=== skew_buffer ===
**skew_buffer: I/O pins on the die edge**

(4 px per um) Pins as bars across the die edge, other pins in gray.
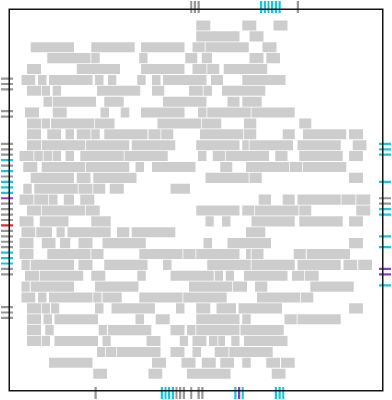
==> src/rtl/skew_buffer_pkg.sv <==
// rtl/skew_buffer_pkg.sv - shared defines, lane depth helpers for skew_buffer
// Optional feature macro SKEW_BUF_LAST_EN stays undefined by default (no last/done tracking)
`ifndef WIDTH_DATA
`define WIDTH_DATA 8
`endif

package skew_buffer_pkg;

  localparam int DEFAULT_WIDTH = `WIDTH_DATA;

  // Lane k: BASE_DELAY+k cycles when skewing, mirrored when deskewing.
  function automatic int lane_depth(input int base_delay, input int channels,
                                    input bit reverse, input int k);
    return reverse ? (base_delay + channels - 1 - k) : (base_delay + k);
  endfunction

  function automatic int longest_lane(input int channels, input bit reverse);
    return reverse ? 0 : (channels - 1);
  endfunction

endpackage

==> src/rtl/skew_lane.sv <==
// rtl/skew_lane.sv - one lane of the skew buffer: DEPTH-stage {valid,tag,data} shift chain
// Tag register exists only when TAG_W>0; invalid slots always carry zero data.
module skew_lane
  import skew_buffer_pkg::*;
#(
  parameter int WIDTH = DEFAULT_WIDTH,
  parameter int DEPTH = 1,
  parameter int TAG_W = 0
) (
  input  logic                                  clk,
  input  logic                                  rst_n,
  input  logic                                  clear,
  input  logic                                  en,
  input  logic                                  din_valid,
  input  logic [WIDTH-1:0]                      din,
  input  logic [((TAG_W > 0) ? TAG_W : 1)-1:0]  din_tag,
  output logic                                  dout_valid,
  output logic [WIDTH-1:0]                      dout,
  output logic [((TAG_W > 0) ? TAG_W : 1)-1:0]  dout_tag
);

  logic             valid_q [DEPTH];
  logic [WIDTH-1:0] data_q  [DEPTH];

  always_ff @(posedge clk) begin
    if (!rst_n || clear) begin
      for (int j = 0; j < DEPTH; j++) begin
        valid_q[j] <= 1'b0;
        data_q[j]  <= '0;
      end
    end else if (en) begin
      valid_q[0] <= din_valid;
      data_q[0]  <= din_valid ? din : '0;
      for (int j = 1; j < DEPTH; j++) begin
        valid_q[j] <= valid_q[j-1];
        data_q[j]  <= data_q[j-1];
      end
    end
  end

  assign dout_valid = valid_q[DEPTH-1];
  assign dout       = data_q[DEPTH-1];

  generate
    if (TAG_W > 0) begin : g_tag
      logic [TAG_W-1:0] tag_q [DEPTH];

      always_ff @(posedge clk) begin
        if (!rst_n || clear) begin
          for (int j = 0; j < DEPTH; j++) tag_q[j] <= '0;
        end else if (en) begin
          tag_q[0] <= din_valid ? din_tag : '0;
          for (int j = 1; j < DEPTH; j++) tag_q[j] <= tag_q[j-1];
        end
      end

      assign dout_tag = tag_q[DEPTH-1];
    end else begin : g_no_tag
      logic unused_tag;
      assign unused_tag = ^din_tag;
      assign dout_tag   = '0;
    end
  endgenerate

endmodule

==> src/rtl/skew_buffer.sv <==
// rtl/skew_buffer.sv - multi-lane skew/deskew delay line feeding the systolic array edges
// Define SKEW_BUF_LAST_EN to add din_last/done tile-end tracking on the longest lane.
module skew_buffer
  import skew_buffer_pkg::*;
#(
  parameter int WIDTH      = DEFAULT_WIDTH,
  parameter int CHANNELS   = 4,
  parameter int BASE_DELAY = 1,
  parameter int REVERSE    = 0
) (
  input  logic                       clk,
  input  logic                       rst_n,
  input  logic                       clear,
  input  logic                       en,
  input  logic                       din_valid,
  input  logic [CHANNELS*WIDTH-1:0]  din,
`ifdef SKEW_BUF_LAST_EN
  input  logic                       din_last,
  output logic                       done,
`endif
  output logic [CHANNELS-1:0]        dout_valid,
  output logic [CHANNELS*WIDTH-1:0]  dout
);

  localparam int LONG = longest_lane(CHANNELS, REVERSE != 0);

  generate
    if (CHANNELS < 1 || BASE_DELAY < 1) begin : g_bad_params
      $error("skew_buffer: CHANNELS and BASE_DELAY must both be >= 1");
    end
  endgenerate

`ifdef SKEW_BUF_LAST_EN
  localparam int LONG_TAG_W = 1;
  logic last_in;
  assign last_in = din_last;
`else
  localparam int LONG_TAG_W = 0;
  logic last_in;
  assign last_in = 1'b0;
`endif

  logic [CHANNELS-1:0] tag_out;

  generate
    for (genvar k = 0; k < CHANNELS; k++) begin : g_lane
      localparam int DEPTH = lane_depth(BASE_DELAY, CHANNELS, REVERSE != 0, k);
      localparam int TAG_W = (k == LONG) ? LONG_TAG_W : 0;

      skew_lane #(
        .WIDTH (WIDTH),
        .DEPTH (DEPTH),
        .TAG_W (TAG_W)
      ) u_lane (
        .clk        (clk),
        .rst_n      (rst_n),
        .clear      (clear),
        .en         (en),
        .din_valid  (din_valid),
        .din        (din[k*WIDTH +: WIDTH]),
        .din_tag    (last_in),
        .dout_valid (dout_valid[k]),
        .dout       (dout[k*WIDTH +: WIDTH]),
        .dout_tag   (tag_out[k])
      );
    end
  endgenerate

  // Only the longest lane carries a real tag; the rest are tied-off zeros.
  logic unused_tags;
  assign unused_tags = ^tag_out;

`ifdef SKEW_BUF_LAST_EN
  assign done = dout_valid[LONG] & tag_out[LONG];
`endif

endmodule

==> config.mk <==
export PLATFORM = sky130hd
export DESIGN_NAME = skew_buffer
export DESIGN_NICKNAME = d
export VERILOG_FILES = /design/src/rtl/skew_buffer_pkg.sv /design/src/rtl/skew_lane.sv /design/src/rtl/skew_buffer.sv
export SDC_FILE = /design/constraint.sdc
export NUM_CORES = 1
export LEC_CHECK = 0
export CAP_MARGIN = 15
export CORE_AREA = 2 2 91 93
export DETAILED_ROUTE_END_ITERATION = 12
export DIE_AREA = 0 0 93 95
export PLACE_DENSITY = 0.79
export SYNTH_ARGS = -nofsm -noshare
export SYNTH_HDL_FRONTEND = slang
export SYNTH_SLANG_ARGS = --single-unit
==> constraint.sdc <==
create_clock -name clk -period 2.5 [get_ports clk]
set_clock_uncertainty 0.15 [all_clocks]
set_input_delay 0.625 -clock clk [delete_from_list [all_inputs] [get_ports clk]]
set_output_delay 0.625 -clock clk [all_outputs]
set_load 0.05 [all_outputs]
==> out/qor.csv <==
metric,value,unit
CTS tree,yes,
Die W,93,um
final hold vios,0,
vias in the first global route,1530,
Slew @ Worst Pin,0.526,ns
CP peak stage delay,0.81,ns
grt ovf,0,
Net Sw Frac,0.218,
gpl congestion,0.607,
"Adder Share, Synth",0,
total core area,7930,um^2
first-pass GRT wire length,7.27,mm
die footprint,8840,um^2
final WL,4.65,mm
final std cells w/o fill,369,
tool warning count,26,
Relative slew margins,0.648,
CTS H-tree depth,3,
total negative slack,0,ns
status,"complete, no violations",
total iterations of the first detailed-routing run,4,
fin crit share,0.909,
Via Count,1647,
Notes on 'I/O pins on the die edge' of skew_buffer above:
| color | port | pins | direction | edge |
|---|---|---|---|---|
| cyan | dout | 32 | output | 9 bottom, 9 right, 8 left, 6 top |
| purple | dout_valid | 4 | output | 2 right, 1 left, 1 bottom |
| red | rst_n | 1 | input | left |


=== ula_multiciclo ===
**ula_multiciclo: the metal 4 layer**

(2 px per um)
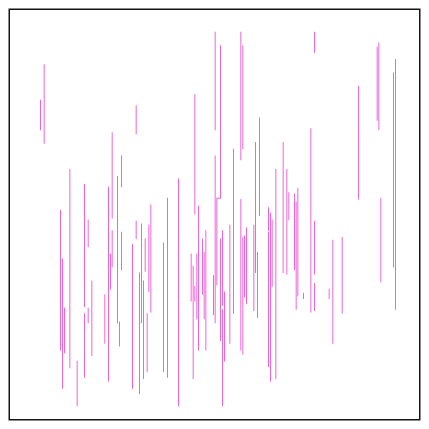
**ula_multiciclo: clock nets**

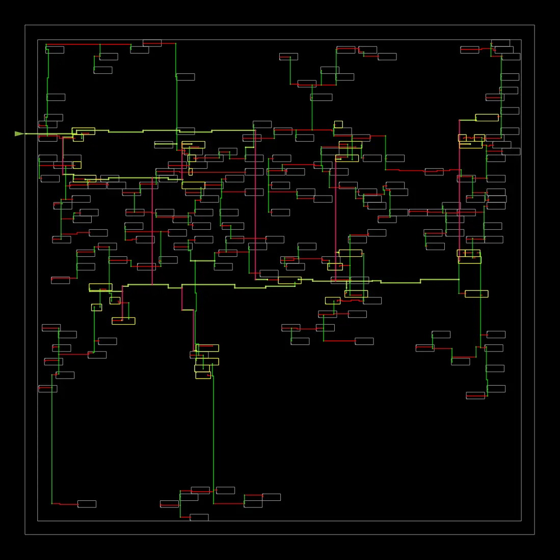
`src/rtl/ula_pkg.sv`:
```
// ula_pkg: opcode map and FSM state encoding shared by the multi-cycle ALU.
package ula_pkg;

  localparam logic [3:0] OP_ADD = 4'b0000;
  localparam logic [3:0] OP_SUB = 4'b0001;
  localparam logic [3:0] OP_MUL = 4'b0010;
  localparam logic [3:0] OP_DIV = 4'b0011;
  localparam logic [3:0] OP_AND = 4'b0100;
  localparam logic [3:0] OP_OR  = 4'b0101;
  localparam logic [3:0] OP_XOR = 4'b0110;
  localparam logic [3:0] OP_SLT = 4'b0111;

  typedef enum logic [1:0] {
    S_IDLE,
    S_MUL,
    S_DIV,
    S_DONE
  } state_t;

endpackage

```
`src/rtl/ula_mul_div_seq.sv`:
```
// ula_mul_div_seq: iterative shift-add multiplier / restoring divider, one bit per cycle.
// done flags the final iteration; lo/hi then carry the finished values combinationally.
module ula_mul_div_seq #(
  parameter int WIDTH = 32
) (
  input  logic             clk,
  input  logic             rst,
  input  logic             start,
  input  logic             is_div,
  input  logic [WIDTH-1:0] a,
  input  logic [WIDTH-1:0] b,
  output logic             busy,
  output logic             done,
  output logic [WIDTH-1:0] lo,
  output logic [WIDTH-1:0] hi
);

  localparam int CW = $clog2(WIDTH) + 1;

  logic             r_busy;
  logic             r_div;
  logic [CW-1:0]    r_cnt;
  logic [WIDTH-1:0] r_hi;
  logic [WIDTH-1:0] r_lo;
  logic [WIDTH-1:0] r_b;

  logic [WIDTH:0]   w_sum;
  logic [WIDTH:0]   w_rsh;
  logic [WIDTH:0]   w_diff;
  logic [WIDTH-1:0] w_hi;
  logic [WIDTH-1:0] w_lo;
  logic             w_last;

  // r_hi is partial product / remainder, r_lo is multiplier / dividend->quotient
  always_comb begin
    w_sum  = {1'b0, r_hi} + (r_lo[0] ? {1'b0, r_b} : '0);
    w_rsh  = {r_hi, r_lo[WIDTH-1]};
    w_diff = w_rsh - {1'b0, r_b};
    if (r_div) begin
      w_hi = w_diff[WIDTH] ? w_rsh[WIDTH-1:0] : w_diff[WIDTH-1:0];
      w_lo = {r_lo[WIDTH-2:0], ~w_diff[WIDTH]};
    end else begin
      w_hi = w_sum[WIDTH:1];
      w_lo = {w_sum[0], r_lo[WIDTH-1:1]};
    end
  end

  assign w_last = r_busy && (r_cnt == CW'(WIDTH - 1));

  always_ff @(posedge clk) begin
    if (rst) begin
      r_busy <= 1'b0;
      r_div  <= 1'b0;
      r_cnt  <= '0;
      r_hi   <= '0;
      r_lo   <= '0;
      r_b    <= '0;
    end else if (start) begin
      r_busy <= 1'b1;
      r_div  <= is_div;
      r_cnt  <= '0;
      r_hi   <= '0;
      r_lo   <= a;
      r_b    <= b;
    end else if (r_busy) begin
      r_hi  <= w_hi;
      r_lo  <= w_lo;
      r_cnt <= r_cnt + 1'b1;
      if (w_last) r_busy <= 1'b0;
    end
  end

  assign busy = r_busy;
  assign done = w_last;
  assign lo   = w_lo;
  assign hi   = w_hi;

endmodule

```
`src/rtl/ula_multiciclo.sv`:
```
// ula_multiciclo: multi-cycle ALU with start/busy/done handshake and registered result.
// Define ULA_SIGNED_EN for signed slt, mul and div.
module ula_multiciclo
  import ula_pkg::*;
#(
  parameter int WIDTH = 32,
  parameter int OP_W  = 4
) (
  input  logic             clk,
  input  logic             rst,
  input  logic             start,
  input  logic [WIDTH-1:0] In1,
  input  logic [WIDTH-1:0] In2,
  input  logic [OP_W-1:0]  OP,
  output logic             busy,
  output logic             done,
  output logic [WIDTH-1:0] result,
  output logic [WIDTH-1:0] result_hi,
  output logic             Zero_flag,
  output logic             div_by_zero
);

  state_t           r_state, w_next;
  logic [WIDTH-1:0] r_result, r_res_hi;
  logic             r_zero, r_dbz;

  logic             w_acc, w_is_div, w_dbz, w_eng_start;
  logic             w_eng_busy, w_eng_done, w_lt;
  logic             w_load, w_ld_dbz;
  logic [WIDTH-1:0] w_alu, w_a, w_b;
  logic [WIDTH-1:0] w_eng_lo, w_eng_hi, w_fix_lo, w_fix_hi;
  logic [WIDTH-1:0] w_ld_lo, w_ld_hi;

  assign w_acc       = start && (r_state == S_IDLE);
  assign w_is_div    = (OP == OP_W'(OP_DIV));
  assign w_dbz       = w_is_div && (In2 == '0);
  assign w_eng_start = w_acc && !w_dbz &&
                       (w_is_div || OP == OP_W'(OP_MUL));

`ifdef ULA_SIGNED_EN
  logic                 w_sa, w_sb;
  logic                 r_neg_q, r_neg_r;
  logic [2*WIDTH-1:0]   w_prod;

  assign w_sa = In1[WIDTH-1];
  assign w_sb = In2[WIDTH-1];
  assign w_a  = w_sa ? -In1 : In1;
  assign w_b  = w_sb ? -In2 : In2;
  assign w_lt = $signed(In1) < $signed(In2);

  // remainder follows the dividend's sign
  always_ff @(posedge clk) begin
    if (rst) begin
      r_neg_q <= 1'b0;
      r_neg_r <= 1'b0;
    end else if (w_eng_start) begin
      r_neg_q <= w_sa ^ w_sb;
      r_neg_r <= w_sa;
    end
  end

  always_comb begin
    w_prod   = {w_eng_hi, w_eng_lo};
    if (r_neg_q) w_prod = -w_prod;
    w_fix_lo = r_neg_q ? -w_eng_lo : w_eng_lo;
    w_fix_hi = r_neg_r ? -w_eng_hi : w_eng_hi;
    if (r_state == S_MUL) begin
      w_fix_lo = w_prod[WIDTH-1:0];
      w_fix_hi = w_prod[2*WIDTH-1:WIDTH];
    end
  end
`else
  assign w_a      = In1;
  assign w_b      = In2;
  assign w_lt     = In1 < In2;
  assign w_fix_lo = w_eng_lo;
  assign w_fix_hi = w_eng_hi;
`endif

  ula_mul_div_seq #(.WIDTH(WIDTH)) u_eng (
    .clk    (clk),
    .rst    (rst),
    .start  (w_eng_start),
    .is_div (w_is_div),
    .a      (w_a),
    .b      (w_b),
    .busy   (w_eng_busy),
    .done   (w_eng_done),
    .lo     (w_eng_lo),
    .hi     (w_eng_hi)
  );

  // OP_DIV only reaches here on divide by zero
  always_comb begin
    w_alu = '0;
    case (OP)
      OP_W'(OP_ADD): w_alu = In1 + In2;
      OP_W'(OP_SUB): w_alu = In1 - In2;
      OP_W'(OP_DIV): w_alu = '1;
      OP_W'(OP_AND): w_alu = In1 & In2;
      OP_W'(OP_OR):  w_alu = In1 | In2;
      OP_W'(OP_XOR): w_alu = In1 ^ In2;
      OP_W'(OP_SLT): w_alu = WIDTH'(w_lt);
      default:       w_alu = '0;
    endcase
  end

  always_comb begin
    w_next   = r_state;
    w_load   = 1'b0;
    w_ld_lo  = w_alu;
    w_ld_hi  = '0;
    w_ld_dbz = 1'b0;
    unique case (r_state)
      S_IDLE: begin
        if (w_eng_start) begin
          w_next = w_is_div ? S_DIV : S_MUL;
        end else if (w_acc) begin
          w_next   = S_DONE;
          w_load   = 1'b1;
          w_ld_hi  = w_dbz ? In1 : '0;
          w_ld_dbz = w_dbz;
        end
      end
      S_MUL, S_DIV: begin
        if (w_eng_done) begin
          w_next  = S_DONE;
          w_load  = 1'b1;
          w_ld_lo = w_fix_lo;
          w_ld_hi = w_fix_hi;
        end
      end
      S_DONE:  w_next = S_IDLE;
      default: w_next = S_IDLE;
    endcase
  end

  always_ff @(posedge clk) begin
    if (rst) begin
      r_state  <= S_IDLE;
      r_result <= '0;
      r_res_hi <= '0;
      r_zero   <= 1'b1;
      r_dbz    <= 1'b0;
    end else begin
      r_state <= w_next;
      if (w_load) begin
        r_result <= w_ld_lo;
        r_res_hi <= w_ld_hi;
        r_zero   <= (w_ld_lo == '0);
        r_dbz    <= w_ld_dbz;
      end
    end
  end

  assign busy        = (r_state != S_IDLE) || w_eng_busy;
  assign done        = (r_state == S_DONE);
  assign result      = r_result;
  assign result_hi   = r_res_hi;
  assign Zero_flag   = r_zero;
  assign div_by_zero = r_dbz;

endmodule

```
`config.mk`:
```
export PLATFORM = sky130hd
export DESIGN_NAME = ula_multiciclo
export DESIGN_NICKNAME = d
export VERILOG_FILES = /design/src/rtl/ula_pkg.sv /design/src/rtl/ula_mul_div_seq.sv /design/src/rtl/ula_multiciclo.sv
export SDC_FILE = /design/constraint.sdc
export NUM_CORES = 1
export LEC_CHECK = 0
export CORE_MARGIN = 5
export CORE_UTILIZATION = 45
export CTS_CLUSTER_SIZE = 20
export DETAILED_ROUTE_END_ITERATION = 12
export HOLD_SLACK_MARGIN = 0.12
export SLEW_MARGIN = 20
export SYNTH_ARGS = -nofsm -noshare
export SYNTH_HDL_FRONTEND = slang
export SYNTH_SLANG_ARGS = --single-unit
```
`constraint.sdc`:
```
create_clock -name clk -period 7.4 [get_ports clk]
set_input_delay 2.22 -clock clk [delete_from_list [all_inputs] [get_ports clk]]
set_output_delay 2.22 -clock clk [all_outputs]
set_load 0.02 [all_outputs]
```
==> out/qor.csv <==
metric,value,unit
Non-clk invs,143,
Power Combinational,0.00169,W
Non-clk bufs,205,
CP Buf/Inv Count,2,
Total GRT Usage,0.336,
top sig layer,met4,
gpl congestion,1.04,
Biggest Area Class,multi-input combinational cells,
reg2reg start,u_eng.r_lo[31],
tool warning count,103,
Slew @ Worst Pin,1.12,ns
row cnt,71,
Reg2Reg Setup Slack,2.16,ns
flop share of the area,0.176,
Critical R2R Capture,u_eng.r_hi[8],
largest area contributor in the netlist,dfxtp_1,
Register Area,3450,um^2
met2 WL,32.8,mm
count of final max-slew check failures,0,
clock tree cell share of total cell area,0.0305,
status,"complete, no violations",
Notes on 'the metal 4 layer' of ula_multiciclo above:
nets with wire on the layer: 77
longest straight run: 125 um
share of all routed wire: 5.7%
Via Count: 19,001
final WL: 73.0 mm

Notes on 'clock nets' of ula_multiciclo above:
Setup Skew: 0.0158 ns
clk sinks: 172
Seq cells: 172


=== muldiv_unit ===
**muldiv_unit: gate families picked out**

(2 px per um)
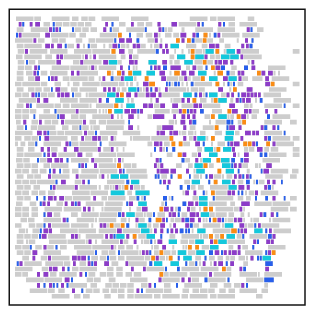
**muldiv_unit: clock nets**

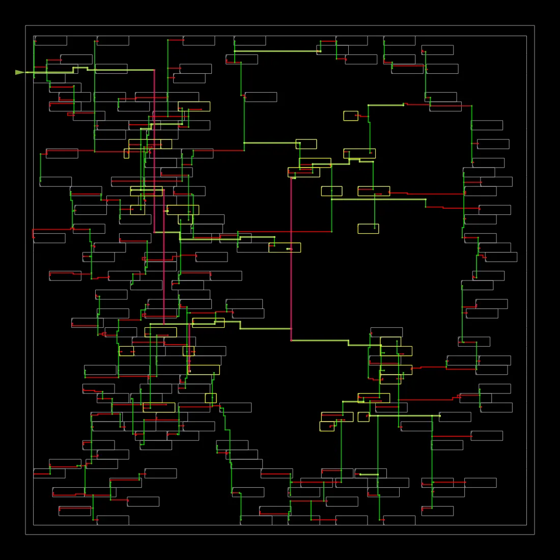
**muldiv_unit: the metal 4 layer**

(2 px per um)
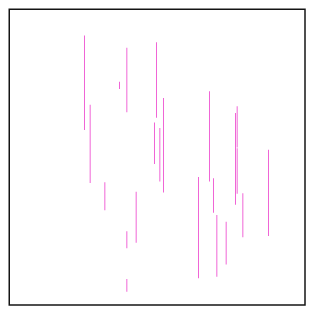
--- config.mk ---
export PLATFORM = sky130hd
export DESIGN_NAME = muldiv_unit
export DESIGN_NICKNAME = d
export VERILOG_FILES = /design/src/rtl/muldiv_unit.sv
export SDC_FILE = /design/constraint.sdc
export NUM_CORES = 1
export LEC_CHECK = 0
export CORE_MARGIN = 2
export CORE_UTILIZATION = 58
export DETAILED_ROUTE_END_ITERATION = 8
export PLACE_DENSITY = 0.82
export SLEW_MARGIN = 15
export SYNTH_ARGS = -nofsm -noshare
export SYNTH_HDL_FRONTEND = slang
export SYNTH_SLANG_ARGS = --single-unit
--- constraint.sdc ---
create_clock -name clk -period 6.9 [get_ports clk]
set_clock_uncertainty 0.1 [all_clocks]
set_input_delay 0.69 -clock clk [delete_from_list [all_inputs] [get_ports clk]]
set_output_delay 0.69 -clock clk [all_outputs]
set_load 0.005 [all_outputs]
--- src/rtl/muldiv_unit.sv ---
// Iterative 32-bit multiply/divide unit: shift-add multiply and restoring divide, one bit per clock.
// Signed arithmetic (op[1]) is available only when MULDIV_SIGNED_EN is defined.
module muldiv_unit (
  input  logic        clk,
  input  logic        reset,
  input  logic        start,
  input  logic [1:0]  op,
  input  logic [31:0] a,
  input  logic [31:0] b,
  input  logic        rd_req,
  output logic        busy,
  output logic        done,
  output logic        stall,
  output logic [31:0] hi,
  output logic [31:0] lo
);

  typedef enum logic [1:0] {IDLE, RUN, DONE} state_t;

  state_t      state_reg, state_next;
  logic [4:0]  count_reg;
  logic        is_div_reg;
  logic [31:0] m_reg;
  logic [63:0] work_reg;
  logic [31:0] a_mag, b_mag;
  logic        accept;

  logic [32:0] mul_sum;
  logic [32:0] div_shift;
  logic        div_ge;
  logic [31:0] div_rem;
  logic [63:0] step_next;
  logic [31:0] res_hi, res_lo;

  assign accept = start && (state_reg != RUN);
  assign busy   = (state_reg == RUN);
  assign done   = (state_reg == DONE);
  assign stall  = (rd_req && busy) || (start && busy);

`ifdef MULDIV_SIGNED_EN
  logic neg_q_reg, neg_r_reg, dz_reg;
  assign a_mag = (op[1] && a[31]) ? (~a + 32'd1) : a;
  assign b_mag = (op[1] && b[31]) ? (~b + 32'd1) : b;
`else
  logic unused_op_sign;
  assign unused_op_sign = op[1];
  assign a_mag = a;
  assign b_mag = b;
`endif

  always_ff @(posedge clk or posedge reset) begin
    if (reset) state_reg <= IDLE;
    else       state_reg <= state_next;
  end

  always_comb begin
    state_next = state_reg;
    case (state_reg)
      IDLE:    if (start) state_next = RUN;
      RUN:     if (count_reg == 5'd31) state_next = DONE;
      DONE:    state_next = start ? RUN : IDLE;
      default: state_next = IDLE;
    endcase
  end

  // work_reg holds {accumulator, multiplier} for multiply and {remainder, dividend/quotient} for divide.
  always_comb begin
    mul_sum   = {1'b0, work_reg[63:32]} + {1'b0, (work_reg[0] ? m_reg : 32'd0)};
    div_shift = {work_reg[63:32], work_reg[31]};
    div_ge    = (div_shift >= {1'b0, m_reg});
    div_rem   = div_shift[31:0] - m_reg;
    if (is_div_reg) begin
      if (div_ge) step_next = {div_rem, work_reg[30:0], 1'b1};
      else        step_next = {div_shift[31:0], work_reg[30:0], 1'b0};
    end else begin
      step_next = {mul_sum, work_reg[31:1]};
    end
  end

  always_comb begin
    res_hi = step_next[63:32];
    res_lo = step_next[31:0];
`ifdef MULDIV_SIGNED_EN
    if (is_div_reg) begin
      if (neg_r_reg) res_hi = ~step_next[63:32] + 32'd1;
      if (dz_reg)         res_lo = 32'hFFFF_FFFF;
      else if (neg_q_reg) res_lo = ~step_next[31:0] + 32'd1;
    end else if (neg_q_reg) begin
      {res_hi, res_lo} = ~step_next + 64'd1;
    end
`endif
  end

  always_ff @(posedge clk or posedge reset) begin
    if (reset) begin
      count_reg  <= 5'd0;
      is_div_reg <= 1'b0;
      m_reg      <= 32'd0;
      work_reg   <= 64'd0;
      hi         <= 32'd0;
      lo         <= 32'd0;
`ifdef MULDIV_SIGNED_EN
      neg_q_reg  <= 1'b0;
      neg_r_reg  <= 1'b0;
      dz_reg     <= 1'b0;
`endif
    end else if (accept) begin
      count_reg  <= 5'd0;
      is_div_reg <= op[0];
      m_reg      <= op[0] ? b_mag : a_mag;
      work_reg   <= {32'd0, (op[0] ? a_mag : b_mag)};
`ifdef MULDIV_SIGNED_EN
      neg_q_reg  <= op[1] && (a[31] ^ b[31]);
      neg_r_reg  <= op[1] && a[31];
      dz_reg     <= (b == 32'd0);
`endif
    end else if (state_reg == RUN) begin
      work_reg  <= step_next;
      count_reg <= count_reg + 5'd1;
      if (count_reg == 5'd31) begin
        hi <= res_hi;
        lo <= res_lo;
      end
    end
  end

endmodule

==> out/qor.csv <==
metric,value,unit
# port buffers,135,
top sig layer,met4,
Hold Crit Class,register to register,
met2 Use GR,0.482,
Slew @ Worst Pin,1.14,ns
share of power burned in combinational logic,0.636,
XOR/XNOR Area Share,0.0339,
Largest register FFs,64,
status,"complete, no violations",
routed len/inst,18.7,um
fin nets,1601,
power density over the cells,578,nW/um^2
multi-input gates,1081,
die footprint,21700,um^2
final WL,32.7,mm
Root Buffer,clkbuf_16,
Int Power,0.00412,W
Final non-clock buffer share,0.100,
critical path endpoint category,register,
Critical R2R Capture,work_reg[61],
PostCTS Resize Cnt,0,
YS chip area,11900,um^2
met2 WL,14.9,mm
reg2reg start,work_reg[0],
Post-synth EDFFs,0,
About 'gate families picked out' of muldiv_unit:
| color | family | cells | most used |
|---|---|---|---|
| purple | inverting AOI/OAI gates | 386 | o21ai_0 |
| blue | NAND gates | 214 | nand2_1 |
| orange | AND and OR gates | 71 | and2_1 |
| cyan | adder and majority cells | 68 | ha_1 |
final std cells w/o fill: 1,746
Top cell excl fill/tap: dfrtp_1
Comb area share: 0.515

About 'clock nets' of muldiv_unit:
clock-net power: 0.000979 W
clk sinks: 168
Seq cells: 168

About 'the metal 4 layer' of muldiv_unit:
main direction: vertical
longest straight run: 50.3 um
share of all routed wire: 1.9%
nets with wire on the layer: 17
wire length on this layer: 622 um


=== reorder_buffer ===
**reorder_buffer: the metal 4 layer**

(1 px per um)
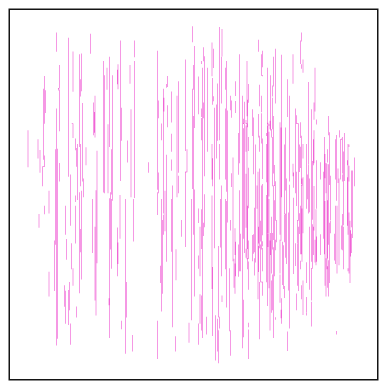
**reorder_buffer: wiring by layer**

(1 px per um) Two of the layers only.
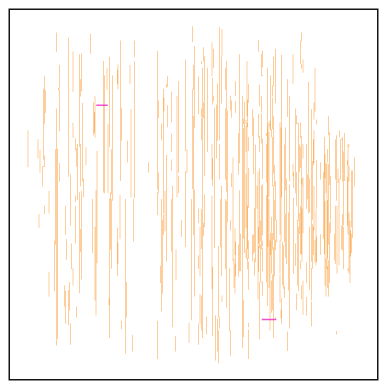
==> src/rtl/foxtrot_pkg.sv <==
// Shared reorder-buffer types: entry layout and depth derived from the id width.
package foxtrot_pkg;

    localparam int ROB_MAX_OPERANDS = 3;
    localparam int ROB_PRN_BITS     = 6;
    localparam int ROB_ARN_BITS     = 6;
    localparam int ROB_INST_ID_BITS = 6;
    localparam int ROB_FU_COUNT     = 4;
    localparam int DEPTH            = 2 ** ROB_INST_ID_BITS;

    typedef struct packed {
        logic                                             valid;
        logic                                             done;
        logic [ROB_MAX_OPERANDS-1:0]                      old_valid;
        logic [ROB_MAX_OPERANDS-1:0][ROB_PRN_BITS-1:0]    old_prn;
        logic [ROB_MAX_OPERANDS-1:0][ROB_ARN_BITS-1:0]    old_arn;
    } rob_entry_t;

endpackage

==> src/rtl/reorder_buffer.sv <==
// In-order retirement buffer: allocates at tail, marks completions, retires one
// finished head entry per cycle and returns its overwritten PRNs to the free list.
module reorder_buffer
    import foxtrot_pkg::*;
#(
    parameter int MAX_OPERANDS = ROB_MAX_OPERANDS,
    parameter int PRN_BITS     = ROB_PRN_BITS,
    parameter int ARN_BITS     = ROB_ARN_BITS,
    parameter int INST_ID_BITS = ROB_INST_ID_BITS,
    parameter int FU_COUNT     = ROB_FU_COUNT
) (
    input  logic                    clk,
    input  logic                    rst,
    input  logic                    flush,
    input  logic                    alloc_valid,
    input  logic                    alloc_old_valid  [MAX_OPERANDS],
    input  logic [PRN_BITS-1:0]     alloc_old_prn    [MAX_OPERANDS],
    input  logic [ARN_BITS-1:0]     alloc_old_arn    [MAX_OPERANDS],
    input  logic                    complete_valid   [FU_COUNT],
    input  logic [INST_ID_BITS-1:0] complete_inst_id [FU_COUNT],
    output logic [INST_ID_BITS-1:0] new_inst_id,
    output logic                    rob_full,
    output logic                    rob_empty,
    output logic                    commit_valid,
    output logic [INST_ID_BITS-1:0] commit_inst_id,
    output logic                    free_valid       [MAX_OPERANDS],
    output logic [PRN_BITS-1:0]     free_prns        [MAX_OPERANDS]
);

    localparam logic [INST_ID_BITS:0] FULL_COUNT = (INST_ID_BITS + 1)'(DEPTH);

    rob_entry_t                rob_mem [DEPTH];
    logic [INST_ID_BITS-1:0]   head;
    logic [INST_ID_BITS-1:0]   tail;
    logic [INST_ID_BITS:0]     count;
    rob_entry_t                head_entry;
    logic                      alloc_accept;
    logic                      commit_fire;

    // Status comes only from registered count, so rename sees no input-to-output path.
    assign new_inst_id  = tail;
    assign rob_full     = (count == FULL_COUNT);
    assign rob_empty    = (count == '0);
    assign head_entry   = rob_mem[head];
    assign alloc_accept = alloc_valid & ~rob_full & ~flush;
    assign commit_fire  = head_entry.valid & head_entry.done & ~flush;

    always_ff @(posedge clk or posedge rst) begin
        if (rst) begin
            for (int i = 0; i < DEPTH; i++) begin
                rob_mem[i] <= '0;
            end
        end else if (flush) begin
            for (int i = 0; i < DEPTH; i++) begin
                rob_mem[i].valid <= 1'b0;
                rob_mem[i].done  <= 1'b0;
            end
        end else begin
            if (commit_fire) begin
                rob_mem[head].valid <= 1'b0;
                rob_mem[head].done  <= 1'b0;
            end
            if (alloc_accept) begin
                rob_mem[tail].valid <= 1'b1;
                rob_mem[tail].done  <= 1'b0;
                for (int j = 0; j < MAX_OPERANDS; j++) begin
                    rob_mem[tail].old_valid[j] <= alloc_old_valid[j];
                    rob_mem[tail].old_prn[j]   <= alloc_old_prn[j];
                    rob_mem[tail].old_arn[j]   <= alloc_old_arn[j];
                end
            end
            // Validity is judged on the pre-edge entry, so a slot being
            // allocated this cycle cannot be marked done by a stale completion.
            for (int k = 0; k < FU_COUNT; k++) begin
                if (complete_valid[k] && rob_mem[complete_inst_id[k]].valid) begin
                    rob_mem[complete_inst_id[k]].done <= 1'b1;
                end
            end
        end
    end

    always_ff @(posedge clk or posedge rst) begin
        if (rst) begin
            head  <= '0;
            tail  <= '0;
            count <= '0;
        end else if (flush) begin
            head  <= '0;
            tail  <= '0;
            count <= '0;
        end else begin
            if (alloc_accept) tail <= tail + 1'b1;
            if (commit_fire)  head <= head + 1'b1;
            case ({alloc_accept, commit_fire})
                2'b10:   count <= count + 1'b1;
                2'b01:   count <= count - 1'b1;
                default: count <= count;
            endcase
        end
    end

    always_ff @(posedge clk or posedge rst) begin
        if (rst) begin
            commit_valid   <= 1'b0;
            commit_inst_id <= '0;
            for (int i = 0; i < MAX_OPERANDS; i++) begin
                free_valid[i] <= 1'b0;
                free_prns[i]  <= '0;
            end
        end else begin
            commit_valid   <= commit_fire;
            commit_inst_id <= commit_fire ? head : '0;
            for (int i = 0; i < MAX_OPERANDS; i++) begin
                free_valid[i] <= commit_fire & head_entry.old_valid[i];
                free_prns[i]  <= (commit_fire && head_entry.old_valid[i])
                                 ? head_entry.old_prn[i] : '0;
            end
        end
    end

endmodule

==> config.mk <==
export PLATFORM = sky130hd
export DESIGN_NAME = reorder_buffer
export DESIGN_NICKNAME = d
export VERILOG_FILES = /design/src/rtl/foxtrot_pkg.sv /design/src/rtl/reorder_buffer.sv
export SDC_FILE = /design/constraint.sdc
export NUM_CORES = 2
export LEC_CHECK = 0
export CAP_MARGIN = 15
export CORE_AREA = 10 10 357 359
export CTS_CLUSTER_SIZE = 28
export DETAILED_ROUTE_END_ITERATION = 12
export DIE_AREA = 0 0 367 369
export PLACE_DENSITY = 0.76
export REMOVE_ABC_BUFFERS = 1
export SLEW_MARGIN = 20
export SYNTH_ARGS = -nofsm -noshare
export SYNTH_HDL_FRONTEND = slang
export SYNTH_SLANG_ARGS = --single-unit
==> constraint.sdc <==
create_clock -name clk -period 105.9 [get_ports clk]
set_input_delay 21.18 -clock clk [delete_from_list [all_inputs] [get_ports clk]]
set_output_delay 21.18 -clock clk [all_outputs]
set_load 0.01 [all_outputs]
==> out/qor.csv <==
metric,value,unit
Reg2Reg Setup Slack,99.04,ns
maximum vdd drop,0.0000144,V
placed cell area,72500,um^2
tool warning count,53,
Power Combinational,0.0000672,W
Routed Antenna Nets,0,
total iterations of the first detailed-routing run,8,
# setup viols final,0,
met1 wire length,93.5,mm
Num CTS Buffers,154,
"Adder Share, Synth",0.00152,
met2 Use GR,0.530,
critical path depth,7,
status,"complete, no violations",
clk sinks,1519,
critical path endpoint category,async pin,
largest area contributor in the netlist,dfrtp_1,
die footprint,135000,um^2
About 'the metal 4 layer' of reorder_buffer:
main direction: vertical
wire length on this layer: 18,500 um
share of all routed wire: 7.6%

About 'wiring by layer' of reorder_buffer:
| color | layer | wire length |
|---|---|---|
| magenta | met5 | 23.0 um |
| orange | met4 | 18,500 um |


=== obstacle_field ===
**obstacle_field: clock nets**

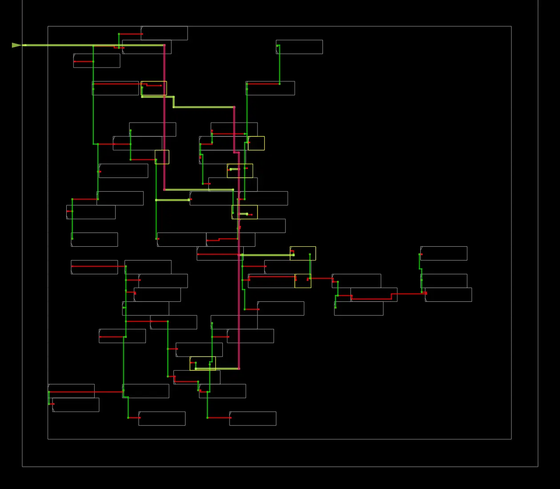
$ cat config.mk
export PLATFORM = sky130hd
export DESIGN_NAME = obstacle_field
export DESIGN_NICKNAME = d
export VERILOG_FILES = /design/src/rtl/obstacle_pkg.sv /design/src/rtl/obstacle_field_lfsr8.sv /design/src/rtl/obstacle_field.sv
export SDC_FILE = /design/constraint.sdc
export NUM_CORES = 1
export LEC_CHECK = 0
export ABC_AREA = 0
export CAP_MARGIN = 0
export CORE_ASPECT_RATIO = 0.9
export CORE_MARGIN = 5
export CORE_UTILIZATION = 60
export CTS_CLUSTER_SIZE = 14
export DETAILED_ROUTE_END_ITERATION = 6
export PLACE_DENSITY_LB_ADDON = 0.15
export SLEW_MARGIN = 20
export SYNTH_ARGS = -nofsm -noshare
export SYNTH_HDL_FRONTEND = slang
export SYNTH_HIERARCHICAL = 1
export SYNTH_SLANG_ARGS = --single-unit
$ cat constraint.sdc
create_clock -name clk -period 6.13 [get_ports clk]
set_clock_uncertainty 0.1 [all_clocks]
set_input_delay 0.613 -clock clk [delete_from_list [all_inputs] [get_ports clk]]
set_output_delay 0.613 -clock clk [all_outputs]
set_load 0.02 [all_outputs]
$ cat src/rtl/obstacle_pkg.sv
// Shared definitions for the obstacle_field game block: FSM state encoding,
// screen geometry, reload/start positions and the 12-bit colour constants
// ({red, green, blue}, 4 bits each).
package obstacle_pkg;

    typedef enum logic [1:0] {
        ST_IDLE  = 2'd0,
        ST_PLAY  = 2'd1,
        ST_CRASH = 2'd2
    } state_t;

    localparam int SCREEN_W   = 640;
    localparam int SCREEN_H   = 480;
    localparam int OBS_RELOAD = 640;   // obstacle parks just off the right edge
    localparam int PLAYER_Y0  = 232;   // player start row
    localparam int GAP_BASE   = 60;    // gap_y = GAP_BASE + lfsr value

    localparam logic [7:0] LFSR_SEED = 8'hA5;

    localparam logic [11:0] COL_BLACK  = 12'h000;
    localparam logic [11:0] COL_YELLOW = 12'hFF0;
    localparam logic [11:0] COL_RED    = 12'hF00;
    localparam logic [11:0] COL_GREEN  = 12'h0F0;
    localparam logic [11:0] COL_BG     = 12'h004;

endpackage

$ cat src/rtl/obstacle_field_lfsr8.sv
// lfsr8: 8-bit Fibonacci LFSR, polynomial x^8+x^6+x^5+x^4+1, seeded with
// LFSR_SEED on reset. Advances one step on every cycle with en=1.
// Ports: clk, rst_n (async active-low), en (step enable), q[7:0] (state).
module lfsr8
    import obstacle_pkg::*;
(
    input  logic       clk,
    input  logic       rst_n,
    input  logic       en,
    output logic [7:0] q
);

    logic [7:0] r_q;
    logic       w_fb;

    // Taps at stages 8,6,5,4 -> bits 7,5,4,3; shift left, feedback into bit 0.
    assign w_fb = r_q[7] ^ r_q[5] ^ r_q[4] ^ r_q[3];

    always_ff @(posedge clk or negedge rst_n) begin
        if (!rst_n)
            r_q <= LFSR_SEED;
        else if (en)
            r_q <= {r_q[6:0], w_fb};
    end

    assign q = r_q;

endmodule

$ cat src/rtl/obstacle_field.sv
// obstacle_field: side-scrolling obstacle game. A single obstacle column with
// a random vertical gap moves left once per frame; the player square moves up
// and down on buttons. Overlap outside the gap ends the game (CRASH).
// Ports:
//   clk, rst_n            pixel clock, async active-low reset
//   HQ, VQ, AR            current column/row and active-region flag
//   frame                 one-cycle per-frame pulse; all game updates happen here
//   start, btn_up/down    synchronised buttons, sampled only on frame
//   red, green, blue      registered pixel colour (one cycle after HQ/VQ/AR)
//   score                 obstacles passed, saturating at 255
//   crash                 high while in CRASH
module obstacle_field
    import obstacle_pkg::*;
#(
    parameter int OBS_SPEED   = 2,
    parameter int OBS_W       = 40,
    parameter int GAP_H       = 120,
    parameter int PLAYER_X    = 100,
    parameter int PLAYER_SZ   = 16,
    parameter int PLAYER_STEP = 4
) (
    input  logic       clk,
    input  logic       rst_n,
    input  logic [9:0] HQ,
    input  logic [9:0] VQ,
    input  logic       AR,
    input  logic       frame,
    input  logic       start,
    input  logic       btn_up,
    input  logic       btn_down,
    output logic [3:0] red,
    output logic [3:0] green,
    output logic [3:0] blue,
    output logic [7:0] score,
    output logic       crash
);

    localparam int PLAYER_Y_MAX = SCREEN_H - PLAYER_SZ;

    state_t      r_state;
    logic [9:0]  r_obs_x;
    logic [9:0]  r_player_y;
    logic [9:0]  r_gap_y;
    logic [7:0]  r_score;
    logic        r_crash;
    logic [11:0] r_rgb;

    logic [7:0]  w_lfsr;
    logic [9:0]  w_gap_next;
    logic [10:0] w_obs_r;      // obs_x + OBS_W, widened so it cannot wrap
    logic [10:0] w_gap_b;      // gap_y + GAP_H
    logic [10:0] w_player_b;   // player_y + PLAYER_SZ
    logic        w_hov;
    logic        w_vin;
    logic        w_collision;
    logic [9:0]  w_py_next;
    logic        w_player_px;
    logic        w_obs_px;
    logic [11:0] w_rgb;

    lfsr8 u_lfsr (
        .clk   (clk),
        .rst_n (rst_n),
        .en    (frame),
        .q     (w_lfsr)
    );

    // Gap row is taken from the LFSR value present on the frame, before it steps.
    assign w_gap_next = 10'(GAP_BASE) + {2'b00, w_lfsr};

    assign w_obs_r    = {1'b0, r_obs_x} + 11'(OBS_W);
    assign w_gap_b    = {1'b0, r_gap_y} + 11'(GAP_H);
    assign w_player_b = {1'b0, r_player_y} + 11'(PLAYER_SZ);

    assign w_hov = (11'(PLAYER_X) < w_obs_r) &&
                   ({1'b0, r_obs_x} < 11'(PLAYER_X + PLAYER_SZ));
    assign w_vin = (r_player_y >= r_gap_y) && (w_player_b <= w_gap_b);
    assign w_collision = w_hov && !w_vin;

    always_comb begin
        w_py_next = r_player_y;
        if (btn_up && !btn_down) begin
            if (r_player_y < 10'(PLAYER_STEP))
                w_py_next = '0;
            else
                w_py_next = r_player_y - 10'(PLAYER_STEP);
        end else if (btn_down && !btn_up) begin
            if ({1'b0, r_player_y} + 11'(PLAYER_STEP) > 11'(PLAYER_Y_MAX))
                w_py_next = 10'(PLAYER_Y_MAX);
            else
                w_py_next = r_player_y + 10'(PLAYER_STEP);
        end
    end

    // Game FSM; crash is registered alongside the state it reflects.
    always_ff @(posedge clk or negedge rst_n) begin
        if (!rst_n) begin
            r_state    <= ST_IDLE;
            r_obs_x    <= 10'(OBS_RELOAD);
            r_player_y <= 10'(PLAYER_Y0);
            r_gap_y    <= 10'(GAP_BASE);
            r_score    <= '0;
            r_crash    <= 1'b0;
        end else if (frame) begin
            case (r_state)
                ST_IDLE, ST_CRASH: begin
                    if (start) begin
                        r_state    <= ST_PLAY;
                        r_crash    <= 1'b0;
                        r_obs_x    <= 10'(OBS_RELOAD);
                        r_player_y <= 10'(PLAYER_Y0);
                        r_gap_y    <= w_gap_next;
                        r_score    <= '0;
                    end
                end
                ST_PLAY: begin
                    if (w_collision) begin
                        // Positions freeze on the crash frame so the hit stays visible.
                        r_state <= ST_CRASH;
                        r_crash <= 1'b1;
                    end else begin
                        r_player_y <= w_py_next;
                        if (r_obs_x <= 10'(OBS_SPEED)) begin
                            r_obs_x <= 10'(OBS_RELOAD);
                            r_gap_y <= w_gap_next;
                            if (r_score != 8'hFF)
                                r_score <= r_score + 8'd1;
                        end else begin
                            r_obs_x <= r_obs_x - 10'(OBS_SPEED);
                        end
                    end
                end
                default: r_state <= ST_IDLE;
            endcase
        end
    end

    // Pixel classification against the current (frame-stable) registers.
    assign w_player_px = (HQ >= 10'(PLAYER_X)) &&
                         ({1'b0, HQ} < 11'(PLAYER_X + PLAYER_SZ)) &&
                         (VQ >= r_player_y) && ({1'b0, VQ} < w_player_b);
    assign w_obs_px = (r_state != ST_IDLE) &&
                      (HQ >= r_obs_x) && ({1'b0, HQ} < w_obs_r) &&
                      !((VQ >= r_gap_y) && ({1'b0, VQ} < w_gap_b));

    always_comb begin
        w_rgb = COL_BG;
        if (!AR)
            w_rgb = COL_BLACK;
        else if (w_player_px)
            w_rgb = (r_state == ST_CRASH) ? COL_RED : COL_YELLOW;
        else if (w_obs_px)
            w_rgb = COL_GREEN;
    end

    always_ff @(posedge clk or negedge rst_n) begin
        if (!rst_n)
            r_rgb <= COL_BLACK;
        else
            r_rgb <= w_rgb;
    end

    assign red   = r_rgb[11:8];
    assign green = r_rgb[7:4];
    assign blue  = r_rgb[3:0];
    assign score = r_score;
    assign crash = r_crash;

endmodule

==> out/qor.csv <==
metric,value,unit
layout cell share with drive strength beyond 1,0.0736,
postcts setup bufs,0,
grt ovf,0,
Top Registers,"r_gap_y x9, r_obs_x x9",
LEAKAGE,2.24,nW
Worst setup startpoint,r_player_y[4],
main flop type,dfrtp_1,
clock-pin transition on the worst setup and hold timing paths,0.09,ns
final WL,11.0,mm
switching power,0.00108,W
antenna fix cells,0,
met3 WL,841,um
Seq. pwr,0.000668,W
Int Power,0.00116,W
initial DRC count,339,
status,"complete, no violations",
Top Layout Cells,"ha_1 (73), inv_1 (45), clkdlybuf4s50_1 (42)",
## Picture notes: 'clock nets' of obstacle_field
# clk buffers: 5
clock-net power: 0.000200 W


=== regfile_writeback ===
**regfile_writeback: clock nets**

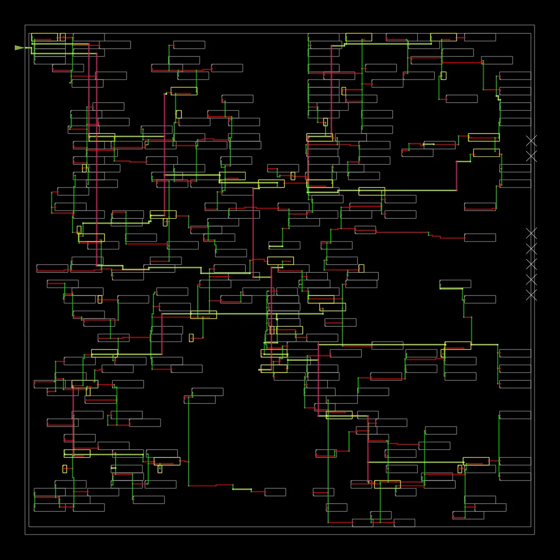
--- src/rtl/regfile_writeback.sv ---
// regfile_writeback -- writeback stage feeding the register file write port.
//
// Collects results from NSRC execution units over valid/ready, buffers them in a
// FIFO_DEPTH-entry write buffer and drains one write per cycle into the regfile.
// A 2-bit pending counter per architectural register lets decode detect RAW
// hazards. All traffic is held off until the regfile's post-reset clear window
// (INIT_CYCLES cycles) has elapsed.
//
// Ports:
//   clk, rst                  clock; synchronous active-high reset
//   src_valid/src_ready       per-source handshake (src_ready is combinational)
//   src_rd, src_data          per-source destination register and result data
//   claim_valid/claim_ready   decode reserving a destination register
//   claim_rd                  register being reserved
//   chk_rs1/chk_rs2           decode source registers to check
//   rs1_busy/rs2_busy         checked register has an uncommitted write pending
//   init_done                 clear window elapsed
//   wr_en, wr_rd, wr_data     regfile write port (rd/data forced to 0 when idle)
//
// Optional feature macro: REGFILE_WB_BYPASS_EN
//   Adds byp1_hit/byp2_hit and byp1_data/byp2_data, flagging that the write on
//   the port this cycle targets a checked source register, and suppresses the
//   busy flag when that write is the last one pending for the register.

module regfile_writeback #(
    parameter int NSRC        = 3,
    parameter int FIFO_DEPTH  = 4,
    parameter int INIT_CYCLES = 32
) (
    input  logic                 clk,
    input  logic                 rst,
    input  logic [NSRC-1:0]      src_valid,
    output logic [NSRC-1:0]      src_ready,
    input  logic [5*NSRC-1:0]    src_rd,
    input  logic [32*NSRC-1:0]   src_data,
    input  logic                 claim_valid,
    input  logic [4:0]           claim_rd,
    output logic                 claim_ready,
    input  logic [4:0]           chk_rs1,
    input  logic [4:0]           chk_rs2,
    output logic                 rs1_busy,
    output logic                 rs2_busy,
    output logic                 init_done,
`ifdef REGFILE_WB_BYPASS_EN
    output logic                 byp1_hit,
    output logic                 byp2_hit,
    output logic [31:0]          byp1_data,
    output logic [31:0]          byp2_data,
`endif
    output logic                 wr_en,
    output logic [4:0]           wr_rd,
    output logic [31:0]          wr_data
);

    localparam int AW = (FIFO_DEPTH > 1) ? $clog2(FIFO_DEPTH) : 1;
    localparam int CW = AW + 1;
    localparam int PW = (NSRC > 1) ? $clog2(NSRC) : 1;
    localparam int IW = $clog2(INIT_CYCLES + 1);
    localparam logic [IW-1:0] INIT_LAST = IW'(INIT_CYCLES);
    localparam logic [CW-1:0] DEPTH_C   = CW'(FIFO_DEPTH);

    logic [IW-1:0] init_cnt_r;
    logic          init_done_s;

    logic [4:0]    fifo_rd_r   [FIFO_DEPTH];
    logic [31:0]   fifo_data_r [FIFO_DEPTH];
    logic [AW-1:0] head_r;
    logic [AW-1:0] tail_r;
    logic [CW-1:0] count_r;
    logic [PW-1:0] rr_ptr_r;

    logic          pop_s;
    logic [4:0]    wr_rd_s;
    logic [31:0]   wr_data_s;

    logic [CW-1:0] free_s;
    logic [CW-1:0] push_num_s;
    logic [NSRC-1:0] grant_s;
    logic [NSRC-1:0] push_en_s;
    logic [AW-1:0] push_off_s [NSRC];
    logic [PW-1:0] ptr_nxt_s;

    logic [1:0]    sb_cnt_r [32];
    logic          claim_ready_s;
    logic          inc_s;
    logic [1:0]    rs1_cnt_s;
    logic [1:0]    rs2_cnt_s;

    // Clear-window counter: saturates at INIT_CYCLES, which is the init_done state.
    always_ff @(posedge clk) begin
        if (rst) begin
            init_cnt_r <= '0;
        end else if (init_cnt_r != INIT_LAST) begin
            init_cnt_r <= init_cnt_r + 1'b1;
        end else begin
            init_cnt_r <= init_cnt_r;
        end
    end

    // Drain side: head of the buffer is presented whenever the buffer is non-empty.
    always_comb begin
        init_done_s = (init_cnt_r == INIT_LAST);
        pop_s       = (count_r != {CW{1'b0}}) && init_done_s;
        if (pop_s) begin
            wr_rd_s   = fifo_rd_r[head_r];
            wr_data_s = fifo_data_r[head_r];
        end else begin
            wr_rd_s   = 5'd0;
            wr_data_s = 32'd0;
        end
    end

    // Round-robin grant from rr_ptr_r, limited by free slots (a pop this cycle
    // frees one). Writes to x0 are granted but take no slot and are never pushed.
    always_comb begin
        int idx;
        grant_s    = '0;
        push_en_s  = '0;
        push_num_s = '0;
        ptr_nxt_s  = rr_ptr_r;
        for (int i = 0; i < NSRC; i++) begin
            push_off_s[i] = '0;
        end
        free_s = DEPTH_C - count_r + {{(CW-1){1'b0}}, pop_s};
        idx    = int'(rr_ptr_r);
        for (int k = 0; k < NSRC; k++) begin
            if (init_done_s && src_valid[idx] && (push_num_s < free_s)) begin
                grant_s[idx] = 1'b1;
                ptr_nxt_s    = (idx == NSRC - 1) ? '0 : PW'(idx + 1);
                if (src_rd[5*idx +: 5] != 5'd0) begin
                    push_en_s[idx]  = 1'b1;
                    push_off_s[idx] = push_num_s[AW-1:0];
                    push_num_s      = push_num_s + 1'b1;
                end else begin
                    push_en_s[idx]  = 1'b0;
                end
            end else begin
                grant_s[idx] = 1'b0;
            end
            idx = (idx == NSRC - 1) ? 0 : idx + 1;
        end
    end

    // Buffer pointers, occupancy and round-robin pointer.
    always_ff @(posedge clk) begin
        if (rst) begin
            head_r   <= '0;
            tail_r   <= '0;
            count_r  <= '0;
            rr_ptr_r <= '0;
        end else begin
            tail_r   <= tail_r + push_num_s[AW-1:0];
            head_r   <= pop_s ? head_r + 1'b1 : head_r;
            count_r  <= count_r + push_num_s - {{(CW-1){1'b0}}, pop_s};
            rr_ptr_r <= ptr_nxt_s;
        end
    end

    // Buffer storage: granted entries land at consecutive slots in grant order.
    always_ff @(posedge clk) begin
        for (int i = 0; i < NSRC; i++) begin
            if (push_en_s[i]) begin
                fifo_rd_r[tail_r + push_off_s[i]]   <= src_rd[5*i +: 5];
                fifo_data_r[tail_r + push_off_s[i]] <= src_data[32*i +: 32];
            end
        end
    end

    // Claim acceptance: a counter at 3 cannot take another reservation.
    always_comb begin
        if (claim_rd == 5'd0) begin
            claim_ready_s = init_done_s;
        end else begin
            claim_ready_s = init_done_s && (sb_cnt_r[claim_rd] != 2'd3);
        end
        inc_s = claim_valid && claim_ready_s && (claim_rd != 5'd0);
    end

    // Pending scoreboard: claim increments, commit decrements, both together cancel.
    always_ff @(posedge clk) begin
        if (rst) begin
            for (int r = 0; r < 32; r++) begin
                sb_cnt_r[r] <= 2'd0;
            end
        end else begin
            sb_cnt_r[0] <= 2'd0;
            for (int r = 1; r < 32; r++) begin
                if (inc_s && (claim_rd == 5'(r)) && !(pop_s && (wr_rd_s == 5'(r)))) begin
                    if (sb_cnt_r[r] != 2'd3) begin
                        sb_cnt_r[r] <= sb_cnt_r[r] + 2'd1;
                    end
                end else if (pop_s && (wr_rd_s == 5'(r)) && !(inc_s && (claim_rd == 5'(r)))) begin
                    if (sb_cnt_r[r] != 2'd0) begin
                        sb_cnt_r[r] <= sb_cnt_r[r] - 2'd1;
                    end
                end
            end
        end
    end

    // Hazard flags for decode, with optional bypass from the write port.
    always_comb begin
        rs1_cnt_s = sb_cnt_r[chk_rs1];
        rs2_cnt_s = sb_cnt_r[chk_rs2];
`ifdef REGFILE_WB_BYPASS_EN
        byp1_hit  = pop_s && (wr_rd_s == chk_rs1) && (chk_rs1 != 5'd0);
        byp2_hit  = pop_s && (wr_rd_s == chk_rs2) && (chk_rs2 != 5'd0);
        byp1_data = wr_data_s;
        byp2_data = wr_data_s;
        rs1_busy  = (rs1_cnt_s != 2'd0) && !(byp1_hit && (rs1_cnt_s == 2'd1));
        rs2_busy  = (rs2_cnt_s != 2'd0) && !(byp2_hit && (rs2_cnt_s == 2'd1));
`else
        rs1_busy  = (rs1_cnt_s != 2'd0);
        rs2_busy  = (rs2_cnt_s != 2'd0);
`endif
    end

    // Output assignments.
    always_comb begin
        src_ready   = grant_s;
        claim_ready = claim_ready_s;
        init_done   = init_done_s;
        wr_en       = pop_s;
        wr_rd       = wr_rd_s;
        wr_data     = wr_data_s;
    end

endmodule
--- config.mk ---
export PLATFORM = sky130hd
export DESIGN_NAME = regfile_writeback
export DESIGN_NICKNAME = d
export VERILOG_FILES = /design/src/rtl/regfile_writeback.sv
export SDC_FILE = /design/constraint.sdc
export NUM_CORES = 1
export LEC_CHECK = 0
export CELL_PAD_IN_SITES_DETAIL_PLACEMENT = 1
export CELL_PAD_IN_SITES_GLOBAL_PLACEMENT = 1
export CORE_UTILIZATION = 49
export CTS_BUF_LIST = sky130_fd_sc_hd__clkbuf_16
export CTS_CLUSTER_SIZE = 40
export DETAILED_ROUTE_END_ITERATION = 16
export GPL_TIMING_DRIVEN = 0
export PLACE_DENSITY_LB_ADDON = 0.1
export SLEW_MARGIN = 5
export SYNTH_ARGS = -nofsm -noshare
export SYNTH_HDL_FRONTEND = slang
export SYNTH_SLANG_ARGS = --single-unit
--- constraint.sdc ---
create_clock -name clk -period 12.7 [get_ports clk]
set_input_delay 2.54 -clock clk [delete_from_list [all_inputs] [get_ports clk]]
set_output_delay 2.54 -clock clk [all_outputs]
set_load 0.02 [all_outputs]
==> out/qor.csv <==
metric,value,unit
reg2reg start,init_cnt_r[0],
Int Power,0.00133,W
Mux area share,0.186,
Hold Crit Class,register to register,
post-synthesis sequential area ratio,0.429,
grt ovf,0,
Netlist cell types,69,
WS Path Type,input pin to primary output,
IO Pins,177,
CP max-delay cell,or4_4,
Net Sw Frac,0.241,
failing checks,DRC,
fin nets,1879,
postcts setup bufs,0,
total negative slack,0,ns
Hold Crit Depth,2,
status,"finished, violations left",
Power Combinational,0.000187,W
Mean Syn Cell Area,10.2,um^2
maximum vdd drop,0.000117,V
maxcap violations,0,
Total GRT Usage,0.341,
Setup crit end,src_ready[2],
largest net degree at the start of global routing,38,
Simple-Gate Area Share,0.164,
clock tree cell share of total cell area,0.0432,
Post-route DRC,7,
flop share of the area,0.358,
## Picture notes: 'clock nets' of regfile_writeback
Seq cells: 227
clk sinks: 227
clock-net power: 0.000726 W
Num CTS Buffers: 26


=== wb_split_n ===
**wb_split_n: the metal 4 layer**

(3 px per um)
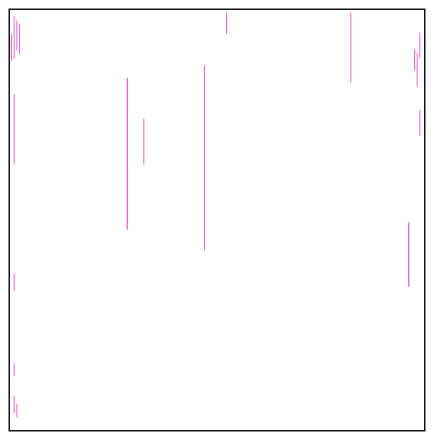
**wb_split_n: I/O pins on the die edge**

(3 px per um) Pins as bars across the die edge, other pins in gray.
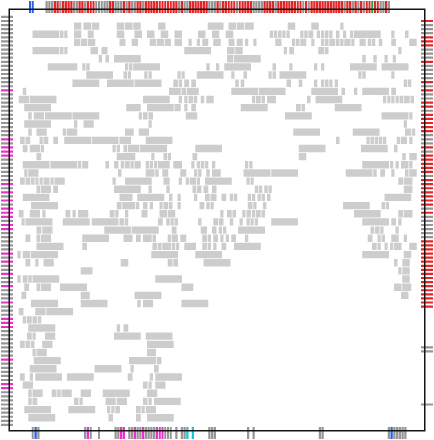
## src/rtl/wb_split_pkg.sv

```systemverilog
// wb_split_pkg: shared state encoding, fault codes and sizing helper for the Wishbone splitter.
package wb_split_pkg;

   typedef enum logic [1:0] {IDLE, WAIT, RESP} state_e;

   localparam logic [1:0] FAULT_NONE     = 2'b00;
   localparam logic [1:0] FAULT_UNMAPPED = 2'b01;
   localparam logic [1:0] FAULT_TIMEOUT  = 2'b10;

   function automatic int idx_width(input int n);
      return (n > 1) ? $clog2(n) : 1;
   endfunction

endpackage

```

## src/rtl/wb_split_decode.sv

```systemverilog
// wb_split_decode: maps the selected address field to a slave hit flag and slave index.
module wb_split_decode
   import wb_split_pkg::*;
#(
   parameter int NUM_SLAVES = 4,
   parameter int SEL_MSB    = 19,
   parameter int SEL_LSB    = 16,
   parameter logic [NUM_SLAVES*(SEL_MSB-SEL_LSB+1)-1:0] SLAVE_IDS = {4'd6, 4'd4, 4'd2, 4'd0},
   localparam int W  = SEL_MSB - SEL_LSB + 1,
   localparam int IW = idx_width(NUM_SLAVES)
) (
   input  logic [SEL_MSB:SEL_LSB] field_i,
   output logic                   hit_o,
   output logic [IW-1:0]          idx_o
);

   always_comb begin
      hit_o = 1'b0;
      idx_o = '0;
      for (int i = 0; i < NUM_SLAVES; i++)
         if (field_i == SLAVE_IDS[i*W +: W]) begin
            hit_o = 1'b1;
            idx_o = IW'(i);
         end
   end

endmodule

```

## src/rtl/wb_split_n.sv

```systemverilog
// wb_split_n: Wishbone classic splitter steering one master to NUM_SLAVES slaves,
// with per-transaction ack timeout, unmapped-address error response and sticky fault record.
module wb_split_n
   import wb_split_pkg::*;
#(
   parameter int NUM_SLAVES = 4,
   parameter int SEL_MSB    = 19,
   parameter int SEL_LSB    = 16,
   parameter logic [NUM_SLAVES*(SEL_MSB-SEL_LSB+1)-1:0] SLAVE_IDS = {4'd6, 4'd4, 4'd2, 4'd0},
   parameter int TIMEOUT    = 255,
   parameter logic [31:0] DEFAULT_DATA = 32'hDEADBEEF
) (
   input  logic                     wb_clk_i,
   input  logic                     wb_rst_ni,
   input  logic                     wbs_cyc_i,
   input  logic                     wbs_stb_i,
   input  logic                     wbs_we_i,
   input  logic [3:0]               wbs_sel_i,
   input  logic [31:0]              wbs_adr_i,
   input  logic [31:0]              wbs_dat_i,
   output logic                     wbs_ack_o,
   output logic [31:0]              wbs_dat_o,
   output logic                     s_cyc_o,
   output logic                     s_we_o,
   output logic [3:0]               s_sel_o,
   output logic [31:0]              s_adr_o,
   output logic [31:0]              s_dat_o,
   output logic [NUM_SLAVES-1:0]    s_stb_o,
   input  logic [NUM_SLAVES-1:0]    s_ack_i,
   input  logic [NUM_SLAVES*32-1:0] s_dat_i,
   input  logic                     fault_clr_i,
   output logic                     fault_o,
   output logic [1:0]               fault_code_o,
   output logic [31:0]              fault_adr_o
);

   localparam int IW = idx_width(NUM_SLAVES);
   localparam logic [15:0] TO_LAST = 16'(TIMEOUT - 1);

   state_e        state_q, state_d;
   logic [IW-1:0] idx_q, idx_d;
   logic [15:0]   cnt_q, cnt_d;
   logic          ack_q, ack_d;
   logic [31:0]   dat_q, dat_d;
   logic          fault_q, fault_d;
   logic [1:0]    code_q, code_d;
   logic [31:0]   fadr_q, fadr_d;
   logic          hit, fault_ev;
   logic [IW-1:0] hit_idx;
   logic [1:0]    ev_code;

   wb_split_decode #(
      .NUM_SLAVES(NUM_SLAVES),
      .SEL_MSB   (SEL_MSB),
      .SEL_LSB   (SEL_LSB),
      .SLAVE_IDS (SLAVE_IDS)
   ) u_decode (
      .field_i(wbs_adr_i[SEL_MSB:SEL_LSB]),
      .hit_o  (hit),
      .idx_o  (hit_idx)
   );

   assign s_cyc_o      = wbs_cyc_i;
   assign s_we_o       = wbs_we_i;
   assign s_sel_o      = wbs_sel_i;
   assign s_adr_o      = wbs_adr_i;
   assign s_dat_o      = wbs_dat_i;
   assign wbs_ack_o    = ack_q;
   assign wbs_dat_o    = dat_q;
   assign fault_o      = fault_q;
   assign fault_code_o = code_q;
   assign fault_adr_o  = fadr_q;

   always_comb begin
      state_d  = state_q;
      idx_d    = idx_q;
      cnt_d    = cnt_q;
      dat_d    = dat_q;
      ack_d    = 1'b0;
      fault_ev = 1'b0;
      ev_code  = FAULT_NONE;
      s_stb_o  = '0;
      case (state_q)
         IDLE:
            if (wbs_cyc_i && wbs_stb_i) begin
               if (hit) begin
                  idx_d   = hit_idx;
                  cnt_d   = '0;
                  state_d = WAIT;
               end else begin
                  dat_d    = DEFAULT_DATA;
                  ack_d    = 1'b1;
                  fault_ev = 1'b1;
                  ev_code  = FAULT_UNMAPPED;
                  state_d  = RESP;
               end
            end
         WAIT: begin
            s_stb_o[idx_q] = wbs_cyc_i & wbs_stb_i;
            cnt_d          = cnt_q + 16'd1;
            if (s_ack_i[idx_q]) begin
               dat_d   = s_dat_i[32*idx_q +: 32];
               ack_d   = 1'b1;
               state_d = RESP;
            end else if (cnt_q == TO_LAST) begin
               dat_d    = DEFAULT_DATA;
               ack_d    = 1'b1;
               fault_ev = 1'b1;
               ev_code  = FAULT_TIMEOUT;
               state_d  = RESP;
            end else if (!wbs_cyc_i) begin
               state_d = IDLE;
            end
         end
         default: state_d = IDLE;
      endcase
      fault_d = fault_clr_i ? 1'b0 : fault_q;
      code_d  = fault_clr_i ? FAULT_NONE : code_q;
      fadr_d  = fault_clr_i ? '0 : fadr_q;
      // A clear in the same cycle as a new fault lets the new fault through
      if (fault_ev && (!fault_q || fault_clr_i)) begin
         fault_d = 1'b1;
         code_d  = ev_code;
         fadr_d  = wbs_adr_i;
      end
   end

   always_ff @(posedge wb_clk_i or negedge wb_rst_ni) begin
      if (!wb_rst_ni) begin
         state_q <= IDLE;
         idx_q   <= '0;
         cnt_q   <= '0;
         ack_q   <= 1'b0;
         dat_q   <= '0;
         fault_q <= 1'b0;
         code_q  <= FAULT_NONE;
         fadr_q  <= '0;
      end else begin
         state_q <= state_d;
         idx_q   <= idx_d;
         cnt_q   <= cnt_d;
         ack_q   <= ack_d;
         dat_q   <= dat_d;
         fault_q <= fault_d;
         code_q  <= code_d;
         fadr_q  <= fadr_d;
      end
   end

endmodule

```

## config.mk

```make
export PLATFORM = sky130hd
export DESIGN_NAME = wb_split_n
export DESIGN_NICKNAME = d
export VERILOG_FILES = /design/src/rtl/wb_split_pkg.sv /design/src/rtl/wb_split_decode.sv /design/src/rtl/wb_split_n.sv
export SDC_FILE = /design/constraint.sdc
export NUM_CORES = 1
export LEC_CHECK = 0
export ABC_AREA = 1
export CAP_MARGIN = 25
export CORE_AREA = 2 2 136 138
export DETAILED_ROUTE_END_ITERATION = 7
export DIE_AREA = 0 0 138 140
export DONT_BUFFER_PORTS = 1
export GPL_TIMING_DRIVEN = 1
export PLACE_DENSITY = 0.48
export SLEW_MARGIN = 10
export SYNTH_ARGS = -nofsm -noshare
export SYNTH_HDL_FRONTEND = slang
export SYNTH_HIERARCHICAL = 1
export SYNTH_SLANG_ARGS = --single-unit
```

## constraint.sdc

```tcl
create_clock -name wb_clk_i -period 3.4 [get_ports wb_clk_i]
set_clock_uncertainty 0.05 [all_clocks]
set_input_delay 0.51 -clock wb_clk_i [delete_from_list [all_inputs] [get_ports wb_clk_i]]
set_output_delay 0.51 -clock wb_clk_i [all_outputs]
set_load 0.02 [all_outputs]
```

==> out/qor.csv <==
metric,value,unit
Top Layout Cells,"nand2_1 (136), dfrtp_1 (88), nor2_1 (81)",
postcts setup bufs,0,
Top cell excl fill/tap,nand2_1,
Net Sw Frac,0.364,
Post-synth EDFFs,0,
unrepaired setup endpoints after global routing,false,
clock buffer depth,2,
Setup crit end,s_stb_o[0],
count of final max-slew check failures,0,
Int Power,0.00195,W
Critical R2R Capture,fault_adr_o[30],
Final non-clock buffer share,0.0164,
Clk network pwr share,0.317,
status,"complete, no violations",
met3 WL,1.16,mm
maximum vdd drop,0.000209,V
R2R depth,11,
About 'the metal 4 layer' of wb_split_n:
longest straight run: 61.2 um
nets with wire on the layer: 19
Via Count: 4,200
final WL: 14.8 mm

About 'I/O pins on the die edge' of wb_split_n:
| color | port | pins | direction | edge |
|---|---|---|---|---|
| green | wbs_ack_o | 1 | output | top |
| red | s_dat_i | 128 | input | 83 top, 45 right |
| blue | wbs_sel_i | 4 | input | 2 top, 2 bottom |
| cyan | fault_code_o | 2 | output | bottom |
| magenta | s_adr_o | 32 | output | 24 left, 8 bottom |
all pins by edge: 127 top, 101 left, 74 right, 46 bottom


=== ship_placer ===
File: src/rtl/ship_placer.sv
// ship_placer
//   Places the fleet on the board at game start. For each ship it asks the
//   random source for a start cell and direction, checks bounds and then
//   overlap cell by cell against an internal occupancy bitmap, and on
//   success writes the ship's cells to board RAM one per cycle.
//
// Ports
//   clock, reset        system clock (rising edge), async active-high reset
//   start               begin a placement run (honoured in IDLE/DONE/FAIL)
//   rnd_req             one-cycle request for a new random sample
//   rnd_valid           sample present on rnd_x/rnd_y/rnd_dir
//   rnd_x, rnd_y        candidate start column / row
//   rnd_dir             0 = horizontal, 1 = vertical
//   wr_en/addr/data     registered board RAM write port (ship index + 1)
//   ship_idx            ship currently being placed
//   busy, done, fail    run status
//   tries_total         (PLACER_STATS_EN only) rejections since last start
//
// Build option: define PLACER_STATS_EN to add the tries_total counter port.

module ship_placer #(
  parameter int          BOARD_SIZE = 10,
  parameter int          NUM_SHIPS  = 4,
  parameter logic [15:0] SHIP_LENS  = 16'h2334,
  parameter int          MAX_TRIES  = 64
) (
  input  logic       clock,
  input  logic       reset,
  input  logic       start,
  output logic       rnd_req,
  input  logic       rnd_valid,
  input  logic [3:0] rnd_x,
  input  logic [3:0] rnd_y,
  input  logic       rnd_dir,
  output logic       wr_en,
  output logic [6:0] wr_addr,
  output logic [2:0] wr_data,
  output logic [2:0] ship_idx,
  output logic       busy,
  output logic       done,
  output logic       fail
`ifdef PLACER_STATS_EN
  ,
  output logic [15:0] tries_total
`endif
);

  localparam int CELLS = BOARD_SIZE * BOARD_SIZE;
  localparam int AW    = $clog2(CELLS);
  localparam int MAP   = 1 << AW;
  localparam int TW    = $clog2(MAX_TRIES + 1);

  localparam logic [4:0]    BS5       = 5'(BOARD_SIZE);
  localparam logic [TW-1:0] TRIES_MAX = TW'(MAX_TRIES);
  localparam logic [2:0]    LAST_SHIP = 3'(NUM_SHIPS - 1);

  typedef enum logic [2:0] {
    IDLE, CLEAR, REQ, WAIT, CHECK, WRITE, DONE, FAIL
  } state_t;

  state_t         state, state_n;
  logic [2:0]     ship_idx_n;
  logic [TW-1:0]  tries, tries_n;
  logic [3:0]     cand_x, cand_x_n, cand_y, cand_y_n;
  logic           cand_dir, cand_dir_n;
  logic [3:0]     offset, offset_n;
  logic [MAP-1:0] bitmap, bitmap_n;
  logic           wr_en_n;
  logic [6:0]     wr_addr_n;
  logic [2:0]     wr_data_n;

  logic [3:0] len;
  logic [4:0] cell_x, cell_y, end_pos;
  logic [7:0] cell_addr;
  logic       range_bad, cell_occ, last_cell, reject;

  // Geometry of the cell under test: the start cell plus the walking offset
  // along the chosen direction, and the far end of the ship for the range test.
  // Everything is kept at 5 bits so that start+len-1 cannot wrap.
  assign len       = SHIP_LENS[ship_idx*4 +: 4];
  assign cell_x    = {1'b0, cand_x} + (cand_dir ? 5'd0 : {1'b0, offset});
  assign cell_y    = {1'b0, cand_y} + (cand_dir ? {1'b0, offset} : 5'd0);
  assign end_pos   = (cand_dir ? {1'b0, cand_y} : {1'b0, cand_x}) + {1'b0, len} - 5'd1;
  assign cell_addr = {3'b000, cell_y} * {3'b000, BS5} + {3'b000, cell_x};
  assign range_bad = ({1'b0, cand_x} >= BS5) || ({1'b0, cand_y} >= BS5) || (end_pos >= BS5);
  assign cell_occ  = bitmap[cell_addr[AW-1:0]];
  assign last_cell = (offset == len - 4'd1);
  // The range test is re-evaluated on every CHECK cycle; the candidate is
  // constant there, so in practice only the first cycle can trip it, and it
  // shields the bitmap lookup from aliased out-of-board addresses.
  assign reject    = (state == CHECK) && (range_bad || cell_occ);

  // State and datapath registers; everything returns to the idle image on reset.
  always_ff @(posedge clock or posedge reset) begin
    if (reset) begin
      state    <= IDLE;
      ship_idx <= '0;
      tries    <= '0;
      cand_x   <= '0;
      cand_y   <= '0;
      cand_dir <= 1'b0;
      offset   <= '0;
      bitmap   <= '0;
      wr_en    <= 1'b0;
      wr_addr  <= '0;
      wr_data  <= '0;
    end else begin
      state    <= state_n;
      ship_idx <= ship_idx_n;
      tries    <= tries_n;
      cand_x   <= cand_x_n;
      cand_y   <= cand_y_n;
      cand_dir <= cand_dir_n;
      offset   <= offset_n;
      bitmap   <= bitmap_n;
      wr_en    <= wr_en_n;
      wr_addr  <= wr_addr_n;
      wr_data  <= wr_data_n;
    end
  end

  // Next-state and datapath decisions. The write port defaults to idle with a
  // zero address/data so RAM sees clean values whenever wr_en is low.
  always_comb begin
    state_n    = state;
    ship_idx_n = ship_idx;
    tries_n    = tries;
    cand_x_n   = cand_x;
    cand_y_n   = cand_y;
    cand_dir_n = cand_dir;
    offset_n   = offset;
    bitmap_n   = bitmap;
    wr_en_n    = 1'b0;
    wr_addr_n  = '0;
    wr_data_n  = '0;
    rnd_req    = (state == REQ);
    busy       = (state == CLEAR) || (state == REQ) || (state == WAIT) ||
                 (state == CHECK) || (state == WRITE);
    done       = (state == DONE);
    fail       = (state == FAIL);

    case (state)
      IDLE, DONE, FAIL: begin
        if (start) state_n = CLEAR;
      end
      CLEAR: begin
        bitmap_n   = '0;
        ship_idx_n = '0;
        tries_n    = '0;
        offset_n   = '0;
        state_n    = REQ;
      end
      REQ: begin
        state_n = WAIT;
      end
      WAIT: begin
        if (rnd_valid) begin
          cand_x_n   = rnd_x;
          cand_y_n   = rnd_y;
          cand_dir_n = rnd_dir;
          offset_n   = '0;
          state_n    = CHECK;
        end
      end
      CHECK: begin
        if (reject) begin
          tries_n  = tries + 1'b1;
          offset_n = '0;
          state_n  = (tries + 1'b1 == TRIES_MAX) ? FAIL : REQ;
        end else if (last_cell) begin
          offset_n = '0;
          state_n  = WRITE;
        end else begin
          offset_n = offset + 4'd1;
        end
      end
      WRITE: begin
        wr_en_n   = 1'b1;
        wr_addr_n = cell_addr[6:0];
        wr_data_n = ship_idx + 3'd1;
        bitmap_n[cell_addr[AW-1:0]] = 1'b1;
        if (last_cell) begin
          offset_n = '0;
          tries_n  = '0;
          if (ship_idx == LAST_SHIP) begin
            state_n = DONE;
          end else begin
            ship_idx_n = ship_idx + 3'd1;
            state_n    = REQ;
          end
        end else begin
          offset_n = offset + 4'd1;
        end
      end
      default: state_n = IDLE;
    endcase
  end

`ifdef PLACER_STATS_EN
  // Running count of rejected candidates for the whole run, held at all-ones
  // rather than wrapping so a long unlucky run still reads as "very many".
  always_ff @(posedge clock or posedge reset) begin
    if (reset) begin
      tries_total <= '0;
    end else if (state == CLEAR) begin
      tries_total <= '0;
    end else if (reject && (tries_total != 16'hFFFF)) begin
      tries_total <= tries_total + 16'd1;
    end
  end
`endif

endmodule

File: config.mk
export PLATFORM = sky130hd
export DESIGN_NAME = ship_placer
export DESIGN_NICKNAME = d
export VERILOG_FILES = /design/src/rtl/ship_placer.sv
export SDC_FILE = /design/constraint.sdc
export NUM_CORES = 1
export LEC_CHECK = 0
export ABC_AREA = 1
export CORE_MARGIN = 3
export CORE_UTILIZATION = 55
export DETAILED_ROUTE_END_ITERATION = 6
export GPL_TIMING_DRIVEN = 0
export PLACE_DENSITY_LB_ADDON = 0.1
export SLEW_MARGIN = 30
export SYNTH_ARGS = -nofsm -noshare
export SYNTH_HDL_FRONTEND = slang
export SYNTH_SLANG_ARGS = --single-unit
File: constraint.sdc
create_clock -name clock -period 13 [get_ports clock]
set_clock_uncertainty 0.15 [all_clocks]
set_input_delay 3.25 -clock clock [delete_from_list [all_inputs] [get_ports clock]]
set_output_delay 3.25 -clock clock [all_outputs]
set_load 0.02 [all_outputs]
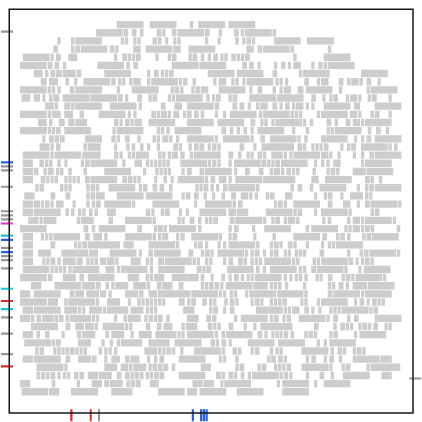
**Above:** ship_placer (I/O pins on the die edge).
(3 px per um) Pins as bars across the die edge, other pins in gray.
| color | port | pins | direction | edge |
|---|---|---|---|---|
| blue | wr_addr | 7 | output | 4 bottom, 3 left |
| cyan | wr_data | 3 | output | left |
| red | rnd_y | 4 | input | 2 left, 2 bottom |
| magenta | wr_en | 1 | output | left |

==> out/qor.csv <==
metric,value,unit
Relative slew margins,0.489,
IO Pins,31,
clock tree cell share of total cell area,0.0622,
Hold Crit Depth,2,
Simple-Gate Area Share,0.228,
initial DRC count,673,
CTS tree,yes,
final WL,22.7,mm
type of origin of the critical path,register,
top area contributor share,0.458,
# fillers,1430,
grt ovf,0,
antenna fix cells,0,
status,"complete, no violations",
met3 WL,1.46,mm
largest reg by FF count,bitmap,
Async SR Flop Fraction,1.00,
hold_sp,bitmap[43],
Syn. warnings,0,
area of the multi-input gates,3890,um^2
final core utilization,0.644,
post-route cell area,10300,um^2

=== mem_bus_arbiter ===
**mem_bus_arbiter: routed clock nets over the placement**

(6 px per um)
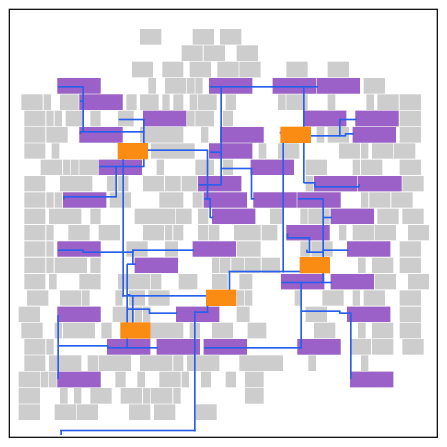
**mem_bus_arbiter: gate families picked out**

(6 px per um)
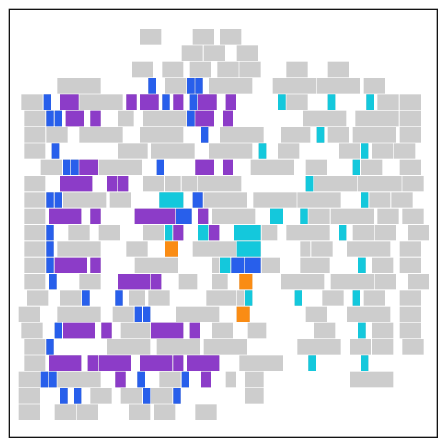
==> config.mk <==
export PLATFORM = sky130hd
export DESIGN_NAME = mem_bus_arbiter
export DESIGN_NICKNAME = d
export VERILOG_FILES = /design/src/rtl/mem_arb_pkg.sv /design/src/rtl/mem_bus_arbiter_arb_rr2.sv /design/src/rtl/mem_bus_arbiter.sv
export SDC_FILE = /design/constraint.sdc
export NUM_CORES = 1
export LEC_CHECK = 0
export CAP_MARGIN = 15
export CORE_UTILIZATION = 35
export DETAILED_ROUTE_END_ITERATION = 16
export PLACE_DENSITY = 0.72
export SLEW_MARGIN = 20
export SYNTH_ARGS = -nofsm -noshare
export SYNTH_HDL_FRONTEND = slang
export SYNTH_SLANG_ARGS = --single-unit
export TNS_END_PERCENT = 20
==> constraint.sdc <==
create_clock -name clk -period 2.1 [get_ports clk]
set_input_delay 0.525 -clock clk [delete_from_list [all_inputs] [get_ports clk]]
set_output_delay 0.525 -clock clk [all_outputs]
set_load 0.03 [all_outputs]
==> src/rtl/mem_arb_pkg.sv <==
// Shared types and constants for the data-memory bus arbiter.
package mem_arb_pkg;

    // Access sequencer states; the unused 2'd3 code falls back to IDLE.
    typedef enum logic [1:0] {
        ST_IDLE = 2'd0,
        ST_ACC  = 2'd1,
        ST_RDW  = 2'd2
    } state_t;

    // Owner of the latched command.
    typedef enum logic {
        OWN_CPU = 1'b0,
        OWN_DMA = 1'b1
    } owner_t;

    // Arbitration policies.
    localparam int unsigned ARB_RR    = 0;
    localparam int unsigned ARB_FIXED = 1;

    // The master that did not win last time.
    function automatic owner_t other_owner(input owner_t o);
        return (o == OWN_CPU) ? OWN_DMA : OWN_CPU;
    endfunction

endpackage

==> src/rtl/mem_bus_arbiter_arb_rr2.sv <==
// Two-input combinational arbiter: req[0] = CPU, req[1] = DMA.
// mode = 0 alternates on ties, mode = 1 gives ties to the CPU.
module arb_rr2
    import mem_arb_pkg::*;
(
    input  logic [1:0] req,
    input  owner_t     last_winner,
    input  logic       mode,
    output owner_t     winner,
    output logic       any
);

    // Pick the winner from the current requests and last grant.
    always_comb begin
        winner = OWN_CPU;
        any    = |req;
        case (req)
            2'b01:   winner = OWN_CPU;
            2'b10:   winner = OWN_DMA;
            2'b11:   winner = mode ? OWN_CPU : other_owner(last_winner);
            default: winner = OWN_CPU;
        endcase
    end

endmodule

==> src/rtl/mem_bus_arbiter.sv <==
// Shares one single-beat data-memory port between the CPU and a DMA master.
// IDLE arbitrates and latches the command, ACC drives the memory, RDW waits
// out the 1-cycle read latency before returning data to the owner.
module mem_bus_arbiter
    import mem_arb_pkg::*;
#(
    parameter int unsigned AW       = 8,
    parameter int unsigned DW       = 8,
    parameter int unsigned ARB_MODE = ARB_RR
) (
    input  logic          clk,
    input  logic          rst,
    input  logic          cpu_req,
    input  logic          cpu_we,
    input  logic [AW-1:0] cpu_addr,
    input  logic [DW-1:0] cpu_wdata,
    output logic          cpu_gnt,
    output logic          cpu_rvalid,
    output logic [DW-1:0] cpu_rdata,
    input  logic          dma_req,
    input  logic          dma_we,
    input  logic [AW-1:0] dma_addr,
    input  logic [DW-1:0] dma_wdata,
    output logic          dma_gnt,
    output logic          dma_rvalid,
    output logic [DW-1:0] dma_rdata,
    output logic          mem_en,
    output logic          mem_we,
    output logic [AW-1:0] mem_addr,
    output logic [DW-1:0] mem_wdata,
    input  logic [DW-1:0] mem_rdata,
    output logic          busy
);

    localparam logic FIXED_PRIO = (ARB_MODE == ARB_FIXED);

    state_t        state_q, state_d;
    logic          lat_we;
    logic [AW-1:0] lat_addr;
    logic [DW-1:0] lat_wdata;
    owner_t        lat_owner;
    owner_t        last_winner;
    owner_t        arb_winner;
    logic          arb_any;

    arb_rr2 u_arb (
        .req         ({dma_req, cpu_req}),
        .last_winner (last_winner),
        .mode        (FIXED_PRIO),
        .winner      (arb_winner),
        .any         (arb_any)
    );

    // State register.
    always_ff @(posedge clk) begin
        if (rst) state_q <= ST_IDLE;
        else     state_q <= state_d;
    end

    // Next-state: one access beat, plus a wait beat for reads.
    always_comb begin
        state_d = ST_IDLE;
        case (state_q)
            ST_IDLE: state_d = arb_any ? ST_ACC : ST_IDLE;
            ST_ACC:  state_d = lat_we ? ST_IDLE : ST_RDW;
            ST_RDW:  state_d = ST_IDLE;
            default: state_d = ST_IDLE;
        endcase
    end

    // Command latch and grant history; only written at an IDLE edge with a request.
    always_ff @(posedge clk) begin
        if (rst) begin
            lat_we      <= 1'b0;
            lat_addr    <= '0;
            lat_wdata   <= '0;
            lat_owner   <= OWN_CPU;
            last_winner <= OWN_DMA;
        end else if (state_q == ST_IDLE && arb_any) begin
            lat_owner   <= arb_winner;
            last_winner <= arb_winner;
            if (arb_winner == OWN_CPU) begin
                lat_we    <= cpu_we;
                lat_addr  <= cpu_addr;
                lat_wdata <= cpu_wdata;
            end else begin
                lat_we    <= dma_we;
                lat_addr  <= dma_addr;
                lat_wdata <= dma_wdata;
            end
        end
    end

    // Read return: capture memory data on the edge leaving RDW.
    always_ff @(posedge clk) begin
        if (rst) begin
            cpu_rvalid <= 1'b0;
            dma_rvalid <= 1'b0;
            cpu_rdata  <= '0;
            dma_rdata  <= '0;
        end else begin
            cpu_rvalid <= (state_q == ST_RDW) && (lat_owner == OWN_CPU);
            dma_rvalid <= (state_q == ST_RDW) && (lat_owner == OWN_DMA);
            if (state_q == ST_RDW && lat_owner == OWN_CPU) cpu_rdata <= mem_rdata;
            if (state_q == ST_RDW && lat_owner == OWN_DMA) dma_rdata <= mem_rdata;
        end
    end

    // Bus outputs decoded from state and latch only.
    always_comb begin
        mem_en    = (state_q == ST_ACC);
        mem_we    = mem_en & lat_we;
        mem_addr  = lat_addr;
        mem_wdata = lat_wdata;
        cpu_gnt   = mem_en & (lat_owner == OWN_CPU);
        dma_gnt   = mem_en & (lat_owner == OWN_DMA);
        busy      = (state_q != ST_IDLE);
    end

endmodule

==> out/qor.csv <==
metric,value,unit
status,"finished, violations left",
failing checks,DRC,
Biggest Area Class,buffers,
Power Combinational,0.000518,W
count of final max-slew check failures,0,
Setup crit end,mem_we,
Int Power,0.00127,W
total iterations of the first detailed-routing run,11,
min Tclk post-route,1.97,ns
Post-route DRC,7,
Yosys Instances,175,
Netlist cell types,25,
die footprint,5060,um^2
switching power,0.000574,W
fin nets,306,
power density over the cells,695,nW/um^2
share of power burned in combinational logic,0.281,
antenna fix cells,0,
# setup viols final,0,
post-synthesis sequential area ratio,0.467,
die height,71.1,um
type of origin of the critical path,register,
Seq cells,39,
met1 wire length,1.73,mm
CTS tree,yes,
floorplan core density,0.374,
CP required,1.57,ns
Via-to-Cell Ratio,4.90,
## Picture notes: 'routed clock nets over the placement' of mem_bus_arbiter
[blue] clock wires | length: 477 um
[purple] flip-flops | count: 39
[orange] cells driving clock nets | count: 5
routed clock nets: 6
clock latency (worst-skew pair): 0.29 ns
Clk network pwr share: 0.271
clock-net power: 0.000501 W
Setup Skew: 0.00231 ns

## Picture notes: 'gate families picked out' of mem_bus_arbiter
| color | family | cells | most used |
|---|---|---|---|
| orange | AND and OR gates | 3 | and2_1 |
| purple | inverting AOI/OAI gates | 38 | a21oi_1 |
| blue | NAND gates | 38 | nand2_1 |
| cyan | NOR gates | 25 | nor2_1 |
Comb area share: 0.299
Top cell excl fill/tap: clkdlybuf4s50_1
final std cells w/o fill: 313


=== dmem_arbiter ===
### config.mk
export PLATFORM = sky130hd
export DESIGN_NAME = dmem_arbiter
export DESIGN_NICKNAME = d
export VERILOG_FILES = /design/src/rtl/dmem_arbiter.sv
export SDC_FILE = /design/constraint.sdc
export NUM_CORES = 1
export LEC_CHECK = 0
export ABC_CLOCK_PERIOD_IN_PS = 1650
export CAP_MARGIN = 10
export CORE_AREA = 2 2 122 124
export DETAILED_ROUTE_END_ITERATION = 7
export DIE_AREA = 0 0 124 126
export HOLD_SLACK_MARGIN = 0.06
export SLEW_MARGIN = 40
export SYNTH_ARGS = -nofsm -noshare
export SYNTH_HDL_FRONTEND = slang
export SYNTH_SLANG_ARGS = --single-unit
### constraint.sdc
create_clock -name clk_i -period 1.65 [get_ports clk_i]
set_input_delay 0.165 -clock clk_i [delete_from_list [all_inputs] [get_ports clk_i]]
set_output_delay 0.165 -clock clk_i [all_outputs]
set_load 0.1 [all_outputs]
### src/rtl/dmem_arbiter.sv
// Two-port round-robin data-memory arbiter with a single-cycle response path.
// The grant and memory strobe are combinational from the requests and the
// priority pointer. The owner, error and read flags of each grant are
// registered so that the response returns exactly one cycle later.
module dmem_arbiter #(
   parameter int unsigned ADDR_W    = 32,
   parameter int unsigned DATA_W    = 32,
   parameter int unsigned MEM_BYTES = 4096
) (
   input  logic                  clk_i,
   input  logic                  rst_i,
   // port 0: core load/store
   input  logic                  m0_req_i,
   input  logic                  m0_we_i,
   input  logic [DATA_W/8-1:0]   m0_be_i,
   input  logic [ADDR_W-1:0]     m0_addr_i,
   input  logic [DATA_W-1:0]     m0_wdata_i,
   output logic                  m0_gnt_o,
   output logic                  m0_rvalid_o,
   output logic [DATA_W-1:0]     m0_rdata_o,
   output logic                  m0_err_o,
   // port 1: debug/loader
   input  logic                  m1_req_i,
   input  logic                  m1_we_i,
   input  logic [DATA_W/8-1:0]   m1_be_i,
   input  logic [ADDR_W-1:0]     m1_addr_i,
   input  logic [DATA_W-1:0]     m1_wdata_i,
   output logic                  m1_gnt_o,
   output logic                  m1_rvalid_o,
   output logic [DATA_W-1:0]     m1_rdata_o,
   output logic                  m1_err_o,
   // memory side
   output logic                  mem_en_o,
   output logic                  mem_we_o,
   output logic [DATA_W/8-1:0]   mem_be_o,
   output logic [ADDR_W-1:0]     mem_addr_o,
   output logic [DATA_W-1:0]     mem_wdata_o,
   input  logic [DATA_W-1:0]     mem_rdata_i
);

   localparam int unsigned BE_W  = DATA_W / 8;
   localparam int unsigned OFF_W = (BE_W > 1) ? $clog2(BE_W) : 1;
   localparam logic [ADDR_W-1:0] ALIGN_MASK =
      (BE_W > 1) ? ~ADDR_W'((64'd1 << OFF_W) - 64'd1) : '1;
   localparam logic [ADDR_W-1:0] LIMIT = ADDR_W'(MEM_BYTES);

   // Pointer names the preferred port on contention (0 = m0, 1 = m1).
   logic ptr_q, ptr_d;
   // Response tracking for the grant made in the previous cycle.
   logic rsp_valid_q, rsp_valid_d;
   logic rsp_owner_q, rsp_owner_d;
   logic rsp_err_q,   rsp_err_d;
   logic rsp_rd_q,    rsp_rd_d;

   logic              win_valid;
   logic              win_sel;
   logic              win_we;
   logic              win_err;
   logic [BE_W-1:0]   win_be;
   logic [ADDR_W-1:0] win_addr;
   logic [DATA_W-1:0] win_wdata;
   logic              rsp_live;

   // Arbitration, memory request drive and next-state for pointer/response.
   always_comb begin
      win_valid = 1'b0;
      win_sel   = 1'b0;
      if (!rst_i) begin
         if (m0_req_i && m1_req_i) begin
            win_valid = 1'b1;
            win_sel   = ptr_q;
         end else if (m0_req_i) begin
            win_valid = 1'b1;
            win_sel   = 1'b0;
         end else if (m1_req_i) begin
            win_valid = 1'b1;
            win_sel   = 1'b1;
         end
      end

      win_we    = win_sel ? m1_we_i    : m0_we_i;
      win_be    = win_sel ? m1_be_i    : m0_be_i;
      win_addr  = win_sel ? m1_addr_i  : m0_addr_i;
      win_wdata = win_sel ? m1_wdata_i : m0_wdata_i;
      win_err   = win_valid && (win_addr >= LIMIT);

      m0_gnt_o    = win_valid && !win_sel;
      m1_gnt_o    = win_valid &&  win_sel;

      // Out-of-range accesses are granted but never reach the memory.
      mem_en_o    = win_valid && !win_err;
      mem_we_o    = mem_en_o && win_we;
      mem_be_o    = win_be;
      mem_addr_o  = win_addr & ALIGN_MASK;
      mem_wdata_o = win_wdata;

      ptr_d       = win_valid ? !win_sel : ptr_q;
      rsp_valid_d = win_valid;
      rsp_owner_d = win_sel;
      rsp_err_d   = win_err;
      rsp_rd_d    = win_valid && !win_we && !win_err;
   end

   // Pointer and response registers; reset drops any pending response.
   always_ff @(posedge clk_i) begin
      if (rst_i) begin
         ptr_q       <= 1'b0;
         rsp_valid_q <= 1'b0;
         rsp_owner_q <= 1'b0;
         rsp_err_q   <= 1'b0;
         rsp_rd_q    <= 1'b0;
      end else begin
         ptr_q       <= ptr_d;
         rsp_valid_q <= rsp_valid_d;
         rsp_owner_q <= rsp_owner_d;
         rsp_err_q   <= rsp_err_d;
         rsp_rd_q    <= rsp_rd_d;
      end
   end

   // Route the response to its owner; rdata is zero unless it is a live read.
   always_comb begin
      rsp_live    = rsp_valid_q && !rst_i;
      m0_rvalid_o = rsp_live && !rsp_owner_q;
      m1_rvalid_o = rsp_live &&  rsp_owner_q;
      m0_err_o    = m0_rvalid_o && rsp_err_q;
      m1_err_o    = m1_rvalid_o && rsp_err_q;
      m0_rdata_o  = (m0_rvalid_o && rsp_rd_q) ? mem_rdata_i : '0;
      m1_rdata_o  = (m1_rvalid_o && rsp_rd_q) ? mem_rdata_i : '0;
   end

endmodule

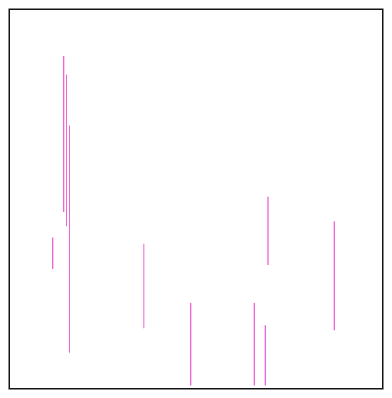
**Above:** dmem_arbiter (the metal 4 layer).
(3 px per um)
longest straight run: 75.5 um
main direction: vertical

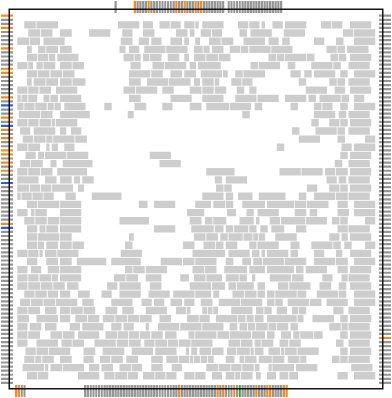
**Above:** dmem_arbiter (I/O pins on the die edge).
(3 px per um) Pins as bars across the die edge, other pins in gray.
| color | port | pins | direction | edge |
|---|---|---|---|---|
| orange | m0_addr_i | 32 | input | 14 left, 11 bottom, 6 top, 1 right |
| blue | mem_be_o | 4 | output | left |
| green | mem_we_o | 1 | output | bottom |

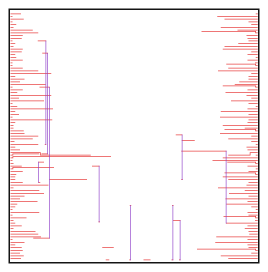
**Above:** dmem_arbiter (wiring by layer).
(2 px per um) Two of the layers only.
| color | layer | wire length |
|---|---|---|
| purple | met4 | 348 um |
| red | met3 | 1,620 um |
final WL: 15.7 mm
Total GRT Usage: 0.190
routed len/inst: 17.8 um

==> out/qor.csv <==
metric,value,unit
Fin Hold WS,0.360,ns
status,"finished, violations left",
CTS H-tree depth,1,
final worst slack,-0.241,ns
Mux area share,0.0190,
Seq cells,5,
Hold Buf Count CTS,0,
YS chip area,1640,um^2
die footprint,15600,um^2
failing checks,setup timing,
Hold Crit Class,input pin to register,
global route hottest layer,met2,
# setup viols final,72,
CP max-delay cell,nor4_4,
top sig layer,met4,
min Tclk post-route,1.89,ns
met1 usage,0.187,
power density over the cells,407,nW/um^2
CTS tree,yes,
fin crit share,1.15,
Async SR Flop Fraction,0,
clock latency (worst-skew pair),0.23,ns
hold_sp,rst_i,
first-pass GRT wire length,22.9,mm

=== input_quant_packer_flat ===
==> src/rtl/input_quant_packer_if.sv <==
// rtl/input_quant_packer_if.sv - sample stream, threshold config and packed-vector handshake bundle
// master drives samples/config/out_ready; slave is the packer.
interface input_quant_packer_if #(
  parameter int NUM_FEATURES = 49,
  parameter int IN_WIDTH     = 16
);
  localparam int AW = (NUM_FEATURES > 1) ? $clog2(NUM_FEATURES) : 1;

  logic                      in_valid;
  logic                      in_ready;
  logic [IN_WIDTH-1:0]       in_data;
  logic                      in_last;
  logic                      cfg_we;
  logic [AW-1:0]             cfg_addr;
  logic [3*IN_WIDTH-1:0]     cfg_thr;
  logic                      out_valid;
  logic                      out_ready;
  logic [2*NUM_FEATURES-1:0] out_data;
  logic                      frame_err;

  modport master (
    output in_valid, in_data, in_last, cfg_we, cfg_addr, cfg_thr, out_ready,
    input  in_ready, out_valid, out_data, frame_err
  );

  modport slave (
    input  in_valid, in_data, in_last, cfg_we, cfg_addr, cfg_thr, out_ready,
    output in_ready, out_valid, out_data, frame_err
  );
endinterface

==> src/rtl/input_quant_packer.sv <==
// rtl/input_quant_packer.sv - quantizes raw features to 2-bit codes and packs a frame for layer 0
// Per-feature thresholds; code = (x>=t0)+(x>=t1)+(x>=t2).
module input_quant_packer #(
  parameter int NUM_FEATURES = 49,
  parameter int IN_WIDTH     = 16
) (
  input logic                 clk,
  input logic                 rst,
  input_quant_packer_if.slave bus
);
  localparam int              AW       = (NUM_FEATURES > 1) ? $clog2(NUM_FEATURES) : 1;
  localparam int              OW       = 2 * NUM_FEATURES;
  localparam logic [AW-1:0]   LAST_IDX = AW'(NUM_FEATURES - 1);
  localparam logic [AW:0]     NF_LIM   = (AW + 1)'(NUM_FEATURES);

  logic [IN_WIDTH-1:0] r_t0 [NUM_FEATURES];
  logic [IN_WIDTH-1:0] r_t1 [NUM_FEATURES];
  logic [IN_WIDTH-1:0] r_t2 [NUM_FEATURES];
  logic [AW-1:0]       r_idx;
  logic [OW-1:0]       r_asm;
  logic [OW-1:0]       r_out;
  logic                r_out_valid;
  logic                r_frame_err;

  logic                w_at_last;
  logic                w_xfer;
  logic                w_ge0, w_ge1, w_ge2;
  logic [1:0]          w_code;
  logic [OW-1:0]       w_frame;

  assign w_at_last = (r_idx == LAST_IDX);
  // Only the closing sample can overrun an unaccepted output, so only it stalls.
  assign bus.in_ready = !(w_at_last && r_out_valid && !bus.out_ready);
  assign w_xfer    = bus.in_valid && bus.in_ready;

  assign w_ge0  = (bus.in_data >= r_t0[r_idx]);
  assign w_ge1  = (bus.in_data >= r_t1[r_idx]);
  assign w_ge2  = (bus.in_data >= r_t2[r_idx]);
  assign w_code = {1'b0, w_ge0} + {1'b0, w_ge1} + {1'b0, w_ge2};

  always_comb begin
    w_frame = r_asm;
    w_frame[2*r_idx +: 2] = w_code;
  end

  // Registered thresholds give the in-flight sample the pre-write value on a collision.
  always_ff @(posedge clk) begin
    if (rst) begin
      for (int i = 0; i < NUM_FEATURES; i++) begin
        r_t0[i] <= '1;
        r_t1[i] <= '1;
        r_t2[i] <= '1;
      end
    end else if (bus.cfg_we && ({1'b0, bus.cfg_addr} < NF_LIM)) begin
      r_t0[bus.cfg_addr] <= bus.cfg_thr[IN_WIDTH-1:0];
      r_t1[bus.cfg_addr] <= bus.cfg_thr[2*IN_WIDTH-1:IN_WIDTH];
      r_t2[bus.cfg_addr] <= bus.cfg_thr[3*IN_WIDTH-1:2*IN_WIDTH];
    end
  end

  always_ff @(posedge clk) begin
    if (rst) begin
      r_idx       <= '0;
      r_asm       <= '0;
      r_out       <= '0;
      r_out_valid <= 1'b0;
      r_frame_err <= 1'b0;
    end else begin
      r_frame_err <= 1'b0;
      if (r_out_valid && bus.out_ready)
        r_out_valid <= 1'b0;
      if (w_xfer) begin
        r_asm <= w_frame;
        if (w_at_last && bus.in_last) begin
          r_out       <= w_frame;
          r_out_valid <= 1'b1;
          r_idx       <= '0;
        end else if (w_at_last || bus.in_last) begin
          r_frame_err <= 1'b1;
          r_idx       <= '0;
        end else begin
          r_idx <= r_idx + AW'(1);
        end
      end
    end
  end

  assign bus.out_valid = r_out_valid;
  assign bus.out_data  = r_out;
  assign bus.frame_err = r_frame_err;
endmodule
==> src/flat_wrapper.sv <==
// flat-port wrapper written by rule: the top's interface ports become plain ports
module input_quant_packer_flat 
#(
  parameter int NUM_FEATURES = 49,
  parameter int IN_WIDTH     = 16
)
  (clk, rst, bus_in_valid, bus_in_data, bus_in_last, bus_cfg_we, bus_cfg_addr, bus_cfg_thr, bus_out_ready, bus_in_ready, bus_out_valid, bus_out_data, bus_frame_err);
  input_quant_packer_if #(.NUM_FEATURES(NUM_FEATURES), .IN_WIDTH(IN_WIDTH)) bus_i ();
  input logic clk;
  input logic rst;
  input wire logic [$bits(bus_i.in_valid)-1:0] bus_in_valid;
  input wire logic [$bits(bus_i.in_data)-1:0] bus_in_data;
  input wire logic [$bits(bus_i.in_last)-1:0] bus_in_last;
  input wire logic [$bits(bus_i.cfg_we)-1:0] bus_cfg_we;
  input wire logic [$bits(bus_i.cfg_addr)-1:0] bus_cfg_addr;
  input wire logic [$bits(bus_i.cfg_thr)-1:0] bus_cfg_thr;
  input wire logic [$bits(bus_i.out_ready)-1:0] bus_out_ready;
  output wire logic [$bits(bus_i.in_ready)-1:0] bus_in_ready;
  output wire logic [$bits(bus_i.out_valid)-1:0] bus_out_valid;
  output wire logic [$bits(bus_i.out_data)-1:0] bus_out_data;
  output wire logic [$bits(bus_i.frame_err)-1:0] bus_frame_err;
  assign bus_i.in_valid = bus_in_valid;
  assign bus_i.in_data = bus_in_data;
  assign bus_i.in_last = bus_in_last;
  assign bus_i.cfg_we = bus_cfg_we;
  assign bus_i.cfg_addr = bus_cfg_addr;
  assign bus_i.cfg_thr = bus_cfg_thr;
  assign bus_i.out_ready = bus_out_ready;
  assign bus_in_ready = bus_i.in_ready;
  assign bus_out_valid = bus_i.out_valid;
  assign bus_out_data = bus_i.out_data;
  assign bus_frame_err = bus_i.frame_err;
  input_quant_packer #(.NUM_FEATURES(NUM_FEATURES), .IN_WIDTH(IN_WIDTH)) u_core (.clk(clk), .rst(rst), .bus(bus_i));
endmodule
==> config.mk <==
export PLATFORM = sky130hd
export DESIGN_NAME = input_quant_packer_flat
export DESIGN_NICKNAME = d
export VERILOG_FILES = /design/src/rtl/input_quant_packer_if.sv /design/src/rtl/input_quant_packer.sv /design/src/flat_wrapper.sv
export SDC_FILE = /design/constraint.sdc
export NUM_CORES = 2
export LEC_CHECK = 0
export CELL_PAD_IN_SITES_DETAIL_PLACEMENT = 1
export CELL_PAD_IN_SITES_GLOBAL_PLACEMENT = 1
export CORE_ASPECT_RATIO = 1.75
export CORE_UTILIZATION = 25
export CTS_CLUSTER_DIAMETER = 80
export DETAILED_ROUTE_END_ITERATION = 7
export PLACE_DENSITY = 0.52
export RECOVER_POWER = 100
export SLEW_MARGIN = 10
export SYNTH_ARGS = -nofsm -noshare
export SYNTH_HDL_FRONTEND = slang
export SYNTH_SLANG_ARGS = --single-unit
==> constraint.sdc <==
create_clock -name clk -period 8 [get_ports clk]
set_input_delay 1.2 -clock clk [delete_from_list [all_inputs] [get_ports clk]]
set_output_delay 1.2 -clock clk [all_outputs]
set_load 0.005 [all_outputs]
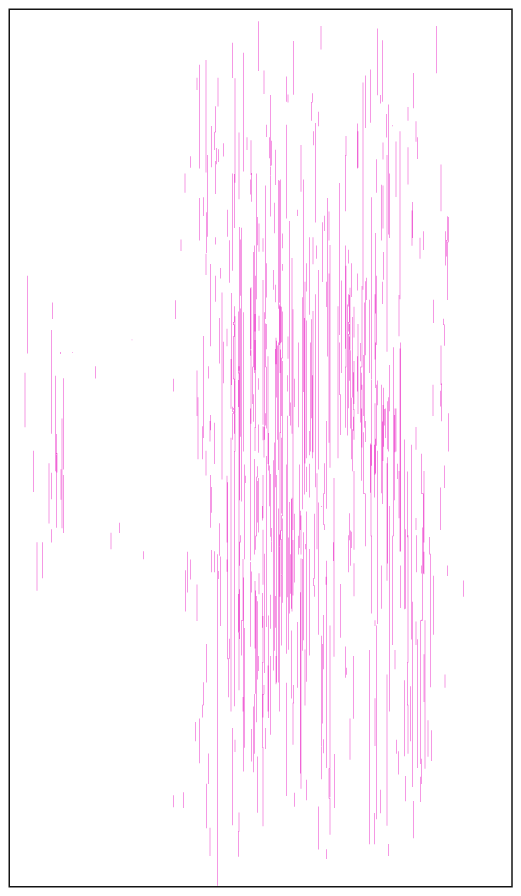
**Above:** input_quant_packer_flat (the metal 4 layer).
nets with wire on the layer: 276
share of all routed wire: 6.9%
wire length on this layer: 38.6 mm
longest straight run: 379 um
main direction: vertical
final WL: 563 mm
Via Count: 87,423

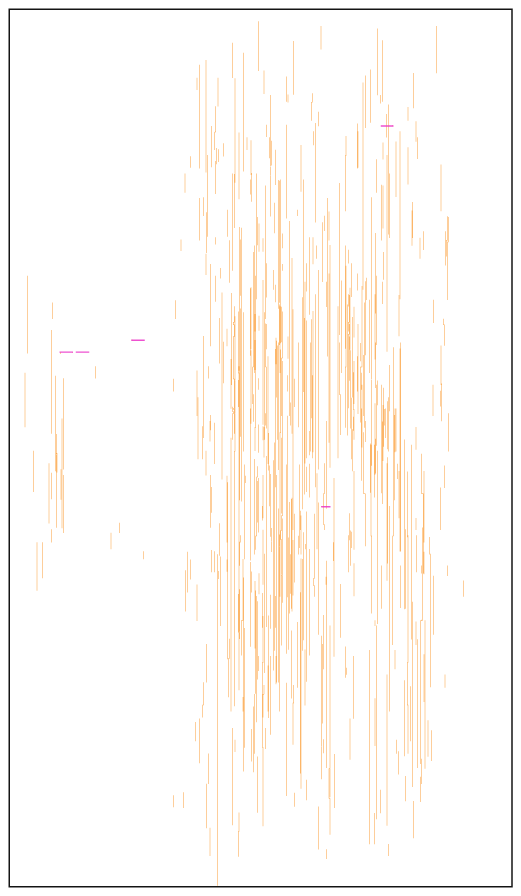
**Above:** input_quant_packer_flat (wiring by layer).
Two of the layers only.
| color | layer | wire length |
|---|---|---|
| orange | met4 | 38.6 mm |
| magenta | met5 | 63.5 um |

==> out/qor.csv <==
metric,value,unit
final worst slack,-0.271,ns
clock-net power,0.0158,W
postcts setup bufs,0,
largest net degree at the start of global routing,128,
Yosys Instances,9004,
multi-input gates,5433,
maxcap violations,177,
Top cell excl fill/tap,edfxtp_1,
#FFs+latches synth,3282,
floorplan core density,0.251,
power density over the cells,233,nW/um^2
initial DRC count,8390,
count of final max-slew check failures,7690,
"Adder Share, Synth",0.00461,
Post-route DRC,44,
CP arrival,8.64,ns
Seq cells,3282,
heaviest power group,sequential cells,
Setup crit end,u_core.r_t0[6][9],
CP required,8.37,ns
CTS H-tree depth,5,
most frequent cells after synthesis,"edfxtp_1 (3,072), or3_1 (1,446), or2_2 (917)",
status,"finished, violations left",
# setup viols final,116,
min Tclk post-route,8.27,ns
Int Power,0.0293,W
XOR/XNOR Area Share,0.000614,
failing checks,"DRC, capacitance limit, slew limit, setup timing",
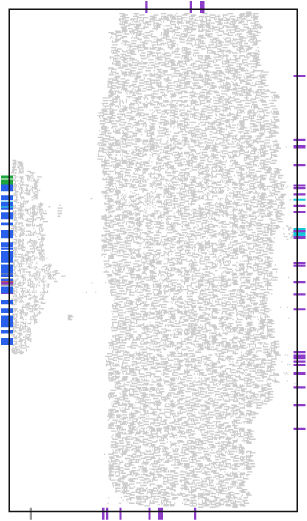
**Above:** input_quant_packer_flat (I/O pins on the die edge).
(0.5 px per um) Pins as bars across the die edge, other pins in gray.
| color | port | pins | direction | edge |
|---|---|---|---|---|
| red | bus_out_ready | 1 | input | left |
| purple | bus_cfg_thr | 48 | input | 29 right, 9 bottom, 8 top, 2 left |
| blue | bus_out_data | 98 | output | left |
| green | bus_cfg_addr | 6 | input | left |
| cyan | bus_in_data | 16 | input | 12 right, 4 left |
all pins by edge: 118 left, 41 right, 10 bottom, 8 top
die height: 1.00 mm
Die W: 573 um
# port buffers: 176


=== datapath_sequencer ===
--- config.mk ---
export PLATFORM = sky130hd
export DESIGN_NAME = datapath_sequencer
export DESIGN_NICKNAME = d
export VERILOG_FILES = /design/src/rtl/datapath_sequencer.sv
export SDC_FILE = /design/constraint.sdc
export NUM_CORES = 1
export LEC_CHECK = 0
export CAP_MARGIN = 10
export CORE_MARGIN = 2
export CORE_UTILIZATION = 40
export DETAILED_ROUTE_END_ITERATION = 8
export PLACE_DENSITY = 0.75
export RECOVER_POWER = 100
export SLEW_MARGIN = 20
export SYNTH_ARGS = -nofsm -noshare
export SYNTH_HDL_FRONTEND = slang
export SYNTH_SLANG_ARGS = --single-unit
--- constraint.sdc ---
create_clock -name Clk -period 2.2 [get_ports Clk]
set_clock_uncertainty 0.1 [all_clocks]
set_input_delay 0.44 -clock Clk [delete_from_list [all_inputs] [get_ports Clk]]
set_output_delay 0.44 -clock Clk [all_outputs]
set_load 0.1 [all_outputs]
--- src/rtl/datapath_sequencer.sv ---
// Instruction sequencer for the 4-register / ALU datapath.
// A small FIFO queues instructions, and each one is issued as an EXEC cycle followed by a WRITE cycle.
module datapath_sequencer #(
  parameter int FIFO_DEPTH  = 2,
  parameter int COUNT_WIDTH = 16
) (
  input  logic                   Clk,
  input  logic                   Rst,
  input  logic                   InstrValid,
  input  logic [9:0]             InstrData,
  output logic                   InstrReady,
  output logic [1:0]             RegReadAddr1,
  output logic [1:0]             RegReadAddr2,
  output logic [1:0]             RegWriteAddr,
  output logic                   RegWriteEnable,
  output logic [2:0]             ALUControl,
  output logic                   Busy,
  output logic [COUNT_WIDTH-1:0] RetiredCount
);

  localparam int PTR_W = (FIFO_DEPTH > 1) ? $clog2(FIFO_DEPTH) : 1;
  localparam int CNT_W = PTR_W + 1;

  typedef enum logic [1:0] {IDLE, EXEC, WRITE} state_e;

  state_e                 state_q, state_d;
  logic [9:0]             ir_q, ir_d;
  logic [9:0]             fifo_q [FIFO_DEPTH];
  logic [9:0]             fifo_d [FIFO_DEPTH];
  logic [PTR_W-1:0]       wr_ptr_q, wr_ptr_d;
  logic [PTR_W-1:0]       rd_ptr_q, rd_ptr_d;
  logic [CNT_W-1:0]       count_q, count_d;
  logic [COUNT_WIDTH-1:0] retired_q, retired_d;
  logic                   push, pop;

  assign InstrReady   = (count_q != CNT_W'(FIFO_DEPTH));
  assign Busy         = (state_q != IDLE) || (count_q != '0);
  assign RetiredCount = retired_q;

  always_comb begin
    state_d   = state_q;
    ir_d      = ir_q;
    fifo_d    = fifo_q;
    wr_ptr_d  = wr_ptr_q;
    rd_ptr_d  = rd_ptr_q;
    count_d   = count_q;
    retired_d = retired_q;
    push      = InstrValid && InstrReady;
    pop       = 1'b0;

    case (state_q)
      IDLE: begin
        if (count_q != '0) begin
          pop     = 1'b1;
          ir_d    = fifo_q[rd_ptr_q];
          state_d = EXEC;
        end
      end
      EXEC: state_d = WRITE;
      WRITE: begin
        retired_d = retired_q + COUNT_WIDTH'(1);
        if (count_q != '0) begin
          pop     = 1'b1;
          ir_d    = fifo_q[rd_ptr_q];
          state_d = EXEC;
        end else begin
          state_d = IDLE;
        end
      end
      default: state_d = IDLE;
    endcase

    if (push) begin
      fifo_d[wr_ptr_q] = InstrData;
      wr_ptr_d         = wr_ptr_q + PTR_W'(1);
    end
    if (pop) begin
      rd_ptr_d = rd_ptr_q + PTR_W'(1);
    end
    // Simultaneous push and pop leaves the occupancy unchanged.
    case ({push, pop})
      2'b10:   count_d = count_q + CNT_W'(1);
      2'b01:   count_d = count_q - CNT_W'(1);
      default: count_d = count_q;
    endcase
  end

  always_comb begin
    RegReadAddr1   = 2'b00;
    RegReadAddr2   = 2'b00;
    RegWriteAddr   = 2'b00;
    ALUControl     = 3'b000;
    RegWriteEnable = 1'b0;
    if (state_q == EXEC || state_q == WRITE) begin
      RegReadAddr1 = ir_q[3:2];
      RegReadAddr2 = ir_q[1:0];
      RegWriteAddr = ir_q[5:4];
      ALUControl   = ir_q[8:6];
    end
    // A low Rst masks the write strobe so a reset cycle can never commit a write.
    if (state_q == WRITE) begin
      RegWriteEnable = ~ir_q[9] & Rst;
    end
  end

  always_ff @(posedge Clk) begin
    if (!Rst) begin
      state_q   <= IDLE;
      ir_q      <= '0;
      wr_ptr_q  <= '0;
      rd_ptr_q  <= '0;
      count_q   <= '0;
      retired_q <= '0;
    end else begin
      state_q   <= state_d;
      ir_q      <= ir_d;
      wr_ptr_q  <= wr_ptr_d;
      rd_ptr_q  <= rd_ptr_d;
      count_q   <= count_d;
      retired_q <= retired_d;
    end
  end

  always_ff @(posedge Clk) begin
    fifo_q <= fifo_d;
  end

endmodule

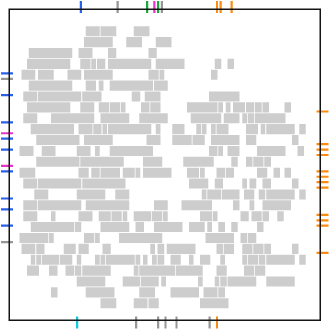
**Above:** datapath_sequencer (I/O pins on the die edge).
(4 px per um) Pins as bars across the die edge, other pins in gray.
| color | port | pins | direction | edge |
|---|---|---|---|---|
| orange | RetiredCount | 16 | output | 12 right, 3 top, 1 bottom |
| magenta | ALUControl | 3 | output | 2 left, 1 top |
| cyan | InstrReady | 1 | output | bottom |
| blue | InstrData | 10 | input | 9 left, 1 top |
| green | RegReadAddr1 | 2 | output | top |
die height: 77.4 um
# port buffers: 40

==> out/qor.csv <==
metric,value,unit
Setup crit end,RetiredCount[12],
Total GRT Usage,0.142,
largest net degree at the start of global routing,22,
# clk buffers,5,
fmax,476,MHz
XOR/XNOR Area Share,0.0447,
Non-clk bufs,45,
top area contributor share,0.297,
multi-input gates,132,
# setup viols final,0,
initial DRC count,61,
row cnt,26,
Via-to-Cell Ratio,4.95,
largest area contributor in the netlist,dfxtp_1,
met3 WL,169,um
Hold Crit Depth,2,
met1 wire length,1.67,mm
# fillers,512,
flop share of the area,0.466,
vias in the first global route,1503,
main flop type,dfxtp_1,
share of power burned in combinational logic,0.417,
hold endpoint,RetiredCount[15],
status,"complete, no violations",
most frequent cells after synthesis,"dfxtp_1 (32), nor2_1 (27), edfxtp_1 (20)",
placed insts,302,
CP Buf/Inv Count,2,

=== store_rmw ===
### src/rtl/store_rmw.sv
// store_rmw: store-path narrowing unit that merges sub-word stores into a word-wide memory.
// Optional STORE_RMW_WSTRB_EN replaces read-modify-write with a lane-strobed write.
module store_rmw #(
    parameter int ADDR_W = 32
) (
    input  logic              clk,
    input  logic              rst_n,
    input  logic              req_valid,
    output logic              req_ready,
    input  logic [ADDR_W-1:0] req_addr,
    input  logic [31:0]       req_data,
    input  logic [1:0]        req_size,
    output logic [ADDR_W-1:0] mem_addr,
    output logic              mem_rd,
    output logic              mem_wr,
    output logic [31:0]       mem_wdata,
    input  logic [31:0]       mem_rdata,
    input  logic              mem_ack,
`ifdef STORE_RMW_WSTRB_EN
    output logic [3:0]        mem_wstrb,
`endif
    output logic              done,
    output logic              err
);
    typedef enum logic [2:0] {S_IDLE, S_READ, S_WRITE, S_DONE, S_ERR} state_t;
    state_t r_state, w_next;
    logic [ADDR_W-3:0] r_addr;
    logic [31:0]       r_wdata;
    logic [3:0]        r_strb;
    logic              w_bad, w_direct, w_accept;
    logic [31:0]       w_rep, w_mask;
    logic [3:0]        w_strb;

    assign w_bad = (req_size == 2'b11) | ((req_size == 2'b01) & req_addr[0]) |
                   ((req_size == 2'b10) & (|req_addr[1:0]));
    assign w_rep = (req_size == 2'b00) ? {4{req_data[7:0]}} :
                   (req_size == 2'b01) ? {2{req_data[15:0]}} : req_data;
    assign w_strb = (req_size == 2'b00) ? 4'b0001 << req_addr[1:0] :
                    (req_size == 2'b01) ? 4'b0011 << {req_addr[1], 1'b0} : 4'b1111;
    assign w_mask = {{8{r_strb[3]}}, {8{r_strb[2]}}, {8{r_strb[1]}}, {8{r_strb[0]}}};
    assign w_accept = (r_state == S_IDLE) & req_valid;
`ifdef STORE_RMW_WSTRB_EN
    assign w_direct = 1'b1;
    assign mem_wstrb = r_strb;
`else
    assign w_direct = (req_size == 2'b10);
`endif
    assign mem_addr = {r_addr, 2'b00};
    assign mem_wdata = r_wdata;

    always_ff @(posedge clk or negedge rst_n) begin
        if (!rst_n) r_state <= S_IDLE;
        else        r_state <= w_next;
    end

    always_comb begin
        w_next    = r_state;
        req_ready = 1'b0;
        mem_rd    = 1'b0;
        mem_wr    = 1'b0;
        done      = 1'b0;
        err       = 1'b0;
        case (r_state)
            S_IDLE: begin
                req_ready = 1'b1;
                if (req_valid) w_next = w_bad ? S_ERR : (w_direct ? S_WRITE : S_READ);
            end
            S_READ: begin
                mem_rd = 1'b1;
                if (mem_ack) w_next = S_WRITE;
            end
            S_WRITE: begin
                mem_wr = 1'b1;
                if (mem_ack) w_next = S_DONE;
            end
            S_DONE: begin
                done   = 1'b1;
                w_next = S_IDLE;
            end
            S_ERR: begin
                err    = 1'b1;
                w_next = S_IDLE;
            end
            default: w_next = S_IDLE;
        endcase
    end

    // Rejected requests leave the registers alone so mem_addr/mem_wdata never glitch.
    always_ff @(posedge clk or negedge rst_n) begin
        if (!rst_n) begin
            r_addr  <= '0;
            r_wdata <= '0;
            r_strb  <= '0;
        end else if (w_accept && !w_bad) begin
            r_addr  <= req_addr[ADDR_W-1:2];
            r_wdata <= w_rep;
            r_strb  <= w_strb;
        end else if (r_state == S_READ && mem_ack) begin
            r_wdata <= (mem_rdata & ~w_mask) | (r_wdata & w_mask);
        end
    end
endmodule

### config.mk
export PLATFORM = sky130hd
export DESIGN_NAME = store_rmw
export DESIGN_NICKNAME = d
export VERILOG_FILES = /design/src/rtl/store_rmw.sv
export SDC_FILE = /design/constraint.sdc
export NUM_CORES = 1
export LEC_CHECK = 0
export ABC_AREA = 1
export CAP_MARGIN = 5
export CORE_ASPECT_RATIO = 0.7
export CORE_MARGIN = 2
export CORE_UTILIZATION = 46
export DETAILED_ROUTE_END_ITERATION = 16
export PLACE_DENSITY = 0.86
export RECOVER_POWER = 50
export SLEW_MARGIN = 10
export SYNTH_ARGS = -nofsm -noshare
export SYNTH_HDL_FRONTEND = slang
export SYNTH_SLANG_ARGS = --single-unit
### constraint.sdc
create_clock -name clk -period 2.7 [get_ports clk]
set_input_delay 0.405 -clock clk [delete_from_list [all_inputs] [get_ports clk]]
set_output_delay 0.405 -clock clk [all_outputs]
set_load 0.03 [all_outputs]
==> out/qor.csv <==
metric,value,unit
Crit path max-delay family,buffers and inverters,
IO Pins,171,
failing checks,"capacitance limit, slew limit",
met1 usage,0.407,
reg2reg start,r_state[1],
Hold Buf Count CTS,0,
Crit Path Max Fanout,12,
switching power,0.00288,W
XOR/XNOR Area Share,0,
largest area contributor in the netlist,dfrtp_1,
Simple-Gate Area Share,0.350,
Hold Crit Depth,2,
final hold vios,0,
dpl hpwl,9.89,mm
min Tclk post-route,2.26,ns
status,"finished, violations left",
Post-synth EDFFs,0,
flop share of the area,0.288,
placed insts,804,
maxcap violations,1,
count of final max-slew check failures,36,
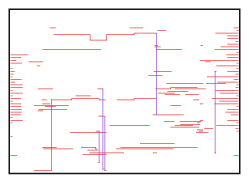
**Above:** store_rmw (wiring by layer).
(2 px per um) Two of the layers only.
| color | layer | wire length |
|---|---|---|
| red | met3 | 956 um |
| purple | met4 | 200 um |
final WL: 13.1 mm
Total GRT Usage: 0.286

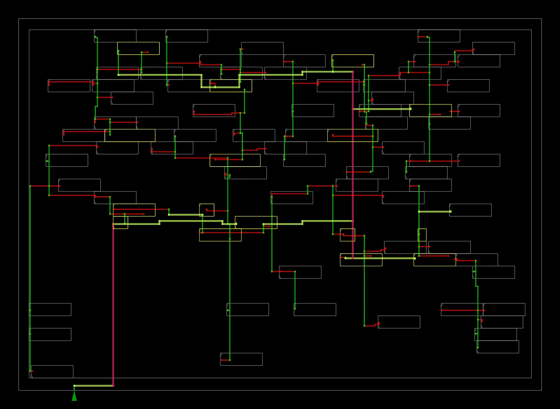
**Above:** store_rmw (clock nets).
Setup Skew: 0.00568 ns
Seq cells: 69
clock-net power: 0.00138 W

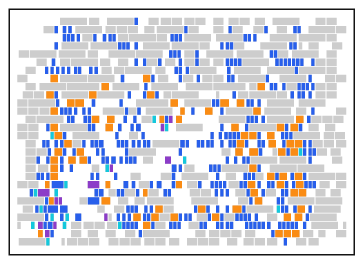
**Above:** store_rmw (gate families picked out).
(3 px per um)
| color | family | cells |
|---|---|---|
| blue | NAND gates | 340 |
| orange | inverting AOI/OAI gates | 78 |
| cyan | inverters | 17 |
| purple | NOR gates | 12 |
final std cells w/o fill: 820
Comb area share: 0.326
Top cell excl fill/tap: nand2_1


=== pwc_window_rx ===
[src/rtl/pwc_pkg.sv]
`default_nettype none
// ============================================================================
//  Module      : pwc_pkg
//  Description : Shared types and the space-length classifier for the
//                pulse-width-coded window receiver.
//  Revision    : 1.0 - initial release
// ============================================================================
package pwc_pkg;

   typedef enum logic [2:0] {
      IDLE  = 3'd0,
      COUNT = 3'd1,
      ERR   = 3'd2,
      SUM   = 3'd3,
      EMIT  = 3'd4
   } state_t;

   typedef enum logic [1:0] {
      ONE  = 2'd0,
      ZERO = 2'd1,
      BAD  = 2'd2
   } bit_class_t;

   function automatic bit_class_t classify(
      input int unsigned len,
      input int unsigned one_min,
      input int unsigned one_max,
      input int unsigned zero_min,
      input int unsigned zero_max
   );
      if (len >= one_min && len <= one_max) begin
         return ONE;
      end
      if (len >= zero_min && len <= zero_max) begin
         return ZERO;
      end
      return BAD;
   endfunction

endpackage
`default_nettype wire

[src/rtl/pwc_window.sv]
`default_nettype none
// ============================================================================
//  Module      : pwc_window
//  Description : DEPTH-entry circular word buffer with a running wide sum.
//  Revision    : 1.0 - initial release
// ============================================================================
module pwc_window
   import pwc_pkg::*;
#(
   parameter int W     = 8,
   parameter int DEPTH = 2,
   parameter int AW    = W + $clog2(DEPTH) + 1
) (
   input  logic          clk,
   input  logic          rst,
   input  logic          i_push,
   input  logic          i_clear,
   input  logic [W-1:0]  i_new,
   input  logic [AW-1:0] i_acc_next,
   output logic [W-1:0]  o_oldest,
   output logic [AW-1:0] o_acc
);

   localparam int PW = (DEPTH > 1) ? $clog2(DEPTH) : 1;

   logic [W-1:0]  r_mem [DEPTH];
   logic [PW-1:0] r_wptr;
   logic [AW-1:0] r_acc;

   always_ff @(posedge clk or posedge rst) begin
      if (rst) begin
         for (int i = 0; i < DEPTH; i++) begin
            r_mem[i] <= '0;
         end
         r_wptr <= '0;
         r_acc  <= '0;
      end else if (i_clear) begin
         for (int i = 0; i < DEPTH; i++) begin
            r_mem[i] <= '0;
         end
         r_wptr <= '0;
         r_acc  <= '0;
      end else if (i_push) begin
         // The slot being overwritten is the one reported as oldest.
         r_mem[r_wptr] <= i_new;
         r_wptr        <= (r_wptr == PW'(DEPTH - 1)) ? '0 : r_wptr + PW'(1);
         r_acc         <= i_acc_next;
      end
   end

   assign o_oldest = r_mem[r_wptr];
   assign o_acc    = r_acc;

endmodule
`default_nettype wire

[src/rtl/pwc_window_rx.sv]
`default_nettype none
// ============================================================================
//  Module      : pwc_window_rx
//  Description : Pulse-width-coded serial receiver with sliding-window signed
//                sum. Optional macro PWC_SATURATE_EN saturates instead of
//                clearing the window on overflow.
//  Revision    : 1.0 - initial release
// ============================================================================
module pwc_window_rx
   import pwc_pkg::*;
#(
   parameter int W        = 8,
   parameter int DEPTH    = 2,
   parameter int ONE_MIN  = 2,
   parameter int ONE_MAX  = 7,
   parameter int ZERO_MIN = 11,
   parameter int ZERO_MAX = 15
) (
   input  logic         clock,
   input  logic         reset,
   input  logic         rxd,
   output logic [W-1:0] out,
   output logic         signal,
   output logic         ow,
   output logic         err
);

   localparam int AW = W + $clog2(DEPTH) + 1;
   localparam int LW = $clog2(ZERO_MAX + 2);
   localparam int BW = $clog2(W);
   localparam logic signed [AW-1:0] c_max = AW'((2 ** (W - 1)) - 1);
   localparam logic signed [AW-1:0] c_min = AW'(-(2 ** (W - 1)));

   state_t                r_rx_state;
   state_t                r_sum_state;
   logic [LW-1:0]         r_len;
   logic [BW-1:0]         r_bit_idx;
   logic [W-2:0]          r_shift;
   logic [W-1:0]          r_new;
   logic signed [AW-1:0]  r_sum;

   bit_class_t            w_class;
   logic [W-1:0]          w_word;
   logic                  w_in_range;
   logic                  w_push;
   logic                  w_clear;
   logic [W-1:0]          w_oldest;
   logic [AW-1:0]         w_acc;

   assign w_class    = classify(32'(r_len), ONE_MIN, ONE_MAX, ZERO_MIN, ZERO_MAX);
   assign w_word     = {(w_class == ONE), r_shift};
   assign w_in_range = (r_sum >= c_min) && (r_sum <= c_max);

   always_comb begin
      w_push  = 1'b0;
      w_clear = 1'b0;
`ifdef PWC_SATURATE_EN
      w_push  = (r_sum_state == EMIT);
`else
      w_push  = (r_sum_state == EMIT) && w_in_range;
      w_clear = (r_sum_state == EMIT) && !w_in_range;
`endif
   end

   pwc_window #(
      .W     (W),
      .DEPTH (DEPTH),
      .AW    (AW)
   ) u_window (
      .clk        (clock),
      .rst        (reset),
      .i_push     (w_push),
      .i_clear    (w_clear),
      .i_new      (r_new),
      .i_acc_next (r_sum),
      .o_oldest   (w_oldest),
      .o_acc      (w_acc)
   );

   // Decoder and sum path advance independently so a new space can start
   // while the previous word is still being summed.
   always_ff @(posedge clock or posedge reset) begin
      if (reset) begin
         r_rx_state  <= IDLE;
         r_sum_state <= IDLE;
         r_len       <= '0;
         r_bit_idx   <= '0;
         r_shift     <= '0;
         r_new       <= '0;
         r_sum       <= '0;
         out         <= '0;
         signal      <= 1'b0;
         ow          <= 1'b0;
         err         <= 1'b0;
      end else begin
         err    <= (r_rx_state == ERR);
         signal <= 1'b0;
         ow     <= 1'b0;

         case (r_rx_state)
            COUNT: begin
               if (!rxd) begin
                  if (r_len != LW'(ZERO_MAX + 1)) begin
                     r_len <= r_len + LW'(1);
                  end
               end else begin
                  r_len      <= '0;
                  r_rx_state <= IDLE;
                  if (w_class == BAD) begin
                     r_rx_state <= ERR;
                     r_bit_idx  <= '0;
                  end else begin
                     r_shift <= w_word[W-1:1];
                     if (r_bit_idx == BW'(W - 1)) begin
                        r_bit_idx   <= '0;
                        r_new       <= w_word;
                        r_sum_state <= SUM;
                     end else begin
                        r_bit_idx <= r_bit_idx + BW'(1);
                     end
                  end
               end
            end
            default: begin
               if (!rxd) begin
                  r_rx_state <= COUNT;
                  r_len      <= LW'(1);
               end else begin
                  r_rx_state <= IDLE;
               end
            end
         endcase

         case (r_sum_state)
            SUM: begin
               r_sum <= w_acc
                      + {{(AW - W){r_new[W-1]}}, r_new}
                      - {{(AW - W){w_oldest[W-1]}}, w_oldest};
               r_sum_state <= EMIT;
            end
            EMIT: begin
               r_sum_state <= IDLE;
`ifdef PWC_SATURATE_EN
               signal <= 1'b1;
               if (w_in_range) begin
                  out <= r_sum[W-1:0];
               end else begin
                  ow  <= 1'b1;
                  out <= r_sum[AW-1] ? c_min[W-1:0] : c_max[W-1:0];
               end
`else
               if (w_in_range) begin
                  out    <= r_sum[W-1:0];
                  signal <= 1'b1;
               end else begin
                  ow <= 1'b1;
               end
`endif
            end
            default: ;
         endcase
      end
   end

endmodule
`default_nettype wire

[config.mk]
export PLATFORM = sky130hd
export DESIGN_NAME = pwc_window_rx
export DESIGN_NICKNAME = d
export VERILOG_FILES = /design/src/rtl/pwc_pkg.sv /design/src/rtl/pwc_window.sv /design/src/rtl/pwc_window_rx.sv
export SDC_FILE = /design/constraint.sdc
export NUM_CORES = 1
export LEC_CHECK = 0
export CAP_MARGIN = 5
export CORE_ASPECT_RATIO = 1.5
export CORE_MARGIN = 2
export CORE_UTILIZATION = 59
export DETAILED_ROUTE_END_ITERATION = 10
export HOLD_SLACK_MARGIN = 0.1
export PLACE_DENSITY = 0.87
export SLEW_MARGIN = 20
export SYNTH_ARGS = -nofsm -noshare
export SYNTH_HDL_FRONTEND = slang
export SYNTH_SLANG_ARGS = --single-unit
[constraint.sdc]
create_clock -name clock -period 3.85 [get_ports clock]
set_input_delay 0.5775 -clock clock [delete_from_list [all_inputs] [get_ports clock]]
set_output_delay 0.5775 -clock clock [all_outputs]
set_load 0.02 [all_outputs]
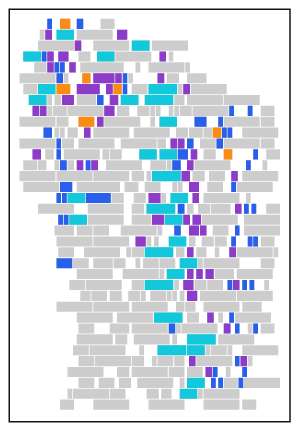
**Above:** pwc_window_rx (gate families picked out).
(4 px per um)
| color | family | cells | most used |
|---|---|---|---|
| orange | AND and OR gates | 7 | or3_1 |
| blue | NAND gates | 55 | nand2_1 |
| purple | inverting AOI/OAI gates | 53 | o21ai_0 |
| cyan | adder and majority cells | 29 | ha_1 |
Comb area share: 0.412
final std cells w/o fill: 451
Top cell excl fill/tap: dfrtp_1

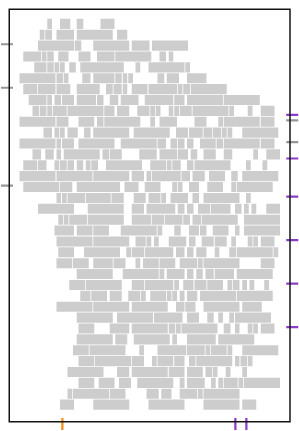
**Above:** pwc_window_rx (I/O pins on the die edge).
(4 px per um) Pins as bars across the die edge, other pins in gray.
| color | port | pins | direction | edge |
|---|---|---|---|---|
| orange | reset | 1 | input | bottom |
| purple | out | 8 | output | 6 right, 2 bottom |
# port buffers: 13
die height: 103 um
Die W: 69.8 um

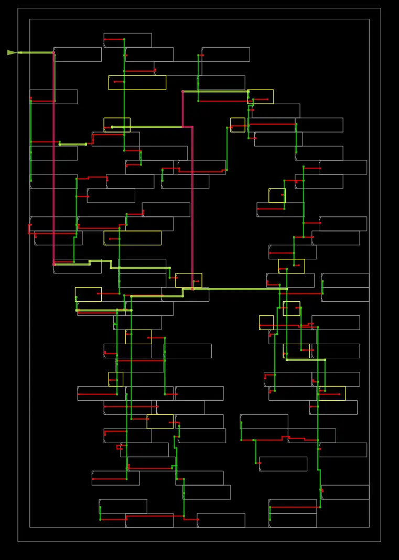
**Above:** pwc_window_rx (clock nets).
clock-net power: 0.000672 W
Setup Skew: 0.0102 ns

==> out/qor.csv <==
metric,value,unit
status,"complete, no violations",
placed cell area,4050,um^2
floorplan core density,0.600,
CTS tree,yes,
Post-Place Setup Slack,0.818,ns
Area Growth Syn to Fin,11.5,%
Root Buffer,clkbuf_8,
CTS H-tree depth,3,
met2 Use GR,0.408,
met1 usage,0.240,
power density over the cells,383,nW/um^2
# fillers,484,
XOR/XNOR Area Share,0.0206,
fin nets,402,
initial DRC count,118,
met1 wire length,2.87,mm
clock-pin transition on the worst setup and hold timing paths,0.08,ns
maxcap violations,0,
clock buffer depth,2,
post-route cell area,4280,um^2
clock tree cell share of total cell area,0.0524,
Num CTS Buffers,9,
GRT met3 Usage,0.0489,
flop share of the area,0.439,
CP max-delay cell,fa_1,
Mux area share,0.0845,

=== id_ex_hazard ===
--- src/rtl/id_ex_hazard.sv ---
// ID/EX pipeline register with valid bit, hold, branch flush, load-use bubble
// insertion and saturating bubble/flush performance counters.
module id_ex_hazard #(
  parameter int SIZE = 32,
  parameter int REGW = 5,
  parameter int CNTW = 16
) (
  input  logic            CLK,
  input  logic            RESET,
  input  logic [SIZE-1:0] PC_ID,
  input  logic [SIZE-1:0] imm_ID,
  input  logic [SIZE-1:0] read_data1_ID,
  input  logic [SIZE-1:0] read_data2_ID,
  input  logic [REGW-1:0] rs1_ID,
  input  logic [REGW-1:0] rs2_ID,
  input  logic [REGW-1:0] wrin_ID,
  input  logic            use_rs1_ID,
  input  logic            use_rs2_ID,
  input  logic [3:0]      ALUOp_ID,
  input  logic [3:0]      entrada_alu_control_ID,
  input  logic [1:0]      AuipcLui_ID,
  input  logic            Branch_ID,
  input  logic            MemRead_ID,
  input  logic            MemtoReg_ID,
  input  logic            MemWrite_ID,
  input  logic            RegWrite_ID,
  input  logic            ALUSrc_ID,
  input  logic            valid_ID,
  input  logic            FLUSH,
  input  logic            HOLD,
  input  logic            CNT_CLR,
  output logic [SIZE-1:0] PC_EX,
  output logic [SIZE-1:0] imm_EX,
  output logic [SIZE-1:0] read_data1_EX,
  output logic [SIZE-1:0] read_data2_EX,
  output logic [REGW-1:0] rs1_EX,
  output logic [REGW-1:0] rs2_EX,
  output logic [REGW-1:0] wrin_EX,
  output logic            use_rs1_EX,
  output logic            use_rs2_EX,
  output logic [3:0]      ALUOp_EX,
  output logic [3:0]      entrada_alu_control_EX,
  output logic [1:0]      AuipcLui_EX,
  output logic            Branch_EX,
  output logic            MemRead_EX,
  output logic            MemtoReg_EX,
  output logic            MemWrite_EX,
  output logic            RegWrite_EX,
  output logic            ALUSrc_EX,
  output logic            valid_EX,
  output logic            stall_IF_ID,
  output logic [CNTW-1:0] bubble_count,
  output logic [CNTW-1:0] flush_count
);

  localparam int W = 4*SIZE + 3*REGW + 2 + 4 + 4 + 2 + 7;

  // All EX fields live in one flat register so a bubble is simply a '0 load.
  logic [W-1:0] ex_q;
  logic [W-1:0] ex_d;
  logic         load_use;
  logic         bubble_inc;

  assign {PC_EX, imm_EX, read_data1_EX, read_data2_EX, rs1_EX, rs2_EX, wrin_EX,
          use_rs1_EX, use_rs2_EX, ALUOp_EX, entrada_alu_control_EX, AuipcLui_EX,
          Branch_EX, MemRead_EX, MemtoReg_EX, MemWrite_EX, RegWrite_EX, ALUSrc_EX,
          valid_EX} = ex_q;

  // Control bits are qualified by valid_ID so an invalid slot is a clean NOP.
  assign ex_d = {PC_ID, imm_ID, read_data1_ID, read_data2_ID, rs1_ID, rs2_ID, wrin_ID,
                 use_rs1_ID, use_rs2_ID, ALUOp_ID, entrada_alu_control_ID, AuipcLui_ID,
                 Branch_ID & valid_ID, MemRead_ID & valid_ID, MemtoReg_ID & valid_ID,
                 MemWrite_ID & valid_ID, RegWrite_ID & valid_ID, ALUSrc_ID & valid_ID,
                 valid_ID};

  always_comb begin
    load_use = valid_EX & MemRead_EX & RegWrite_EX & (wrin_EX != '0) & valid_ID &
               ((use_rs1_ID & (rs1_ID == wrin_EX)) | (use_rs2_ID & (rs2_ID == wrin_EX)));
  end

  assign stall_IF_ID = HOLD | (load_use & ~FLUSH);
  assign bubble_inc  = load_use & ~FLUSH & ~HOLD;

  always_ff @(posedge CLK or posedge RESET) begin
    if (RESET)         ex_q <= '0;
    else if (FLUSH)    ex_q <= '0;
    else if (HOLD)     ex_q <= ex_q;
    else if (load_use) ex_q <= '0;
    else               ex_q <= ex_d;
  end

  always_ff @(posedge CLK or posedge RESET) begin
    if (RESET) begin
      bubble_count <= '0;
      flush_count  <= '0;
    end else if (CNT_CLR) begin
      bubble_count <= '0;
      flush_count  <= '0;
    end else begin
      if (FLUSH && flush_count != '1)      flush_count  <= flush_count + 1'b1;
      if (bubble_inc && bubble_count != '1) bubble_count <= bubble_count + 1'b1;
    end
  end

endmodule

--- config.mk ---
export PLATFORM = sky130hd
export DESIGN_NAME = id_ex_hazard
export DESIGN_NICKNAME = d
export VERILOG_FILES = /design/src/rtl/id_ex_hazard.sv
export SDC_FILE = /design/constraint.sdc
export NUM_CORES = 1
export LEC_CHECK = 0
export ABC_AREA = 1
export CAP_MARGIN = 10
export CORE_UTILIZATION = 30
export CTS_CLUSTER_DIAMETER = 40
export DETAILED_ROUTE_END_ITERATION = 8
export SLEW_MARGIN = 20
export SYNTH_ARGS = -nofsm -noshare
export SYNTH_HDL_FRONTEND = slang
export SYNTH_SLANG_ARGS = --single-unit
--- constraint.sdc ---
create_clock -name CLK -period 11.9 [get_ports CLK]
set_clock_uncertainty 0.1 [all_clocks]
set_input_delay 2.38 -clock CLK [delete_from_list [all_inputs] [get_ports CLK]]
set_output_delay 2.38 -clock CLK [all_outputs]
set_load 0.02 [all_outputs]
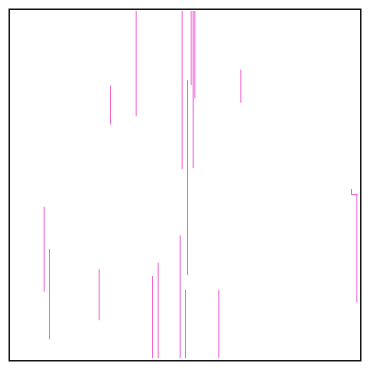
**Above:** id_ex_hazard (the metal 4 layer).
(2 px per um)
share of all routed wire: 2.7%
main direction: vertical
wire length on this layer: 811 um
nets with wire on the layer: 14
longest straight run: 97.2 um
Via Count: 8,408
final WL: 30.4 mm

==> out/qor.csv <==
metric,value,unit
first-pass GRT wire length,48.3,mm
top sig layer,met4,
Cell area leaders,"dfrtp_1 (54%), nand3_1 (19%), nand2_1 (9.4%)",
Num CTS Buffers,17,
"Adder Share, Synth",0.00279,
dpl hpwl,20.2,mm
most frequent cells after synthesis,"nand3_1 (339), nand2_1 (224), dfrtp_1 (194)",
Die W,175,um
initial antenna violation count,1,
gpl congestion,0.831,
Hold Buf Count CTS,0,
# setup viols final,0,
clock tree cell share of total cell area,0.0424,
post-route cell area,13300,um^2
Dominant combinational family,simple AND/OR/NAND/NOR gates,
Seq. pwr,0.000709,W
Hold Crit Depth,2,
switching power,0.000423,W
CP required,9.42,ns
Root Buffer,clkbuf_16,
reg2reg start,ex_q[22],
final core utilization,0.457,
Async SR Flop Fraction,1.00,
row cnt,62,
Reg power frac,0.462,
status,"complete, no violations",

=== lot_occupancy_tracker_flat ===
**lot_occupancy_tracker_flat: I/O pins on the die edge**

(10 px per um) Pins as bars across the die edge, other pins in gray.
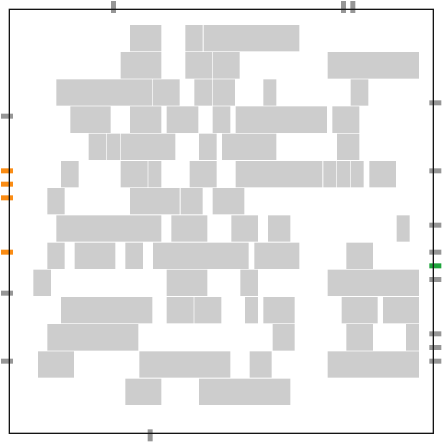
[config.mk]
export PLATFORM = sky130hd
export DESIGN_NAME = lot_occupancy_tracker_flat
export DESIGN_NICKNAME = d
export VERILOG_FILES = /design/src/rtl/lot_occupancy_tracker_if.sv /design/src/rtl/lot_occupancy_tracker.sv /design/src/flat_wrapper.sv
export SDC_FILE = /design/constraint.sdc
export NUM_CORES = 1
export LEC_CHECK = 0
export ABC_CLOCK_PERIOD_IN_PS = 1800
export CAP_MARGIN = 20
export CELL_PAD_IN_SITES_DETAIL_PLACEMENT = 0
export CELL_PAD_IN_SITES_GLOBAL_PLACEMENT = 1
export CORE_UTILIZATION = 39
export DETAILED_ROUTE_END_ITERATION = 10
export DONT_BUFFER_PORTS = 1
export GPL_TIMING_DRIVEN = 0
export HOLD_SLACK_MARGIN = 0.05
export PLACE_DENSITY_LB_ADDON = 0.1
export SLEW_MARGIN = 20
export SYNTH_ARGS = -nofsm -noshare
export SYNTH_HDL_FRONTEND = slang
export SYNTH_SLANG_ARGS = --single-unit
[constraint.sdc]
create_clock -name clk -period 1.8 [get_ports clk]
set_input_delay 0.27 -clock clk [delete_from_list [all_inputs] [get_ports clk]]
set_output_delay 0.27 -clock clk [all_outputs]
set_load 0.05 [all_outputs]
[src/rtl/lot_occupancy_tracker_if.sv]
// -----------------------------------------------------------------------------
// lot_occupancy_tracker_if
//   Bundles the event/control inputs and the status outputs of the parking-lot
//   occupancy tracker so producer and consumer share one port.
//
//   Signals
//     enter, exit     car event strobes from the beam-sequence FSM (level, any length)
//     load, load_val  operator preset of the occupancy count
//     clr_err         clears the sticky error flags
//     count           current occupancy
//     empty, near_full, full, gate_closed, ovf_err, unf_err   status flags
//
//   Modports
//     master : drives enter/exit/load/load_val/clr_err, observes status
//     slave  : the tracker itself
// -----------------------------------------------------------------------------
interface lot_occupancy_tracker_if #(
    parameter int CNT_W = 4
);
    logic             enter;
    logic             exit;
    logic             load;
    logic [CNT_W-1:0] load_val;
    logic             clr_err;
    logic [CNT_W-1:0] count;
    logic             empty;
    logic             near_full;
    logic             full;
    logic             gate_closed;
    logic             ovf_err;
    logic             unf_err;

    modport master (
        output enter,
        output exit,
        output load,
        output load_val,
        output clr_err,
        input  count,
        input  empty,
        input  near_full,
        input  full,
        input  gate_closed,
        input  ovf_err,
        input  unf_err
    );

    modport slave (
        input  enter,
        input  exit,
        input  load,
        input  load_val,
        input  clr_err,
        output count,
        output empty,
        output near_full,
        output full,
        output gate_closed,
        output ovf_err,
        output unf_err
    );
endinterface

[src/rtl/lot_occupancy_tracker.sv]
// -----------------------------------------------------------------------------
// lot_occupancy_tracker
//   Keeps the car count of a parking lot from enter/exit strobes produced by
//   the beam-sequence FSM. Strobes are double-registered and rising-edge
//   detected so each strobe counts once regardless of its length. The count
//   saturates at CAPACITY and at zero; attempts past either limit set sticky
//   error flags. A hysteresis gate FSM drives the "LOT FULL" sign / barrier:
//   it closes at CAPACITY and reopens only once the count falls to REOPEN.
//
//   Ports
//     clk  : clock, all state on rising edge
//     rst  : asynchronous active-low reset
//     bus  : lot_occupancy_tracker_if.slave (events, preset, status)
//
//   Parameters
//     CNT_W     count width (CAPACITY <= 2**CNT_W-1)
//     CAPACITY  saturation limit of the count
//     NEAR_FULL near_full threshold (count >= NEAR_FULL)
//     REOPEN    gate reopen threshold (count <= REOPEN), below CAPACITY
// -----------------------------------------------------------------------------
module lot_occupancy_tracker #(
    parameter int CNT_W     = 4,
    parameter int CAPACITY  = 10,
    parameter int NEAR_FULL = 8,
    parameter int REOPEN    = 8
) (
    input  logic                         clk,
    input  logic                         rst,
    lot_occupancy_tracker_if.slave       bus
);

    // Thresholds expressed in count width so every compare is same-width.
    localparam logic [CNT_W-1:0] CAP_V    = CNT_W'(CAPACITY);
    localparam logic [CNT_W-1:0] NEAR_V   = CNT_W'(NEAR_FULL);
    localparam logic [CNT_W-1:0] REOPEN_V = CNT_W'(REOPEN);
    localparam logic [CNT_W-1:0] ZERO_V   = CNT_W'(0);
    localparam logic [CNT_W-1:0] ONE_V    = CNT_W'(1);

    typedef enum logic {
        GATE_OPEN   = 1'b0,
        GATE_CLOSED = 1'b1
    } gate_state_t;

    // Preset values larger than the lot are pulled back to CAPACITY.
    function automatic logic [CNT_W-1:0] clamp_to_cap(input logic [CNT_W-1:0] val);
        logic [CNT_W-1:0] res;
        if (val > CAP_V) begin
            res = CAP_V;
        end else begin
            res = val;
        end
        return res;
    endfunction

    // -------------------------------------------------------------------------
    // State
    // -------------------------------------------------------------------------
    logic             enter_q_r;
    logic             enter_qq_r;
    logic             exit_q_r;
    logic             exit_qq_r;
    logic [CNT_W-1:0] count_r;
    logic             ovf_err_r;
    logic             unf_err_r;
    gate_state_t      gate_state_r;

    // -------------------------------------------------------------------------
    // Combinational next-state
    // -------------------------------------------------------------------------
    logic             ev_in_s;
    logic             ev_out_s;
    logic [CNT_W-1:0] count_next_s;
    logic             ovf_set_s;
    logic             unf_set_s;
    logic             ovf_err_next_s;
    logic             unf_err_next_s;
    gate_state_t      gate_state_next_s;

    // The first register stage also absorbs glitches on the combinational
    // strobes; the edge detect then yields one event per rising edge.
    assign ev_in_s  = enter_q_r & ~enter_qq_r;
    assign ev_out_s = exit_q_r  & ~exit_qq_r;

    // Strobe synchronisation and edge-detect history.
    always_ff @(posedge clk or negedge rst) begin
        if (!rst) begin
            enter_q_r  <= 1'b0;
            enter_qq_r <= 1'b0;
            exit_q_r   <= 1'b0;
            exit_qq_r  <= 1'b0;
        end else begin
            enter_q_r  <= bus.enter;
            enter_qq_r <= enter_q_r;
            exit_q_r   <= bus.exit;
            exit_qq_r  <= exit_q_r;
        end
    end

    // Count update with priority load > simultaneous events > enter > exit.
    always_comb begin
        count_next_s = count_r;
        ovf_set_s    = 1'b0;
        unf_set_s    = 1'b0;
        if (bus.load) begin
            // Operator correction overrides any event seen this cycle.
            count_next_s = clamp_to_cap(bus.load_val);
        end else if (ev_in_s && ev_out_s) begin
            // One car in and one out: net zero, even at the limits.
            count_next_s = count_r;
        end else if (ev_in_s) begin
            if (count_r < CAP_V) begin
                count_next_s = count_r + ONE_V;
            end else begin
                count_next_s = count_r;
                ovf_set_s    = 1'b1;
            end
        end else if (ev_out_s) begin
            if (count_r > ZERO_V) begin
                count_next_s = count_r - ONE_V;
            end else begin
                count_next_s = count_r;
                unf_set_s    = 1'b1;
            end
        end else begin
            count_next_s = count_r;
        end
    end

    // Sticky error flags: a new error in the clearing cycle keeps the flag set.
    always_comb begin
        ovf_err_next_s = ovf_set_s | (ovf_err_r & ~bus.clr_err);
        unf_err_next_s = unf_set_s | (unf_err_r & ~bus.clr_err);
    end

    // Occupancy count and error flag registers.
    always_ff @(posedge clk or negedge rst) begin
        if (!rst) begin
            count_r   <= ZERO_V;
            ovf_err_r <= 1'b0;
            unf_err_r <= 1'b0;
        end else begin
            count_r   <= count_next_s;
            ovf_err_r <= ovf_err_next_s;
            unf_err_r <= unf_err_next_s;
        end
    end

    // Gate hysteresis: looks at the already-updated count, so it trails the
    // count by one cycle. The gap between REOPEN and CAPACITY stops the sign
    // flickering when cars enter and leave around the full mark.
    always_comb begin
        gate_state_next_s = gate_state_r;
        case (gate_state_r)
            GATE_OPEN: begin
                if (count_r == CAP_V) begin
                    gate_state_next_s = GATE_CLOSED;
                end else begin
                    gate_state_next_s = GATE_OPEN;
                end
            end
            GATE_CLOSED: begin
                if (count_r <= REOPEN_V) begin
                    gate_state_next_s = GATE_OPEN;
                end else begin
                    gate_state_next_s = GATE_CLOSED;
                end
            end
            default: begin
                gate_state_next_s = GATE_OPEN;
            end
        endcase
    end

    // Gate state register.
    always_ff @(posedge clk or negedge rst) begin
        if (!rst) begin
            gate_state_r <= GATE_OPEN;
        end else begin
            gate_state_r <= gate_state_next_s;
        end
    end

    // -------------------------------------------------------------------------
    // Outputs: count and errors straight from registers, level flags decoded
    // from the registered count so they move in the same cycle as count.
    // -------------------------------------------------------------------------
    assign bus.count       = count_r;
    assign bus.empty       = (count_r == ZERO_V);
    assign bus.near_full   = (count_r >= NEAR_V);
    assign bus.full        = (count_r == CAP_V);
    assign bus.gate_closed = (gate_state_r == GATE_CLOSED);
    assign bus.ovf_err     = ovf_err_r;
    assign bus.unf_err     = unf_err_r;

endmodule

[src/flat_wrapper.sv]
// flat-port wrapper written by rule: the top's interface ports become plain ports
module lot_occupancy_tracker_flat 
#(
    parameter int CNT_W     = 4,
    parameter int CAPACITY  = 10,
    parameter int NEAR_FULL = 8,
    parameter int REOPEN    = 8
)
  (clk, rst, bus_enter, bus_exit, bus_load, bus_load_val, bus_clr_err, bus_count, bus_empty, bus_near_full, bus_full, bus_gate_closed, bus_ovf_err, bus_unf_err);
  lot_occupancy_tracker_if #(.CNT_W(CNT_W)) bus_i ();
  input  logic clk;
  input  logic rst;
  input wire logic [$bits(bus_i.enter)-1:0] bus_enter;
  input wire logic [$bits(bus_i.exit)-1:0] bus_exit;
  input wire logic [$bits(bus_i.load)-1:0] bus_load;
  input wire logic [$bits(bus_i.load_val)-1:0] bus_load_val;
  input wire logic [$bits(bus_i.clr_err)-1:0] bus_clr_err;
  output wire logic [$bits(bus_i.count)-1:0] bus_count;
  output wire logic [$bits(bus_i.empty)-1:0] bus_empty;
  output wire logic [$bits(bus_i.near_full)-1:0] bus_near_full;
  output wire logic [$bits(bus_i.full)-1:0] bus_full;
  output wire logic [$bits(bus_i.gate_closed)-1:0] bus_gate_closed;
  output wire logic [$bits(bus_i.ovf_err)-1:0] bus_ovf_err;
  output wire logic [$bits(bus_i.unf_err)-1:0] bus_unf_err;
  assign bus_i.enter = bus_enter;
  assign bus_i.exit = bus_exit;
  assign bus_i.load = bus_load;
  assign bus_i.load_val = bus_load_val;
  assign bus_i.clr_err = bus_clr_err;
  assign bus_count = bus_i.count;
  assign bus_empty = bus_i.empty;
  assign bus_near_full = bus_i.near_full;
  assign bus_full = bus_i.full;
  assign bus_gate_closed = bus_i.gate_closed;
  assign bus_ovf_err = bus_i.ovf_err;
  assign bus_unf_err = bus_i.unf_err;
  lot_occupancy_tracker #(.CNT_W(CNT_W), .CAPACITY(CAPACITY), .NEAR_FULL(NEAR_FULL), .REOPEN(REOPEN)) u_core (.clk(clk), .rst(rst), .bus(bus_i));
endmodule
==> out/qor.csv <==
metric,value,unit
total core area,1510,um^2
maxcap violations,0,
Slew @ Worst Pin,0.584,ns
maximum vdd drop,0.000676,V
critical path depth,7,
Post-Place Setup Slack,-0.0965,ns
heaviest power group,sequential cells,
die footprint,1790,um^2
Net Sw Frac,0.491,
GRT met3 Usage,0.0302,
"Adder Share, Synth",0.0396,
Hold Crit Depth,2,
total iterations of the first detailed-routing run,4,
Via Count,479,
initial DRC count,4,
power density over the cells,1550,nW/um^2
Top cell excl fill/tap,dfrtp_1,
CTS H-tree depth,1,
total negative slack,0,ns
Relative slew margins,0.612,
status,"complete, no violations",
Routed Antenna Nets,0,
Notes on 'I/O pins on the die edge' of lot_occupancy_tracker_flat above:
| color | port | pins | direction | edge |
|---|---|---|---|---|
| green | bus_empty | 1 | output | right |
| orange | bus_load_val | 4 | input | left |
all pins by edge: 9 right, 7 left, 3 top, 1 bottom
die height: 42.3 um
# port buffers: 0
Die W: 42.3 um


=== lsu_mem_port ===
**lsu_mem_port: I/O pins on the die edge**

(2 px per um) Pins as bars across the die edge, other pins in gray.
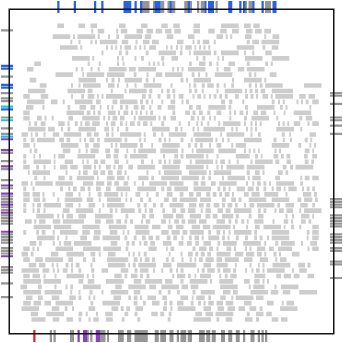
**lsu_mem_port: the metal 4 layer**

(2 px per um)
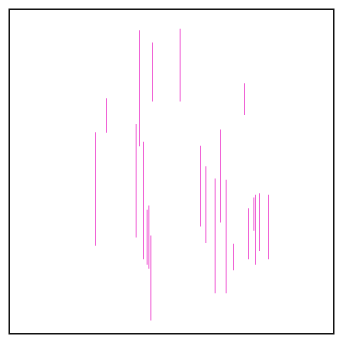
**lsu_mem_port: wiring by layer**

(1.5 px per um) Two of the layers only.
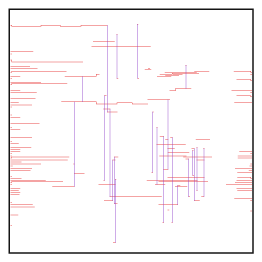
==> src/rtl/lsu_mem_port.sv <==
// MEM-stage load/store controller driving a word-addressed data memory
// (async read, sync write). Optional misalignment trapping: LSU_MISALIGN_TRAP_EN.
module lsu_mem_port #(
  parameter int DEPTH = 100,
  parameter int AW    = 14
) (
  input  logic          clk,
  input  logic          rst_n,
  input  logic          req_valid,
  output logic          req_ready,
  input  logic          req_we,
  input  logic [2:0]    req_funct3,
  input  logic [31:0]   req_addr,
  input  logic [31:0]   req_wdata,
  output logic          resp_valid,
  input  logic          resp_ready,
  output logic [31:0]   resp_rdata,
  output logic          resp_err,
  output logic [AW-1:0] mem_a,
  output logic [31:0]   mem_wd,
  output logic          mem_we,
  input  logic [31:0]   mem_rd
);

  localparam logic [1:0] S_IDLE = 2'd0;
  localparam logic [1:0] S_ACC  = 2'd1;
  localparam logic [1:0] S_WR   = 2'd2;
  localparam logic [1:0] S_RESP = 2'd3;

  localparam logic [29:0] DEPTH_W = 30'(DEPTH);

  logic [1:0]  state;
  logic        we_q;
  logic [2:0]  f3_q;
  logic [31:0] addr_q;
  logic [31:0] wdata_q;
  logic [31:0] merge_q;
  logic [31:0] rdata_q;
  logic        err_q;

  logic        bad_f3;
  logic        out_of_range;
  logic        misaligned;
  logic        err;
  logic        sw_now;
  logic [7:0]  byte_sel;
  logic [15:0] half_sel;
  logic [31:0] ext;
  logic [31:0] merged;

  // Request classification, evaluated on the latched request during ACC.
  always_comb begin
    bad_f3       = we_q ? (f3_q > 3'b010) : (f3_q == 3'b011 || f3_q[2:1] == 2'b11);
    out_of_range = addr_q[31:2] >= DEPTH_W;
`ifdef LSU_MISALIGN_TRAP_EN
    case (f3_q[1:0])
      2'b01:   misaligned = addr_q[0];
      2'b10:   misaligned = |addr_q[1:0];
      default: misaligned = 1'b0;
    endcase
`else
    misaligned = 1'b0;
`endif
    err    = bad_f3 | out_of_range | misaligned;
    sw_now = (state == S_ACC) && we_q && !err && (f3_q == 3'b010);
  end

  // Little-endian lane extraction and sign/zero extension for loads.
  always_comb begin
    // NOTE: every combinational output gets a default first so no path
    // leaves it unassigned and infers a latch.
    byte_sel = mem_rd[{addr_q[1:0], 3'b000} +: 8];
    half_sel = addr_q[1] ? mem_rd[31:16] : mem_rd[15:0];
    ext      = '0;
    case (f3_q)
      3'b000:  ext = {{24{byte_sel[7]}}, byte_sel};
      3'b001:  ext = {{16{half_sel[15]}}, half_sel};
      3'b010:  ext = mem_rd;
      3'b100:  ext = {24'b0, byte_sel};
      3'b101:  ext = {16'b0, half_sel};
      default: ext = '0;
    endcase
  end

  // Read-modify-write merge for SB/SH.
  always_comb begin
    merged = merge_q;
    if (f3_q[1:0] == 2'b00)
      merged[{addr_q[1:0], 3'b000} +: 8] = wdata_q[7:0];
    else
      merged[{addr_q[1], 4'b0000} +: 16] = wdata_q[15:0];
  end

  always_ff @(posedge clk or negedge rst_n) begin
    if (!rst_n) begin
      state   <= S_IDLE;
      we_q    <= 1'b0;
      f3_q    <= '0;
      addr_q  <= '0;
      wdata_q <= '0;
      merge_q <= '0;
      rdata_q <= '0;
      err_q   <= 1'b0;
    end else begin
      // NOTE: state registers use non-blocking assignments so every flop
      // samples pre-edge values regardless of statement order.
      case (state)
        S_IDLE: if (req_valid) begin
          we_q    <= req_we;
          f3_q    <= req_funct3;
          addr_q  <= req_addr;
          wdata_q <= req_wdata;
          rdata_q <= '0;
          err_q   <= 1'b0;
          state   <= S_ACC;
        end
        S_ACC: begin
          err_q   <= err;
          rdata_q <= (!we_q && !err) ? ext : '0;
          merge_q <= mem_rd;
          state   <= (we_q && !err && !f3_q[1]) ? S_WR : S_RESP;
        end
        S_WR:    state <= S_RESP;
        default: if (resp_ready) state <= S_IDLE;
      endcase
    end
  end

  // Gating with rst_n keeps the handshake and write strobe low the instant reset asserts.
  assign req_ready  = rst_n && (state == S_IDLE);
  assign resp_valid = (state == S_RESP);
  assign resp_rdata = rdata_q;
  assign resp_err   = err_q;
  assign mem_a      = (state == S_IDLE) ? '0 : addr_q[AW+1:2];
  assign mem_we     = rst_n && (sw_now || (state == S_WR));
  assign mem_wd     = (state == S_WR) ? merged : (sw_now ? wdata_q : '0);

endmodule

==> config.mk <==
export PLATFORM = sky130hd
export DESIGN_NAME = lsu_mem_port
export DESIGN_NICKNAME = d
export VERILOG_FILES = /design/src/rtl/lsu_mem_port.sv
export SDC_FILE = /design/constraint.sdc
export NUM_CORES = 1
export LEC_CHECK = 0
export ABC_AREA = 1
export CAP_MARGIN = 20
export CELL_PAD_IN_SITES_DETAIL_PLACEMENT = 1
export CELL_PAD_IN_SITES_GLOBAL_PLACEMENT = 1
export CORE_MARGIN = 5
export CORE_UTILIZATION = 32
export DETAILED_ROUTE_END_ITERATION = 16
export HOLD_SLACK_MARGIN = 0.02
export PLACE_DENSITY_LB_ADDON = 0.1
export SLEW_MARGIN = 0
export SYNTH_ARGS = -nofsm -noshare
export SYNTH_HDL_FRONTEND = slang
export SYNTH_SLANG_ARGS = --single-unit
==> constraint.sdc <==
create_clock -name clk -period 2.4 [get_ports clk]
set_input_delay 0.6 -clock clk [delete_from_list [all_inputs] [get_ports clk]]
set_output_delay 0.6 -clock clk [all_outputs]
set_load 0.01 [all_outputs]
==> out/qor.csv <==
metric,value,unit
Fin Hold WS,0.240,ns
Routed Antenna Nets,0,
reg2reg start,addr_q[25],
post-synthesis cell type with the largest instance count,nand2_1,
Post-Synthesis Cells,959,
Floorplan Nets,1072,
total core area,22600,um^2
# setup viols final,33,
status,"finished, violations left",
GRT met3 Usage,0.0498,
CP arrival,2.21,ns
PostCTS Resize Cnt,260,
ao+oa area frac,0.204,
clk sinks,135,
CP peak stage delay,0.41,ns
failing checks,setup timing,
met2 Use GR,0.380,
Post-Place Setup Slack,-0.522,ns
Mapped Area,7350,um^2
final worst slack,-0.406,ns
flop share of the area,0.295,
final hold vios,0,
Root Buffer,clkbuf_16,
## Picture notes: 'I/O pins on the die edge' of lsu_mem_port
| color | port | pins | direction | edge |
|---|---|---|---|---|
| purple | mem_a | 14 | output | 9 left, 5 bottom |
| red | rst_n | 1 | input | bottom |
| cyan | req_funct3 | 3 | input | left |
| blue | resp_rdata | 32 | output | 27 top, 5 left |
die height: 162 um
# port buffers: 185
Die W: 162 um

## Picture notes: 'the metal 4 layer' of lsu_mem_port
longest straight run: 58.5 um
main direction: vertical
wire length on this layer: 815 um
nets with wire on the layer: 19
share of all routed wire: 2.7%
Via Count: 7,791
final WL: 30.1 mm

## Picture notes: 'wiring by layer' of lsu_mem_port
| color | layer | wire length |
|---|---|---|
| red | met3 | 1,440 um |
| purple | met4 | 815 um |
routed len/inst: 19.9 um
Total GRT Usage: 0.224


=== pipe_exec_ctrl ===
### config.mk
export PLATFORM = sky130hd
export DESIGN_NAME = pipe_exec_ctrl
export DESIGN_NICKNAME = d
export VERILOG_FILES = /design/src/rtl/pipe_exec_pkg.sv /design/src/rtl/sat_counter.sv /design/src/rtl/pipe_exec_ctrl.sv
export SDC_FILE = /design/constraint.sdc
export NUM_CORES = 1
export LEC_CHECK = 0
export ABC_AREA = 1
export CAP_MARGIN = 20
export CORE_MARGIN = 3
export CORE_UTILIZATION = 42
export CTS_CLUSTER_SIZE = 25
export DETAILED_ROUTE_END_ITERATION = 16
export PLACE_DENSITY = 0.72
export SYNTH_ARGS = -nofsm -noshare
export SYNTH_HDL_FRONTEND = slang
export SYNTH_SLANG_ARGS = --single-unit
### constraint.sdc
create_clock -name i_clk -period 1.7 [get_ports i_clk]
set_clock_uncertainty 0.2 [all_clocks]
set_input_delay 0.255 -clock i_clk [delete_from_list [all_inputs] [get_ports i_clk]]
set_output_delay 0.255 -clock i_clk [all_outputs]
set_load 0.02 [all_outputs]
### src/rtl/pipe_exec_pkg.sv
// Shared definitions for the pipeline execution sequencer: state encoding,
// debug command codes and the opcodes the controller reacts to.
package pipe_exec_pkg;

    typedef enum logic [2:0] {
        ST_IDLE   = 3'd0,
        ST_RUN    = 3'd1,
        ST_STEP   = 3'd2,
        ST_DRAIN  = 3'd3,
        ST_HALTED = 3'd4
    } state_e;

    localparam logic [1:0] CMD_NOP  = 2'b00;
    localparam logic [1:0] CMD_RUN  = 2'b01;
    localparam logic [1:0] CMD_STEP = 2'b10;
    localparam logic [1:0] CMD_STOP = 2'b11;

    localparam logic [5:0] HALT_OPCODE = 6'b111111;

endpackage

### src/rtl/sat_counter.sv
// Saturating up-counter with enable and synchronous clear; holds at all ones
// instead of wrapping.
module sat_counter #(
    parameter int WIDTH = 32
) (
    input  logic             i_clk,
    input  logic             i_clr,
    input  logic             i_en,
    output logic [WIDTH-1:0] o_cnt
);

    logic [WIDTH-1:0] cnt_q, cnt_d;

    always_comb begin
        cnt_d = cnt_q;
        if (i_clr) begin
            cnt_d = '0;
        end else if (i_en && (cnt_q != '1)) begin
            cnt_d = cnt_q + WIDTH'(1);
        end
    end

    always_ff @(posedge i_clk) begin
        cnt_q <= cnt_d;
    end

    assign o_cnt = cnt_q;

endmodule

### src/rtl/pipe_exec_ctrl.sv
// Execution sequencer for the 5-stage MIPS pipeline: debug RUN/STEP/STOP,
// HALT drain and enabled-cycle count. Define PIPE_EXEC_BREAKPOINT_EN for the PC breakpoint.
module pipe_exec_ctrl
    import pipe_exec_pkg::*;
#(
    parameter int                 INSBITS      = 6,
    parameter int                 PCBITS       = 32,
    parameter int                 CNTBITS      = 32,
    parameter int                 DRAIN_CYCLES = 4,
    parameter logic [INSBITS-1:0] HALT_OPCODE  = INSBITS'(pipe_exec_pkg::HALT_OPCODE)
) (
    input  logic               i_clk,
    input  logic               i_reset,
    input  logic               i_cmd_valid,
    input  logic [1:0]         i_cmd,
    output logic               o_cmd_ready,
    input  logic [INSBITS-1:0] i_if_opcode,
    input  logic [PCBITS-1:0]  i_if_pc,
`ifdef PIPE_EXEC_BREAKPOINT_EN
    input  logic               i_bp_valid,
    input  logic [PCBITS-1:0]  i_bp_addr,
`endif
    output logic               o_pipe_en,
    output logic               o_if_bubble,
    output logic               o_halted,
    output logic               o_done,
    output logic [CNTBITS-1:0] o_cycle_cnt
);

    localparam int DW = (DRAIN_CYCLES < 2) ? 1 : $clog2(DRAIN_CYCLES + 1);

    state_e        state_q, state_d;
    logic [DW-1:0] drain_q, drain_d;
    logic          done_q, done_d;
    logic          cmd_acc;
    logic          halt_seen;
    logic          bp_hit;

    assign o_cmd_ready = (state_q == ST_IDLE) || (state_q == ST_RUN) || (state_q == ST_HALTED);
    assign cmd_acc     = i_cmd_valid && o_cmd_ready;
    assign halt_seen   = (i_if_opcode == HALT_OPCODE);

`ifdef PIPE_EXEC_BREAKPOINT_EN
    logic skip_q, skip_d;

    // Skip lets a resume from the breakpoint PC execute that instruction once.
    assign bp_hit = (state_q == ST_RUN) && i_bp_valid && (i_if_pc == i_bp_addr) && !skip_q;

    always_comb begin
        skip_d = skip_q;
        if ((state_q == ST_IDLE) && cmd_acc && ((i_cmd == CMD_RUN) || (i_cmd == CMD_STEP))) begin
            skip_d = 1'b1;
        end else if (o_pipe_en) begin
            skip_d = 1'b0;
        end
    end

    always_ff @(posedge i_clk) begin
        if (i_reset) begin
            skip_q <= 1'b0;
        end else begin
            skip_q <= skip_d;
        end
    end
`else
    logic unused_pc;
    assign unused_pc = ^i_if_pc;
    assign bp_hit    = 1'b0;
`endif

    assign o_pipe_en   = ((state_q == ST_RUN) || (state_q == ST_STEP) || (state_q == ST_DRAIN)) && !bp_hit;
    assign o_if_bubble = (state_q == ST_DRAIN);
    assign o_halted    = (state_q == ST_HALTED);
    assign o_done      = done_q;

    always_comb begin
        state_d = state_q;
        drain_d = drain_q;
        done_d  = 1'b0;
        case (state_q)
            ST_IDLE: begin
                if (cmd_acc) begin
                    case (i_cmd)
                        CMD_RUN:  state_d = ST_RUN;
                        CMD_STEP: state_d = ST_STEP;
                        default:  state_d = ST_IDLE;
                    endcase
                end
            end
            ST_RUN: begin
                // Breakpoint outranks HALT: the instruction at IF never executes.
                if (bp_hit) begin
                    state_d = ST_IDLE;
                    done_d  = 1'b1;
                end else if (halt_seen) begin
                    state_d = ST_DRAIN;
                    drain_d = DW'(DRAIN_CYCLES);
                end else if (cmd_acc && (i_cmd == CMD_STOP)) begin
                    state_d = ST_IDLE;
                end
            end
            ST_STEP: begin
                if (halt_seen) begin
                    state_d = ST_DRAIN;
                    drain_d = DW'(DRAIN_CYCLES);
                end else begin
                    state_d = ST_IDLE;
                    done_d  = 1'b1;
                end
            end
            ST_DRAIN: begin
                drain_d = drain_q - DW'(1);
                if (drain_q <= DW'(1)) begin
                    state_d = ST_HALTED;
                    done_d  = 1'b1;
                end
            end
            ST_HALTED: state_d = ST_HALTED;
            default:   state_d = ST_IDLE;
        endcase
    end

    always_ff @(posedge i_clk) begin
        if (i_reset) begin
            state_q <= ST_IDLE;
            drain_q <= '0;
            done_q  <= 1'b0;
        end else begin
            state_q <= state_d;
            drain_q <= drain_d;
            done_q  <= done_d;
        end
    end

    sat_counter #(
        .WIDTH (CNTBITS)
    ) u_cycle_cnt (
        .i_clk (i_clk),
        .i_clr (i_reset),
        .i_en  (o_pipe_en),
        .o_cnt (o_cycle_cnt)
    );

endmodule

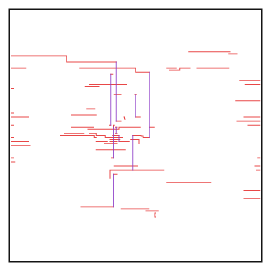
**Above:** pipe_exec_ctrl (wiring by layer).
(3 px per um) Two of the layers only.
| color | layer | wire length |
|---|---|---|
| purple | met4 | 103 um |
| red | met3 | 383 um |
Via Count: 2,925
routed len/inst: 13.4 um

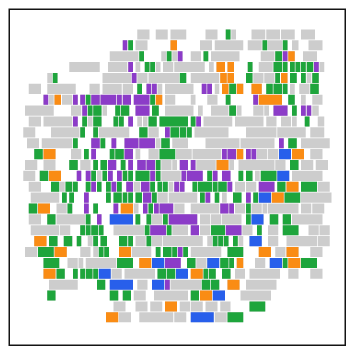
**Above:** pipe_exec_ctrl (gate families picked out).
(4 px per um)
| color | family | cells | most used |
|---|---|---|---|
| orange | inverting AOI/OAI gates | 36 | a21oi_2 |
| blue | XOR/XNOR gates | 15 | xor2_1 |
| purple | NOR gates | 81 | nor2_1 |
| green | NAND gates | 178 | nand2_1 |
final std cells w/o fill: 582
Comb area share: 0.458
Top cell excl fill/tap: nand2_1

==> out/qor.csv <==
metric,value,unit
Hold Buf Count CTS,0,
reg2reg start,u_cycle_cnt.o_cnt[12],
# setup viols final,15,
total iterations of the first detailed-routing run,7,
final core utilization,0.706,
Dominant combinational family,simple AND/OR/NAND/NOR gates,
Yosys Instances,400,
Int Power,0.00140,W
CP Buf/Inv Count,2,
clk sinks,39,
largest net degree at the start of global routing,28,
Top Layout Cells,"nand2_1 (100), buf_4 (54), nor2_1 (53)",
status,"finished, violations left",
final worst slack,-0.0540,ns
YS chip area,2530,um^2
Largest register FFs,32,
initial DRC count,234,
failing checks,setup timing,
Root Buffer,clkbuf_8,
Floorplan Nets,445,
grt ovf,0,

=== dm_access_ctrl_flat ===
**dm_access_ctrl_flat: clock nets**

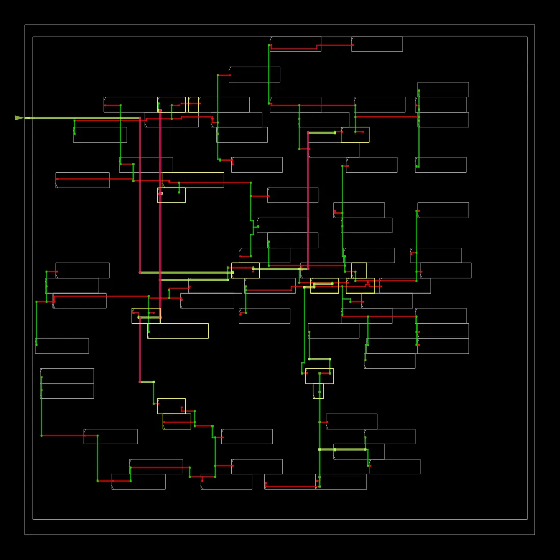
**dm_access_ctrl_flat: gate families picked out**

(4 px per um)
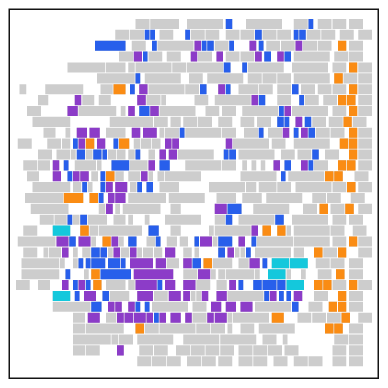
## config.mk

```make
export PLATFORM = sky130hd
export DESIGN_NAME = dm_access_ctrl_flat
export DESIGN_NICKNAME = d
export VERILOG_FILES = /design/src/rtl/dm_access_ctrl_if.sv /design/src/rtl/dm_access_ctrl.sv /design/src/flat_wrapper.sv
export SDC_FILE = /design/constraint.sdc
export NUM_CORES = 1
export LEC_CHECK = 0
export CAP_MARGIN = 5
export CORE_UTILIZATION = 47
export CTS_BUF_LIST = sky130_fd_sc_hd__clkbuf_2 sky130_fd_sc_hd__clkbuf_4 sky130_fd_sc_hd__clkbuf_8
export DETAILED_ROUTE_END_ITERATION = 10
export PLACE_DENSITY = 0.95
export SLEW_MARGIN = 30
export SYNTH_ARGS = -nofsm -noshare
export SYNTH_HDL_FRONTEND = slang
export SYNTH_SLANG_ARGS = --single-unit
```

## constraint.sdc

```tcl
create_clock -name clk -period 3.28 [get_ports clk]
set_input_delay 0.656 -clock clk [delete_from_list [all_inputs] [get_ports clk]]
set_output_delay 0.656 -clock clk [all_outputs]
set_load 0.05 [all_outputs]
```

## src/rtl/dm_access_ctrl_if.sv

```systemverilog
// Bus bundle for the data-memory access controller: the core request/response
// channel, the debug request/response channel and the single-port memory port.
// The controller sits on the slave side; requesters and the memory model sit
// on the master side.
interface dm_access_ctrl_if #(
  parameter int DW = 16,
  parameter int AW = 9
);

  // Core channel: load/store/push/pop
  logic          cpu_req_valid;
  logic          cpu_req_ready;
  logic [1:0]    cpu_op;
  logic [AW-1:0] cpu_addr;
  logic [DW-1:0] cpu_wdata;
  logic          cpu_rsp_valid;
  logic          cpu_rsp_err;
  logic [DW-1:0] cpu_rdata;

  // Debug channel: raw 16-bit addressed read/write
  logic          dbg_req_valid;
  logic          dbg_req_ready;
  logic          dbg_we;
  logic [15:0]   dbg_addr;
  logic [DW-1:0] dbg_wdata;
  logic          dbg_rsp_valid;
  logic [DW-1:0] dbg_rdata;

  // Single-port synchronous memory, one cycle read latency
  logic          mem_en;
  logic          mem_we;
  logic [15:0]   mem_addr;
  logic [DW-1:0] mem_wdata;
  logic [DW-1:0] mem_rdata;

  // Requesters and memory side
  modport master (
    output cpu_req_valid, cpu_op, cpu_addr, cpu_wdata,
    input  cpu_req_ready, cpu_rsp_valid, cpu_rsp_err, cpu_rdata,
    output dbg_req_valid, dbg_we, dbg_addr, dbg_wdata,
    input  dbg_req_ready, dbg_rsp_valid, dbg_rdata,
    input  mem_en, mem_we, mem_addr, mem_wdata,
    output mem_rdata
  );

  // Controller side
  modport slave (
    input  cpu_req_valid, cpu_op, cpu_addr, cpu_wdata,
    output cpu_req_ready, cpu_rsp_valid, cpu_rsp_err, cpu_rdata,
    input  dbg_req_valid, dbg_we, dbg_addr, dbg_wdata,
    output dbg_req_ready, dbg_rsp_valid, dbg_rdata,
    output mem_en, mem_we, mem_addr, mem_wdata,
    input  mem_rdata
  );

endinterface

```

## src/rtl/dm_access_ctrl.sv

```systemverilog
// Data-memory access sequencer and arbiter.
// Two requesters (core, debug) share one single-port 64K x 16 memory through a
// three-state sequence IDLE -> ISSUE -> DONE, giving one operation every three
// cycles. Round-robin arbitration between the requesters; the controller owns
// the stack pointer and guards it against overflow and underflow.
module dm_access_ctrl #(
  parameter int          DW          = 16,
  parameter int          AW          = 9,
  parameter logic [15:0] STACK_BASE  = 16'hFFFF,
  parameter logic [15:0] STACK_LIMIT = 16'hFF00
) (
  input  logic               clk,
  input  logic               rst_b,
  dm_access_ctrl_if.slave    bus,
  output logic [15:0]        sp,
  output logic               stack_ovf,
  output logic               stack_unf,
  input  logic               err_clr
);

  localparam logic [1:0] ST_IDLE  = 2'd0;
  localparam logic [1:0] ST_ISSUE = 2'd1;
  localparam logic [1:0] ST_DONE  = 2'd2;

  localparam logic [1:0] OP_LOAD  = 2'b00;
  localparam logic [1:0] OP_STORE = 2'b01;
  localparam logic [1:0] OP_PUSH  = 2'b10;
  localparam logic [1:0] OP_POP   = 2'b11;

  // Lowest legal sp value: the stack holds no free slot below this.
  localparam logic [15:0] SP_FULL = STACK_LIMIT - 16'd1;

  // True when a push at this sp would leave the stack region.
  function automatic logic stack_full(input logic [15:0] sp_v);
    return (sp_v == SP_FULL);
  endfunction

  // True when a pop at this sp would read above the stack base.
  function automatic logic stack_empty(input logic [15:0] sp_v);
    return (sp_v == STACK_BASE);
  endfunction

  // Sequencer state and arbitration pointer
  logic [1:0]    state_r;
  logic          pref_dbg_r;      // 1: debug wins a tie next time

  // Stack pointer and sticky guard flags
  logic [15:0]   sp_r;
  logic          ovf_r;
  logic          unf_r;

  // Registered memory port
  logic          mem_en_r;
  logic          mem_we_r;
  logic [15:0]   mem_addr_r;
  logic [DW-1:0] mem_wdata_r;

  // Context of the operation in flight
  logic          txn_dbg_r;
  logic          txn_read_r;
  logic          txn_rej_r;
  logic          sp_dec_r;
  logic          sp_inc_r;

  // Registered response strobes
  logic          cpu_rsp_valid_r;
  logic          cpu_rsp_err_r;
  logic          dbg_rsp_valid_r;

  // Arbitration and handshake decode
  logic          grant_cpu_s;
  logic          grant_dbg_s;
  logic          hs_s;
  logic [15:0]   cpu_addr_ext_s;

  // Memory cycle decode for the winning request
  logic          iss_we_s;
  logic [15:0]   iss_addr_s;
  logic [DW-1:0] iss_wdata_s;
  logic          iss_read_s;
  logic          iss_rej_s;
  logic          set_ovf_s;
  logic          set_unf_s;
  logic          sp_dec_s;
  logic          sp_inc_s;

  assign cpu_addr_ext_s = {{(16-AW){1'b0}}, bus.cpu_addr};

  // Round-robin grant; only offered in IDLE and never while reset is asserted.
  always_comb begin
    grant_cpu_s = 1'b0;
    grant_dbg_s = 1'b0;
    if ((state_r == ST_IDLE) && rst_b) begin
      if (bus.cpu_req_valid && bus.dbg_req_valid) begin
        if (pref_dbg_r) begin
          grant_dbg_s = 1'b1;
        end else begin
          grant_cpu_s = 1'b1;
        end
      end else if (bus.cpu_req_valid) begin
        grant_cpu_s = 1'b1;
      end else if (bus.dbg_req_valid) begin
        grant_dbg_s = 1'b1;
      end else begin
        grant_cpu_s = 1'b0;
        grant_dbg_s = 1'b0;
      end
    end else begin
      grant_cpu_s = 1'b0;
      grant_dbg_s = 1'b0;
    end
  end

  assign hs_s              = grant_cpu_s | grant_dbg_s;
  assign bus.cpu_req_ready = grant_cpu_s;
  assign bus.dbg_req_ready = grant_dbg_s;

  // Translate the winning request into a memory cycle, applying the stack guard.
  always_comb begin
    iss_we_s    = 1'b0;
    iss_addr_s  = 16'h0000;
    iss_wdata_s = {DW{1'b0}};
    iss_read_s  = 1'b0;
    iss_rej_s   = 1'b0;
    set_ovf_s   = 1'b0;
    set_unf_s   = 1'b0;
    sp_dec_s    = 1'b0;
    sp_inc_s    = 1'b0;
    if (grant_dbg_s) begin
      iss_we_s    = bus.dbg_we;
      iss_addr_s  = bus.dbg_addr;
      iss_wdata_s = bus.dbg_we ? bus.dbg_wdata : {DW{1'b0}};
      iss_read_s  = ~bus.dbg_we;
    end else if (grant_cpu_s) begin
      case (bus.cpu_op)
        OP_LOAD: begin
          iss_addr_s = cpu_addr_ext_s;
          iss_read_s = 1'b1;
        end
        OP_STORE: begin
          iss_addr_s  = cpu_addr_ext_s;
          iss_we_s    = 1'b1;
          iss_wdata_s = bus.cpu_wdata;
        end
        OP_PUSH: begin
          if (stack_full(sp_r)) begin
            iss_rej_s = 1'b1;
            set_ovf_s = 1'b1;
          end else begin
            iss_addr_s  = sp_r;
            iss_we_s    = 1'b1;
            iss_wdata_s = bus.cpu_wdata;
            sp_dec_s    = 1'b1;
          end
        end
        OP_POP: begin
          if (stack_empty(sp_r)) begin
            iss_rej_s = 1'b1;
            set_unf_s = 1'b1;
          end else begin
            iss_addr_s = sp_r + 16'd1;
            iss_read_s = 1'b1;
            sp_inc_s   = 1'b1;
          end
        end
        default: begin
          iss_rej_s = 1'b0;
        end
      endcase
    end else begin
      iss_rej_s = 1'b0;
    end
  end

  // Sequencer: one handshake, one memory cycle, one response cycle.
  always_ff @(posedge clk or negedge rst_b) begin
    if (!rst_b) begin
      state_r <= ST_IDLE;
    end else begin
      case (state_r)
        ST_IDLE:  state_r <= hs_s ? ST_ISSUE : ST_IDLE;
        ST_ISSUE: state_r <= ST_DONE;
        ST_DONE:  state_r <= ST_IDLE;
        default:  state_r <= ST_IDLE;
      endcase
    end
  end

  // Round-robin pointer: after a grant, the other requester wins the next tie.
  always_ff @(posedge clk or negedge rst_b) begin
    if (!rst_b) begin
      pref_dbg_r <= 1'b0;
    end else if (hs_s) begin
      pref_dbg_r <= grant_cpu_s;
    end else begin
      pref_dbg_r <= pref_dbg_r;
    end
  end

  // Memory port: loaded at the handshake so it is live during ISSUE only;
  // a rejected stack op leaves the port idle.
  always_ff @(posedge clk or negedge rst_b) begin
    if (!rst_b) begin
      mem_en_r    <= 1'b0;
      mem_we_r    <= 1'b0;
      mem_addr_r  <= 16'h0000;
      mem_wdata_r <= {DW{1'b0}};
    end else if (hs_s && !iss_rej_s) begin
      mem_en_r    <= 1'b1;
      mem_we_r    <= iss_we_s;
      mem_addr_r  <= iss_addr_s;
      mem_wdata_r <= iss_wdata_s;
    end else begin
      mem_en_r    <= 1'b0;
      mem_we_r    <= 1'b0;
      mem_addr_r  <= 16'h0000;
      mem_wdata_r <= {DW{1'b0}};
    end
  end

  // Operation context, held from the handshake until the next one.
  always_ff @(posedge clk or negedge rst_b) begin
    if (!rst_b) begin
      txn_dbg_r  <= 1'b0;
      txn_read_r <= 1'b0;
      txn_rej_r  <= 1'b0;
      sp_dec_r   <= 1'b0;
      sp_inc_r   <= 1'b0;
    end else if (hs_s) begin
      txn_dbg_r  <= grant_dbg_s;
      txn_read_r <= iss_read_s;
      txn_rej_r  <= iss_rej_s;
      sp_dec_r   <= sp_dec_s;
      sp_inc_r   <= sp_inc_s;
    end else begin
      txn_dbg_r  <= txn_dbg_r;
      txn_read_r <= txn_read_r;
      txn_rej_r  <= txn_rej_r;
      sp_dec_r   <= sp_dec_r;
      sp_inc_r   <= sp_inc_r;
    end
  end

  // Response strobes: raised for the DONE cycle of the owning requester.
  always_ff @(posedge clk or negedge rst_b) begin
    if (!rst_b) begin
      cpu_rsp_valid_r <= 1'b0;
      cpu_rsp_err_r   <= 1'b0;
      dbg_rsp_valid_r <= 1'b0;
    end else if (state_r == ST_ISSUE) begin
      cpu_rsp_valid_r <= ~txn_dbg_r;
      cpu_rsp_err_r   <= ~txn_dbg_r & txn_rej_r;
      dbg_rsp_valid_r <= txn_dbg_r;
    end else begin
      cpu_rsp_valid_r <= 1'b0;
      cpu_rsp_err_r   <= 1'b0;
      dbg_rsp_valid_r <= 1'b0;
    end
  end

  // Stack pointer moves at the end of ISSUE, so a reset during ISSUE drops it.
  always_ff @(posedge clk or negedge rst_b) begin
    if (!rst_b) begin
      sp_r <= STACK_BASE;
    end else if ((state_r == ST_ISSUE) && sp_dec_r) begin
      sp_r <= sp_r - 16'd1;
    end else if ((state_r == ST_ISSUE) && sp_inc_r) begin
      sp_r <= sp_r + 16'd1;
    end else begin
      sp_r <= sp_r;
    end
  end

  // Sticky guard flags; a new violation outranks a simultaneous clear.
  always_ff @(posedge clk or negedge rst_b) begin
    if (!rst_b) begin
      ovf_r <= 1'b0;
      unf_r <= 1'b0;
    end else begin
      if (set_ovf_s) begin
        ovf_r <= 1'b1;
      end else if (err_clr) begin
        ovf_r <= 1'b0;
      end else begin
        ovf_r <= ovf_r;
      end
      if (set_unf_s) begin
        unf_r <= 1'b1;
      end else if (err_clr) begin
        unf_r <= 1'b0;
      end else begin
        unf_r <= unf_r;
      end
    end
  end

  assign bus.mem_en        = mem_en_r;
  assign bus.mem_we        = mem_we_r;
  assign bus.mem_addr      = mem_addr_r;
  assign bus.mem_wdata     = mem_wdata_r;
  assign bus.cpu_rsp_valid = cpu_rsp_valid_r;
  assign bus.cpu_rsp_err   = cpu_rsp_err_r;
  assign bus.dbg_rsp_valid = dbg_rsp_valid_r;

  // Read data arrives from the memory's own output register in DONE; it is
  // steered by registered qualifiers and forced to zero for writes and rejects.
  assign bus.cpu_rdata = (cpu_rsp_valid_r && txn_read_r) ? bus.mem_rdata : {DW{1'b0}};
  assign bus.dbg_rdata = (dbg_rsp_valid_r && txn_read_r) ? bus.mem_rdata : {DW{1'b0}};

  assign sp        = sp_r;
  assign stack_ovf = ovf_r;
  assign stack_unf = unf_r;

endmodule
```

## src/flat_wrapper.sv

```systemverilog
// flat-port wrapper written by rule: the top's interface ports become plain ports
module dm_access_ctrl_flat 
#(
  parameter int          DW          = 16,
  parameter int          AW          = 9,
  parameter logic [15:0] STACK_BASE  = 16'hFFFF,
  parameter logic [15:0] STACK_LIMIT = 16'hFF00
)
  (clk, rst_b, sp, stack_ovf, stack_unf, err_clr, bus_cpu_req_valid, bus_cpu_op, bus_cpu_addr, bus_cpu_wdata, bus_cpu_req_ready, bus_cpu_rsp_valid, bus_cpu_rsp_err, bus_cpu_rdata, bus_dbg_req_valid, bus_dbg_we, bus_dbg_addr, bus_dbg_wdata, bus_dbg_req_ready, bus_dbg_rsp_valid, bus_dbg_rdata, bus_mem_en, bus_mem_we, bus_mem_addr, bus_mem_wdata, bus_mem_rdata);
  dm_access_ctrl_if #(.DW(DW), .AW(AW)) bus_i ();
  input  logic clk;
  input  logic rst_b;
  output logic [15:0] sp;
  output logic stack_ovf;
  output logic stack_unf;
  input  logic err_clr;
  input wire logic [$bits(bus_i.cpu_req_valid)-1:0] bus_cpu_req_valid;
  input wire logic [$bits(bus_i.cpu_op)-1:0] bus_cpu_op;
  input wire logic [$bits(bus_i.cpu_addr)-1:0] bus_cpu_addr;
  input wire logic [$bits(bus_i.cpu_wdata)-1:0] bus_cpu_wdata;
  output wire logic [$bits(bus_i.cpu_req_ready)-1:0] bus_cpu_req_ready;
  output wire logic [$bits(bus_i.cpu_rsp_valid)-1:0] bus_cpu_rsp_valid;
  output wire logic [$bits(bus_i.cpu_rsp_err)-1:0] bus_cpu_rsp_err;
  output wire logic [$bits(bus_i.cpu_rdata)-1:0] bus_cpu_rdata;
  input wire logic [$bits(bus_i.dbg_req_valid)-1:0] bus_dbg_req_valid;
  input wire logic [$bits(bus_i.dbg_we)-1:0] bus_dbg_we;
  input wire logic [$bits(bus_i.dbg_addr)-1:0] bus_dbg_addr;
  input wire logic [$bits(bus_i.dbg_wdata)-1:0] bus_dbg_wdata;
  output wire logic [$bits(bus_i.dbg_req_ready)-1:0] bus_dbg_req_ready;
  output wire logic [$bits(bus_i.dbg_rsp_valid)-1:0] bus_dbg_rsp_valid;
  output wire logic [$bits(bus_i.dbg_rdata)-1:0] bus_dbg_rdata;
  output wire logic [$bits(bus_i.mem_en)-1:0] bus_mem_en;
  output wire logic [$bits(bus_i.mem_we)-1:0] bus_mem_we;
  output wire logic [$bits(bus_i.mem_addr)-1:0] bus_mem_addr;
  output wire logic [$bits(bus_i.mem_wdata)-1:0] bus_mem_wdata;
  input wire logic [$bits(bus_i.mem_rdata)-1:0] bus_mem_rdata;
  assign bus_i.cpu_req_valid = bus_cpu_req_valid;
  assign bus_i.cpu_op = bus_cpu_op;
  assign bus_i.cpu_addr = bus_cpu_addr;
  assign bus_i.cpu_wdata = bus_cpu_wdata;
  assign bus_cpu_req_ready = bus_i.cpu_req_ready;
  assign bus_cpu_rsp_valid = bus_i.cpu_rsp_valid;
  assign bus_cpu_rsp_err = bus_i.cpu_rsp_err;
  assign bus_cpu_rdata = bus_i.cpu_rdata;
  assign bus_i.dbg_req_valid = bus_dbg_req_valid;
  assign bus_i.dbg_we = bus_dbg_we;
  assign bus_i.dbg_addr = bus_dbg_addr;
  assign bus_i.dbg_wdata = bus_dbg_wdata;
  assign bus_dbg_req_ready = bus_i.dbg_req_ready;
  assign bus_dbg_rsp_valid = bus_i.dbg_rsp_valid;
  assign bus_dbg_rdata = bus_i.dbg_rdata;
  assign bus_mem_en = bus_i.mem_en;
  assign bus_mem_we = bus_i.mem_we;
  assign bus_mem_addr = bus_i.mem_addr;
  assign bus_mem_wdata = bus_i.mem_wdata;
  assign bus_i.mem_rdata = bus_mem_rdata;
  dm_access_ctrl #(.DW(DW), .AW(AW), .STACK_BASE(STACK_BASE), .STACK_LIMIT(STACK_LIMIT)) u_core (.clk(clk), .rst_b(rst_b), .bus(bus_i), .sp(sp), .stack_ovf(stack_ovf), .stack_unf(stack_unf), .err_clr(err_clr));
endmodule
```

==> out/qor.csv <==
metric,value,unit
largest area contributor in the netlist,dfrtp_1,
placed cell area,5490,um^2
final std cells w/o fill,687,
XOR/XNOR Area Share,0.0323,
initial DRC count,331,
PostCTS Resize Cnt,0,
row cnt,32,
met2 WL,6.38,mm
Reg2Reg Setup Slack,0.55,ns
Area Growth Syn to Fin,50.2,%
status,"complete, no violations",
Floorplan Nets,519,
gpl congestion,0.885,
Post-Synthesis Cells,432,
clock buffer depth,2,
About 'clock nets' of dm_access_ctrl_flat:
clk sinks: 63
clock-net power: 0.000742 W
Num CTS Buffers: 9
# clk buffers: 11
clock latency (worst-skew pair): 0.34 ns

About 'gate families picked out' of dm_access_ctrl_flat:
| color | family | cells | most used |
|---|---|---|---|
| cyan | adder and majority cells | 6 | ha_1 |
| purple | inverting AOI/OAI gates | 93 | a21oi_1 |
| blue | NAND gates | 99 | nand2_1 |
| orange | AND and OR gates | 47 | and3_1 |


=== moving_sum_decoder_flat ===
`config.mk`:
```
export PLATFORM = sky130hd
export DESIGN_NAME = moving_sum_decoder_flat
export DESIGN_NICKNAME = d
export VERILOG_FILES = /design/src/rtl/moving_sum_decoder_if.sv /design/src/rtl/moving_sum_decoder.sv /design/src/flat_wrapper.sv
export SDC_FILE = /design/constraint.sdc
export NUM_CORES = 1
export LEC_CHECK = 0
export CAP_MARGIN = 20
export CORE_ASPECT_RATIO = 0.75
export CORE_MARGIN = 5
export CORE_UTILIZATION = 25
export CTS_BUF_LIST = sky130_fd_sc_hd__clkbuf_4
export CTS_CLUSTER_DIAMETER = 100
export CTS_CLUSTER_SIZE = 40
export DETAILED_ROUTE_END_ITERATION = 12
export GPL_ROUTABILITY_DRIVEN = 0
export GPL_TIMING_DRIVEN = 0
export PLACE_DENSITY = 0.49
export SLEW_MARGIN = 20
export SYNTH_ARGS = -nofsm -noshare
export SYNTH_HDL_FRONTEND = slang
export SYNTH_SLANG_ARGS = --single-unit
```
`constraint.sdc`:
```
create_clock -name clk -period 5.2 [get_ports clk]
set_input_delay 1.04 -clock clk [delete_from_list [all_inputs] [get_ports clk]]
set_output_delay 1.04 -clock clk [all_outputs]
set_load 0.05 [all_outputs]
```
`src/rtl/moving_sum_decoder_if.sv`:
```
// Valid/ready stream bundle for moving_sum_decoder: sum words in, samples out.
// master: upstream/downstream side (drives sums, accepts samples).
// slave: the decoder itself.
interface moving_sum_decoder_if #(
  parameter int unsigned n          = 3,
  parameter int unsigned DATA_WIDTH = 16
);
  localparam int unsigned ACC_WIDTH = DATA_WIDTH + n;

  logic                         s_valid;
  logic                         s_ready;
  logic signed [ACC_WIDTH-1:0]  s_sum;
  logic                         m_valid;
  logic                         m_ready;
  logic signed [DATA_WIDTH-1:0] m_data;

  modport master (
    output s_valid, s_sum, m_ready,
    input  s_ready, m_valid, m_data
  );

  modport slave (
    input  s_valid, s_sum, m_ready,
    output s_ready, m_valid, m_data
  );
endinterface

```
`src/rtl/moving_sum_decoder.sv`:
```
// Inverse boxcar filter: rebuilds x[k] = S[k] - S[k-1] + x[k-N] from N-sample running sums.
// Single output register, 1-cycle latency, full-throughput valid/ready on both sides.
// Optional: define MOVING_SUM_DECODER_SAT_EN to saturate out-of-range samples instead of
// wrapping them (err is raised either way).
module moving_sum_decoder #(
  parameter int unsigned n          = 3,
  parameter int unsigned DATA_WIDTH = 16
) (
  input  logic                clk,
  input  logic                reset_n,
  input  logic                flush,
  moving_sum_decoder_if.slave bus,
  output logic                primed,
  output logic                err
);

  localparam int unsigned N         = 1 << n;
  localparam int unsigned ACC_WIDTH = DATA_WIDTH + n;
  localparam int unsigned DIFF_W    = ACC_WIDTH + 2;
  localparam int unsigned HI_W      = DIFF_W - DATA_WIDTH + 1;
  localparam logic [n:0]  LastCount = (n + 1)'(N - 1);

  typedef enum logic [0:0] {StWarmup, StSteady} state_e;

  state_e                       state_q, state_d;
  logic [n:0]                   count_q, count_d;
  logic signed [ACC_WIDTH-1:0]  prev_q;
  logic signed [DATA_WIDTH-1:0] hist_q [N];
  logic                         m_valid_q;
  logic signed [DATA_WIDTH-1:0] m_data_q;
  logic                         err_q;

  logic                         accept;
  logic signed [DIFF_W-1:0]     diff;
  logic [HI_W-1:0]              diff_hi;
  logic                         ovf;
  logic signed [DATA_WIDTH-1:0] result;

  assign bus.s_ready = !m_valid_q || bus.m_ready;
  // A word arriving with flush is discarded even if s_ready is high.
  assign accept      = bus.s_valid && bus.s_ready && !flush;

  // Full-precision reconstruction and range check of the candidate sample.
  always_comb begin
    diff    = {{2{bus.s_sum[ACC_WIDTH-1]}}, bus.s_sum}
            - {{2{prev_q[ACC_WIDTH-1]}}, prev_q}
            + {{(DIFF_W - DATA_WIDTH){hist_q[N-1][DATA_WIDTH-1]}}, hist_q[N-1]};
    // In range only when every bit from the DATA_WIDTH sign bit upward agrees.
    diff_hi = diff[DIFF_W-1:DATA_WIDTH-1];
    ovf     = !((&diff_hi) || !(|diff_hi));
    result  = diff[DATA_WIDTH-1:0];
`ifdef MOVING_SUM_DECODER_SAT_EN
    if (ovf) begin
      result = diff[DIFF_W-1] ? {1'b1, {(DATA_WIDTH-1){1'b0}}}
                              : {1'b0, {(DATA_WIDTH-1){1'b1}}};
    end
`endif
  end

  // Output register, sum/sample history and sticky error.
  always_ff @(posedge clk or negedge reset_n) begin
    if (!reset_n) begin
      m_valid_q <= 1'b0;
      m_data_q  <= '0;
      prev_q    <= '0;
      err_q     <= 1'b0;
      for (int i = 0; i < N; i++) hist_q[i] <= '0;
    end else if (flush) begin
      m_valid_q <= 1'b0;
      m_data_q  <= '0;
      prev_q    <= '0;
      err_q     <= 1'b0;
      for (int i = 0; i < N; i++) hist_q[i] <= '0;
    end else if (accept) begin
      m_valid_q <= 1'b1;
      m_data_q  <= result;
      prev_q    <= bus.s_sum;
      // History holds what was emitted, so the decoder tracks its own output.
      hist_q[0] <= result;
      for (int i = 1; i < N; i++) hist_q[i] <= hist_q[i-1];
      if (ovf) err_q <= 1'b1;
    end else if (bus.m_ready) begin
      m_valid_q <= 1'b0;
    end
  end

  // Warm-up state register and sample counter.
  always_ff @(posedge clk or negedge reset_n) begin
    if (!reset_n) begin
      state_q <= StWarmup;
      count_q <= '0;
    end else begin
      state_q <= state_d;
      count_q <= count_d;
    end
  end

  // Count accepted words until the window is full; the counter then freezes.
  always_comb begin
    state_d = state_q;
    count_d = count_q;
    if (flush) begin
      state_d = StWarmup;
      count_d = '0;
    end else begin
      unique case (state_q)
        StWarmup: begin
          if (accept) begin
            count_d = count_q + 1'b1;
            if (count_q == LastCount) state_d = StSteady;
          end
        end
        StSteady: begin
        end
        default: begin
          state_d = StWarmup;
        end
      endcase
    end
  end

  assign bus.m_valid = m_valid_q;
  assign bus.m_data  = m_data_q;
  assign primed      = (state_q == StSteady);
  assign err         = err_q;

endmodule

```
`src/flat_wrapper.sv`:
```
// flat-port wrapper written by rule: the top's interface ports become plain ports
module moving_sum_decoder_flat 
#(
  parameter int unsigned n          = 3,
  parameter int unsigned DATA_WIDTH = 16
)
  (clk, reset_n, flush, primed, err, bus_s_valid, bus_s_sum, bus_m_ready, bus_s_ready, bus_m_valid, bus_m_data);
  moving_sum_decoder_if #(.n(n), .DATA_WIDTH(DATA_WIDTH)) bus_i ();
  input  logic clk;
  input  logic reset_n;
  input  logic flush;
  output logic primed;
  output logic err;
  input wire logic [$bits(bus_i.s_valid)-1:0] bus_s_valid;
  input wire logic [$bits(bus_i.s_sum)-1:0] bus_s_sum;
  input wire logic [$bits(bus_i.m_ready)-1:0] bus_m_ready;
  output wire logic [$bits(bus_i.s_ready)-1:0] bus_s_ready;
  output wire logic [$bits(bus_i.m_valid)-1:0] bus_m_valid;
  output wire logic [$bits(bus_i.m_data)-1:0] bus_m_data;
  assign bus_i.s_valid = bus_s_valid;
  assign bus_i.s_sum = bus_s_sum;
  assign bus_i.m_ready = bus_m_ready;
  assign bus_s_ready = bus_i.s_ready;
  assign bus_m_valid = bus_i.m_valid;
  assign bus_m_data = bus_i.m_data;
  moving_sum_decoder #(.n(n), .DATA_WIDTH(DATA_WIDTH)) u_core (.clk(clk), .reset_n(reset_n), .flush(flush), .bus(bus_i), .primed(primed), .err(err));
endmodule
```
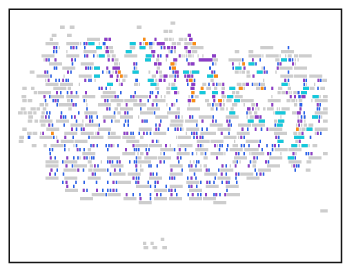
**Above:** moving_sum_decoder_flat (gate families picked out).
(1.5 px per um)
| color | family | cells | most used |
|---|---|---|---|
| cyan | adder and majority cells | 44 | ha_1 |
| blue | NAND gates | 321 | nand2_1 |
| purple | inverting AOI/OAI gates | 227 | a21oi_1 |
| orange | AND and OR gates | 18 | and3_1 |

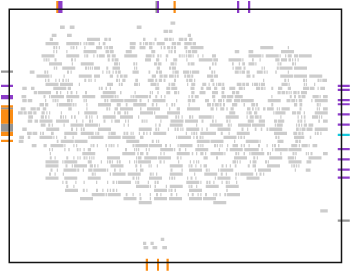
**Above:** moving_sum_decoder_flat (I/O pins on the die edge).
(1.5 px per um) Pins as bars across the die edge, other pins in gray.
| color | port | pins | direction | edge |
|---|---|---|---|---|
| purple | bus_s_sum | 19 | input | 10 right, 6 top, 3 left |
| cyan | primed | 1 | output | right |
| orange | bus_m_data | 16 | output | 11 left, 3 bottom, 2 top |
all pins by edge: 20 left, 12 right, 9 top, 3 bottom

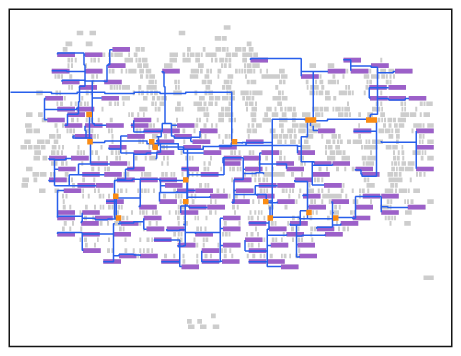
**Above:** moving_sum_decoder_flat (routed clock nets over the placement).
(2 px per um)
[orange] cells driving clock nets | count: 17
[purple] flip-flops | count: 154
[blue] clock wires | length: 2,180 um
routed clock nets: 18
clock-net power: 0.000787 W
Clk network pwr share: 0.297
clock latency (worst-skew pair): 0.59 ns

==> out/qor.csv <==
metric,value,unit
floorplan core density,0.255,
tool warning count,28,
Root Buffer,clkbuf_4,
placed insts,1470,
clock buffer depth,2,
Comb area share,0.413,
die height,168,um
CTS tree,yes,
critical path endpoint category,register,
CP peak stage delay,0.46,ns
status,"complete, no violations",
multi-input gates,725,
Crit Path Max Fanout,4,
maxcap violations,0,
met1 wire length,13.4,mm
count of final max-slew check failures,0,
Biggest Area Class,multi-input combinational cells,
# port buffers,42,
CTS H-tree depth,4,
crit-path cells,"clkdlybuf4s50_1, ha_1, nor2b_1, o21ai_0, a21oi_1, o21ai_0, nand2b_1, a21o_1, a21oi_1, xnor2_1, ha_1, o21ai_0, nor2_1, o22ai_1, o21ai_0, o311ai_2, or4_1, nor4b_2, a211oi_1",
Post-Synthesis Cells,985,
min Tclk post-route,4.94,ns
cell mode on critical path,o21ai_0,
met1 usage,0.212,
Routed Antenna Nets,0,
largest reg by FF count,u_core.hist_q,
top sig layer,met4,
met2 Use GR,0.174,
global route hottest layer,met1,
post-route cell area,9640,um^2

=== arb_8_16_flat ===
**arb_8_16_flat: gate families picked out**

(4 px per um)
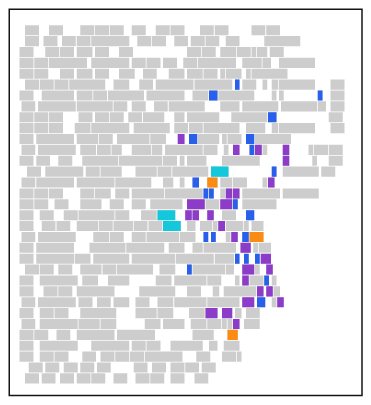
**config.mk**
```make
export PLATFORM = sky130hd
export DESIGN_NAME = arb_8_16_flat
export DESIGN_NICKNAME = d
export VERILOG_FILES = /design/src/rtl/arb_pkg.sv /design/src/rtl/arb_8_16_if.sv /design/src/rtl/mux_8_16.sv /design/src/rtl/rr_pick.sv /design/src/rtl/arb_8_16.sv /design/src/flat_wrapper.sv
export SDC_FILE = /design/constraint.sdc
export NUM_CORES = 1
export LEC_CHECK = 0
export CAP_MARGIN = 0
export CORE_ASPECT_RATIO = 1.1
export CORE_MARGIN = 2
export CORE_UTILIZATION = 41
export CTS_BUF_LIST = sky130_fd_sc_hd__clkbuf_4 sky130_fd_sc_hd__clkbuf_8
export DETAILED_ROUTE_END_ITERATION = 12
export HOLD_SLACK_MARGIN = 0.03
export PLACE_DENSITY = 0.83
export SLEW_MARGIN = 20
export SYNTH_ARGS = -nofsm -noshare
export SYNTH_HDL_FRONTEND = slang
export SYNTH_HIERARCHICAL = 1
export SYNTH_SLANG_ARGS = --single-unit
```
**constraint.sdc**
```tcl
create_clock -name clk -period 6.07 [get_ports clk]
set_input_delay 0.9105 -clock clk [delete_from_list [all_inputs] [get_ports clk]]
set_output_delay 0.9105 -clock clk [all_outputs]
set_load 0.02 [all_outputs]
```
**src/rtl/arb_pkg.sv**
```systemverilog
// arb_pkg: shared sizing constants for the 8-way round-robin arbiter
package arb_pkg;
  localparam int ARB_N = 8;
  localparam int ARB_W = 16;
  localparam int ARB_SW = 3;
  localparam logic [ARB_SW-1:0] ARB_LAST_RST = 3'd7;
endpackage

```
**src/rtl/arb_8_16_if.sv**
```systemverilog
// arb_8_16_if: requester bus plus registered grant/data outputs of arb_8_16
interface arb_8_16_if import arb_pkg::*; #(parameter int W = ARB_W);
  logic [ARB_N-1:0] req;
  logic [W-1:0] d0, d1, d2, d3, d4, d5, d6, d7;
  logic [ARB_N-1:0] gnt;
  logic s0, s1, s2;
  logic [W-1:0] y;
  logic valid;
  modport master (output req, d0, d1, d2, d3, d4, d5, d6, d7, input gnt, s0, s1, s2, y, valid);
  modport slave (input req, d0, d1, d2, d3, d4, d5, d6, d7, output gnt, s0, s1, s2, y, valid);
endinterface

```
**src/rtl/mux_8_16.sv**
```systemverilog
// mux_8_16: 8:1 word mux, select s0 (MSB) .. s2 (LSB)
module mux_8_16 #(parameter int W = 16) (
  input  logic [W-1:0] d0, d1, d2, d3, d4, d5, d6, d7,
  input  logic         s0, s1, s2,
  output logic [W-1:0] y
);
  always_comb begin
    y = s0 ? (s1 ? (s2 ? d7 : d6) : (s2 ? d5 : d4))
           : (s1 ? (s2 ? d3 : d2) : (s2 ? d1 : d0));
  end
endmodule

```
**src/rtl/rr_pick.sv**
```systemverilog
// rr_pick: first asserted request at or after last+1, wrapping upward
module rr_pick import arb_pkg::*; #(parameter int N = ARB_N) (
  input  logic [N-1:0]      req,
  input  logic [ARB_SW-1:0] last,
  output logic [ARB_SW-1:0] win,
  output logic              found
);
  logic [ARB_SW-1:0] idx;
  always_comb begin
    win = '0;
    found = 1'b0;
    idx = '0;
    // scan farthest offset first so the nearest hit overwrites
    for (int k = N - 1; k >= 0; k--) begin
      idx = last + ARB_SW'(k) + ARB_SW'(1);
      if (req[idx]) begin
        win = idx;
        found = 1'b1;
      end
    end
  end
endmodule

```
**src/rtl/arb_8_16.sv**
```systemverilog
// arb_8_16: registered 8-way round-robin arbiter with data mux
// ARB_LOCK_EN: grantee keeps the grant while its req stays high
module arb_8_16 import arb_pkg::*; #(
  parameter int W = ARB_W,
  parameter int N = ARB_N
) (
  input logic       clk,
  input logic       rst,
  arb_8_16_if.slave bus
);
  logic [ARB_SW-1:0] last_q, last_d, sel_q, sel_d, win, pick;
  logic [N-1:0] gnt_q, gnt_d;
  logic [W-1:0] y_q, y_d, mux_y;
  logic found, locked, any;
`ifdef ARB_LOCK_EN
  assign locked = (|gnt_q) && bus.req[last_q];
`else
  assign locked = 1'b0;
`endif
  rr_pick #(.N(N)) u_pick (.req(bus.req), .last(last_q), .win(win), .found(found));
  mux_8_16 #(.W(W)) u_mux (
    .d0(bus.d0), .d1(bus.d1), .d2(bus.d2), .d3(bus.d3),
    .d4(bus.d4), .d5(bus.d5), .d6(bus.d6), .d7(bus.d7),
    .s0(pick[2]), .s1(pick[1]), .s2(pick[0]), .y(mux_y)
  );
  always_comb begin
    pick = locked ? last_q : win;
    any = locked | found;
    gnt_d = any ? N'(1) << pick : '0;
    last_d = any ? pick : last_q;
    sel_d = any ? pick : sel_q;
    y_d = any ? mux_y : y_q;
  end
  always_ff @(posedge clk or posedge rst) begin
    if (rst) begin
      last_q <= ARB_LAST_RST;
      sel_q <= '0;
      gnt_q <= '0;
      y_q <= '0;
    end else begin
      last_q <= last_d;
      sel_q <= sel_d;
      gnt_q <= gnt_d;
      y_q <= y_d;
    end
  end
  assign bus.gnt = gnt_q;
  assign bus.valid = |gnt_q;
  assign bus.y = y_q;
  assign bus.s0 = sel_q[2];
  assign bus.s1 = sel_q[1];
  assign bus.s2 = sel_q[0];
endmodule

```
**src/flat_wrapper.sv**
```systemverilog
// flat-port wrapper written by rule: the top's interface ports become plain ports
module arb_8_16_flat import arb_pkg::*;
#(
  parameter int W = ARB_W,
  parameter int N = ARB_N
)
  (clk, rst, bus_req, bus_d0, bus_d1, bus_d2, bus_d3, bus_d4, bus_d5, bus_d6, bus_d7, bus_gnt, bus_s0, bus_s1, bus_s2, bus_y, bus_valid);
  arb_8_16_if #(.W(W)) bus_i ();
  input logic clk;
  input logic rst;
  input wire logic [$bits(bus_i.req)-1:0] bus_req;
  input wire logic [$bits(bus_i.d0)-1:0] bus_d0;
  input wire logic [$bits(bus_i.d1)-1:0] bus_d1;
  input wire logic [$bits(bus_i.d2)-1:0] bus_d2;
  input wire logic [$bits(bus_i.d3)-1:0] bus_d3;
  input wire logic [$bits(bus_i.d4)-1:0] bus_d4;
  input wire logic [$bits(bus_i.d5)-1:0] bus_d5;
  input wire logic [$bits(bus_i.d6)-1:0] bus_d6;
  input wire logic [$bits(bus_i.d7)-1:0] bus_d7;
  output wire logic [$bits(bus_i.gnt)-1:0] bus_gnt;
  output wire logic [$bits(bus_i.s0)-1:0] bus_s0;
  output wire logic [$bits(bus_i.s1)-1:0] bus_s1;
  output wire logic [$bits(bus_i.s2)-1:0] bus_s2;
  output wire logic [$bits(bus_i.y)-1:0] bus_y;
  output wire logic [$bits(bus_i.valid)-1:0] bus_valid;
  assign bus_i.req = bus_req;
  assign bus_i.d0 = bus_d0;
  assign bus_i.d1 = bus_d1;
  assign bus_i.d2 = bus_d2;
  assign bus_i.d3 = bus_d3;
  assign bus_i.d4 = bus_d4;
  assign bus_i.d5 = bus_d5;
  assign bus_i.d6 = bus_d6;
  assign bus_i.d7 = bus_d7;
  assign bus_gnt = bus_i.gnt;
  assign bus_s0 = bus_i.s0;
  assign bus_s1 = bus_i.s1;
  assign bus_s2 = bus_i.s2;
  assign bus_y = bus_i.y;
  assign bus_valid = bus_i.valid;
  arb_8_16 #(.W(W), .N(N)) u_core (.clk(clk), .rst(rst), .bus(bus_i));
endmodule
```
==> out/qor.csv <==
metric,value,unit
# setup viols final,0,
die footprint,8440,um^2
Worst setup startpoint,u_core/last_q[0],
critical path depth,12,
met2 Use GR,0.427,
status,"complete, no violations",
switching power,0.00172,W
largest net degree at the start of global routing,31,
area of the multi-input gates,2200,um^2
Comb area share,0.442,
vias in the first global route,2962,
XOR/XNOR Area Share,0.0158,
Crit Path Max Fanout,19,
Post-synth EDFFs,0,
met1 wire length,3.34,mm
Biggest Area Class,multi-input combinational cells,
CP required,6.24,ns
Num CTS Buffers,5,
Simple-Gate Area Share,0.0766,
main flop type,dfrtp_1,
final std cells w/o fill,507,
Total GRT Usage,0.232,
initial DRC count,305,
## Picture notes: 'gate families picked out' of arb_8_16_flat
| color | family | cells |
|---|---|---|
| purple | inverting AOI/OAI gates | 27 |
| orange | AND and OR gates | 3 |
| blue | NAND gates | 22 |
| cyan | adder and majority cells | 3 |


=== harvard_mem_arbiter_flat ===
**harvard_mem_arbiter_flat: the metal 4 layer**

(3 px per um)
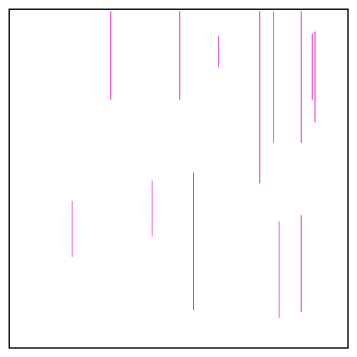
**harvard_mem_arbiter_flat: wiring by layer**

(2 px per um) Two of the layers only.
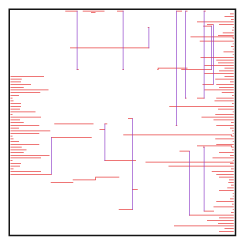
==> config.mk <==
export PLATFORM = sky130hd
export DESIGN_NAME = harvard_mem_arbiter_flat
export DESIGN_NICKNAME = d
export VERILOG_FILES = /design/src/rtl/harvard_mem_arbiter_if.sv /design/src/rtl/harvard_mem_arbiter.sv /design/src/flat_wrapper.sv
export SDC_FILE = /design/constraint.sdc
export NUM_CORES = 1
export LEC_CHECK = 0
export CAP_MARGIN = 10
export CORE_MARGIN = 4
export CORE_UTILIZATION = 30
export DETAILED_ROUTE_END_ITERATION = 8
export GPL_ROUTABILITY_DRIVEN = 0
export PLACE_DENSITY = 0.78
export SETUP_SLACK_MARGIN = 0.3
export SYNTH_ARGS = -nofsm -noshare
export SYNTH_HDL_FRONTEND = slang
export SYNTH_SLANG_ARGS = --single-unit
==> constraint.sdc <==
create_clock -name clk -period 1.6 [get_ports clk]
set_clock_uncertainty 0.15 [all_clocks]
set_input_delay 0.16 -clock clk [delete_from_list [all_inputs] [get_ports clk]]
set_output_delay 0.16 -clock clk [all_outputs]
set_load 0.03 [all_outputs]
==> src/rtl/harvard_mem_arbiter_if.sv <==
// ---------------------------------------------------------------------------
// harvard_mem_arbiter_if
//   Bundles the CPU-side and memory-side signals of the Harvard memory
//   arbiter: the CPU instruction and data ports, and one shared single-port,
//   waitrequest-style memory.
//
//   modport master : the arbiter's view. It drives the memory request and
//                    the data returned to the CPU.
//   modport slave  : the CPU/memory view. This is the opposite direction of
//                    every signal.
//
//   Signals (widths follow ADDR_W / DATA_W):
//     cpu_active, cpu_clk_enable, cpu_instr_address, cpu_instr_readdata,
//     cpu_data_address, cpu_data_read, cpu_data_write, cpu_data_writedata,
//     cpu_data_readdata, mem_address, mem_read, mem_write, mem_writedata,
//     mem_readdata, mem_waitrequest
// ---------------------------------------------------------------------------
interface harvard_mem_arbiter_if #(
    parameter int ADDR_W = 32,
    parameter int DATA_W = 32
);
    logic              cpu_active;
    logic              cpu_clk_enable;
    logic [ADDR_W-1:0] cpu_instr_address;
    logic [DATA_W-1:0] cpu_instr_readdata;
    logic [ADDR_W-1:0] cpu_data_address;
    logic              cpu_data_read;
    logic              cpu_data_write;
    logic [DATA_W-1:0] cpu_data_writedata;
    logic [DATA_W-1:0] cpu_data_readdata;
    logic [ADDR_W-1:0] mem_address;
    logic              mem_read;
    logic              mem_write;
    logic [DATA_W-1:0] mem_writedata;
    logic [DATA_W-1:0] mem_readdata;
    logic              mem_waitrequest;

    modport master (
        input  cpu_active, cpu_instr_address, cpu_data_address, cpu_data_read,
               cpu_data_write, cpu_data_writedata, mem_readdata, mem_waitrequest,
        output cpu_clk_enable, cpu_instr_readdata, cpu_data_readdata,
               mem_address, mem_read, mem_write, mem_writedata
    );

    modport slave (
        output cpu_active, cpu_instr_address, cpu_data_address, cpu_data_read,
               cpu_data_write, cpu_data_writedata, mem_readdata, mem_waitrequest,
        input  cpu_clk_enable, cpu_instr_readdata, cpu_data_readdata,
               mem_address, mem_read, mem_write, mem_writedata
    );
endinterface

==> src/rtl/harvard_mem_arbiter.sv <==
// ---------------------------------------------------------------------------
// harvard_mem_arbiter
//   Lets the instruction port and the data port of a Harvard MIPS CPU share
//   one single-port, waitrequest-style memory. Each CPU step runs in this
//   order:
//     FETCH -> DECODE -> [DATA] -> COMMIT
//   COMMIT drives cpu_clk_enable high for one cycle. Fetched words and loaded
//   words are latched, so they stay stable while the CPU is stalled.
//
//   Ports:
//     clk          rising-edge clock
//     reset        asynchronous reset, active low
//     bus          harvard_mem_arbiter_if.master (CPU and memory signals)
//     timeout_err  sticky flag: an access waited TIMEOUT_CYCLES cycles
//
//   Build option ARB_TIMEOUT_EN:
//     Defined   : a per-access wait counter abandons an access that has been
//                 stalled for TIMEOUT_CYCLES cycles. The arbiter then parks
//                 in HALT.
//     Undefined : there is no counter, timeout_err is 0, and an access waits
//                 forever.
// ---------------------------------------------------------------------------
module harvard_mem_arbiter #(
    parameter int ADDR_W         = 32,
    parameter int DATA_W         = 32,
    parameter int TIMEOUT_CYCLES = 255
) (
    input  logic                   clk,
    input  logic                   reset,
    harvard_mem_arbiter_if.master  bus,
    output logic                   timeout_err
);

    typedef enum logic [2:0] {
        S_IDLE, S_FETCH, S_DECODE, S_DATA, S_COMMIT, S_HALT
    } state_t;

    state_t            r_state, w_next;
    logic [DATA_W-1:0] r_instr, r_rdata;
    logic              w_instr_ld, w_rdata_ld;
    logic              w_mem_read, w_mem_write, w_clk_en;
    logic [ADDR_W-1:0] w_addr;
    logic [DATA_W-1:0] w_wdata;
    logic              w_timeout;

`ifdef ARB_TIMEOUT_EN
    localparam int CNT_W = $clog2(TIMEOUT_CYCLES + 1);

    logic [CNT_W-1:0] r_cnt;
    logic             r_err;
    logic             w_waiting;

    assign w_waiting = (r_state == S_FETCH || r_state == S_DATA) && bus.mem_waitrequest;

    // The counter fires on the last allowed wait cycle. That cycle is the
    // TIMEOUT_CYCLES-th stalled cycle, and the FSM leaves for HALT at the
    // following edge.
    assign w_timeout = w_waiting && (r_cnt == CNT_W'(TIMEOUT_CYCLES - 1));

    always_ff @(posedge clk or negedge reset) begin
        if (!reset) begin
            r_cnt <= '0;
            r_err <= 1'b0;
        end else begin
            if (w_timeout)
                r_err <= 1'b1;
            // A state change starts a new access, so the count restarts at 0.
            if (w_next != r_state)
                r_cnt <= '0;
            else if (w_waiting)
                r_cnt <= r_cnt + 1'b1;
        end
    end

    assign timeout_err = r_err;
`else
    assign w_timeout   = 1'b0;
    assign timeout_err = 1'b0;
`endif

    always_ff @(posedge clk or negedge reset) begin
        if (!reset)
            r_state <= S_IDLE;
        else
            r_state <= w_next;
    end

    // Memory strobes are decoded from the state, so they drop at once
    // (asynchronously) when reset forces the state back to IDLE.
    always_comb begin
        w_next      = r_state;
        w_mem_read  = 1'b0;
        w_mem_write = 1'b0;
        w_clk_en    = 1'b0;
        w_addr      = '0;
        w_wdata     = '0;
        w_instr_ld  = 1'b0;
        w_rdata_ld  = 1'b0;
        case (r_state)
            S_IDLE:   w_next = S_FETCH;
            S_FETCH: begin
                w_mem_read = 1'b1;
                w_addr     = bus.cpu_instr_address;
                if (!bus.mem_waitrequest) begin
                    w_instr_ld = 1'b1;
                    w_next     = S_DECODE;
                end else if (w_timeout) begin
                    w_next = S_HALT;
                end
            end
            // DECODE is one settle cycle. It lets the CPU decode the new
            // instruction before its data strobes are sampled.
            S_DECODE: w_next = (bus.cpu_data_read || bus.cpu_data_write) ? S_DATA : S_COMMIT;
            S_DATA: begin
                w_addr = bus.cpu_data_address;
                // If read and write are both set, the write wins and the
                // read is not issued.
                if (bus.cpu_data_write) begin
                    w_mem_write = 1'b1;
                    w_wdata     = bus.cpu_data_writedata;
                end else if (bus.cpu_data_read) begin
                    w_mem_read = 1'b1;
                end
                if (!bus.mem_waitrequest) begin
                    w_rdata_ld = bus.cpu_data_read && !bus.cpu_data_write;
                    w_next     = S_COMMIT;
                end else if (w_timeout) begin
                    w_next = S_HALT;
                end
            end
            S_COMMIT: begin
                w_clk_en = 1'b1;
                w_next   = bus.cpu_active ? S_FETCH : S_HALT;
            end
            S_HALT:   w_next = S_HALT;
            default:  w_next = S_IDLE;
        endcase
    end

    always_ff @(posedge clk or negedge reset) begin
        if (!reset) begin
            r_instr <= '0;
            r_rdata <= '0;
        end else begin
            if (w_instr_ld) r_instr <= bus.mem_readdata;
            if (w_rdata_ld) r_rdata <= bus.mem_readdata;
        end
    end

    assign bus.cpu_clk_enable     = w_clk_en;
    assign bus.cpu_instr_readdata = r_instr;
    assign bus.cpu_data_readdata  = r_rdata;
    assign bus.mem_address        = w_addr;
    assign bus.mem_read           = w_mem_read;
    assign bus.mem_write          = w_mem_write;
    assign bus.mem_writedata      = w_wdata;

endmodule
==> src/flat_wrapper.sv <==
// flat-port wrapper written by rule: the top's interface ports become plain ports
module harvard_mem_arbiter_flat 
#(
    parameter int ADDR_W         = 32,
    parameter int DATA_W         = 32,
    parameter int TIMEOUT_CYCLES = 255
)
  (clk, reset, timeout_err, bus_cpu_active, bus_cpu_instr_address, bus_cpu_data_address, bus_cpu_data_read, bus_cpu_data_write, bus_cpu_data_writedata, bus_mem_readdata, bus_mem_waitrequest, bus_cpu_clk_enable, bus_cpu_instr_readdata, bus_cpu_data_readdata, bus_mem_address, bus_mem_read, bus_mem_write, bus_mem_writedata);
  harvard_mem_arbiter_if #(.ADDR_W(ADDR_W), .DATA_W(DATA_W)) bus_i ();
  input  logic clk;
  input  logic reset;
  output logic timeout_err;
  input wire logic [$bits(bus_i.cpu_active)-1:0] bus_cpu_active;
  input wire logic [$bits(bus_i.cpu_instr_address)-1:0] bus_cpu_instr_address;
  input wire logic [$bits(bus_i.cpu_data_address)-1:0] bus_cpu_data_address;
  input wire logic [$bits(bus_i.cpu_data_read)-1:0] bus_cpu_data_read;
  input wire logic [$bits(bus_i.cpu_data_write)-1:0] bus_cpu_data_write;
  input wire logic [$bits(bus_i.cpu_data_writedata)-1:0] bus_cpu_data_writedata;
  input wire logic [$bits(bus_i.mem_readdata)-1:0] bus_mem_readdata;
  input wire logic [$bits(bus_i.mem_waitrequest)-1:0] bus_mem_waitrequest;
  output wire logic [$bits(bus_i.cpu_clk_enable)-1:0] bus_cpu_clk_enable;
  output wire logic [$bits(bus_i.cpu_instr_readdata)-1:0] bus_cpu_instr_readdata;
  output wire logic [$bits(bus_i.cpu_data_readdata)-1:0] bus_cpu_data_readdata;
  output wire logic [$bits(bus_i.mem_address)-1:0] bus_mem_address;
  output wire logic [$bits(bus_i.mem_read)-1:0] bus_mem_read;
  output wire logic [$bits(bus_i.mem_write)-1:0] bus_mem_write;
  output wire logic [$bits(bus_i.mem_writedata)-1:0] bus_mem_writedata;
  assign bus_i.cpu_active = bus_cpu_active;
  assign bus_i.cpu_instr_address = bus_cpu_instr_address;
  assign bus_i.cpu_data_address = bus_cpu_data_address;
  assign bus_i.cpu_data_read = bus_cpu_data_read;
  assign bus_i.cpu_data_write = bus_cpu_data_write;
  assign bus_i.cpu_data_writedata = bus_cpu_data_writedata;
  assign bus_i.mem_readdata = bus_mem_readdata;
  assign bus_i.mem_waitrequest = bus_mem_waitrequest;
  assign bus_cpu_clk_enable = bus_i.cpu_clk_enable;
  assign bus_cpu_instr_readdata = bus_i.cpu_instr_readdata;
  assign bus_cpu_data_readdata = bus_i.cpu_data_readdata;
  assign bus_mem_address = bus_i.mem_address;
  assign bus_mem_read = bus_i.mem_read;
  assign bus_mem_write = bus_i.mem_write;
  assign bus_mem_writedata = bus_i.mem_writedata;
  harvard_mem_arbiter #(.ADDR_W(ADDR_W), .DATA_W(DATA_W), .TIMEOUT_CYCLES(TIMEOUT_CYCLES)) u_core (.clk(clk), .reset(reset), .bus(bus_i), .timeout_err(timeout_err));
endmodule
==> out/qor.csv <==
metric,value,unit
critical path depth,5,
final worst slack,-0.379,ns
status,"finished, violations left",
routed len/inst,24.1,um
Dominant combinational family,multiplexers,
floorplan core density,0.313,
# setup viols final,132,
Power Combinational,0.0110,W
# port buffers,264,
failing checks,setup timing,
WS Path Type,register to primary output,
maximum vdd drop,0.00142,V
Biggest Area Class,buffers,
post-synthesis sequential area ratio,0.513,
power density over the cells,2060,nW/um^2
## Picture notes: 'the metal 4 layer' of harvard_mem_arbiter_flat
longest straight run: 57.1 um
wire length on this layer: 411 um
share of all routed wire: 2.5%
main direction: vertical
nets with wire on the layer: 13
final WL: 16.5 mm
Via Count: 3,373

## Picture notes: 'wiring by layer' of harvard_mem_arbiter_flat
| color | layer | wire length |
|---|---|---|
| purple | met4 | 411 um |
| red | met3 | 1,200 um |


=== dog_anim_ctrl_flat ===
<file path="src/rtl/dog_anim_ctrl_if.sv">
// Bus bundle between the dog sprite controller and its VGA timing, sprite ROM and palette.
// The master side drives coordinates, pacing pulses, ROM data and palette colour.
interface dog_anim_ctrl_if #(
  parameter int ADDR_W = 12
);
  logic              frame_start;
  logic              anim_en;
  logic              anim_restart;
  logic [9:0]        dog_x;
  logic [9:0]        dog_y;
  logic [9:0]        draw_x;
  logic [9:0]        draw_y;
  logic [ADDR_W-1:0] rom_addr;
  logic [2:0]        frame_sel;
  logic [3:0]        rom_index;
  logic [3:0]        pal_index;
  logic [3:0]        pal_r;
  logic [3:0]        pal_g;
  logic [3:0]        pal_b;
  logic              pix_on;
  logic [3:0]        pix_r;
  logic [3:0]        pix_g;
  logic [3:0]        pix_b;

  modport master (
    output frame_start, anim_en, anim_restart, dog_x, dog_y, draw_x, draw_y,
           rom_index, pal_r, pal_g, pal_b,
    input  rom_addr, frame_sel, pal_index, pix_on, pix_r, pix_g, pix_b
  );

  modport slave (
    input  frame_start, anim_en, anim_restart, dog_x, dog_y, draw_x, draw_y,
           rom_index, pal_r, pal_g, pal_b,
    output rom_addr, frame_sel, pal_index, pix_on, pix_r, pix_g, pix_b
  );
endinterface

</file>
<file path="src/rtl/dog_anim_ctrl.sv">
// Dog sprite animation sequencer (vsync-paced frame stepping) and 3-stage pixel pipeline
// from draw coordinate to ROM address, palette lookup and registered RGB / pix_on.
//
//  state | meaning
//  IDLE  | not animating, frame 0 and tick count forced to 0
//  RUN   | counting frame_start pulses, stepping frame_sel every FRAME_TICKS pulses
//  PAUSE | frame_sel and tick count frozen until anim_en returns
module dog_anim_ctrl #(
  parameter int          NUM_FRAMES  = 6,
  parameter int          FRAME_TICKS = 8,
  parameter int          SPRITE_W    = 64,
  parameter int          SPRITE_H    = 64,
  parameter int          ADDR_W      = 12,
  parameter logic [15:0] TRANS_MASK  = 16'hFDAE
) (
  input  logic         Clk,
  input  logic         Reset_n,
  dog_anim_ctrl_if.slave bus
);

  localparam int TW = (FRAME_TICKS > 1) ? $clog2(FRAME_TICKS) : 1;
  localparam int XW = $clog2(SPRITE_W);
  localparam int YW = ADDR_W - XW;
  localparam logic [TW-1:0]     TICK_LAST  = TW'(FRAME_TICKS - 1);
  localparam logic [2:0]        FRAME_LAST = 3'(NUM_FRAMES - 1);
  localparam logic signed [10:0] LIM_W     = 11'(SPRITE_W);
  localparam logic signed [10:0] LIM_H     = 11'(SPRITE_H);

  typedef enum logic [1:0] {IDLE, RUN, PAUSE} state_t;

  state_t            state;
  logic [TW-1:0]     tick_cnt;
  logic [2:0]        frame_sel;

  logic signed [10:0] off_x, off_y;
  logic              in_box;
  logic [ADDR_W-1:0] addr_next;
  logic [ADDR_W-1:0] rom_addr;
  logic              in_box_d1, in_box_d2;
  logic              pix_on_next;
  logic              pix_on;
  logic [3:0]        pix_r, pix_g, pix_b;

  always_ff @(posedge Clk or negedge Reset_n) begin
    if (!Reset_n) begin
      state     <= IDLE;
      tick_cnt  <= '0;
      frame_sel <= '0;
    end else if (bus.anim_restart) begin
      // restart wins over a coincident frame_start
      tick_cnt  <= '0;
      frame_sel <= '0;
      state     <= bus.anim_en ? RUN : IDLE;
    end else begin
      case (state)
        IDLE: begin
          tick_cnt  <= '0;
          frame_sel <= '0;
          if (bus.anim_en) state <= RUN;
        end
        RUN: begin
          if (!bus.anim_en) begin
            state <= PAUSE;
          end else if (bus.frame_start) begin
            if (tick_cnt == TICK_LAST) begin
              tick_cnt  <= '0;
              frame_sel <= (frame_sel == FRAME_LAST) ? 3'd0 : frame_sel + 3'd1;
            end else begin
              tick_cnt <= tick_cnt + 1'b1;
            end
          end
        end
        PAUSE: begin
          if (bus.anim_en) state <= RUN;
        end
        default: state <= IDLE;
      endcase
    end
  end

  // 11-bit signed offsets so a sprite wrapped past a screen edge reads as negative
  assign off_x  = $signed({1'b0, bus.draw_x}) - $signed({1'b0, bus.dog_x});
  assign off_y  = $signed({1'b0, bus.draw_y}) - $signed({1'b0, bus.dog_y});
  assign in_box = !off_x[10] && !off_y[10] && (off_x < LIM_W) && (off_y < LIM_H);
  assign addr_next = in_box ? {off_y[YW-1:0], off_x[XW-1:0]} : '0;

  assign bus.pal_index = bus.rom_index;
  assign pix_on_next   = in_box_d2 & ~TRANS_MASK[bus.rom_index];

  always_ff @(posedge Clk or negedge Reset_n) begin
    if (!Reset_n) begin
      rom_addr  <= '0;
      in_box_d1 <= 1'b0;
      in_box_d2 <= 1'b0;
      pix_on    <= 1'b0;
      pix_r     <= '0;
      pix_g     <= '0;
      pix_b     <= '0;
    end else begin
      rom_addr  <= addr_next;
      in_box_d1 <= in_box;
      in_box_d2 <= in_box_d1;
      pix_on    <= pix_on_next;
      pix_r     <= pix_on_next ? bus.pal_r : 4'd0;
      pix_g     <= pix_on_next ? bus.pal_g : 4'd0;
      pix_b     <= pix_on_next ? bus.pal_b : 4'd0;
    end
  end

  assign bus.rom_addr  = rom_addr;
  assign bus.frame_sel = frame_sel;
  assign bus.pix_on    = pix_on;
  assign bus.pix_r     = pix_r;
  assign bus.pix_g     = pix_g;
  assign bus.pix_b     = pix_b;

endmodule

</file>
<file path="src/flat_wrapper.sv">
// flat-port wrapper written by rule: the top's interface ports become plain ports
module dog_anim_ctrl_flat 
#(
  parameter int          NUM_FRAMES  = 6,
  parameter int          FRAME_TICKS = 8,
  parameter int          SPRITE_W    = 64,
  parameter int          SPRITE_H    = 64,
  parameter int          ADDR_W      = 12,
  parameter logic [15:0] TRANS_MASK  = 16'hFDAE
)
  (Clk, Reset_n, bus_frame_start, bus_anim_en, bus_anim_restart, bus_dog_x, bus_dog_y, bus_draw_x, bus_draw_y, bus_rom_index, bus_pal_r, bus_pal_g, bus_pal_b, bus_rom_addr, bus_frame_sel, bus_pal_index, bus_pix_on, bus_pix_r, bus_pix_g, bus_pix_b);
  dog_anim_ctrl_if #(.ADDR_W(ADDR_W)) bus_i ();
  input  logic Clk;
  input  logic Reset_n;
  input wire logic [$bits(bus_i.frame_start)-1:0] bus_frame_start;
  input wire logic [$bits(bus_i.anim_en)-1:0] bus_anim_en;
  input wire logic [$bits(bus_i.anim_restart)-1:0] bus_anim_restart;
  input wire logic [$bits(bus_i.dog_x)-1:0] bus_dog_x;
  input wire logic [$bits(bus_i.dog_y)-1:0] bus_dog_y;
  input wire logic [$bits(bus_i.draw_x)-1:0] bus_draw_x;
  input wire logic [$bits(bus_i.draw_y)-1:0] bus_draw_y;
  input wire logic [$bits(bus_i.rom_index)-1:0] bus_rom_index;
  input wire logic [$bits(bus_i.pal_r)-1:0] bus_pal_r;
  input wire logic [$bits(bus_i.pal_g)-1:0] bus_pal_g;
  input wire logic [$bits(bus_i.pal_b)-1:0] bus_pal_b;
  output wire logic [$bits(bus_i.rom_addr)-1:0] bus_rom_addr;
  output wire logic [$bits(bus_i.frame_sel)-1:0] bus_frame_sel;
  output wire logic [$bits(bus_i.pal_index)-1:0] bus_pal_index;
  output wire logic [$bits(bus_i.pix_on)-1:0] bus_pix_on;
  output wire logic [$bits(bus_i.pix_r)-1:0] bus_pix_r;
  output wire logic [$bits(bus_i.pix_g)-1:0] bus_pix_g;
  output wire logic [$bits(bus_i.pix_b)-1:0] bus_pix_b;
  assign bus_i.frame_start = bus_frame_start;
  assign bus_i.anim_en = bus_anim_en;
  assign bus_i.anim_restart = bus_anim_restart;
  assign bus_i.dog_x = bus_dog_x;
  assign bus_i.dog_y = bus_dog_y;
  assign bus_i.draw_x = bus_draw_x;
  assign bus_i.draw_y = bus_draw_y;
  assign bus_i.rom_index = bus_rom_index;
  assign bus_i.pal_r = bus_pal_r;
  assign bus_i.pal_g = bus_pal_g;
  assign bus_i.pal_b = bus_pal_b;
  assign bus_rom_addr = bus_i.rom_addr;
  assign bus_frame_sel = bus_i.frame_sel;
  assign bus_pal_index = bus_i.pal_index;
  assign bus_pix_on = bus_i.pix_on;
  assign bus_pix_r = bus_i.pix_r;
  assign bus_pix_g = bus_i.pix_g;
  assign bus_pix_b = bus_i.pix_b;
  dog_anim_ctrl #(.NUM_FRAMES(NUM_FRAMES), .FRAME_TICKS(FRAME_TICKS), .SPRITE_W(SPRITE_W), .SPRITE_H(SPRITE_H), .ADDR_W(ADDR_W), .TRANS_MASK(TRANS_MASK)) u_core (.Clk(Clk), .Reset_n(Reset_n), .bus(bus_i));
endmodule
</file>
<file path="config.mk">
export PLATFORM = sky130hd
export DESIGN_NAME = dog_anim_ctrl_flat
export DESIGN_NICKNAME = d
export VERILOG_FILES = /design/src/rtl/dog_anim_ctrl_if.sv /design/src/rtl/dog_anim_ctrl.sv /design/src/flat_wrapper.sv
export SDC_FILE = /design/constraint.sdc
export NUM_CORES = 1
export LEC_CHECK = 0
export CAP_MARGIN = 30
export CORE_MARGIN = 2
export CORE_UTILIZATION = 25
export CTS_BUF_LIST = sky130_fd_sc_hd__clkbuf_4 sky130_fd_sc_hd__clkbuf_8
export CTS_CLUSTER_SIZE = 40
export DETAILED_ROUTE_END_ITERATION = 8
export GPL_TIMING_DRIVEN = 0
export SLEW_MARGIN = 20
export SYNTH_ARGS = -nofsm -noshare
export SYNTH_HDL_FRONTEND = slang
export SYNTH_SLANG_ARGS = --single-unit
</file>
<file path="constraint.sdc">
create_clock -name Clk -period 3.61 [get_ports Clk]
set_input_delay 0.9025 -clock Clk [delete_from_list [all_inputs] [get_ports Clk]]
set_output_delay 0.9025 -clock Clk [all_outputs]
set_load 0.02 [all_outputs]
</file>
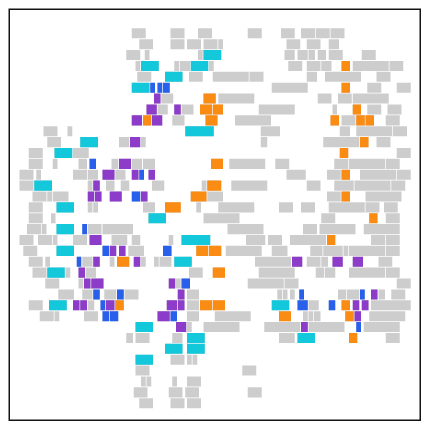
**Above:** dog_anim_ctrl_flat (gate families picked out).
(4 px per um)
| color | family | cells | most used |
|---|---|---|---|
| blue | NAND gates | 22 | nand2_1 |
| cyan | adder and majority cells | 24 | ha_1 |
| orange | AND and OR gates | 32 | and2_1 |
| purple | inverting AOI/OAI gates | 40 | a21oi_1 |

==> out/qor.csv <==
metric,value,unit
status,"complete, no violations",
fin crit share,0.930,
Root Buffer,clkbuf_8,
dpl hpwl,4.70,mm
YS chip area,2420,um^2
row cnt,35,
gpl congestion,0.736,
# fillers,932,
Register Area,876,um^2
clock latency (worst-skew pair),0.27,ns
initial antenna violation count,0,
met1 usage,0.144,
GRT met3 Usage,0.0226,
post-synthesis sequential area ratio,0.362,
clock tree cell share of total cell area,0.0246,

=== fs_accel_wbuf ===
### config.mk
export PLATFORM = sky130hd
export DESIGN_NAME = fs_accel_wbuf
export DESIGN_NICKNAME = d
export VERILOG_FILES = /design/src/rtl/fs_accel_wbuf.sv
export SDC_FILE = /design/constraint.sdc
export NUM_CORES = 1
export LEC_CHECK = 0
export ABC_AREA = 1
export CORE_MARGIN = 10
export CORE_UTILIZATION = 43
export CTS_CLUSTER_SIZE = 20
export DETAILED_ROUTE_END_ITERATION = 7
export PLACE_DENSITY = 0.76
export SLEW_MARGIN = 30
export SYNTH_ARGS = -nofsm -noshare
export SYNTH_HDL_FRONTEND = slang
export SYNTH_SLANG_ARGS = --single-unit
export TNS_END_PERCENT = 5
### constraint.sdc
create_clock -name clk -period 1.2 [get_ports clk]
set_input_delay 0.12 -clock clk [delete_from_list [all_inputs] [get_ports clk]]
set_output_delay 0.12 -clock clk [all_outputs]
set_load 0.005 [all_outputs]
### src/rtl/fs_accel_wbuf.sv
// K x K weight-kernel loader/holder: row beats fill the bank in order, and the finished kernel is presented to the MAC array.
// Define FS_ACCEL_WBUF_DBUF_EN to load a shadow bank while the active kernel is still being consumed.
module fs_accel_wbuf #(
    parameter int DATA_W = 8,
    parameter int K      = 3
) (
    input  logic                    clk,
    input  logic                    resetn,
    input  logic                    wb_start,
    input  logic                    wb_abort,
    input  logic                    wb_valid,
    output logic                    wb_ready,
    input  logic [K*DATA_W-1:0]     wb_di,
    output logic                    wb_busy,
    output logic                    wb_done,
    output logic                    wb_kvalid,
    input  logic                    wb_release,
    output logic [K*K*DATA_W-1:0]   wb_kernel
);

    localparam int ROW_W = K * DATA_W;
    localparam int CNT_W = (K > 1) ? $clog2(K) : 1;
    localparam logic [CNT_W-1:0] LAST_ROW = CNT_W'(K - 1);

    typedef enum logic [1:0] {
        S_IDLE = 2'd0,
        S_LOAD = 2'd1,
        S_FULL = 2'd2
    } state_t;

    state_t                   r_state;
    logic [CNT_W-1:0]         r_row_cnt;
    logic                     r_ready;
    logic                     r_busy;
    logic                     r_done;
    logic                     r_kvalid;
    // Bank written by incoming rows; row r sits at the r-th ROW_W slice.
    logic [K-1:0][ROW_W-1:0]  r_wbank;
    logic [K-1:0][ROW_W-1:0]  w_obank;

    logic w_accept;
    logic w_last;

    assign w_accept = wb_valid && r_ready;
    assign w_last   = (r_row_cnt == LAST_ROW);

`ifdef FS_ACCEL_WBUF_DBUF_EN
    logic [K-1:0][ROW_W-1:0]  r_abank;

    assign w_obank = r_abank;
`else
    assign w_obank = r_wbank;
`endif

    always_ff @(posedge clk or negedge resetn) begin
        if (!resetn) begin
            r_state   <= S_IDLE;
            r_row_cnt <= '0;
            r_ready   <= 1'b0;
            r_busy    <= 1'b0;
            r_done    <= 1'b0;
            r_kvalid  <= 1'b0;
            // NOTE: the weight banks are plain flops, not RAM, so they are cleared by reset like any other state.
            r_wbank   <= '0;
`ifdef FS_ACCEL_WBUF_DBUF_EN
            r_abank   <= '0;
`endif
        end else begin
            r_done <= 1'b0;
            case (r_state)
                S_IDLE: begin
                    if (wb_start) begin
                        r_state   <= S_LOAD;
                        r_row_cnt <= '0;
                        r_ready   <= 1'b1;
                        r_busy    <= 1'b1;
                    end
                end
                S_LOAD: begin
                    if (wb_abort) begin
                        r_state   <= S_IDLE;
                        r_row_cnt <= '0;
                        r_ready   <= 1'b0;
                        r_busy    <= 1'b0;
                        r_wbank   <= '0;
                    end else if (w_accept) begin
                        r_wbank[r_row_cnt] <= wb_di;
                        if (w_last) begin
                            r_state   <= S_FULL;
                            r_row_cnt <= '0;
                            r_ready   <= 1'b0;
                            r_done    <= 1'b1;
`ifndef FS_ACCEL_WBUF_DBUF_EN
                            r_kvalid  <= 1'b1;
`endif
                        end else begin
                            r_row_cnt <= r_row_cnt + CNT_W'(1);
                        end
                    end
                end
                S_FULL: begin
`ifdef FS_ACCEL_WBUF_DBUF_EN
                    // Hand the shadow over as soon as the active slot is free or being released.
                    if (!r_kvalid || wb_release) begin
                        r_abank  <= r_wbank;
                        r_kvalid <= 1'b1;
                        r_state  <= S_IDLE;
                        r_busy   <= 1'b0;
                    end
`else
                    if (wb_release) begin
                        r_kvalid <= 1'b0;
                        r_state  <= S_IDLE;
                        r_busy   <= 1'b0;
                    end
`endif
                end
                default: begin
                    r_state   <= S_IDLE;
                    r_row_cnt <= '0;
                    r_ready   <= 1'b0;
                    r_busy    <= 1'b0;
                end
            endcase
`ifdef FS_ACCEL_WBUF_DBUF_EN
            // Outside FULL a release simply retires the active kernel.
            if (wb_release && r_kvalid && (r_state != S_FULL)) begin
                r_kvalid <= 1'b0;
            end
`endif
        end
    end

    assign wb_ready  = r_ready;
    assign wb_busy   = r_busy;
    assign wb_done   = r_done;
    assign wb_kvalid = r_kvalid;
    assign wb_kernel = r_kvalid ? w_obank : '0;

endmodule
==> out/qor.csv <==
metric,value,unit
Slew @ Worst Pin,0.362,ns
Top cell excl fill/tap,nand2_1,
status,"finished, violations left",
Post-synth EDFFs,0,
met2 Use GR,0.295,
critical path endpoint category,primary output,
Cell area leaders,"dfrtp_1 (54%), nand2_1 (17%), inv_1 (8.4%)",
multi-input gates,279,
CP Buf/Inv Count,5,
Clk network pwr share,0.215,
# setup viols final,144,
final worst slack,-0.324,ns
Die W,113,um
area of the multi-input gates,1400,um^2
first-pass GRT wire length,18.6,mm
Register Area,2010,um^2
Reg power frac,0.360,
failing checks,setup timing,
Mapped Area,3700,um^2
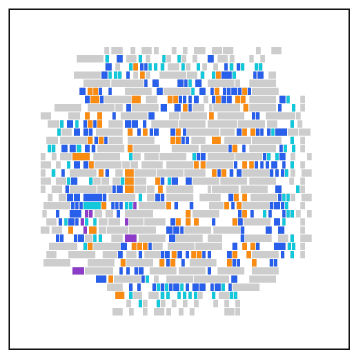
**Above:** fs_accel_wbuf (gate families picked out).
(3 px per um)
| color | family | cells | most used |
|---|---|---|---|
| cyan | inverters | 86 | inv_1 |
| purple | NOR gates | 8 | nor2_1 |
| orange | inverting AOI/OAI gates | 79 | o21ai_1 |
| blue | NAND gates | 192 | nand2_1 |

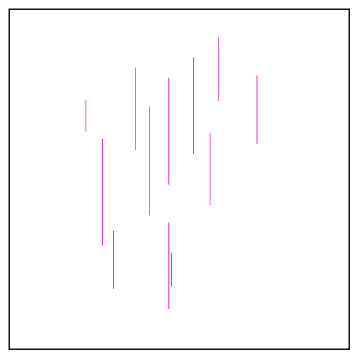
**Above:** fs_accel_wbuf (the metal 4 layer).
(3 px per um)
main direction: vertical
longest straight run: 36.0 um
nets with wire on the layer: 11
wire length on this layer: 302 um
share of all routed wire: 2.6%
Via Count: 3,569
final WL: 11.6 mm


=== world ===
**world: gate families picked out**

(3 px per um)
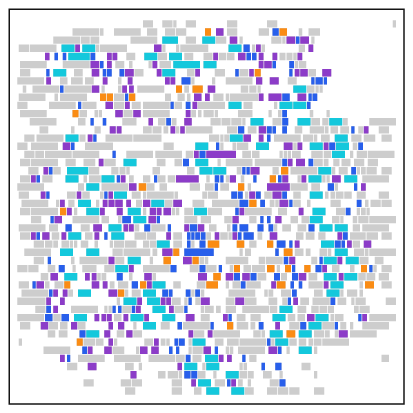
**world: clock nets**

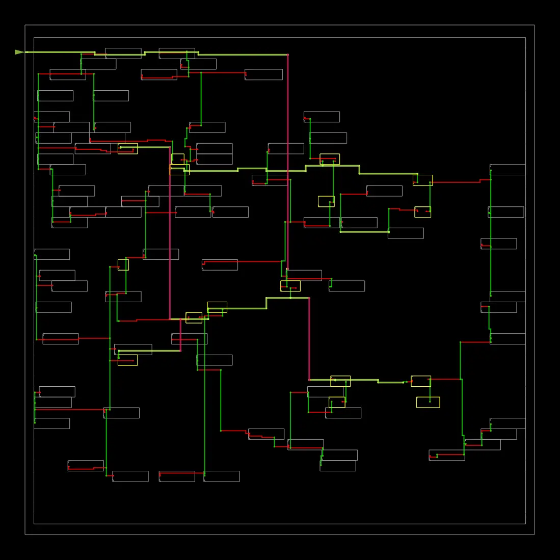
<file path="src/rtl/world.sv">
// Player-physics core: walking, jumping and gravity advanced once per game tick,
// producing Mario's screen-space sprite position and sprite frame ID.
module world #(
    parameter int GROUND_Y  = 400,
    parameter int WALK_STEP = 4,
    parameter int JUMP_V    = 12,
    parameter int GRAVITY   = 1,
    parameter int X_SPAN    = 624
) (
    input  logic        clk,
    input  logic        rst,
    input  logic        clk_10,
    input  logic        jump,
    input  logic        left,
    input  logic        right,
    input  logic [32:0] view,
    output logic [10:0] mario_x,
    output logic [9:0]  mario_y,
    output logic [5:0]  mario_id
);

    localparam logic [32:0]        START_X  = 33'd64;
    localparam logic [9:0]         START_Y  = 10'(GROUND_Y);
    localparam logic [10:0]        START_SX = 11'd64;
    localparam logic signed [7:0]  VY_LAUNCH = 8'(GRAVITY - JUMP_V);
    localparam logic signed [7:0]  VY_GRAV   = 8'(GRAVITY);
    localparam logic signed [34:0] STEP      = 35'(WALK_STEP);
    localparam logic signed [34:0] SPAN      = 35'(X_SPAN);
    localparam logic signed [11:0] GROUND_S  = 12'(GROUND_Y);
    localparam logic [9:0]         JUMP_DY   = 10'(JUMP_V);
    localparam logic [4:0]         FRAME_AIR = 5'd4;

    function automatic logic signed [34:0] clamp_x(input logic signed [34:0] pos,
                                                   input logic signed [34:0] lo,
                                                   input logic signed [34:0] hi);
        if (pos < lo)
            return lo;
        else if (pos > hi)
            return hi;
        else
            return pos;
    endfunction

    function automatic logic [1:0] next_frame(input logic [1:0] f);
        return (f == 2'd3) ? 2'd1 : f + 2'd1;
    endfunction

    function automatic logic [5:0] sprite_id(input logic       airborne,
                                             input logic       walking,
                                             input logic [1:0] frame_cur,
                                             input logic       face_left);
        logic [4:0] sel;
        if (airborne)
            sel = FRAME_AIR;
        else if (walking)
            sel = {3'b000, frame_cur};
        else
            sel = 5'd0;
        return {face_left, sel};
    endfunction

    // Stage p0..p2: two-flop synchronizer plus edge register on the game strobe.
    // vld_pN marks when sync_p1 holds a genuinely sampled level after reset; the
    // strobe must be seen low once before a rising edge may produce a tick.
    logic sync_p0, sync_p1, sync_p2;
    logic vld_p0, vld_p1;
    logic armed;
    logic tick;

    always_ff @(posedge clk or negedge rst) begin
        if (!rst) begin
            sync_p0 <= 1'b0;
            sync_p1 <= 1'b0;
            sync_p2 <= 1'b0;
            vld_p0  <= 1'b0;
            vld_p1  <= 1'b0;
            armed   <= 1'b0;
        end else begin
            sync_p0 <= clk_10;
            sync_p1 <= sync_p0;
            sync_p2 <= sync_p1;
            vld_p0  <= 1'b1;
            vld_p1  <= vld_p0;
            armed   <= armed | (vld_p1 & ~sync_p1);
        end
    end

    assign tick = armed & sync_p1 & ~sync_p2;

    logic [32:0]        world_x;
    logic [9:0]         y;
    logic signed [7:0]  vy;
    logic               air;
    logic               facing;
    logic [1:0]         frame;

    logic               go_right, go_left, moving, launch, airborne, walking;
    logic signed [34:0] lo, hi, wx_step, wx_clamped, x_off;
    logic signed [11:0] y_sum;
    logic [32:0]        world_x_nxt;
    logic [10:0]        mario_x_nxt;
    logic [9:0]         y_nxt;
    logic signed [7:0]  vy_nxt;
    logic               air_nxt, facing_nxt;
    logic [1:0]         frame_nxt;
    logic [5:0]         id_nxt;

    always_comb begin
        go_right = right & ~left;
        go_left  = left & ~right;
        moving   = go_right | go_left;
        launch   = ~air & jump;

        lo      = signed'({2'b00, view});
        hi      = lo + SPAN;
        wx_step = signed'({2'b00, world_x});
        if (go_right)
            wx_step = wx_step + STEP;
        else if (go_left)
            wx_step = wx_step - STEP;
        wx_clamped  = clamp_x(wx_step, lo, hi);
        x_off       = wx_clamped - lo;
        world_x_nxt = wx_clamped[32:0];
        mario_x_nxt = x_off[10:0];

        facing_nxt = facing;
        if (go_left)
            facing_nxt = 1'b1;
        else if (go_right)
            facing_nxt = 1'b0;

        y_sum   = signed'({2'b00, y}) + 12'(vy);
        y_nxt   = y;
        vy_nxt  = vy;
        air_nxt = air;
        if (launch) begin
            y_nxt   = y - JUMP_DY;
            vy_nxt  = VY_LAUNCH;
            air_nxt = 1'b1;
        end else if (air) begin
            if (y_sum >= GROUND_S) begin
                y_nxt   = START_Y;
                vy_nxt  = 8'sd0;
                air_nxt = 1'b0;
            end else begin
                y_nxt  = y_sum[9:0];
                vy_nxt = vy + VY_GRAV;
            end
        end

        // The landing tick still shows the airborne frame.
        airborne  = air | launch;
        walking   = ~airborne & moving;
        frame_nxt = frame;
        if (walking)
            frame_nxt = next_frame(frame);
        else if (!airborne)
            frame_nxt = 2'd1;
        id_nxt = sprite_id(airborne, walking, frame, facing_nxt);
    end

    // Stage p3: tick-qualified physics state and registered sprite outputs.
    always_ff @(posedge clk or negedge rst) begin
        if (!rst) begin
            world_x  <= START_X;
            y        <= START_Y;
            vy       <= 8'sd0;
            air      <= 1'b0;
            facing   <= 1'b0;
            frame    <= 2'd1;
            mario_x  <= START_SX;
            mario_y  <= START_Y;
            mario_id <= 6'd0;
        end else if (tick) begin
            world_x  <= world_x_nxt;
            y        <= y_nxt;
            vy       <= vy_nxt;
            air      <= air_nxt;
            facing   <= facing_nxt;
            frame    <= frame_nxt;
            mario_x  <= mario_x_nxt;
            mario_y  <= y_nxt;
            mario_id <= id_nxt;
        end
    end

endmodule

</file>
<file path="config.mk">
export PLATFORM = sky130hd
export DESIGN_NAME = world
export DESIGN_NICKNAME = d
export VERILOG_FILES = /design/src/rtl/world.sv
export SDC_FILE = /design/constraint.sdc
export NUM_CORES = 1
export LEC_CHECK = 0
export CAP_MARGIN = 20
export CORE_MARGIN = 2
export CORE_UTILIZATION = 50
export CTS_BUF_LIST = sky130_fd_sc_hd__clkbuf_2 sky130_fd_sc_hd__clkbuf_4 sky130_fd_sc_hd__clkbuf_8
export DETAILED_ROUTE_END_ITERATION = 8
export HOLD_SLACK_MARGIN = 0.02
export PLACE_DENSITY = 0.7
export SETUP_SLACK_MARGIN = 0.5
export SLEW_MARGIN = 20
export SYNTH_ARGS = -nofsm -noshare
export SYNTH_HDL_FRONTEND = slang
export SYNTH_SLANG_ARGS = --single-unit
</file>
<file path="constraint.sdc">
create_clock -name clk -period 8.53 [get_ports clk]
set_clock_uncertainty 0.2 [all_clocks]
set_input_delay 1.706 -clock clk [delete_from_list [all_inputs] [get_ports clk]]
set_output_delay 1.706 -clock clk [all_outputs]
set_load 0.01 [all_outputs]
</file>
==> out/qor.csv <==
metric,value,unit
status,"complete, no violations",
Net Sw Frac,0.508,
first-pass GRT wire length,37.5,mm
CP Buf/Inv Count,6,
type of origin of the critical path,input pin,
Well Taps,216,
top area contributor share,0.214,
Hold Crit Class,register to register,
CP peak stage delay,0.43,ns
Yosys Instances,1009,
post-synthesis sequential area ratio,0.233,
Total GRT Usage,0.277,
"Adder Share, Synth",0.148,
hold endpoint,vld_p1,
critical path depth,29,
Mapped Area,8080,um^2
Reg2Reg Setup Slack,2.03,ns
Reg power frac,0.233,
grt ovf,0,
Simple-Gate Area Share,0.218,
About 'gate families picked out' of world:
| color | family | cells | most used |
|---|---|---|---|
| cyan | adder and majority cells | 94 | ha_1 |
| blue | NAND gates | 169 | nand2_1 |
| purple | inverting AOI/OAI gates | 196 | a21oi_1 |
| orange | AND and OR gates | 37 | or3_1 |
Comb area share: 0.625
final std cells w/o fill: 1,290
Top cell excl fill/tap: ha_1

About 'clock nets' of world:
clk sinks: 75
clock latency (worst-skew pair): 0.40 ns
Seq cells: 75
Num CTS Buffers: 9


=== rf_wport_arbiter ===
===== src/rtl/rf_wport_arbiter.sv =====
// Shares the register-file write port between core writeback and a queued
// sharpen-unit stream, with starvation relief and pending-write hazard flags.
module rf_wport_arbiter #(
    parameter int DEPTH        = 4,
    parameter int STARVE_LIMIT = 8
) (
    input  logic                       CLK,
    input  logic                       RESET,
    input  logic                       CORE_WE,
    input  logic [4:0]                 CORE_WA,
    input  logic [31:0]                CORE_WD,
    output logic                       HOLD_REQ,
    input  logic                       SH_VALID,
    output logic                       SH_READY,
    input  logic [4:0]                 SH_WA,
    input  logic [31:0]                SH_WD,
    output logic                       RF_WE,
    output logic [4:0]                 RF_WA,
    output logic [31:0]                RF_WD,
    output logic                       RF_SRC,
    input  logic [4:0]                 CHK_A,
    input  logic [4:0]                 CHK_B,
    output logic                       HAZ_A,
    output logic                       HAZ_B,
    output logic [$clog2(DEPTH+1)-1:0] PEND_CNT
);
    localparam int PW = $clog2(DEPTH);
    localparam int CW = $clog2(DEPTH + 1);
    localparam int SW = (STARVE_LIMIT > 0) ? $clog2(STARVE_LIMIT + 1) : 1;
    localparam logic [SW-1:0] STARVE_MAX = SW'(STARVE_LIMIT);
    localparam logic [CW-1:0] FULL_CNT   = CW'(DEPTH);

    logic [4:0]       wa_mem_q [DEPTH];
    logic [4:0]       wa_mem_d [DEPTH];
    logic [31:0]      wd_mem_q [DEPTH];
    logic [31:0]      wd_mem_d [DEPTH];
    logic [DEPTH-1:0] valid_q, valid_d;
    logic [PW-1:0]    rd_ptr_q, rd_ptr_d;
    logic [PW-1:0]    wr_ptr_q, wr_ptr_d;
    logic [CW-1:0]    count_q, count_d;
    logic [SW-1:0]    starve_q, starve_d;
    logic             rf_we_q, rf_we_d;
    logic [4:0]       rf_wa_q, rf_wa_d;
    logic [31:0]      rf_wd_q, rf_wd_d;
    logic             rf_src_q, rf_src_d;

    logic fifo_nonempty, core_valid, hold, ready, push, pop;

    // Grant decision: a saturated starve counter overrides the core's default priority.
    always_comb begin
        fifo_nonempty = (count_q != '0);
        core_valid    = CORE_WE && (CORE_WA != 5'd0);
        hold          = !RESET && fifo_nonempty && (STARVE_LIMIT != 0) && (starve_q == STARVE_MAX);
        ready         = !RESET && (count_q < FULL_CNT);
        push          = SH_VALID && ready && (SH_WA != 5'd0);
        pop           = fifo_nonempty && (hold || !core_valid);
    end

    always_comb begin
        wa_mem_d = wa_mem_q;
        wd_mem_d = wd_mem_q;
        valid_d  = valid_q;
        rd_ptr_d = rd_ptr_q;
        wr_ptr_d = wr_ptr_q;
        count_d  = count_q;
        starve_d = starve_q;
        rf_we_d  = 1'b0;
        rf_wa_d  = rf_wa_q;
        rf_wd_d  = rf_wd_q;
        rf_src_d = rf_src_q;

        // Push never targets the head slot when popping: full blocks push, empty blocks pop.
        if (pop) begin
            valid_d[rd_ptr_q] = 1'b0;
            rd_ptr_d          = rd_ptr_q + PW'(1);
            rf_we_d           = 1'b1;
            rf_wa_d           = wa_mem_q[rd_ptr_q];
            rf_wd_d           = wd_mem_q[rd_ptr_q];
            rf_src_d          = 1'b1;
        end else if (core_valid) begin
            rf_we_d  = 1'b1;
            rf_wa_d  = CORE_WA;
            rf_wd_d  = CORE_WD;
            rf_src_d = 1'b0;
        end

        if (push) begin
            wa_mem_d[wr_ptr_q] = SH_WA;
            wd_mem_d[wr_ptr_q] = SH_WD;
            valid_d[wr_ptr_q]  = 1'b1;
            wr_ptr_d           = wr_ptr_q + PW'(1);
        end

        if (push && !pop) begin
            count_d = count_q + CW'(1);
        end else if (pop && !push) begin
            count_d = count_q - CW'(1);
        end

        // A non-empty FIFO that did not pop can only mean the core won this cycle.
        if (pop || !fifo_nonempty) begin
            starve_d = '0;
        end else if (starve_q != STARVE_MAX) begin
            starve_d = starve_q + SW'(1);
        end
    end

    always_comb begin
        HAZ_A = 1'b0;
        HAZ_B = 1'b0;
        for (int i = 0; i < DEPTH; i++) begin
            if (valid_q[i] && (wa_mem_q[i] == CHK_A)) HAZ_A = 1'b1;
            if (valid_q[i] && (wa_mem_q[i] == CHK_B)) HAZ_B = 1'b1;
        end
        HAZ_A = HAZ_A && (CHK_A != 5'd0);
        HAZ_B = HAZ_B && (CHK_B != 5'd0);
    end

    always_ff @(posedge CLK) begin
        if (RESET) begin
            for (int i = 0; i < DEPTH; i++) begin
                wa_mem_q[i] <= '0;
                wd_mem_q[i] <= '0;
            end
            valid_q  <= '0;
            rd_ptr_q <= '0;
            wr_ptr_q <= '0;
            count_q  <= '0;
            starve_q <= '0;
            rf_we_q  <= 1'b0;
            rf_wa_q  <= '0;
            rf_wd_q  <= '0;
            rf_src_q <= 1'b0;
        end else begin
            wa_mem_q <= wa_mem_d;
            wd_mem_q <= wd_mem_d;
            valid_q  <= valid_d;
            rd_ptr_q <= rd_ptr_d;
            wr_ptr_q <= wr_ptr_d;
            count_q  <= count_d;
            starve_q <= starve_d;
            rf_we_q  <= rf_we_d;
            rf_wa_q  <= rf_wa_d;
            rf_wd_q  <= rf_wd_d;
            rf_src_q <= rf_src_d;
        end
    end

    assign HOLD_REQ = hold;
    assign SH_READY = ready;
    assign RF_WE    = rf_we_q;
    assign RF_WA    = rf_wa_q;
    assign RF_WD    = rf_wd_q;
    assign RF_SRC   = rf_src_q;
    assign PEND_CNT = count_q;
endmodule

===== config.mk =====
export PLATFORM = sky130hd
export DESIGN_NAME = rf_wport_arbiter
export DESIGN_NICKNAME = d
export VERILOG_FILES = /design/src/rtl/rf_wport_arbiter.sv
export SDC_FILE = /design/constraint.sdc
export NUM_CORES = 1
export LEC_CHECK = 0
export CAP_MARGIN = 20
export CELL_PAD_IN_SITES_DETAIL_PLACEMENT = 1
export CELL_PAD_IN_SITES_GLOBAL_PLACEMENT = 1
export CORE_MARGIN = 5
export CORE_UTILIZATION = 37
export CTS_BUF_LIST = sky130_fd_sc_hd__clkbuf_8 sky130_fd_sc_hd__clkbuf_16
export DETAILED_ROUTE_END_ITERATION = 7
export PLACE_DENSITY_LB_ADDON = 0.1
export RECOVER_POWER = 100
export SKIP_LAST_GASP = 1
export SYNTH_ARGS = -nofsm -noshare
export SYNTH_HDL_FRONTEND = slang
export SYNTH_SLANG_ARGS = --single-unit

===== constraint.sdc =====
create_clock -name CLK -period 2.61 [get_ports CLK]
set_input_delay 0.3915 -clock CLK [delete_from_list [all_inputs] [get_ports CLK]]
set_output_delay 0.3915 -clock CLK [all_outputs]
set_load 0.1 [all_outputs]

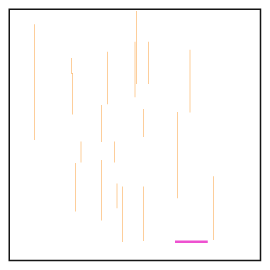
**Above:** rf_wport_arbiter (wiring by layer).
(1.5 px per um) Two of the layers only.
| color | layer | wire length |
|---|---|---|
| magenta | met5 | 20.2 um |
| orange | met4 | 635 um |

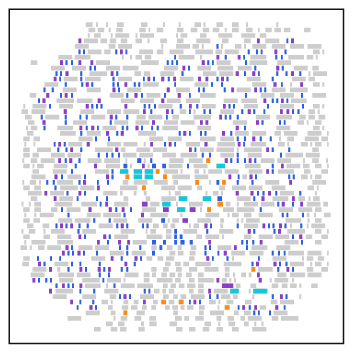
**Above:** rf_wport_arbiter (gate families picked out).
(2 px per um)
| color | family | cells | most used |
|---|---|---|---|
| blue | NAND gates | 324 | nand2_1 |
| orange | AND and OR gates | 14 | and2_0 |
| purple | inverting AOI/OAI gates | 163 | a21oi_1 |
| cyan | adder and majority cells | 12 | ha_1 |

==> out/qor.csv <==
metric,value,unit
first-pass GRT wire length,46.1,mm
Via-to-Cell Ratio,5.27,
Die W,166,um
total core area,24200,um^2
Biggest Area Class,multi-input combinational cells,
largest area contributor in the netlist,dfxtp_1,
#FFs+latches synth,202,
Well Taps,324,
count of final max-slew check failures,0,
Simple-Gate Area Share,0.177,
Netlist cell types,35,
clock-pin transition on the worst setup and hold timing paths,0.05,ns
Yosys Instances,1024,
PostCTS Resize Cnt,1,
Critical R2R Capture,valid_q[3],
Seq. pwr,0.00362,W
R2R depth,7,
crit-path cells,"clkdlybuf4s50_1, xor2_1, nor4_1, nand3_1, nand4_1, o21a_1, buf_6",
gpl congestion,0.847,
met2 Use GR,0.351,
CTS H-tree depth,1,
reg2reg start,PEND_CNT[2],
clock tree cell share of total cell area,0.0624,
status,"complete, no violations",

=== fetch_controller ===
**fetch_controller: I/O pins on the die edge**

(2 px per um) Pins as bars across the die edge, other pins in gray.
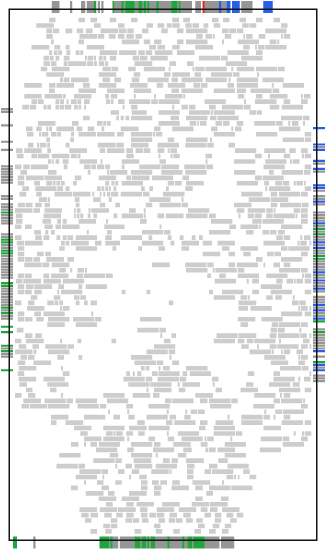
**fetch_controller: gate families picked out**

(2 px per um)
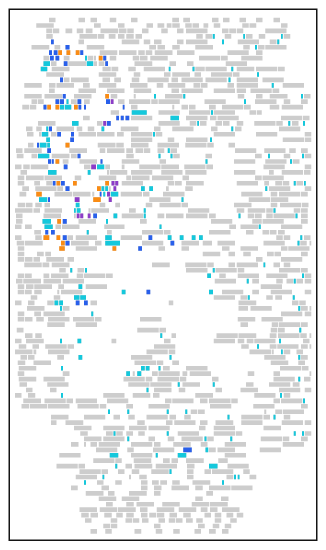
--- src/rtl/fetch_controller.sv ---
// rtl/fetch_controller.sv - instruction fetch sequencer with fetch buffer; optional FETCH_MISALIGN_CHECK_EN
module fetch_controller #(
  parameter int              XLEN       = 64,
  parameter int              DEPTH      = 2,
  parameter int              IMEM_BYTES = 16,
  parameter logic [XLEN-1:0] RESET_PC   = '0
) (
  input  logic            clk,
  input  logic            rst_n,
  input  logic            start,
  output logic [XLEN-1:0] imem_addr,
  input  logic [31:0]     imem_rdata,
  input  logic            redirect_valid,
  input  logic [XLEN-1:0] redirect_pc,
  output logic            if_valid,
  output logic [31:0]     if_instr,
  output logic [XLEN-1:0] if_pc,
  input  logic            id_ready,
  output logic            busy,
  output logic            halted,
  output logic [31:0]     fetch_count,
  output logic            misalign_err
);

  localparam int PW = $clog2(DEPTH);
  localparam int CW = PW + 1;
  localparam logic [CW-1:0]   DEPTH_C  = CW'(DEPTH);
  localparam logic [XLEN-1:0] IMEM_END = XLEN'(IMEM_BYTES);

  localparam logic [1:0] S_IDLE = 2'd0;
  localparam logic [1:0] S_RUN  = 2'd1;
  localparam logic [1:0] S_HALT = 2'd2;

  logic [1:0]      state, state_nx;
  logic [XLEN-1:0] pc;
  logic [PW-1:0]   rd_ptr, wr_ptr;
  logic [CW-1:0]   count;
  logic [XLEN-1:0] pc_buf    [DEPTH];
  logic [31:0]     instr_buf [DEPTH];
  logic            pop, push, in_image;
  logic [XLEN-1:0] redirect_target;
  logic            misaligned;

  assign imem_addr = pc;
  assign in_image  = (pc < IMEM_END);
  assign if_valid  = (count != '0);
  assign if_instr  = if_valid ? instr_buf[rd_ptr] : 32'd0;
  assign if_pc     = if_valid ? pc_buf[rd_ptr] : '0;
  assign busy      = (state == S_RUN);
  assign halted    = (state == S_HALT);

  // Redirect wins over everything: no handshake and no fetch in a redirect cycle.
  assign pop  = if_valid && id_ready && !redirect_valid;
  assign push = (state == S_RUN) && in_image && !redirect_valid
                && ((count < DEPTH_C) || pop);

`ifdef FETCH_MISALIGN_CHECK_EN
  assign misaligned      = |redirect_pc[1:0];
  assign redirect_target = redirect_pc;
`else
  assign misaligned      = 1'b0;
  assign redirect_target = redirect_pc & ~XLEN'(3);
`endif

  // Next-state selection; a misaligned redirect parks the fetcher in HALT.
  always_comb begin
    state_nx = state;
    if (redirect_valid) begin
      state_nx = misaligned ? S_HALT : S_RUN;
    end else begin
      case (state)
        S_IDLE:  if (start) state_nx = S_RUN;
        S_RUN:   if (!in_image) state_nx = S_HALT;
        default: state_nx = state;
      endcase
    end
  end

  // Control state: FSM, pc, buffer pointers/occupancy and the fetch counter.
  always_ff @(posedge clk or negedge rst_n) begin
    if (!rst_n) begin
      state       <= S_IDLE;
      pc          <= RESET_PC;
      rd_ptr      <= '0;
      wr_ptr      <= '0;
      count       <= '0;
      fetch_count <= 32'd0;
    end else begin
      state <= state_nx;
      if (redirect_valid) begin
        pc     <= redirect_target;
        rd_ptr <= '0;
        wr_ptr <= '0;
        count  <= '0;
      end else begin
        if (push) begin
          pc          <= pc + XLEN'(4);
          wr_ptr      <= wr_ptr + PW'(1);
          fetch_count <= fetch_count + 32'd1;
        end
        if (pop) rd_ptr <= rd_ptr + PW'(1);
        case ({push, pop})
          2'b10:   count <= count + CW'(1);
          2'b01:   count <= count - CW'(1);
          default: count <= count;
        endcase
      end
    end
  end

  // Buffer payload needs no reset; occupancy gates what is visible.
  always_ff @(posedge clk) begin
    if (push) begin
      pc_buf[wr_ptr]    <= pc;
      instr_buf[wr_ptr] <= imem_rdata;
    end
  end

`ifdef FETCH_MISALIGN_CHECK_EN
  // Sticky misalignment flag, refreshed by every redirect.
  always_ff @(posedge clk or negedge rst_n) begin
    if (!rst_n) misalign_err <= 1'b0;
    else if (redirect_valid) misalign_err <= misaligned;
  end
`else
  assign misalign_err = misaligned;
`endif

endmodule

--- config.mk ---
export PLATFORM = sky130hd
export DESIGN_NAME = fetch_controller
export DESIGN_NICKNAME = d
export VERILOG_FILES = /design/src/rtl/fetch_controller.sv
export SDC_FILE = /design/constraint.sdc
export NUM_CORES = 1
export LEC_CHECK = 0
export CORE_ASPECT_RATIO = 1.75
export CORE_MARGIN = 2
export CORE_UTILIZATION = 30
export DETAILED_ROUTE_END_ITERATION = 12
export PLACE_DENSITY = 0.51
export SYNTH_ARGS = -nofsm -noshare
export SYNTH_HDL_FRONTEND = slang
export SYNTH_SLANG_ARGS = --single-unit
--- constraint.sdc ---
create_clock -name clk -period 12.1 [get_ports clk]
set_input_delay 1.21 -clock clk [delete_from_list [all_inputs] [get_ports clk]]
set_output_delay 1.21 -clock clk [all_outputs]
set_load 0.02 [all_outputs]
==> out/qor.csv <==
metric,value,unit
Reg2Reg Setup Slack,8.32,ns
CP peak stage delay,1.17,ns
hold endpoint,fetch_count[31],
Final non-clock buffer share,0.185,
Critical R2R Capture,pc_buf[0][20],
switching power,0.000484,W
Async SR Flop Fraction,0.347,
largest net degree at the start of global routing,65,
vias in the first global route,7556,
Mux area share,0.139,
post-route cell area,16000,um^2
dpl hpwl,22.6,mm
Setup crit end,if_pc[20],
row cnt,95,
YS chip area,11700,um^2
critical path endpoint category,primary output,
Cell area leaders,"edfxtp_1 (48%), dfrtp_1 (21%), mux2i_1 (8.1%)",
unrepaired setup endpoints after global routing,false,
Crit Path Max Fanout,58,
status,"complete, no violations",
GRT met3 Usage,0.0278,
Fin Hold WS,0.484,ns
Netlist cell types,41,
clock-net power,0.000884,W
About 'I/O pins on the die edge' of fetch_controller:
| color | port | pins | direction | edge |
|---|---|---|---|---|
| red | rst_n | 1 | input | top |
| blue | if_instr | 32 | output | 20 right, 12 top |
| green | redirect_pc | 64 | input | 26 bottom, 17 top, 14 left, 7 right |
all pins by edge: 90 top, 74 bottom, 72 right, 61 left
Die W: 153 um
# port buffers: 289
die height: 265 um

About 'gate families picked out' of fetch_controller:
| color | family | cells |
|---|---|---|
| purple | inverting AOI/OAI gates | 12 |
| cyan | NOR gates | 152 |
| blue | NAND gates | 53 |
| orange | AND and OR gates | 22 |
Top cell excl fill/tap: clkdlybuf4s50_1
Comb area share: 0.207
final std cells w/o fill: 1,567



==> gallery <==
Routed clock nets over the placement.
picture 1
(4 px per um)
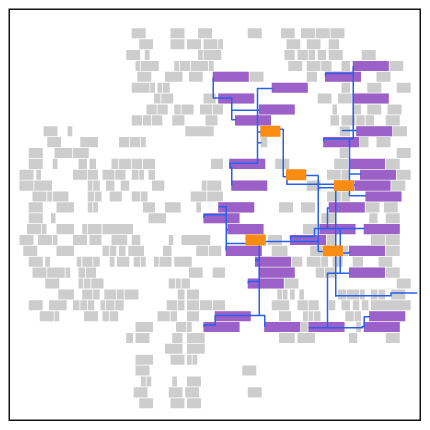
picture 2
(4 px per um)
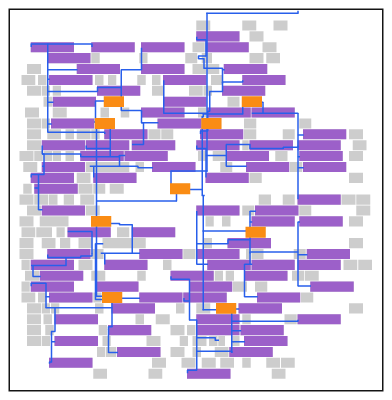
picture 3
(12 px per um)
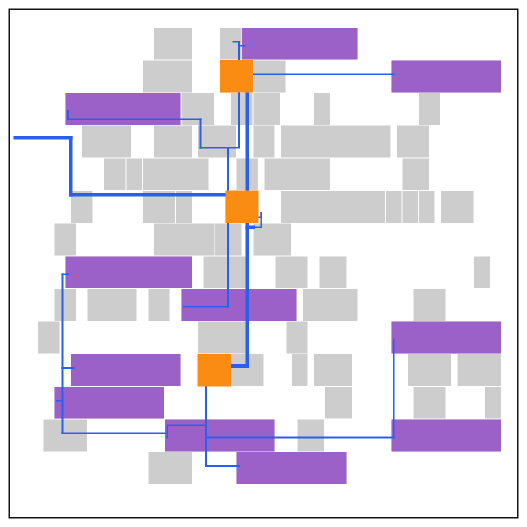
picture 4
(6 px per um)
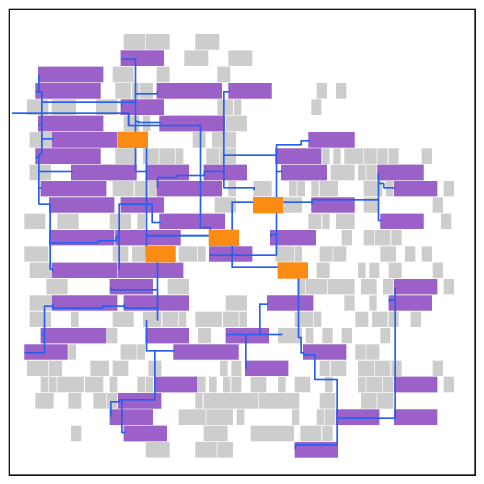
datapath_sequencer: picture 4
dog_anim_ctrl_flat: picture 1
lot_occupancy_tracker_flat: picture 3
skew_buffer: picture 2


## Gallery

I/O pins on the die edge.
Plate I
(1 px per um) Pins as bars across the die edge, other pins in gray.
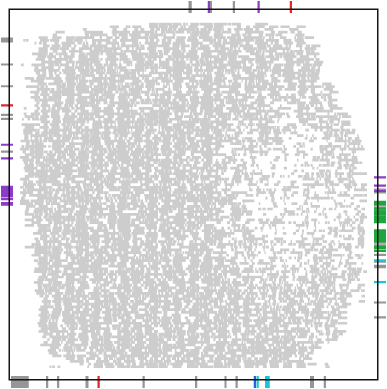
Plate II
(2 px per um) Pins as bars across the die edge, other pins in gray.
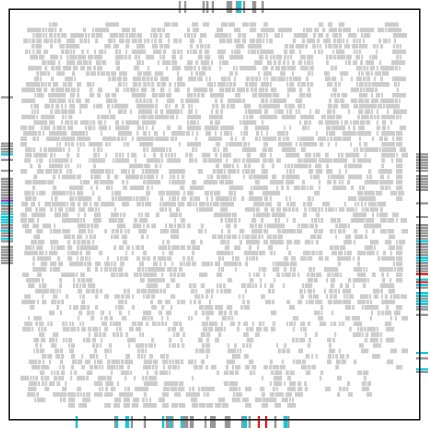
Plate III
(6 px per um) Pins as bars across the die edge, other pins in gray.
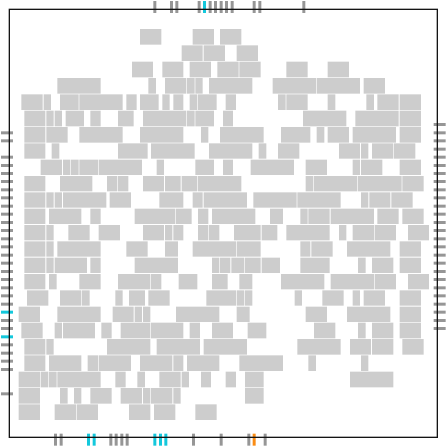
Plate IV
(3 px per um) Pins as bars across the die edge, other pins in gray.
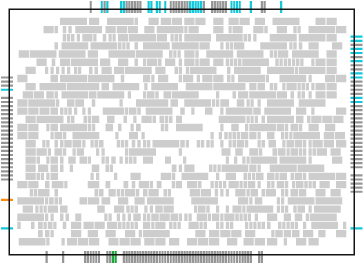
Plate V
(2 px per um) Pins as bars across the die edge, other pins in gray.
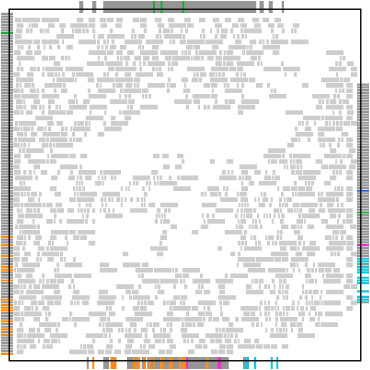
Plate VI
(3 px per um) Pins as bars across the die edge, other pins in gray.
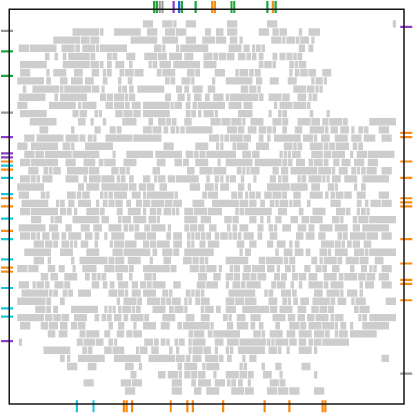
Of these, most pins: Plate V
Of these, smallest die: Plate III
| from | picture |
|---|---|
| id_ex_hazard | Plate V |
| store_rmw | Plate IV |
| world | Plate VI |
| mem_bus_arbiter | Plate III |
| ula_multiciclo | Plate II |
| reorder_buffer | Plate I |

Key to Plate VI:
| color | port | pins | direction | edge |
|---|---|---|---|---|
| blue | jump | 1 | input | top |
| green | mario_y | 10 | output | 8 top, 2 left |
| cyan | mario_x | 11 | output | 9 left, 2 bottom |
| purple | mario_id | 6 | output | 4 left, 1 right, 1 top |
| orange | view | 33 | input | 12 right, 11 bottom, 7 left, 3 top |
all pins by edge: 24 left, 15 top, 14 right, 13 bottom

Power and IR drop assume default switching activity.
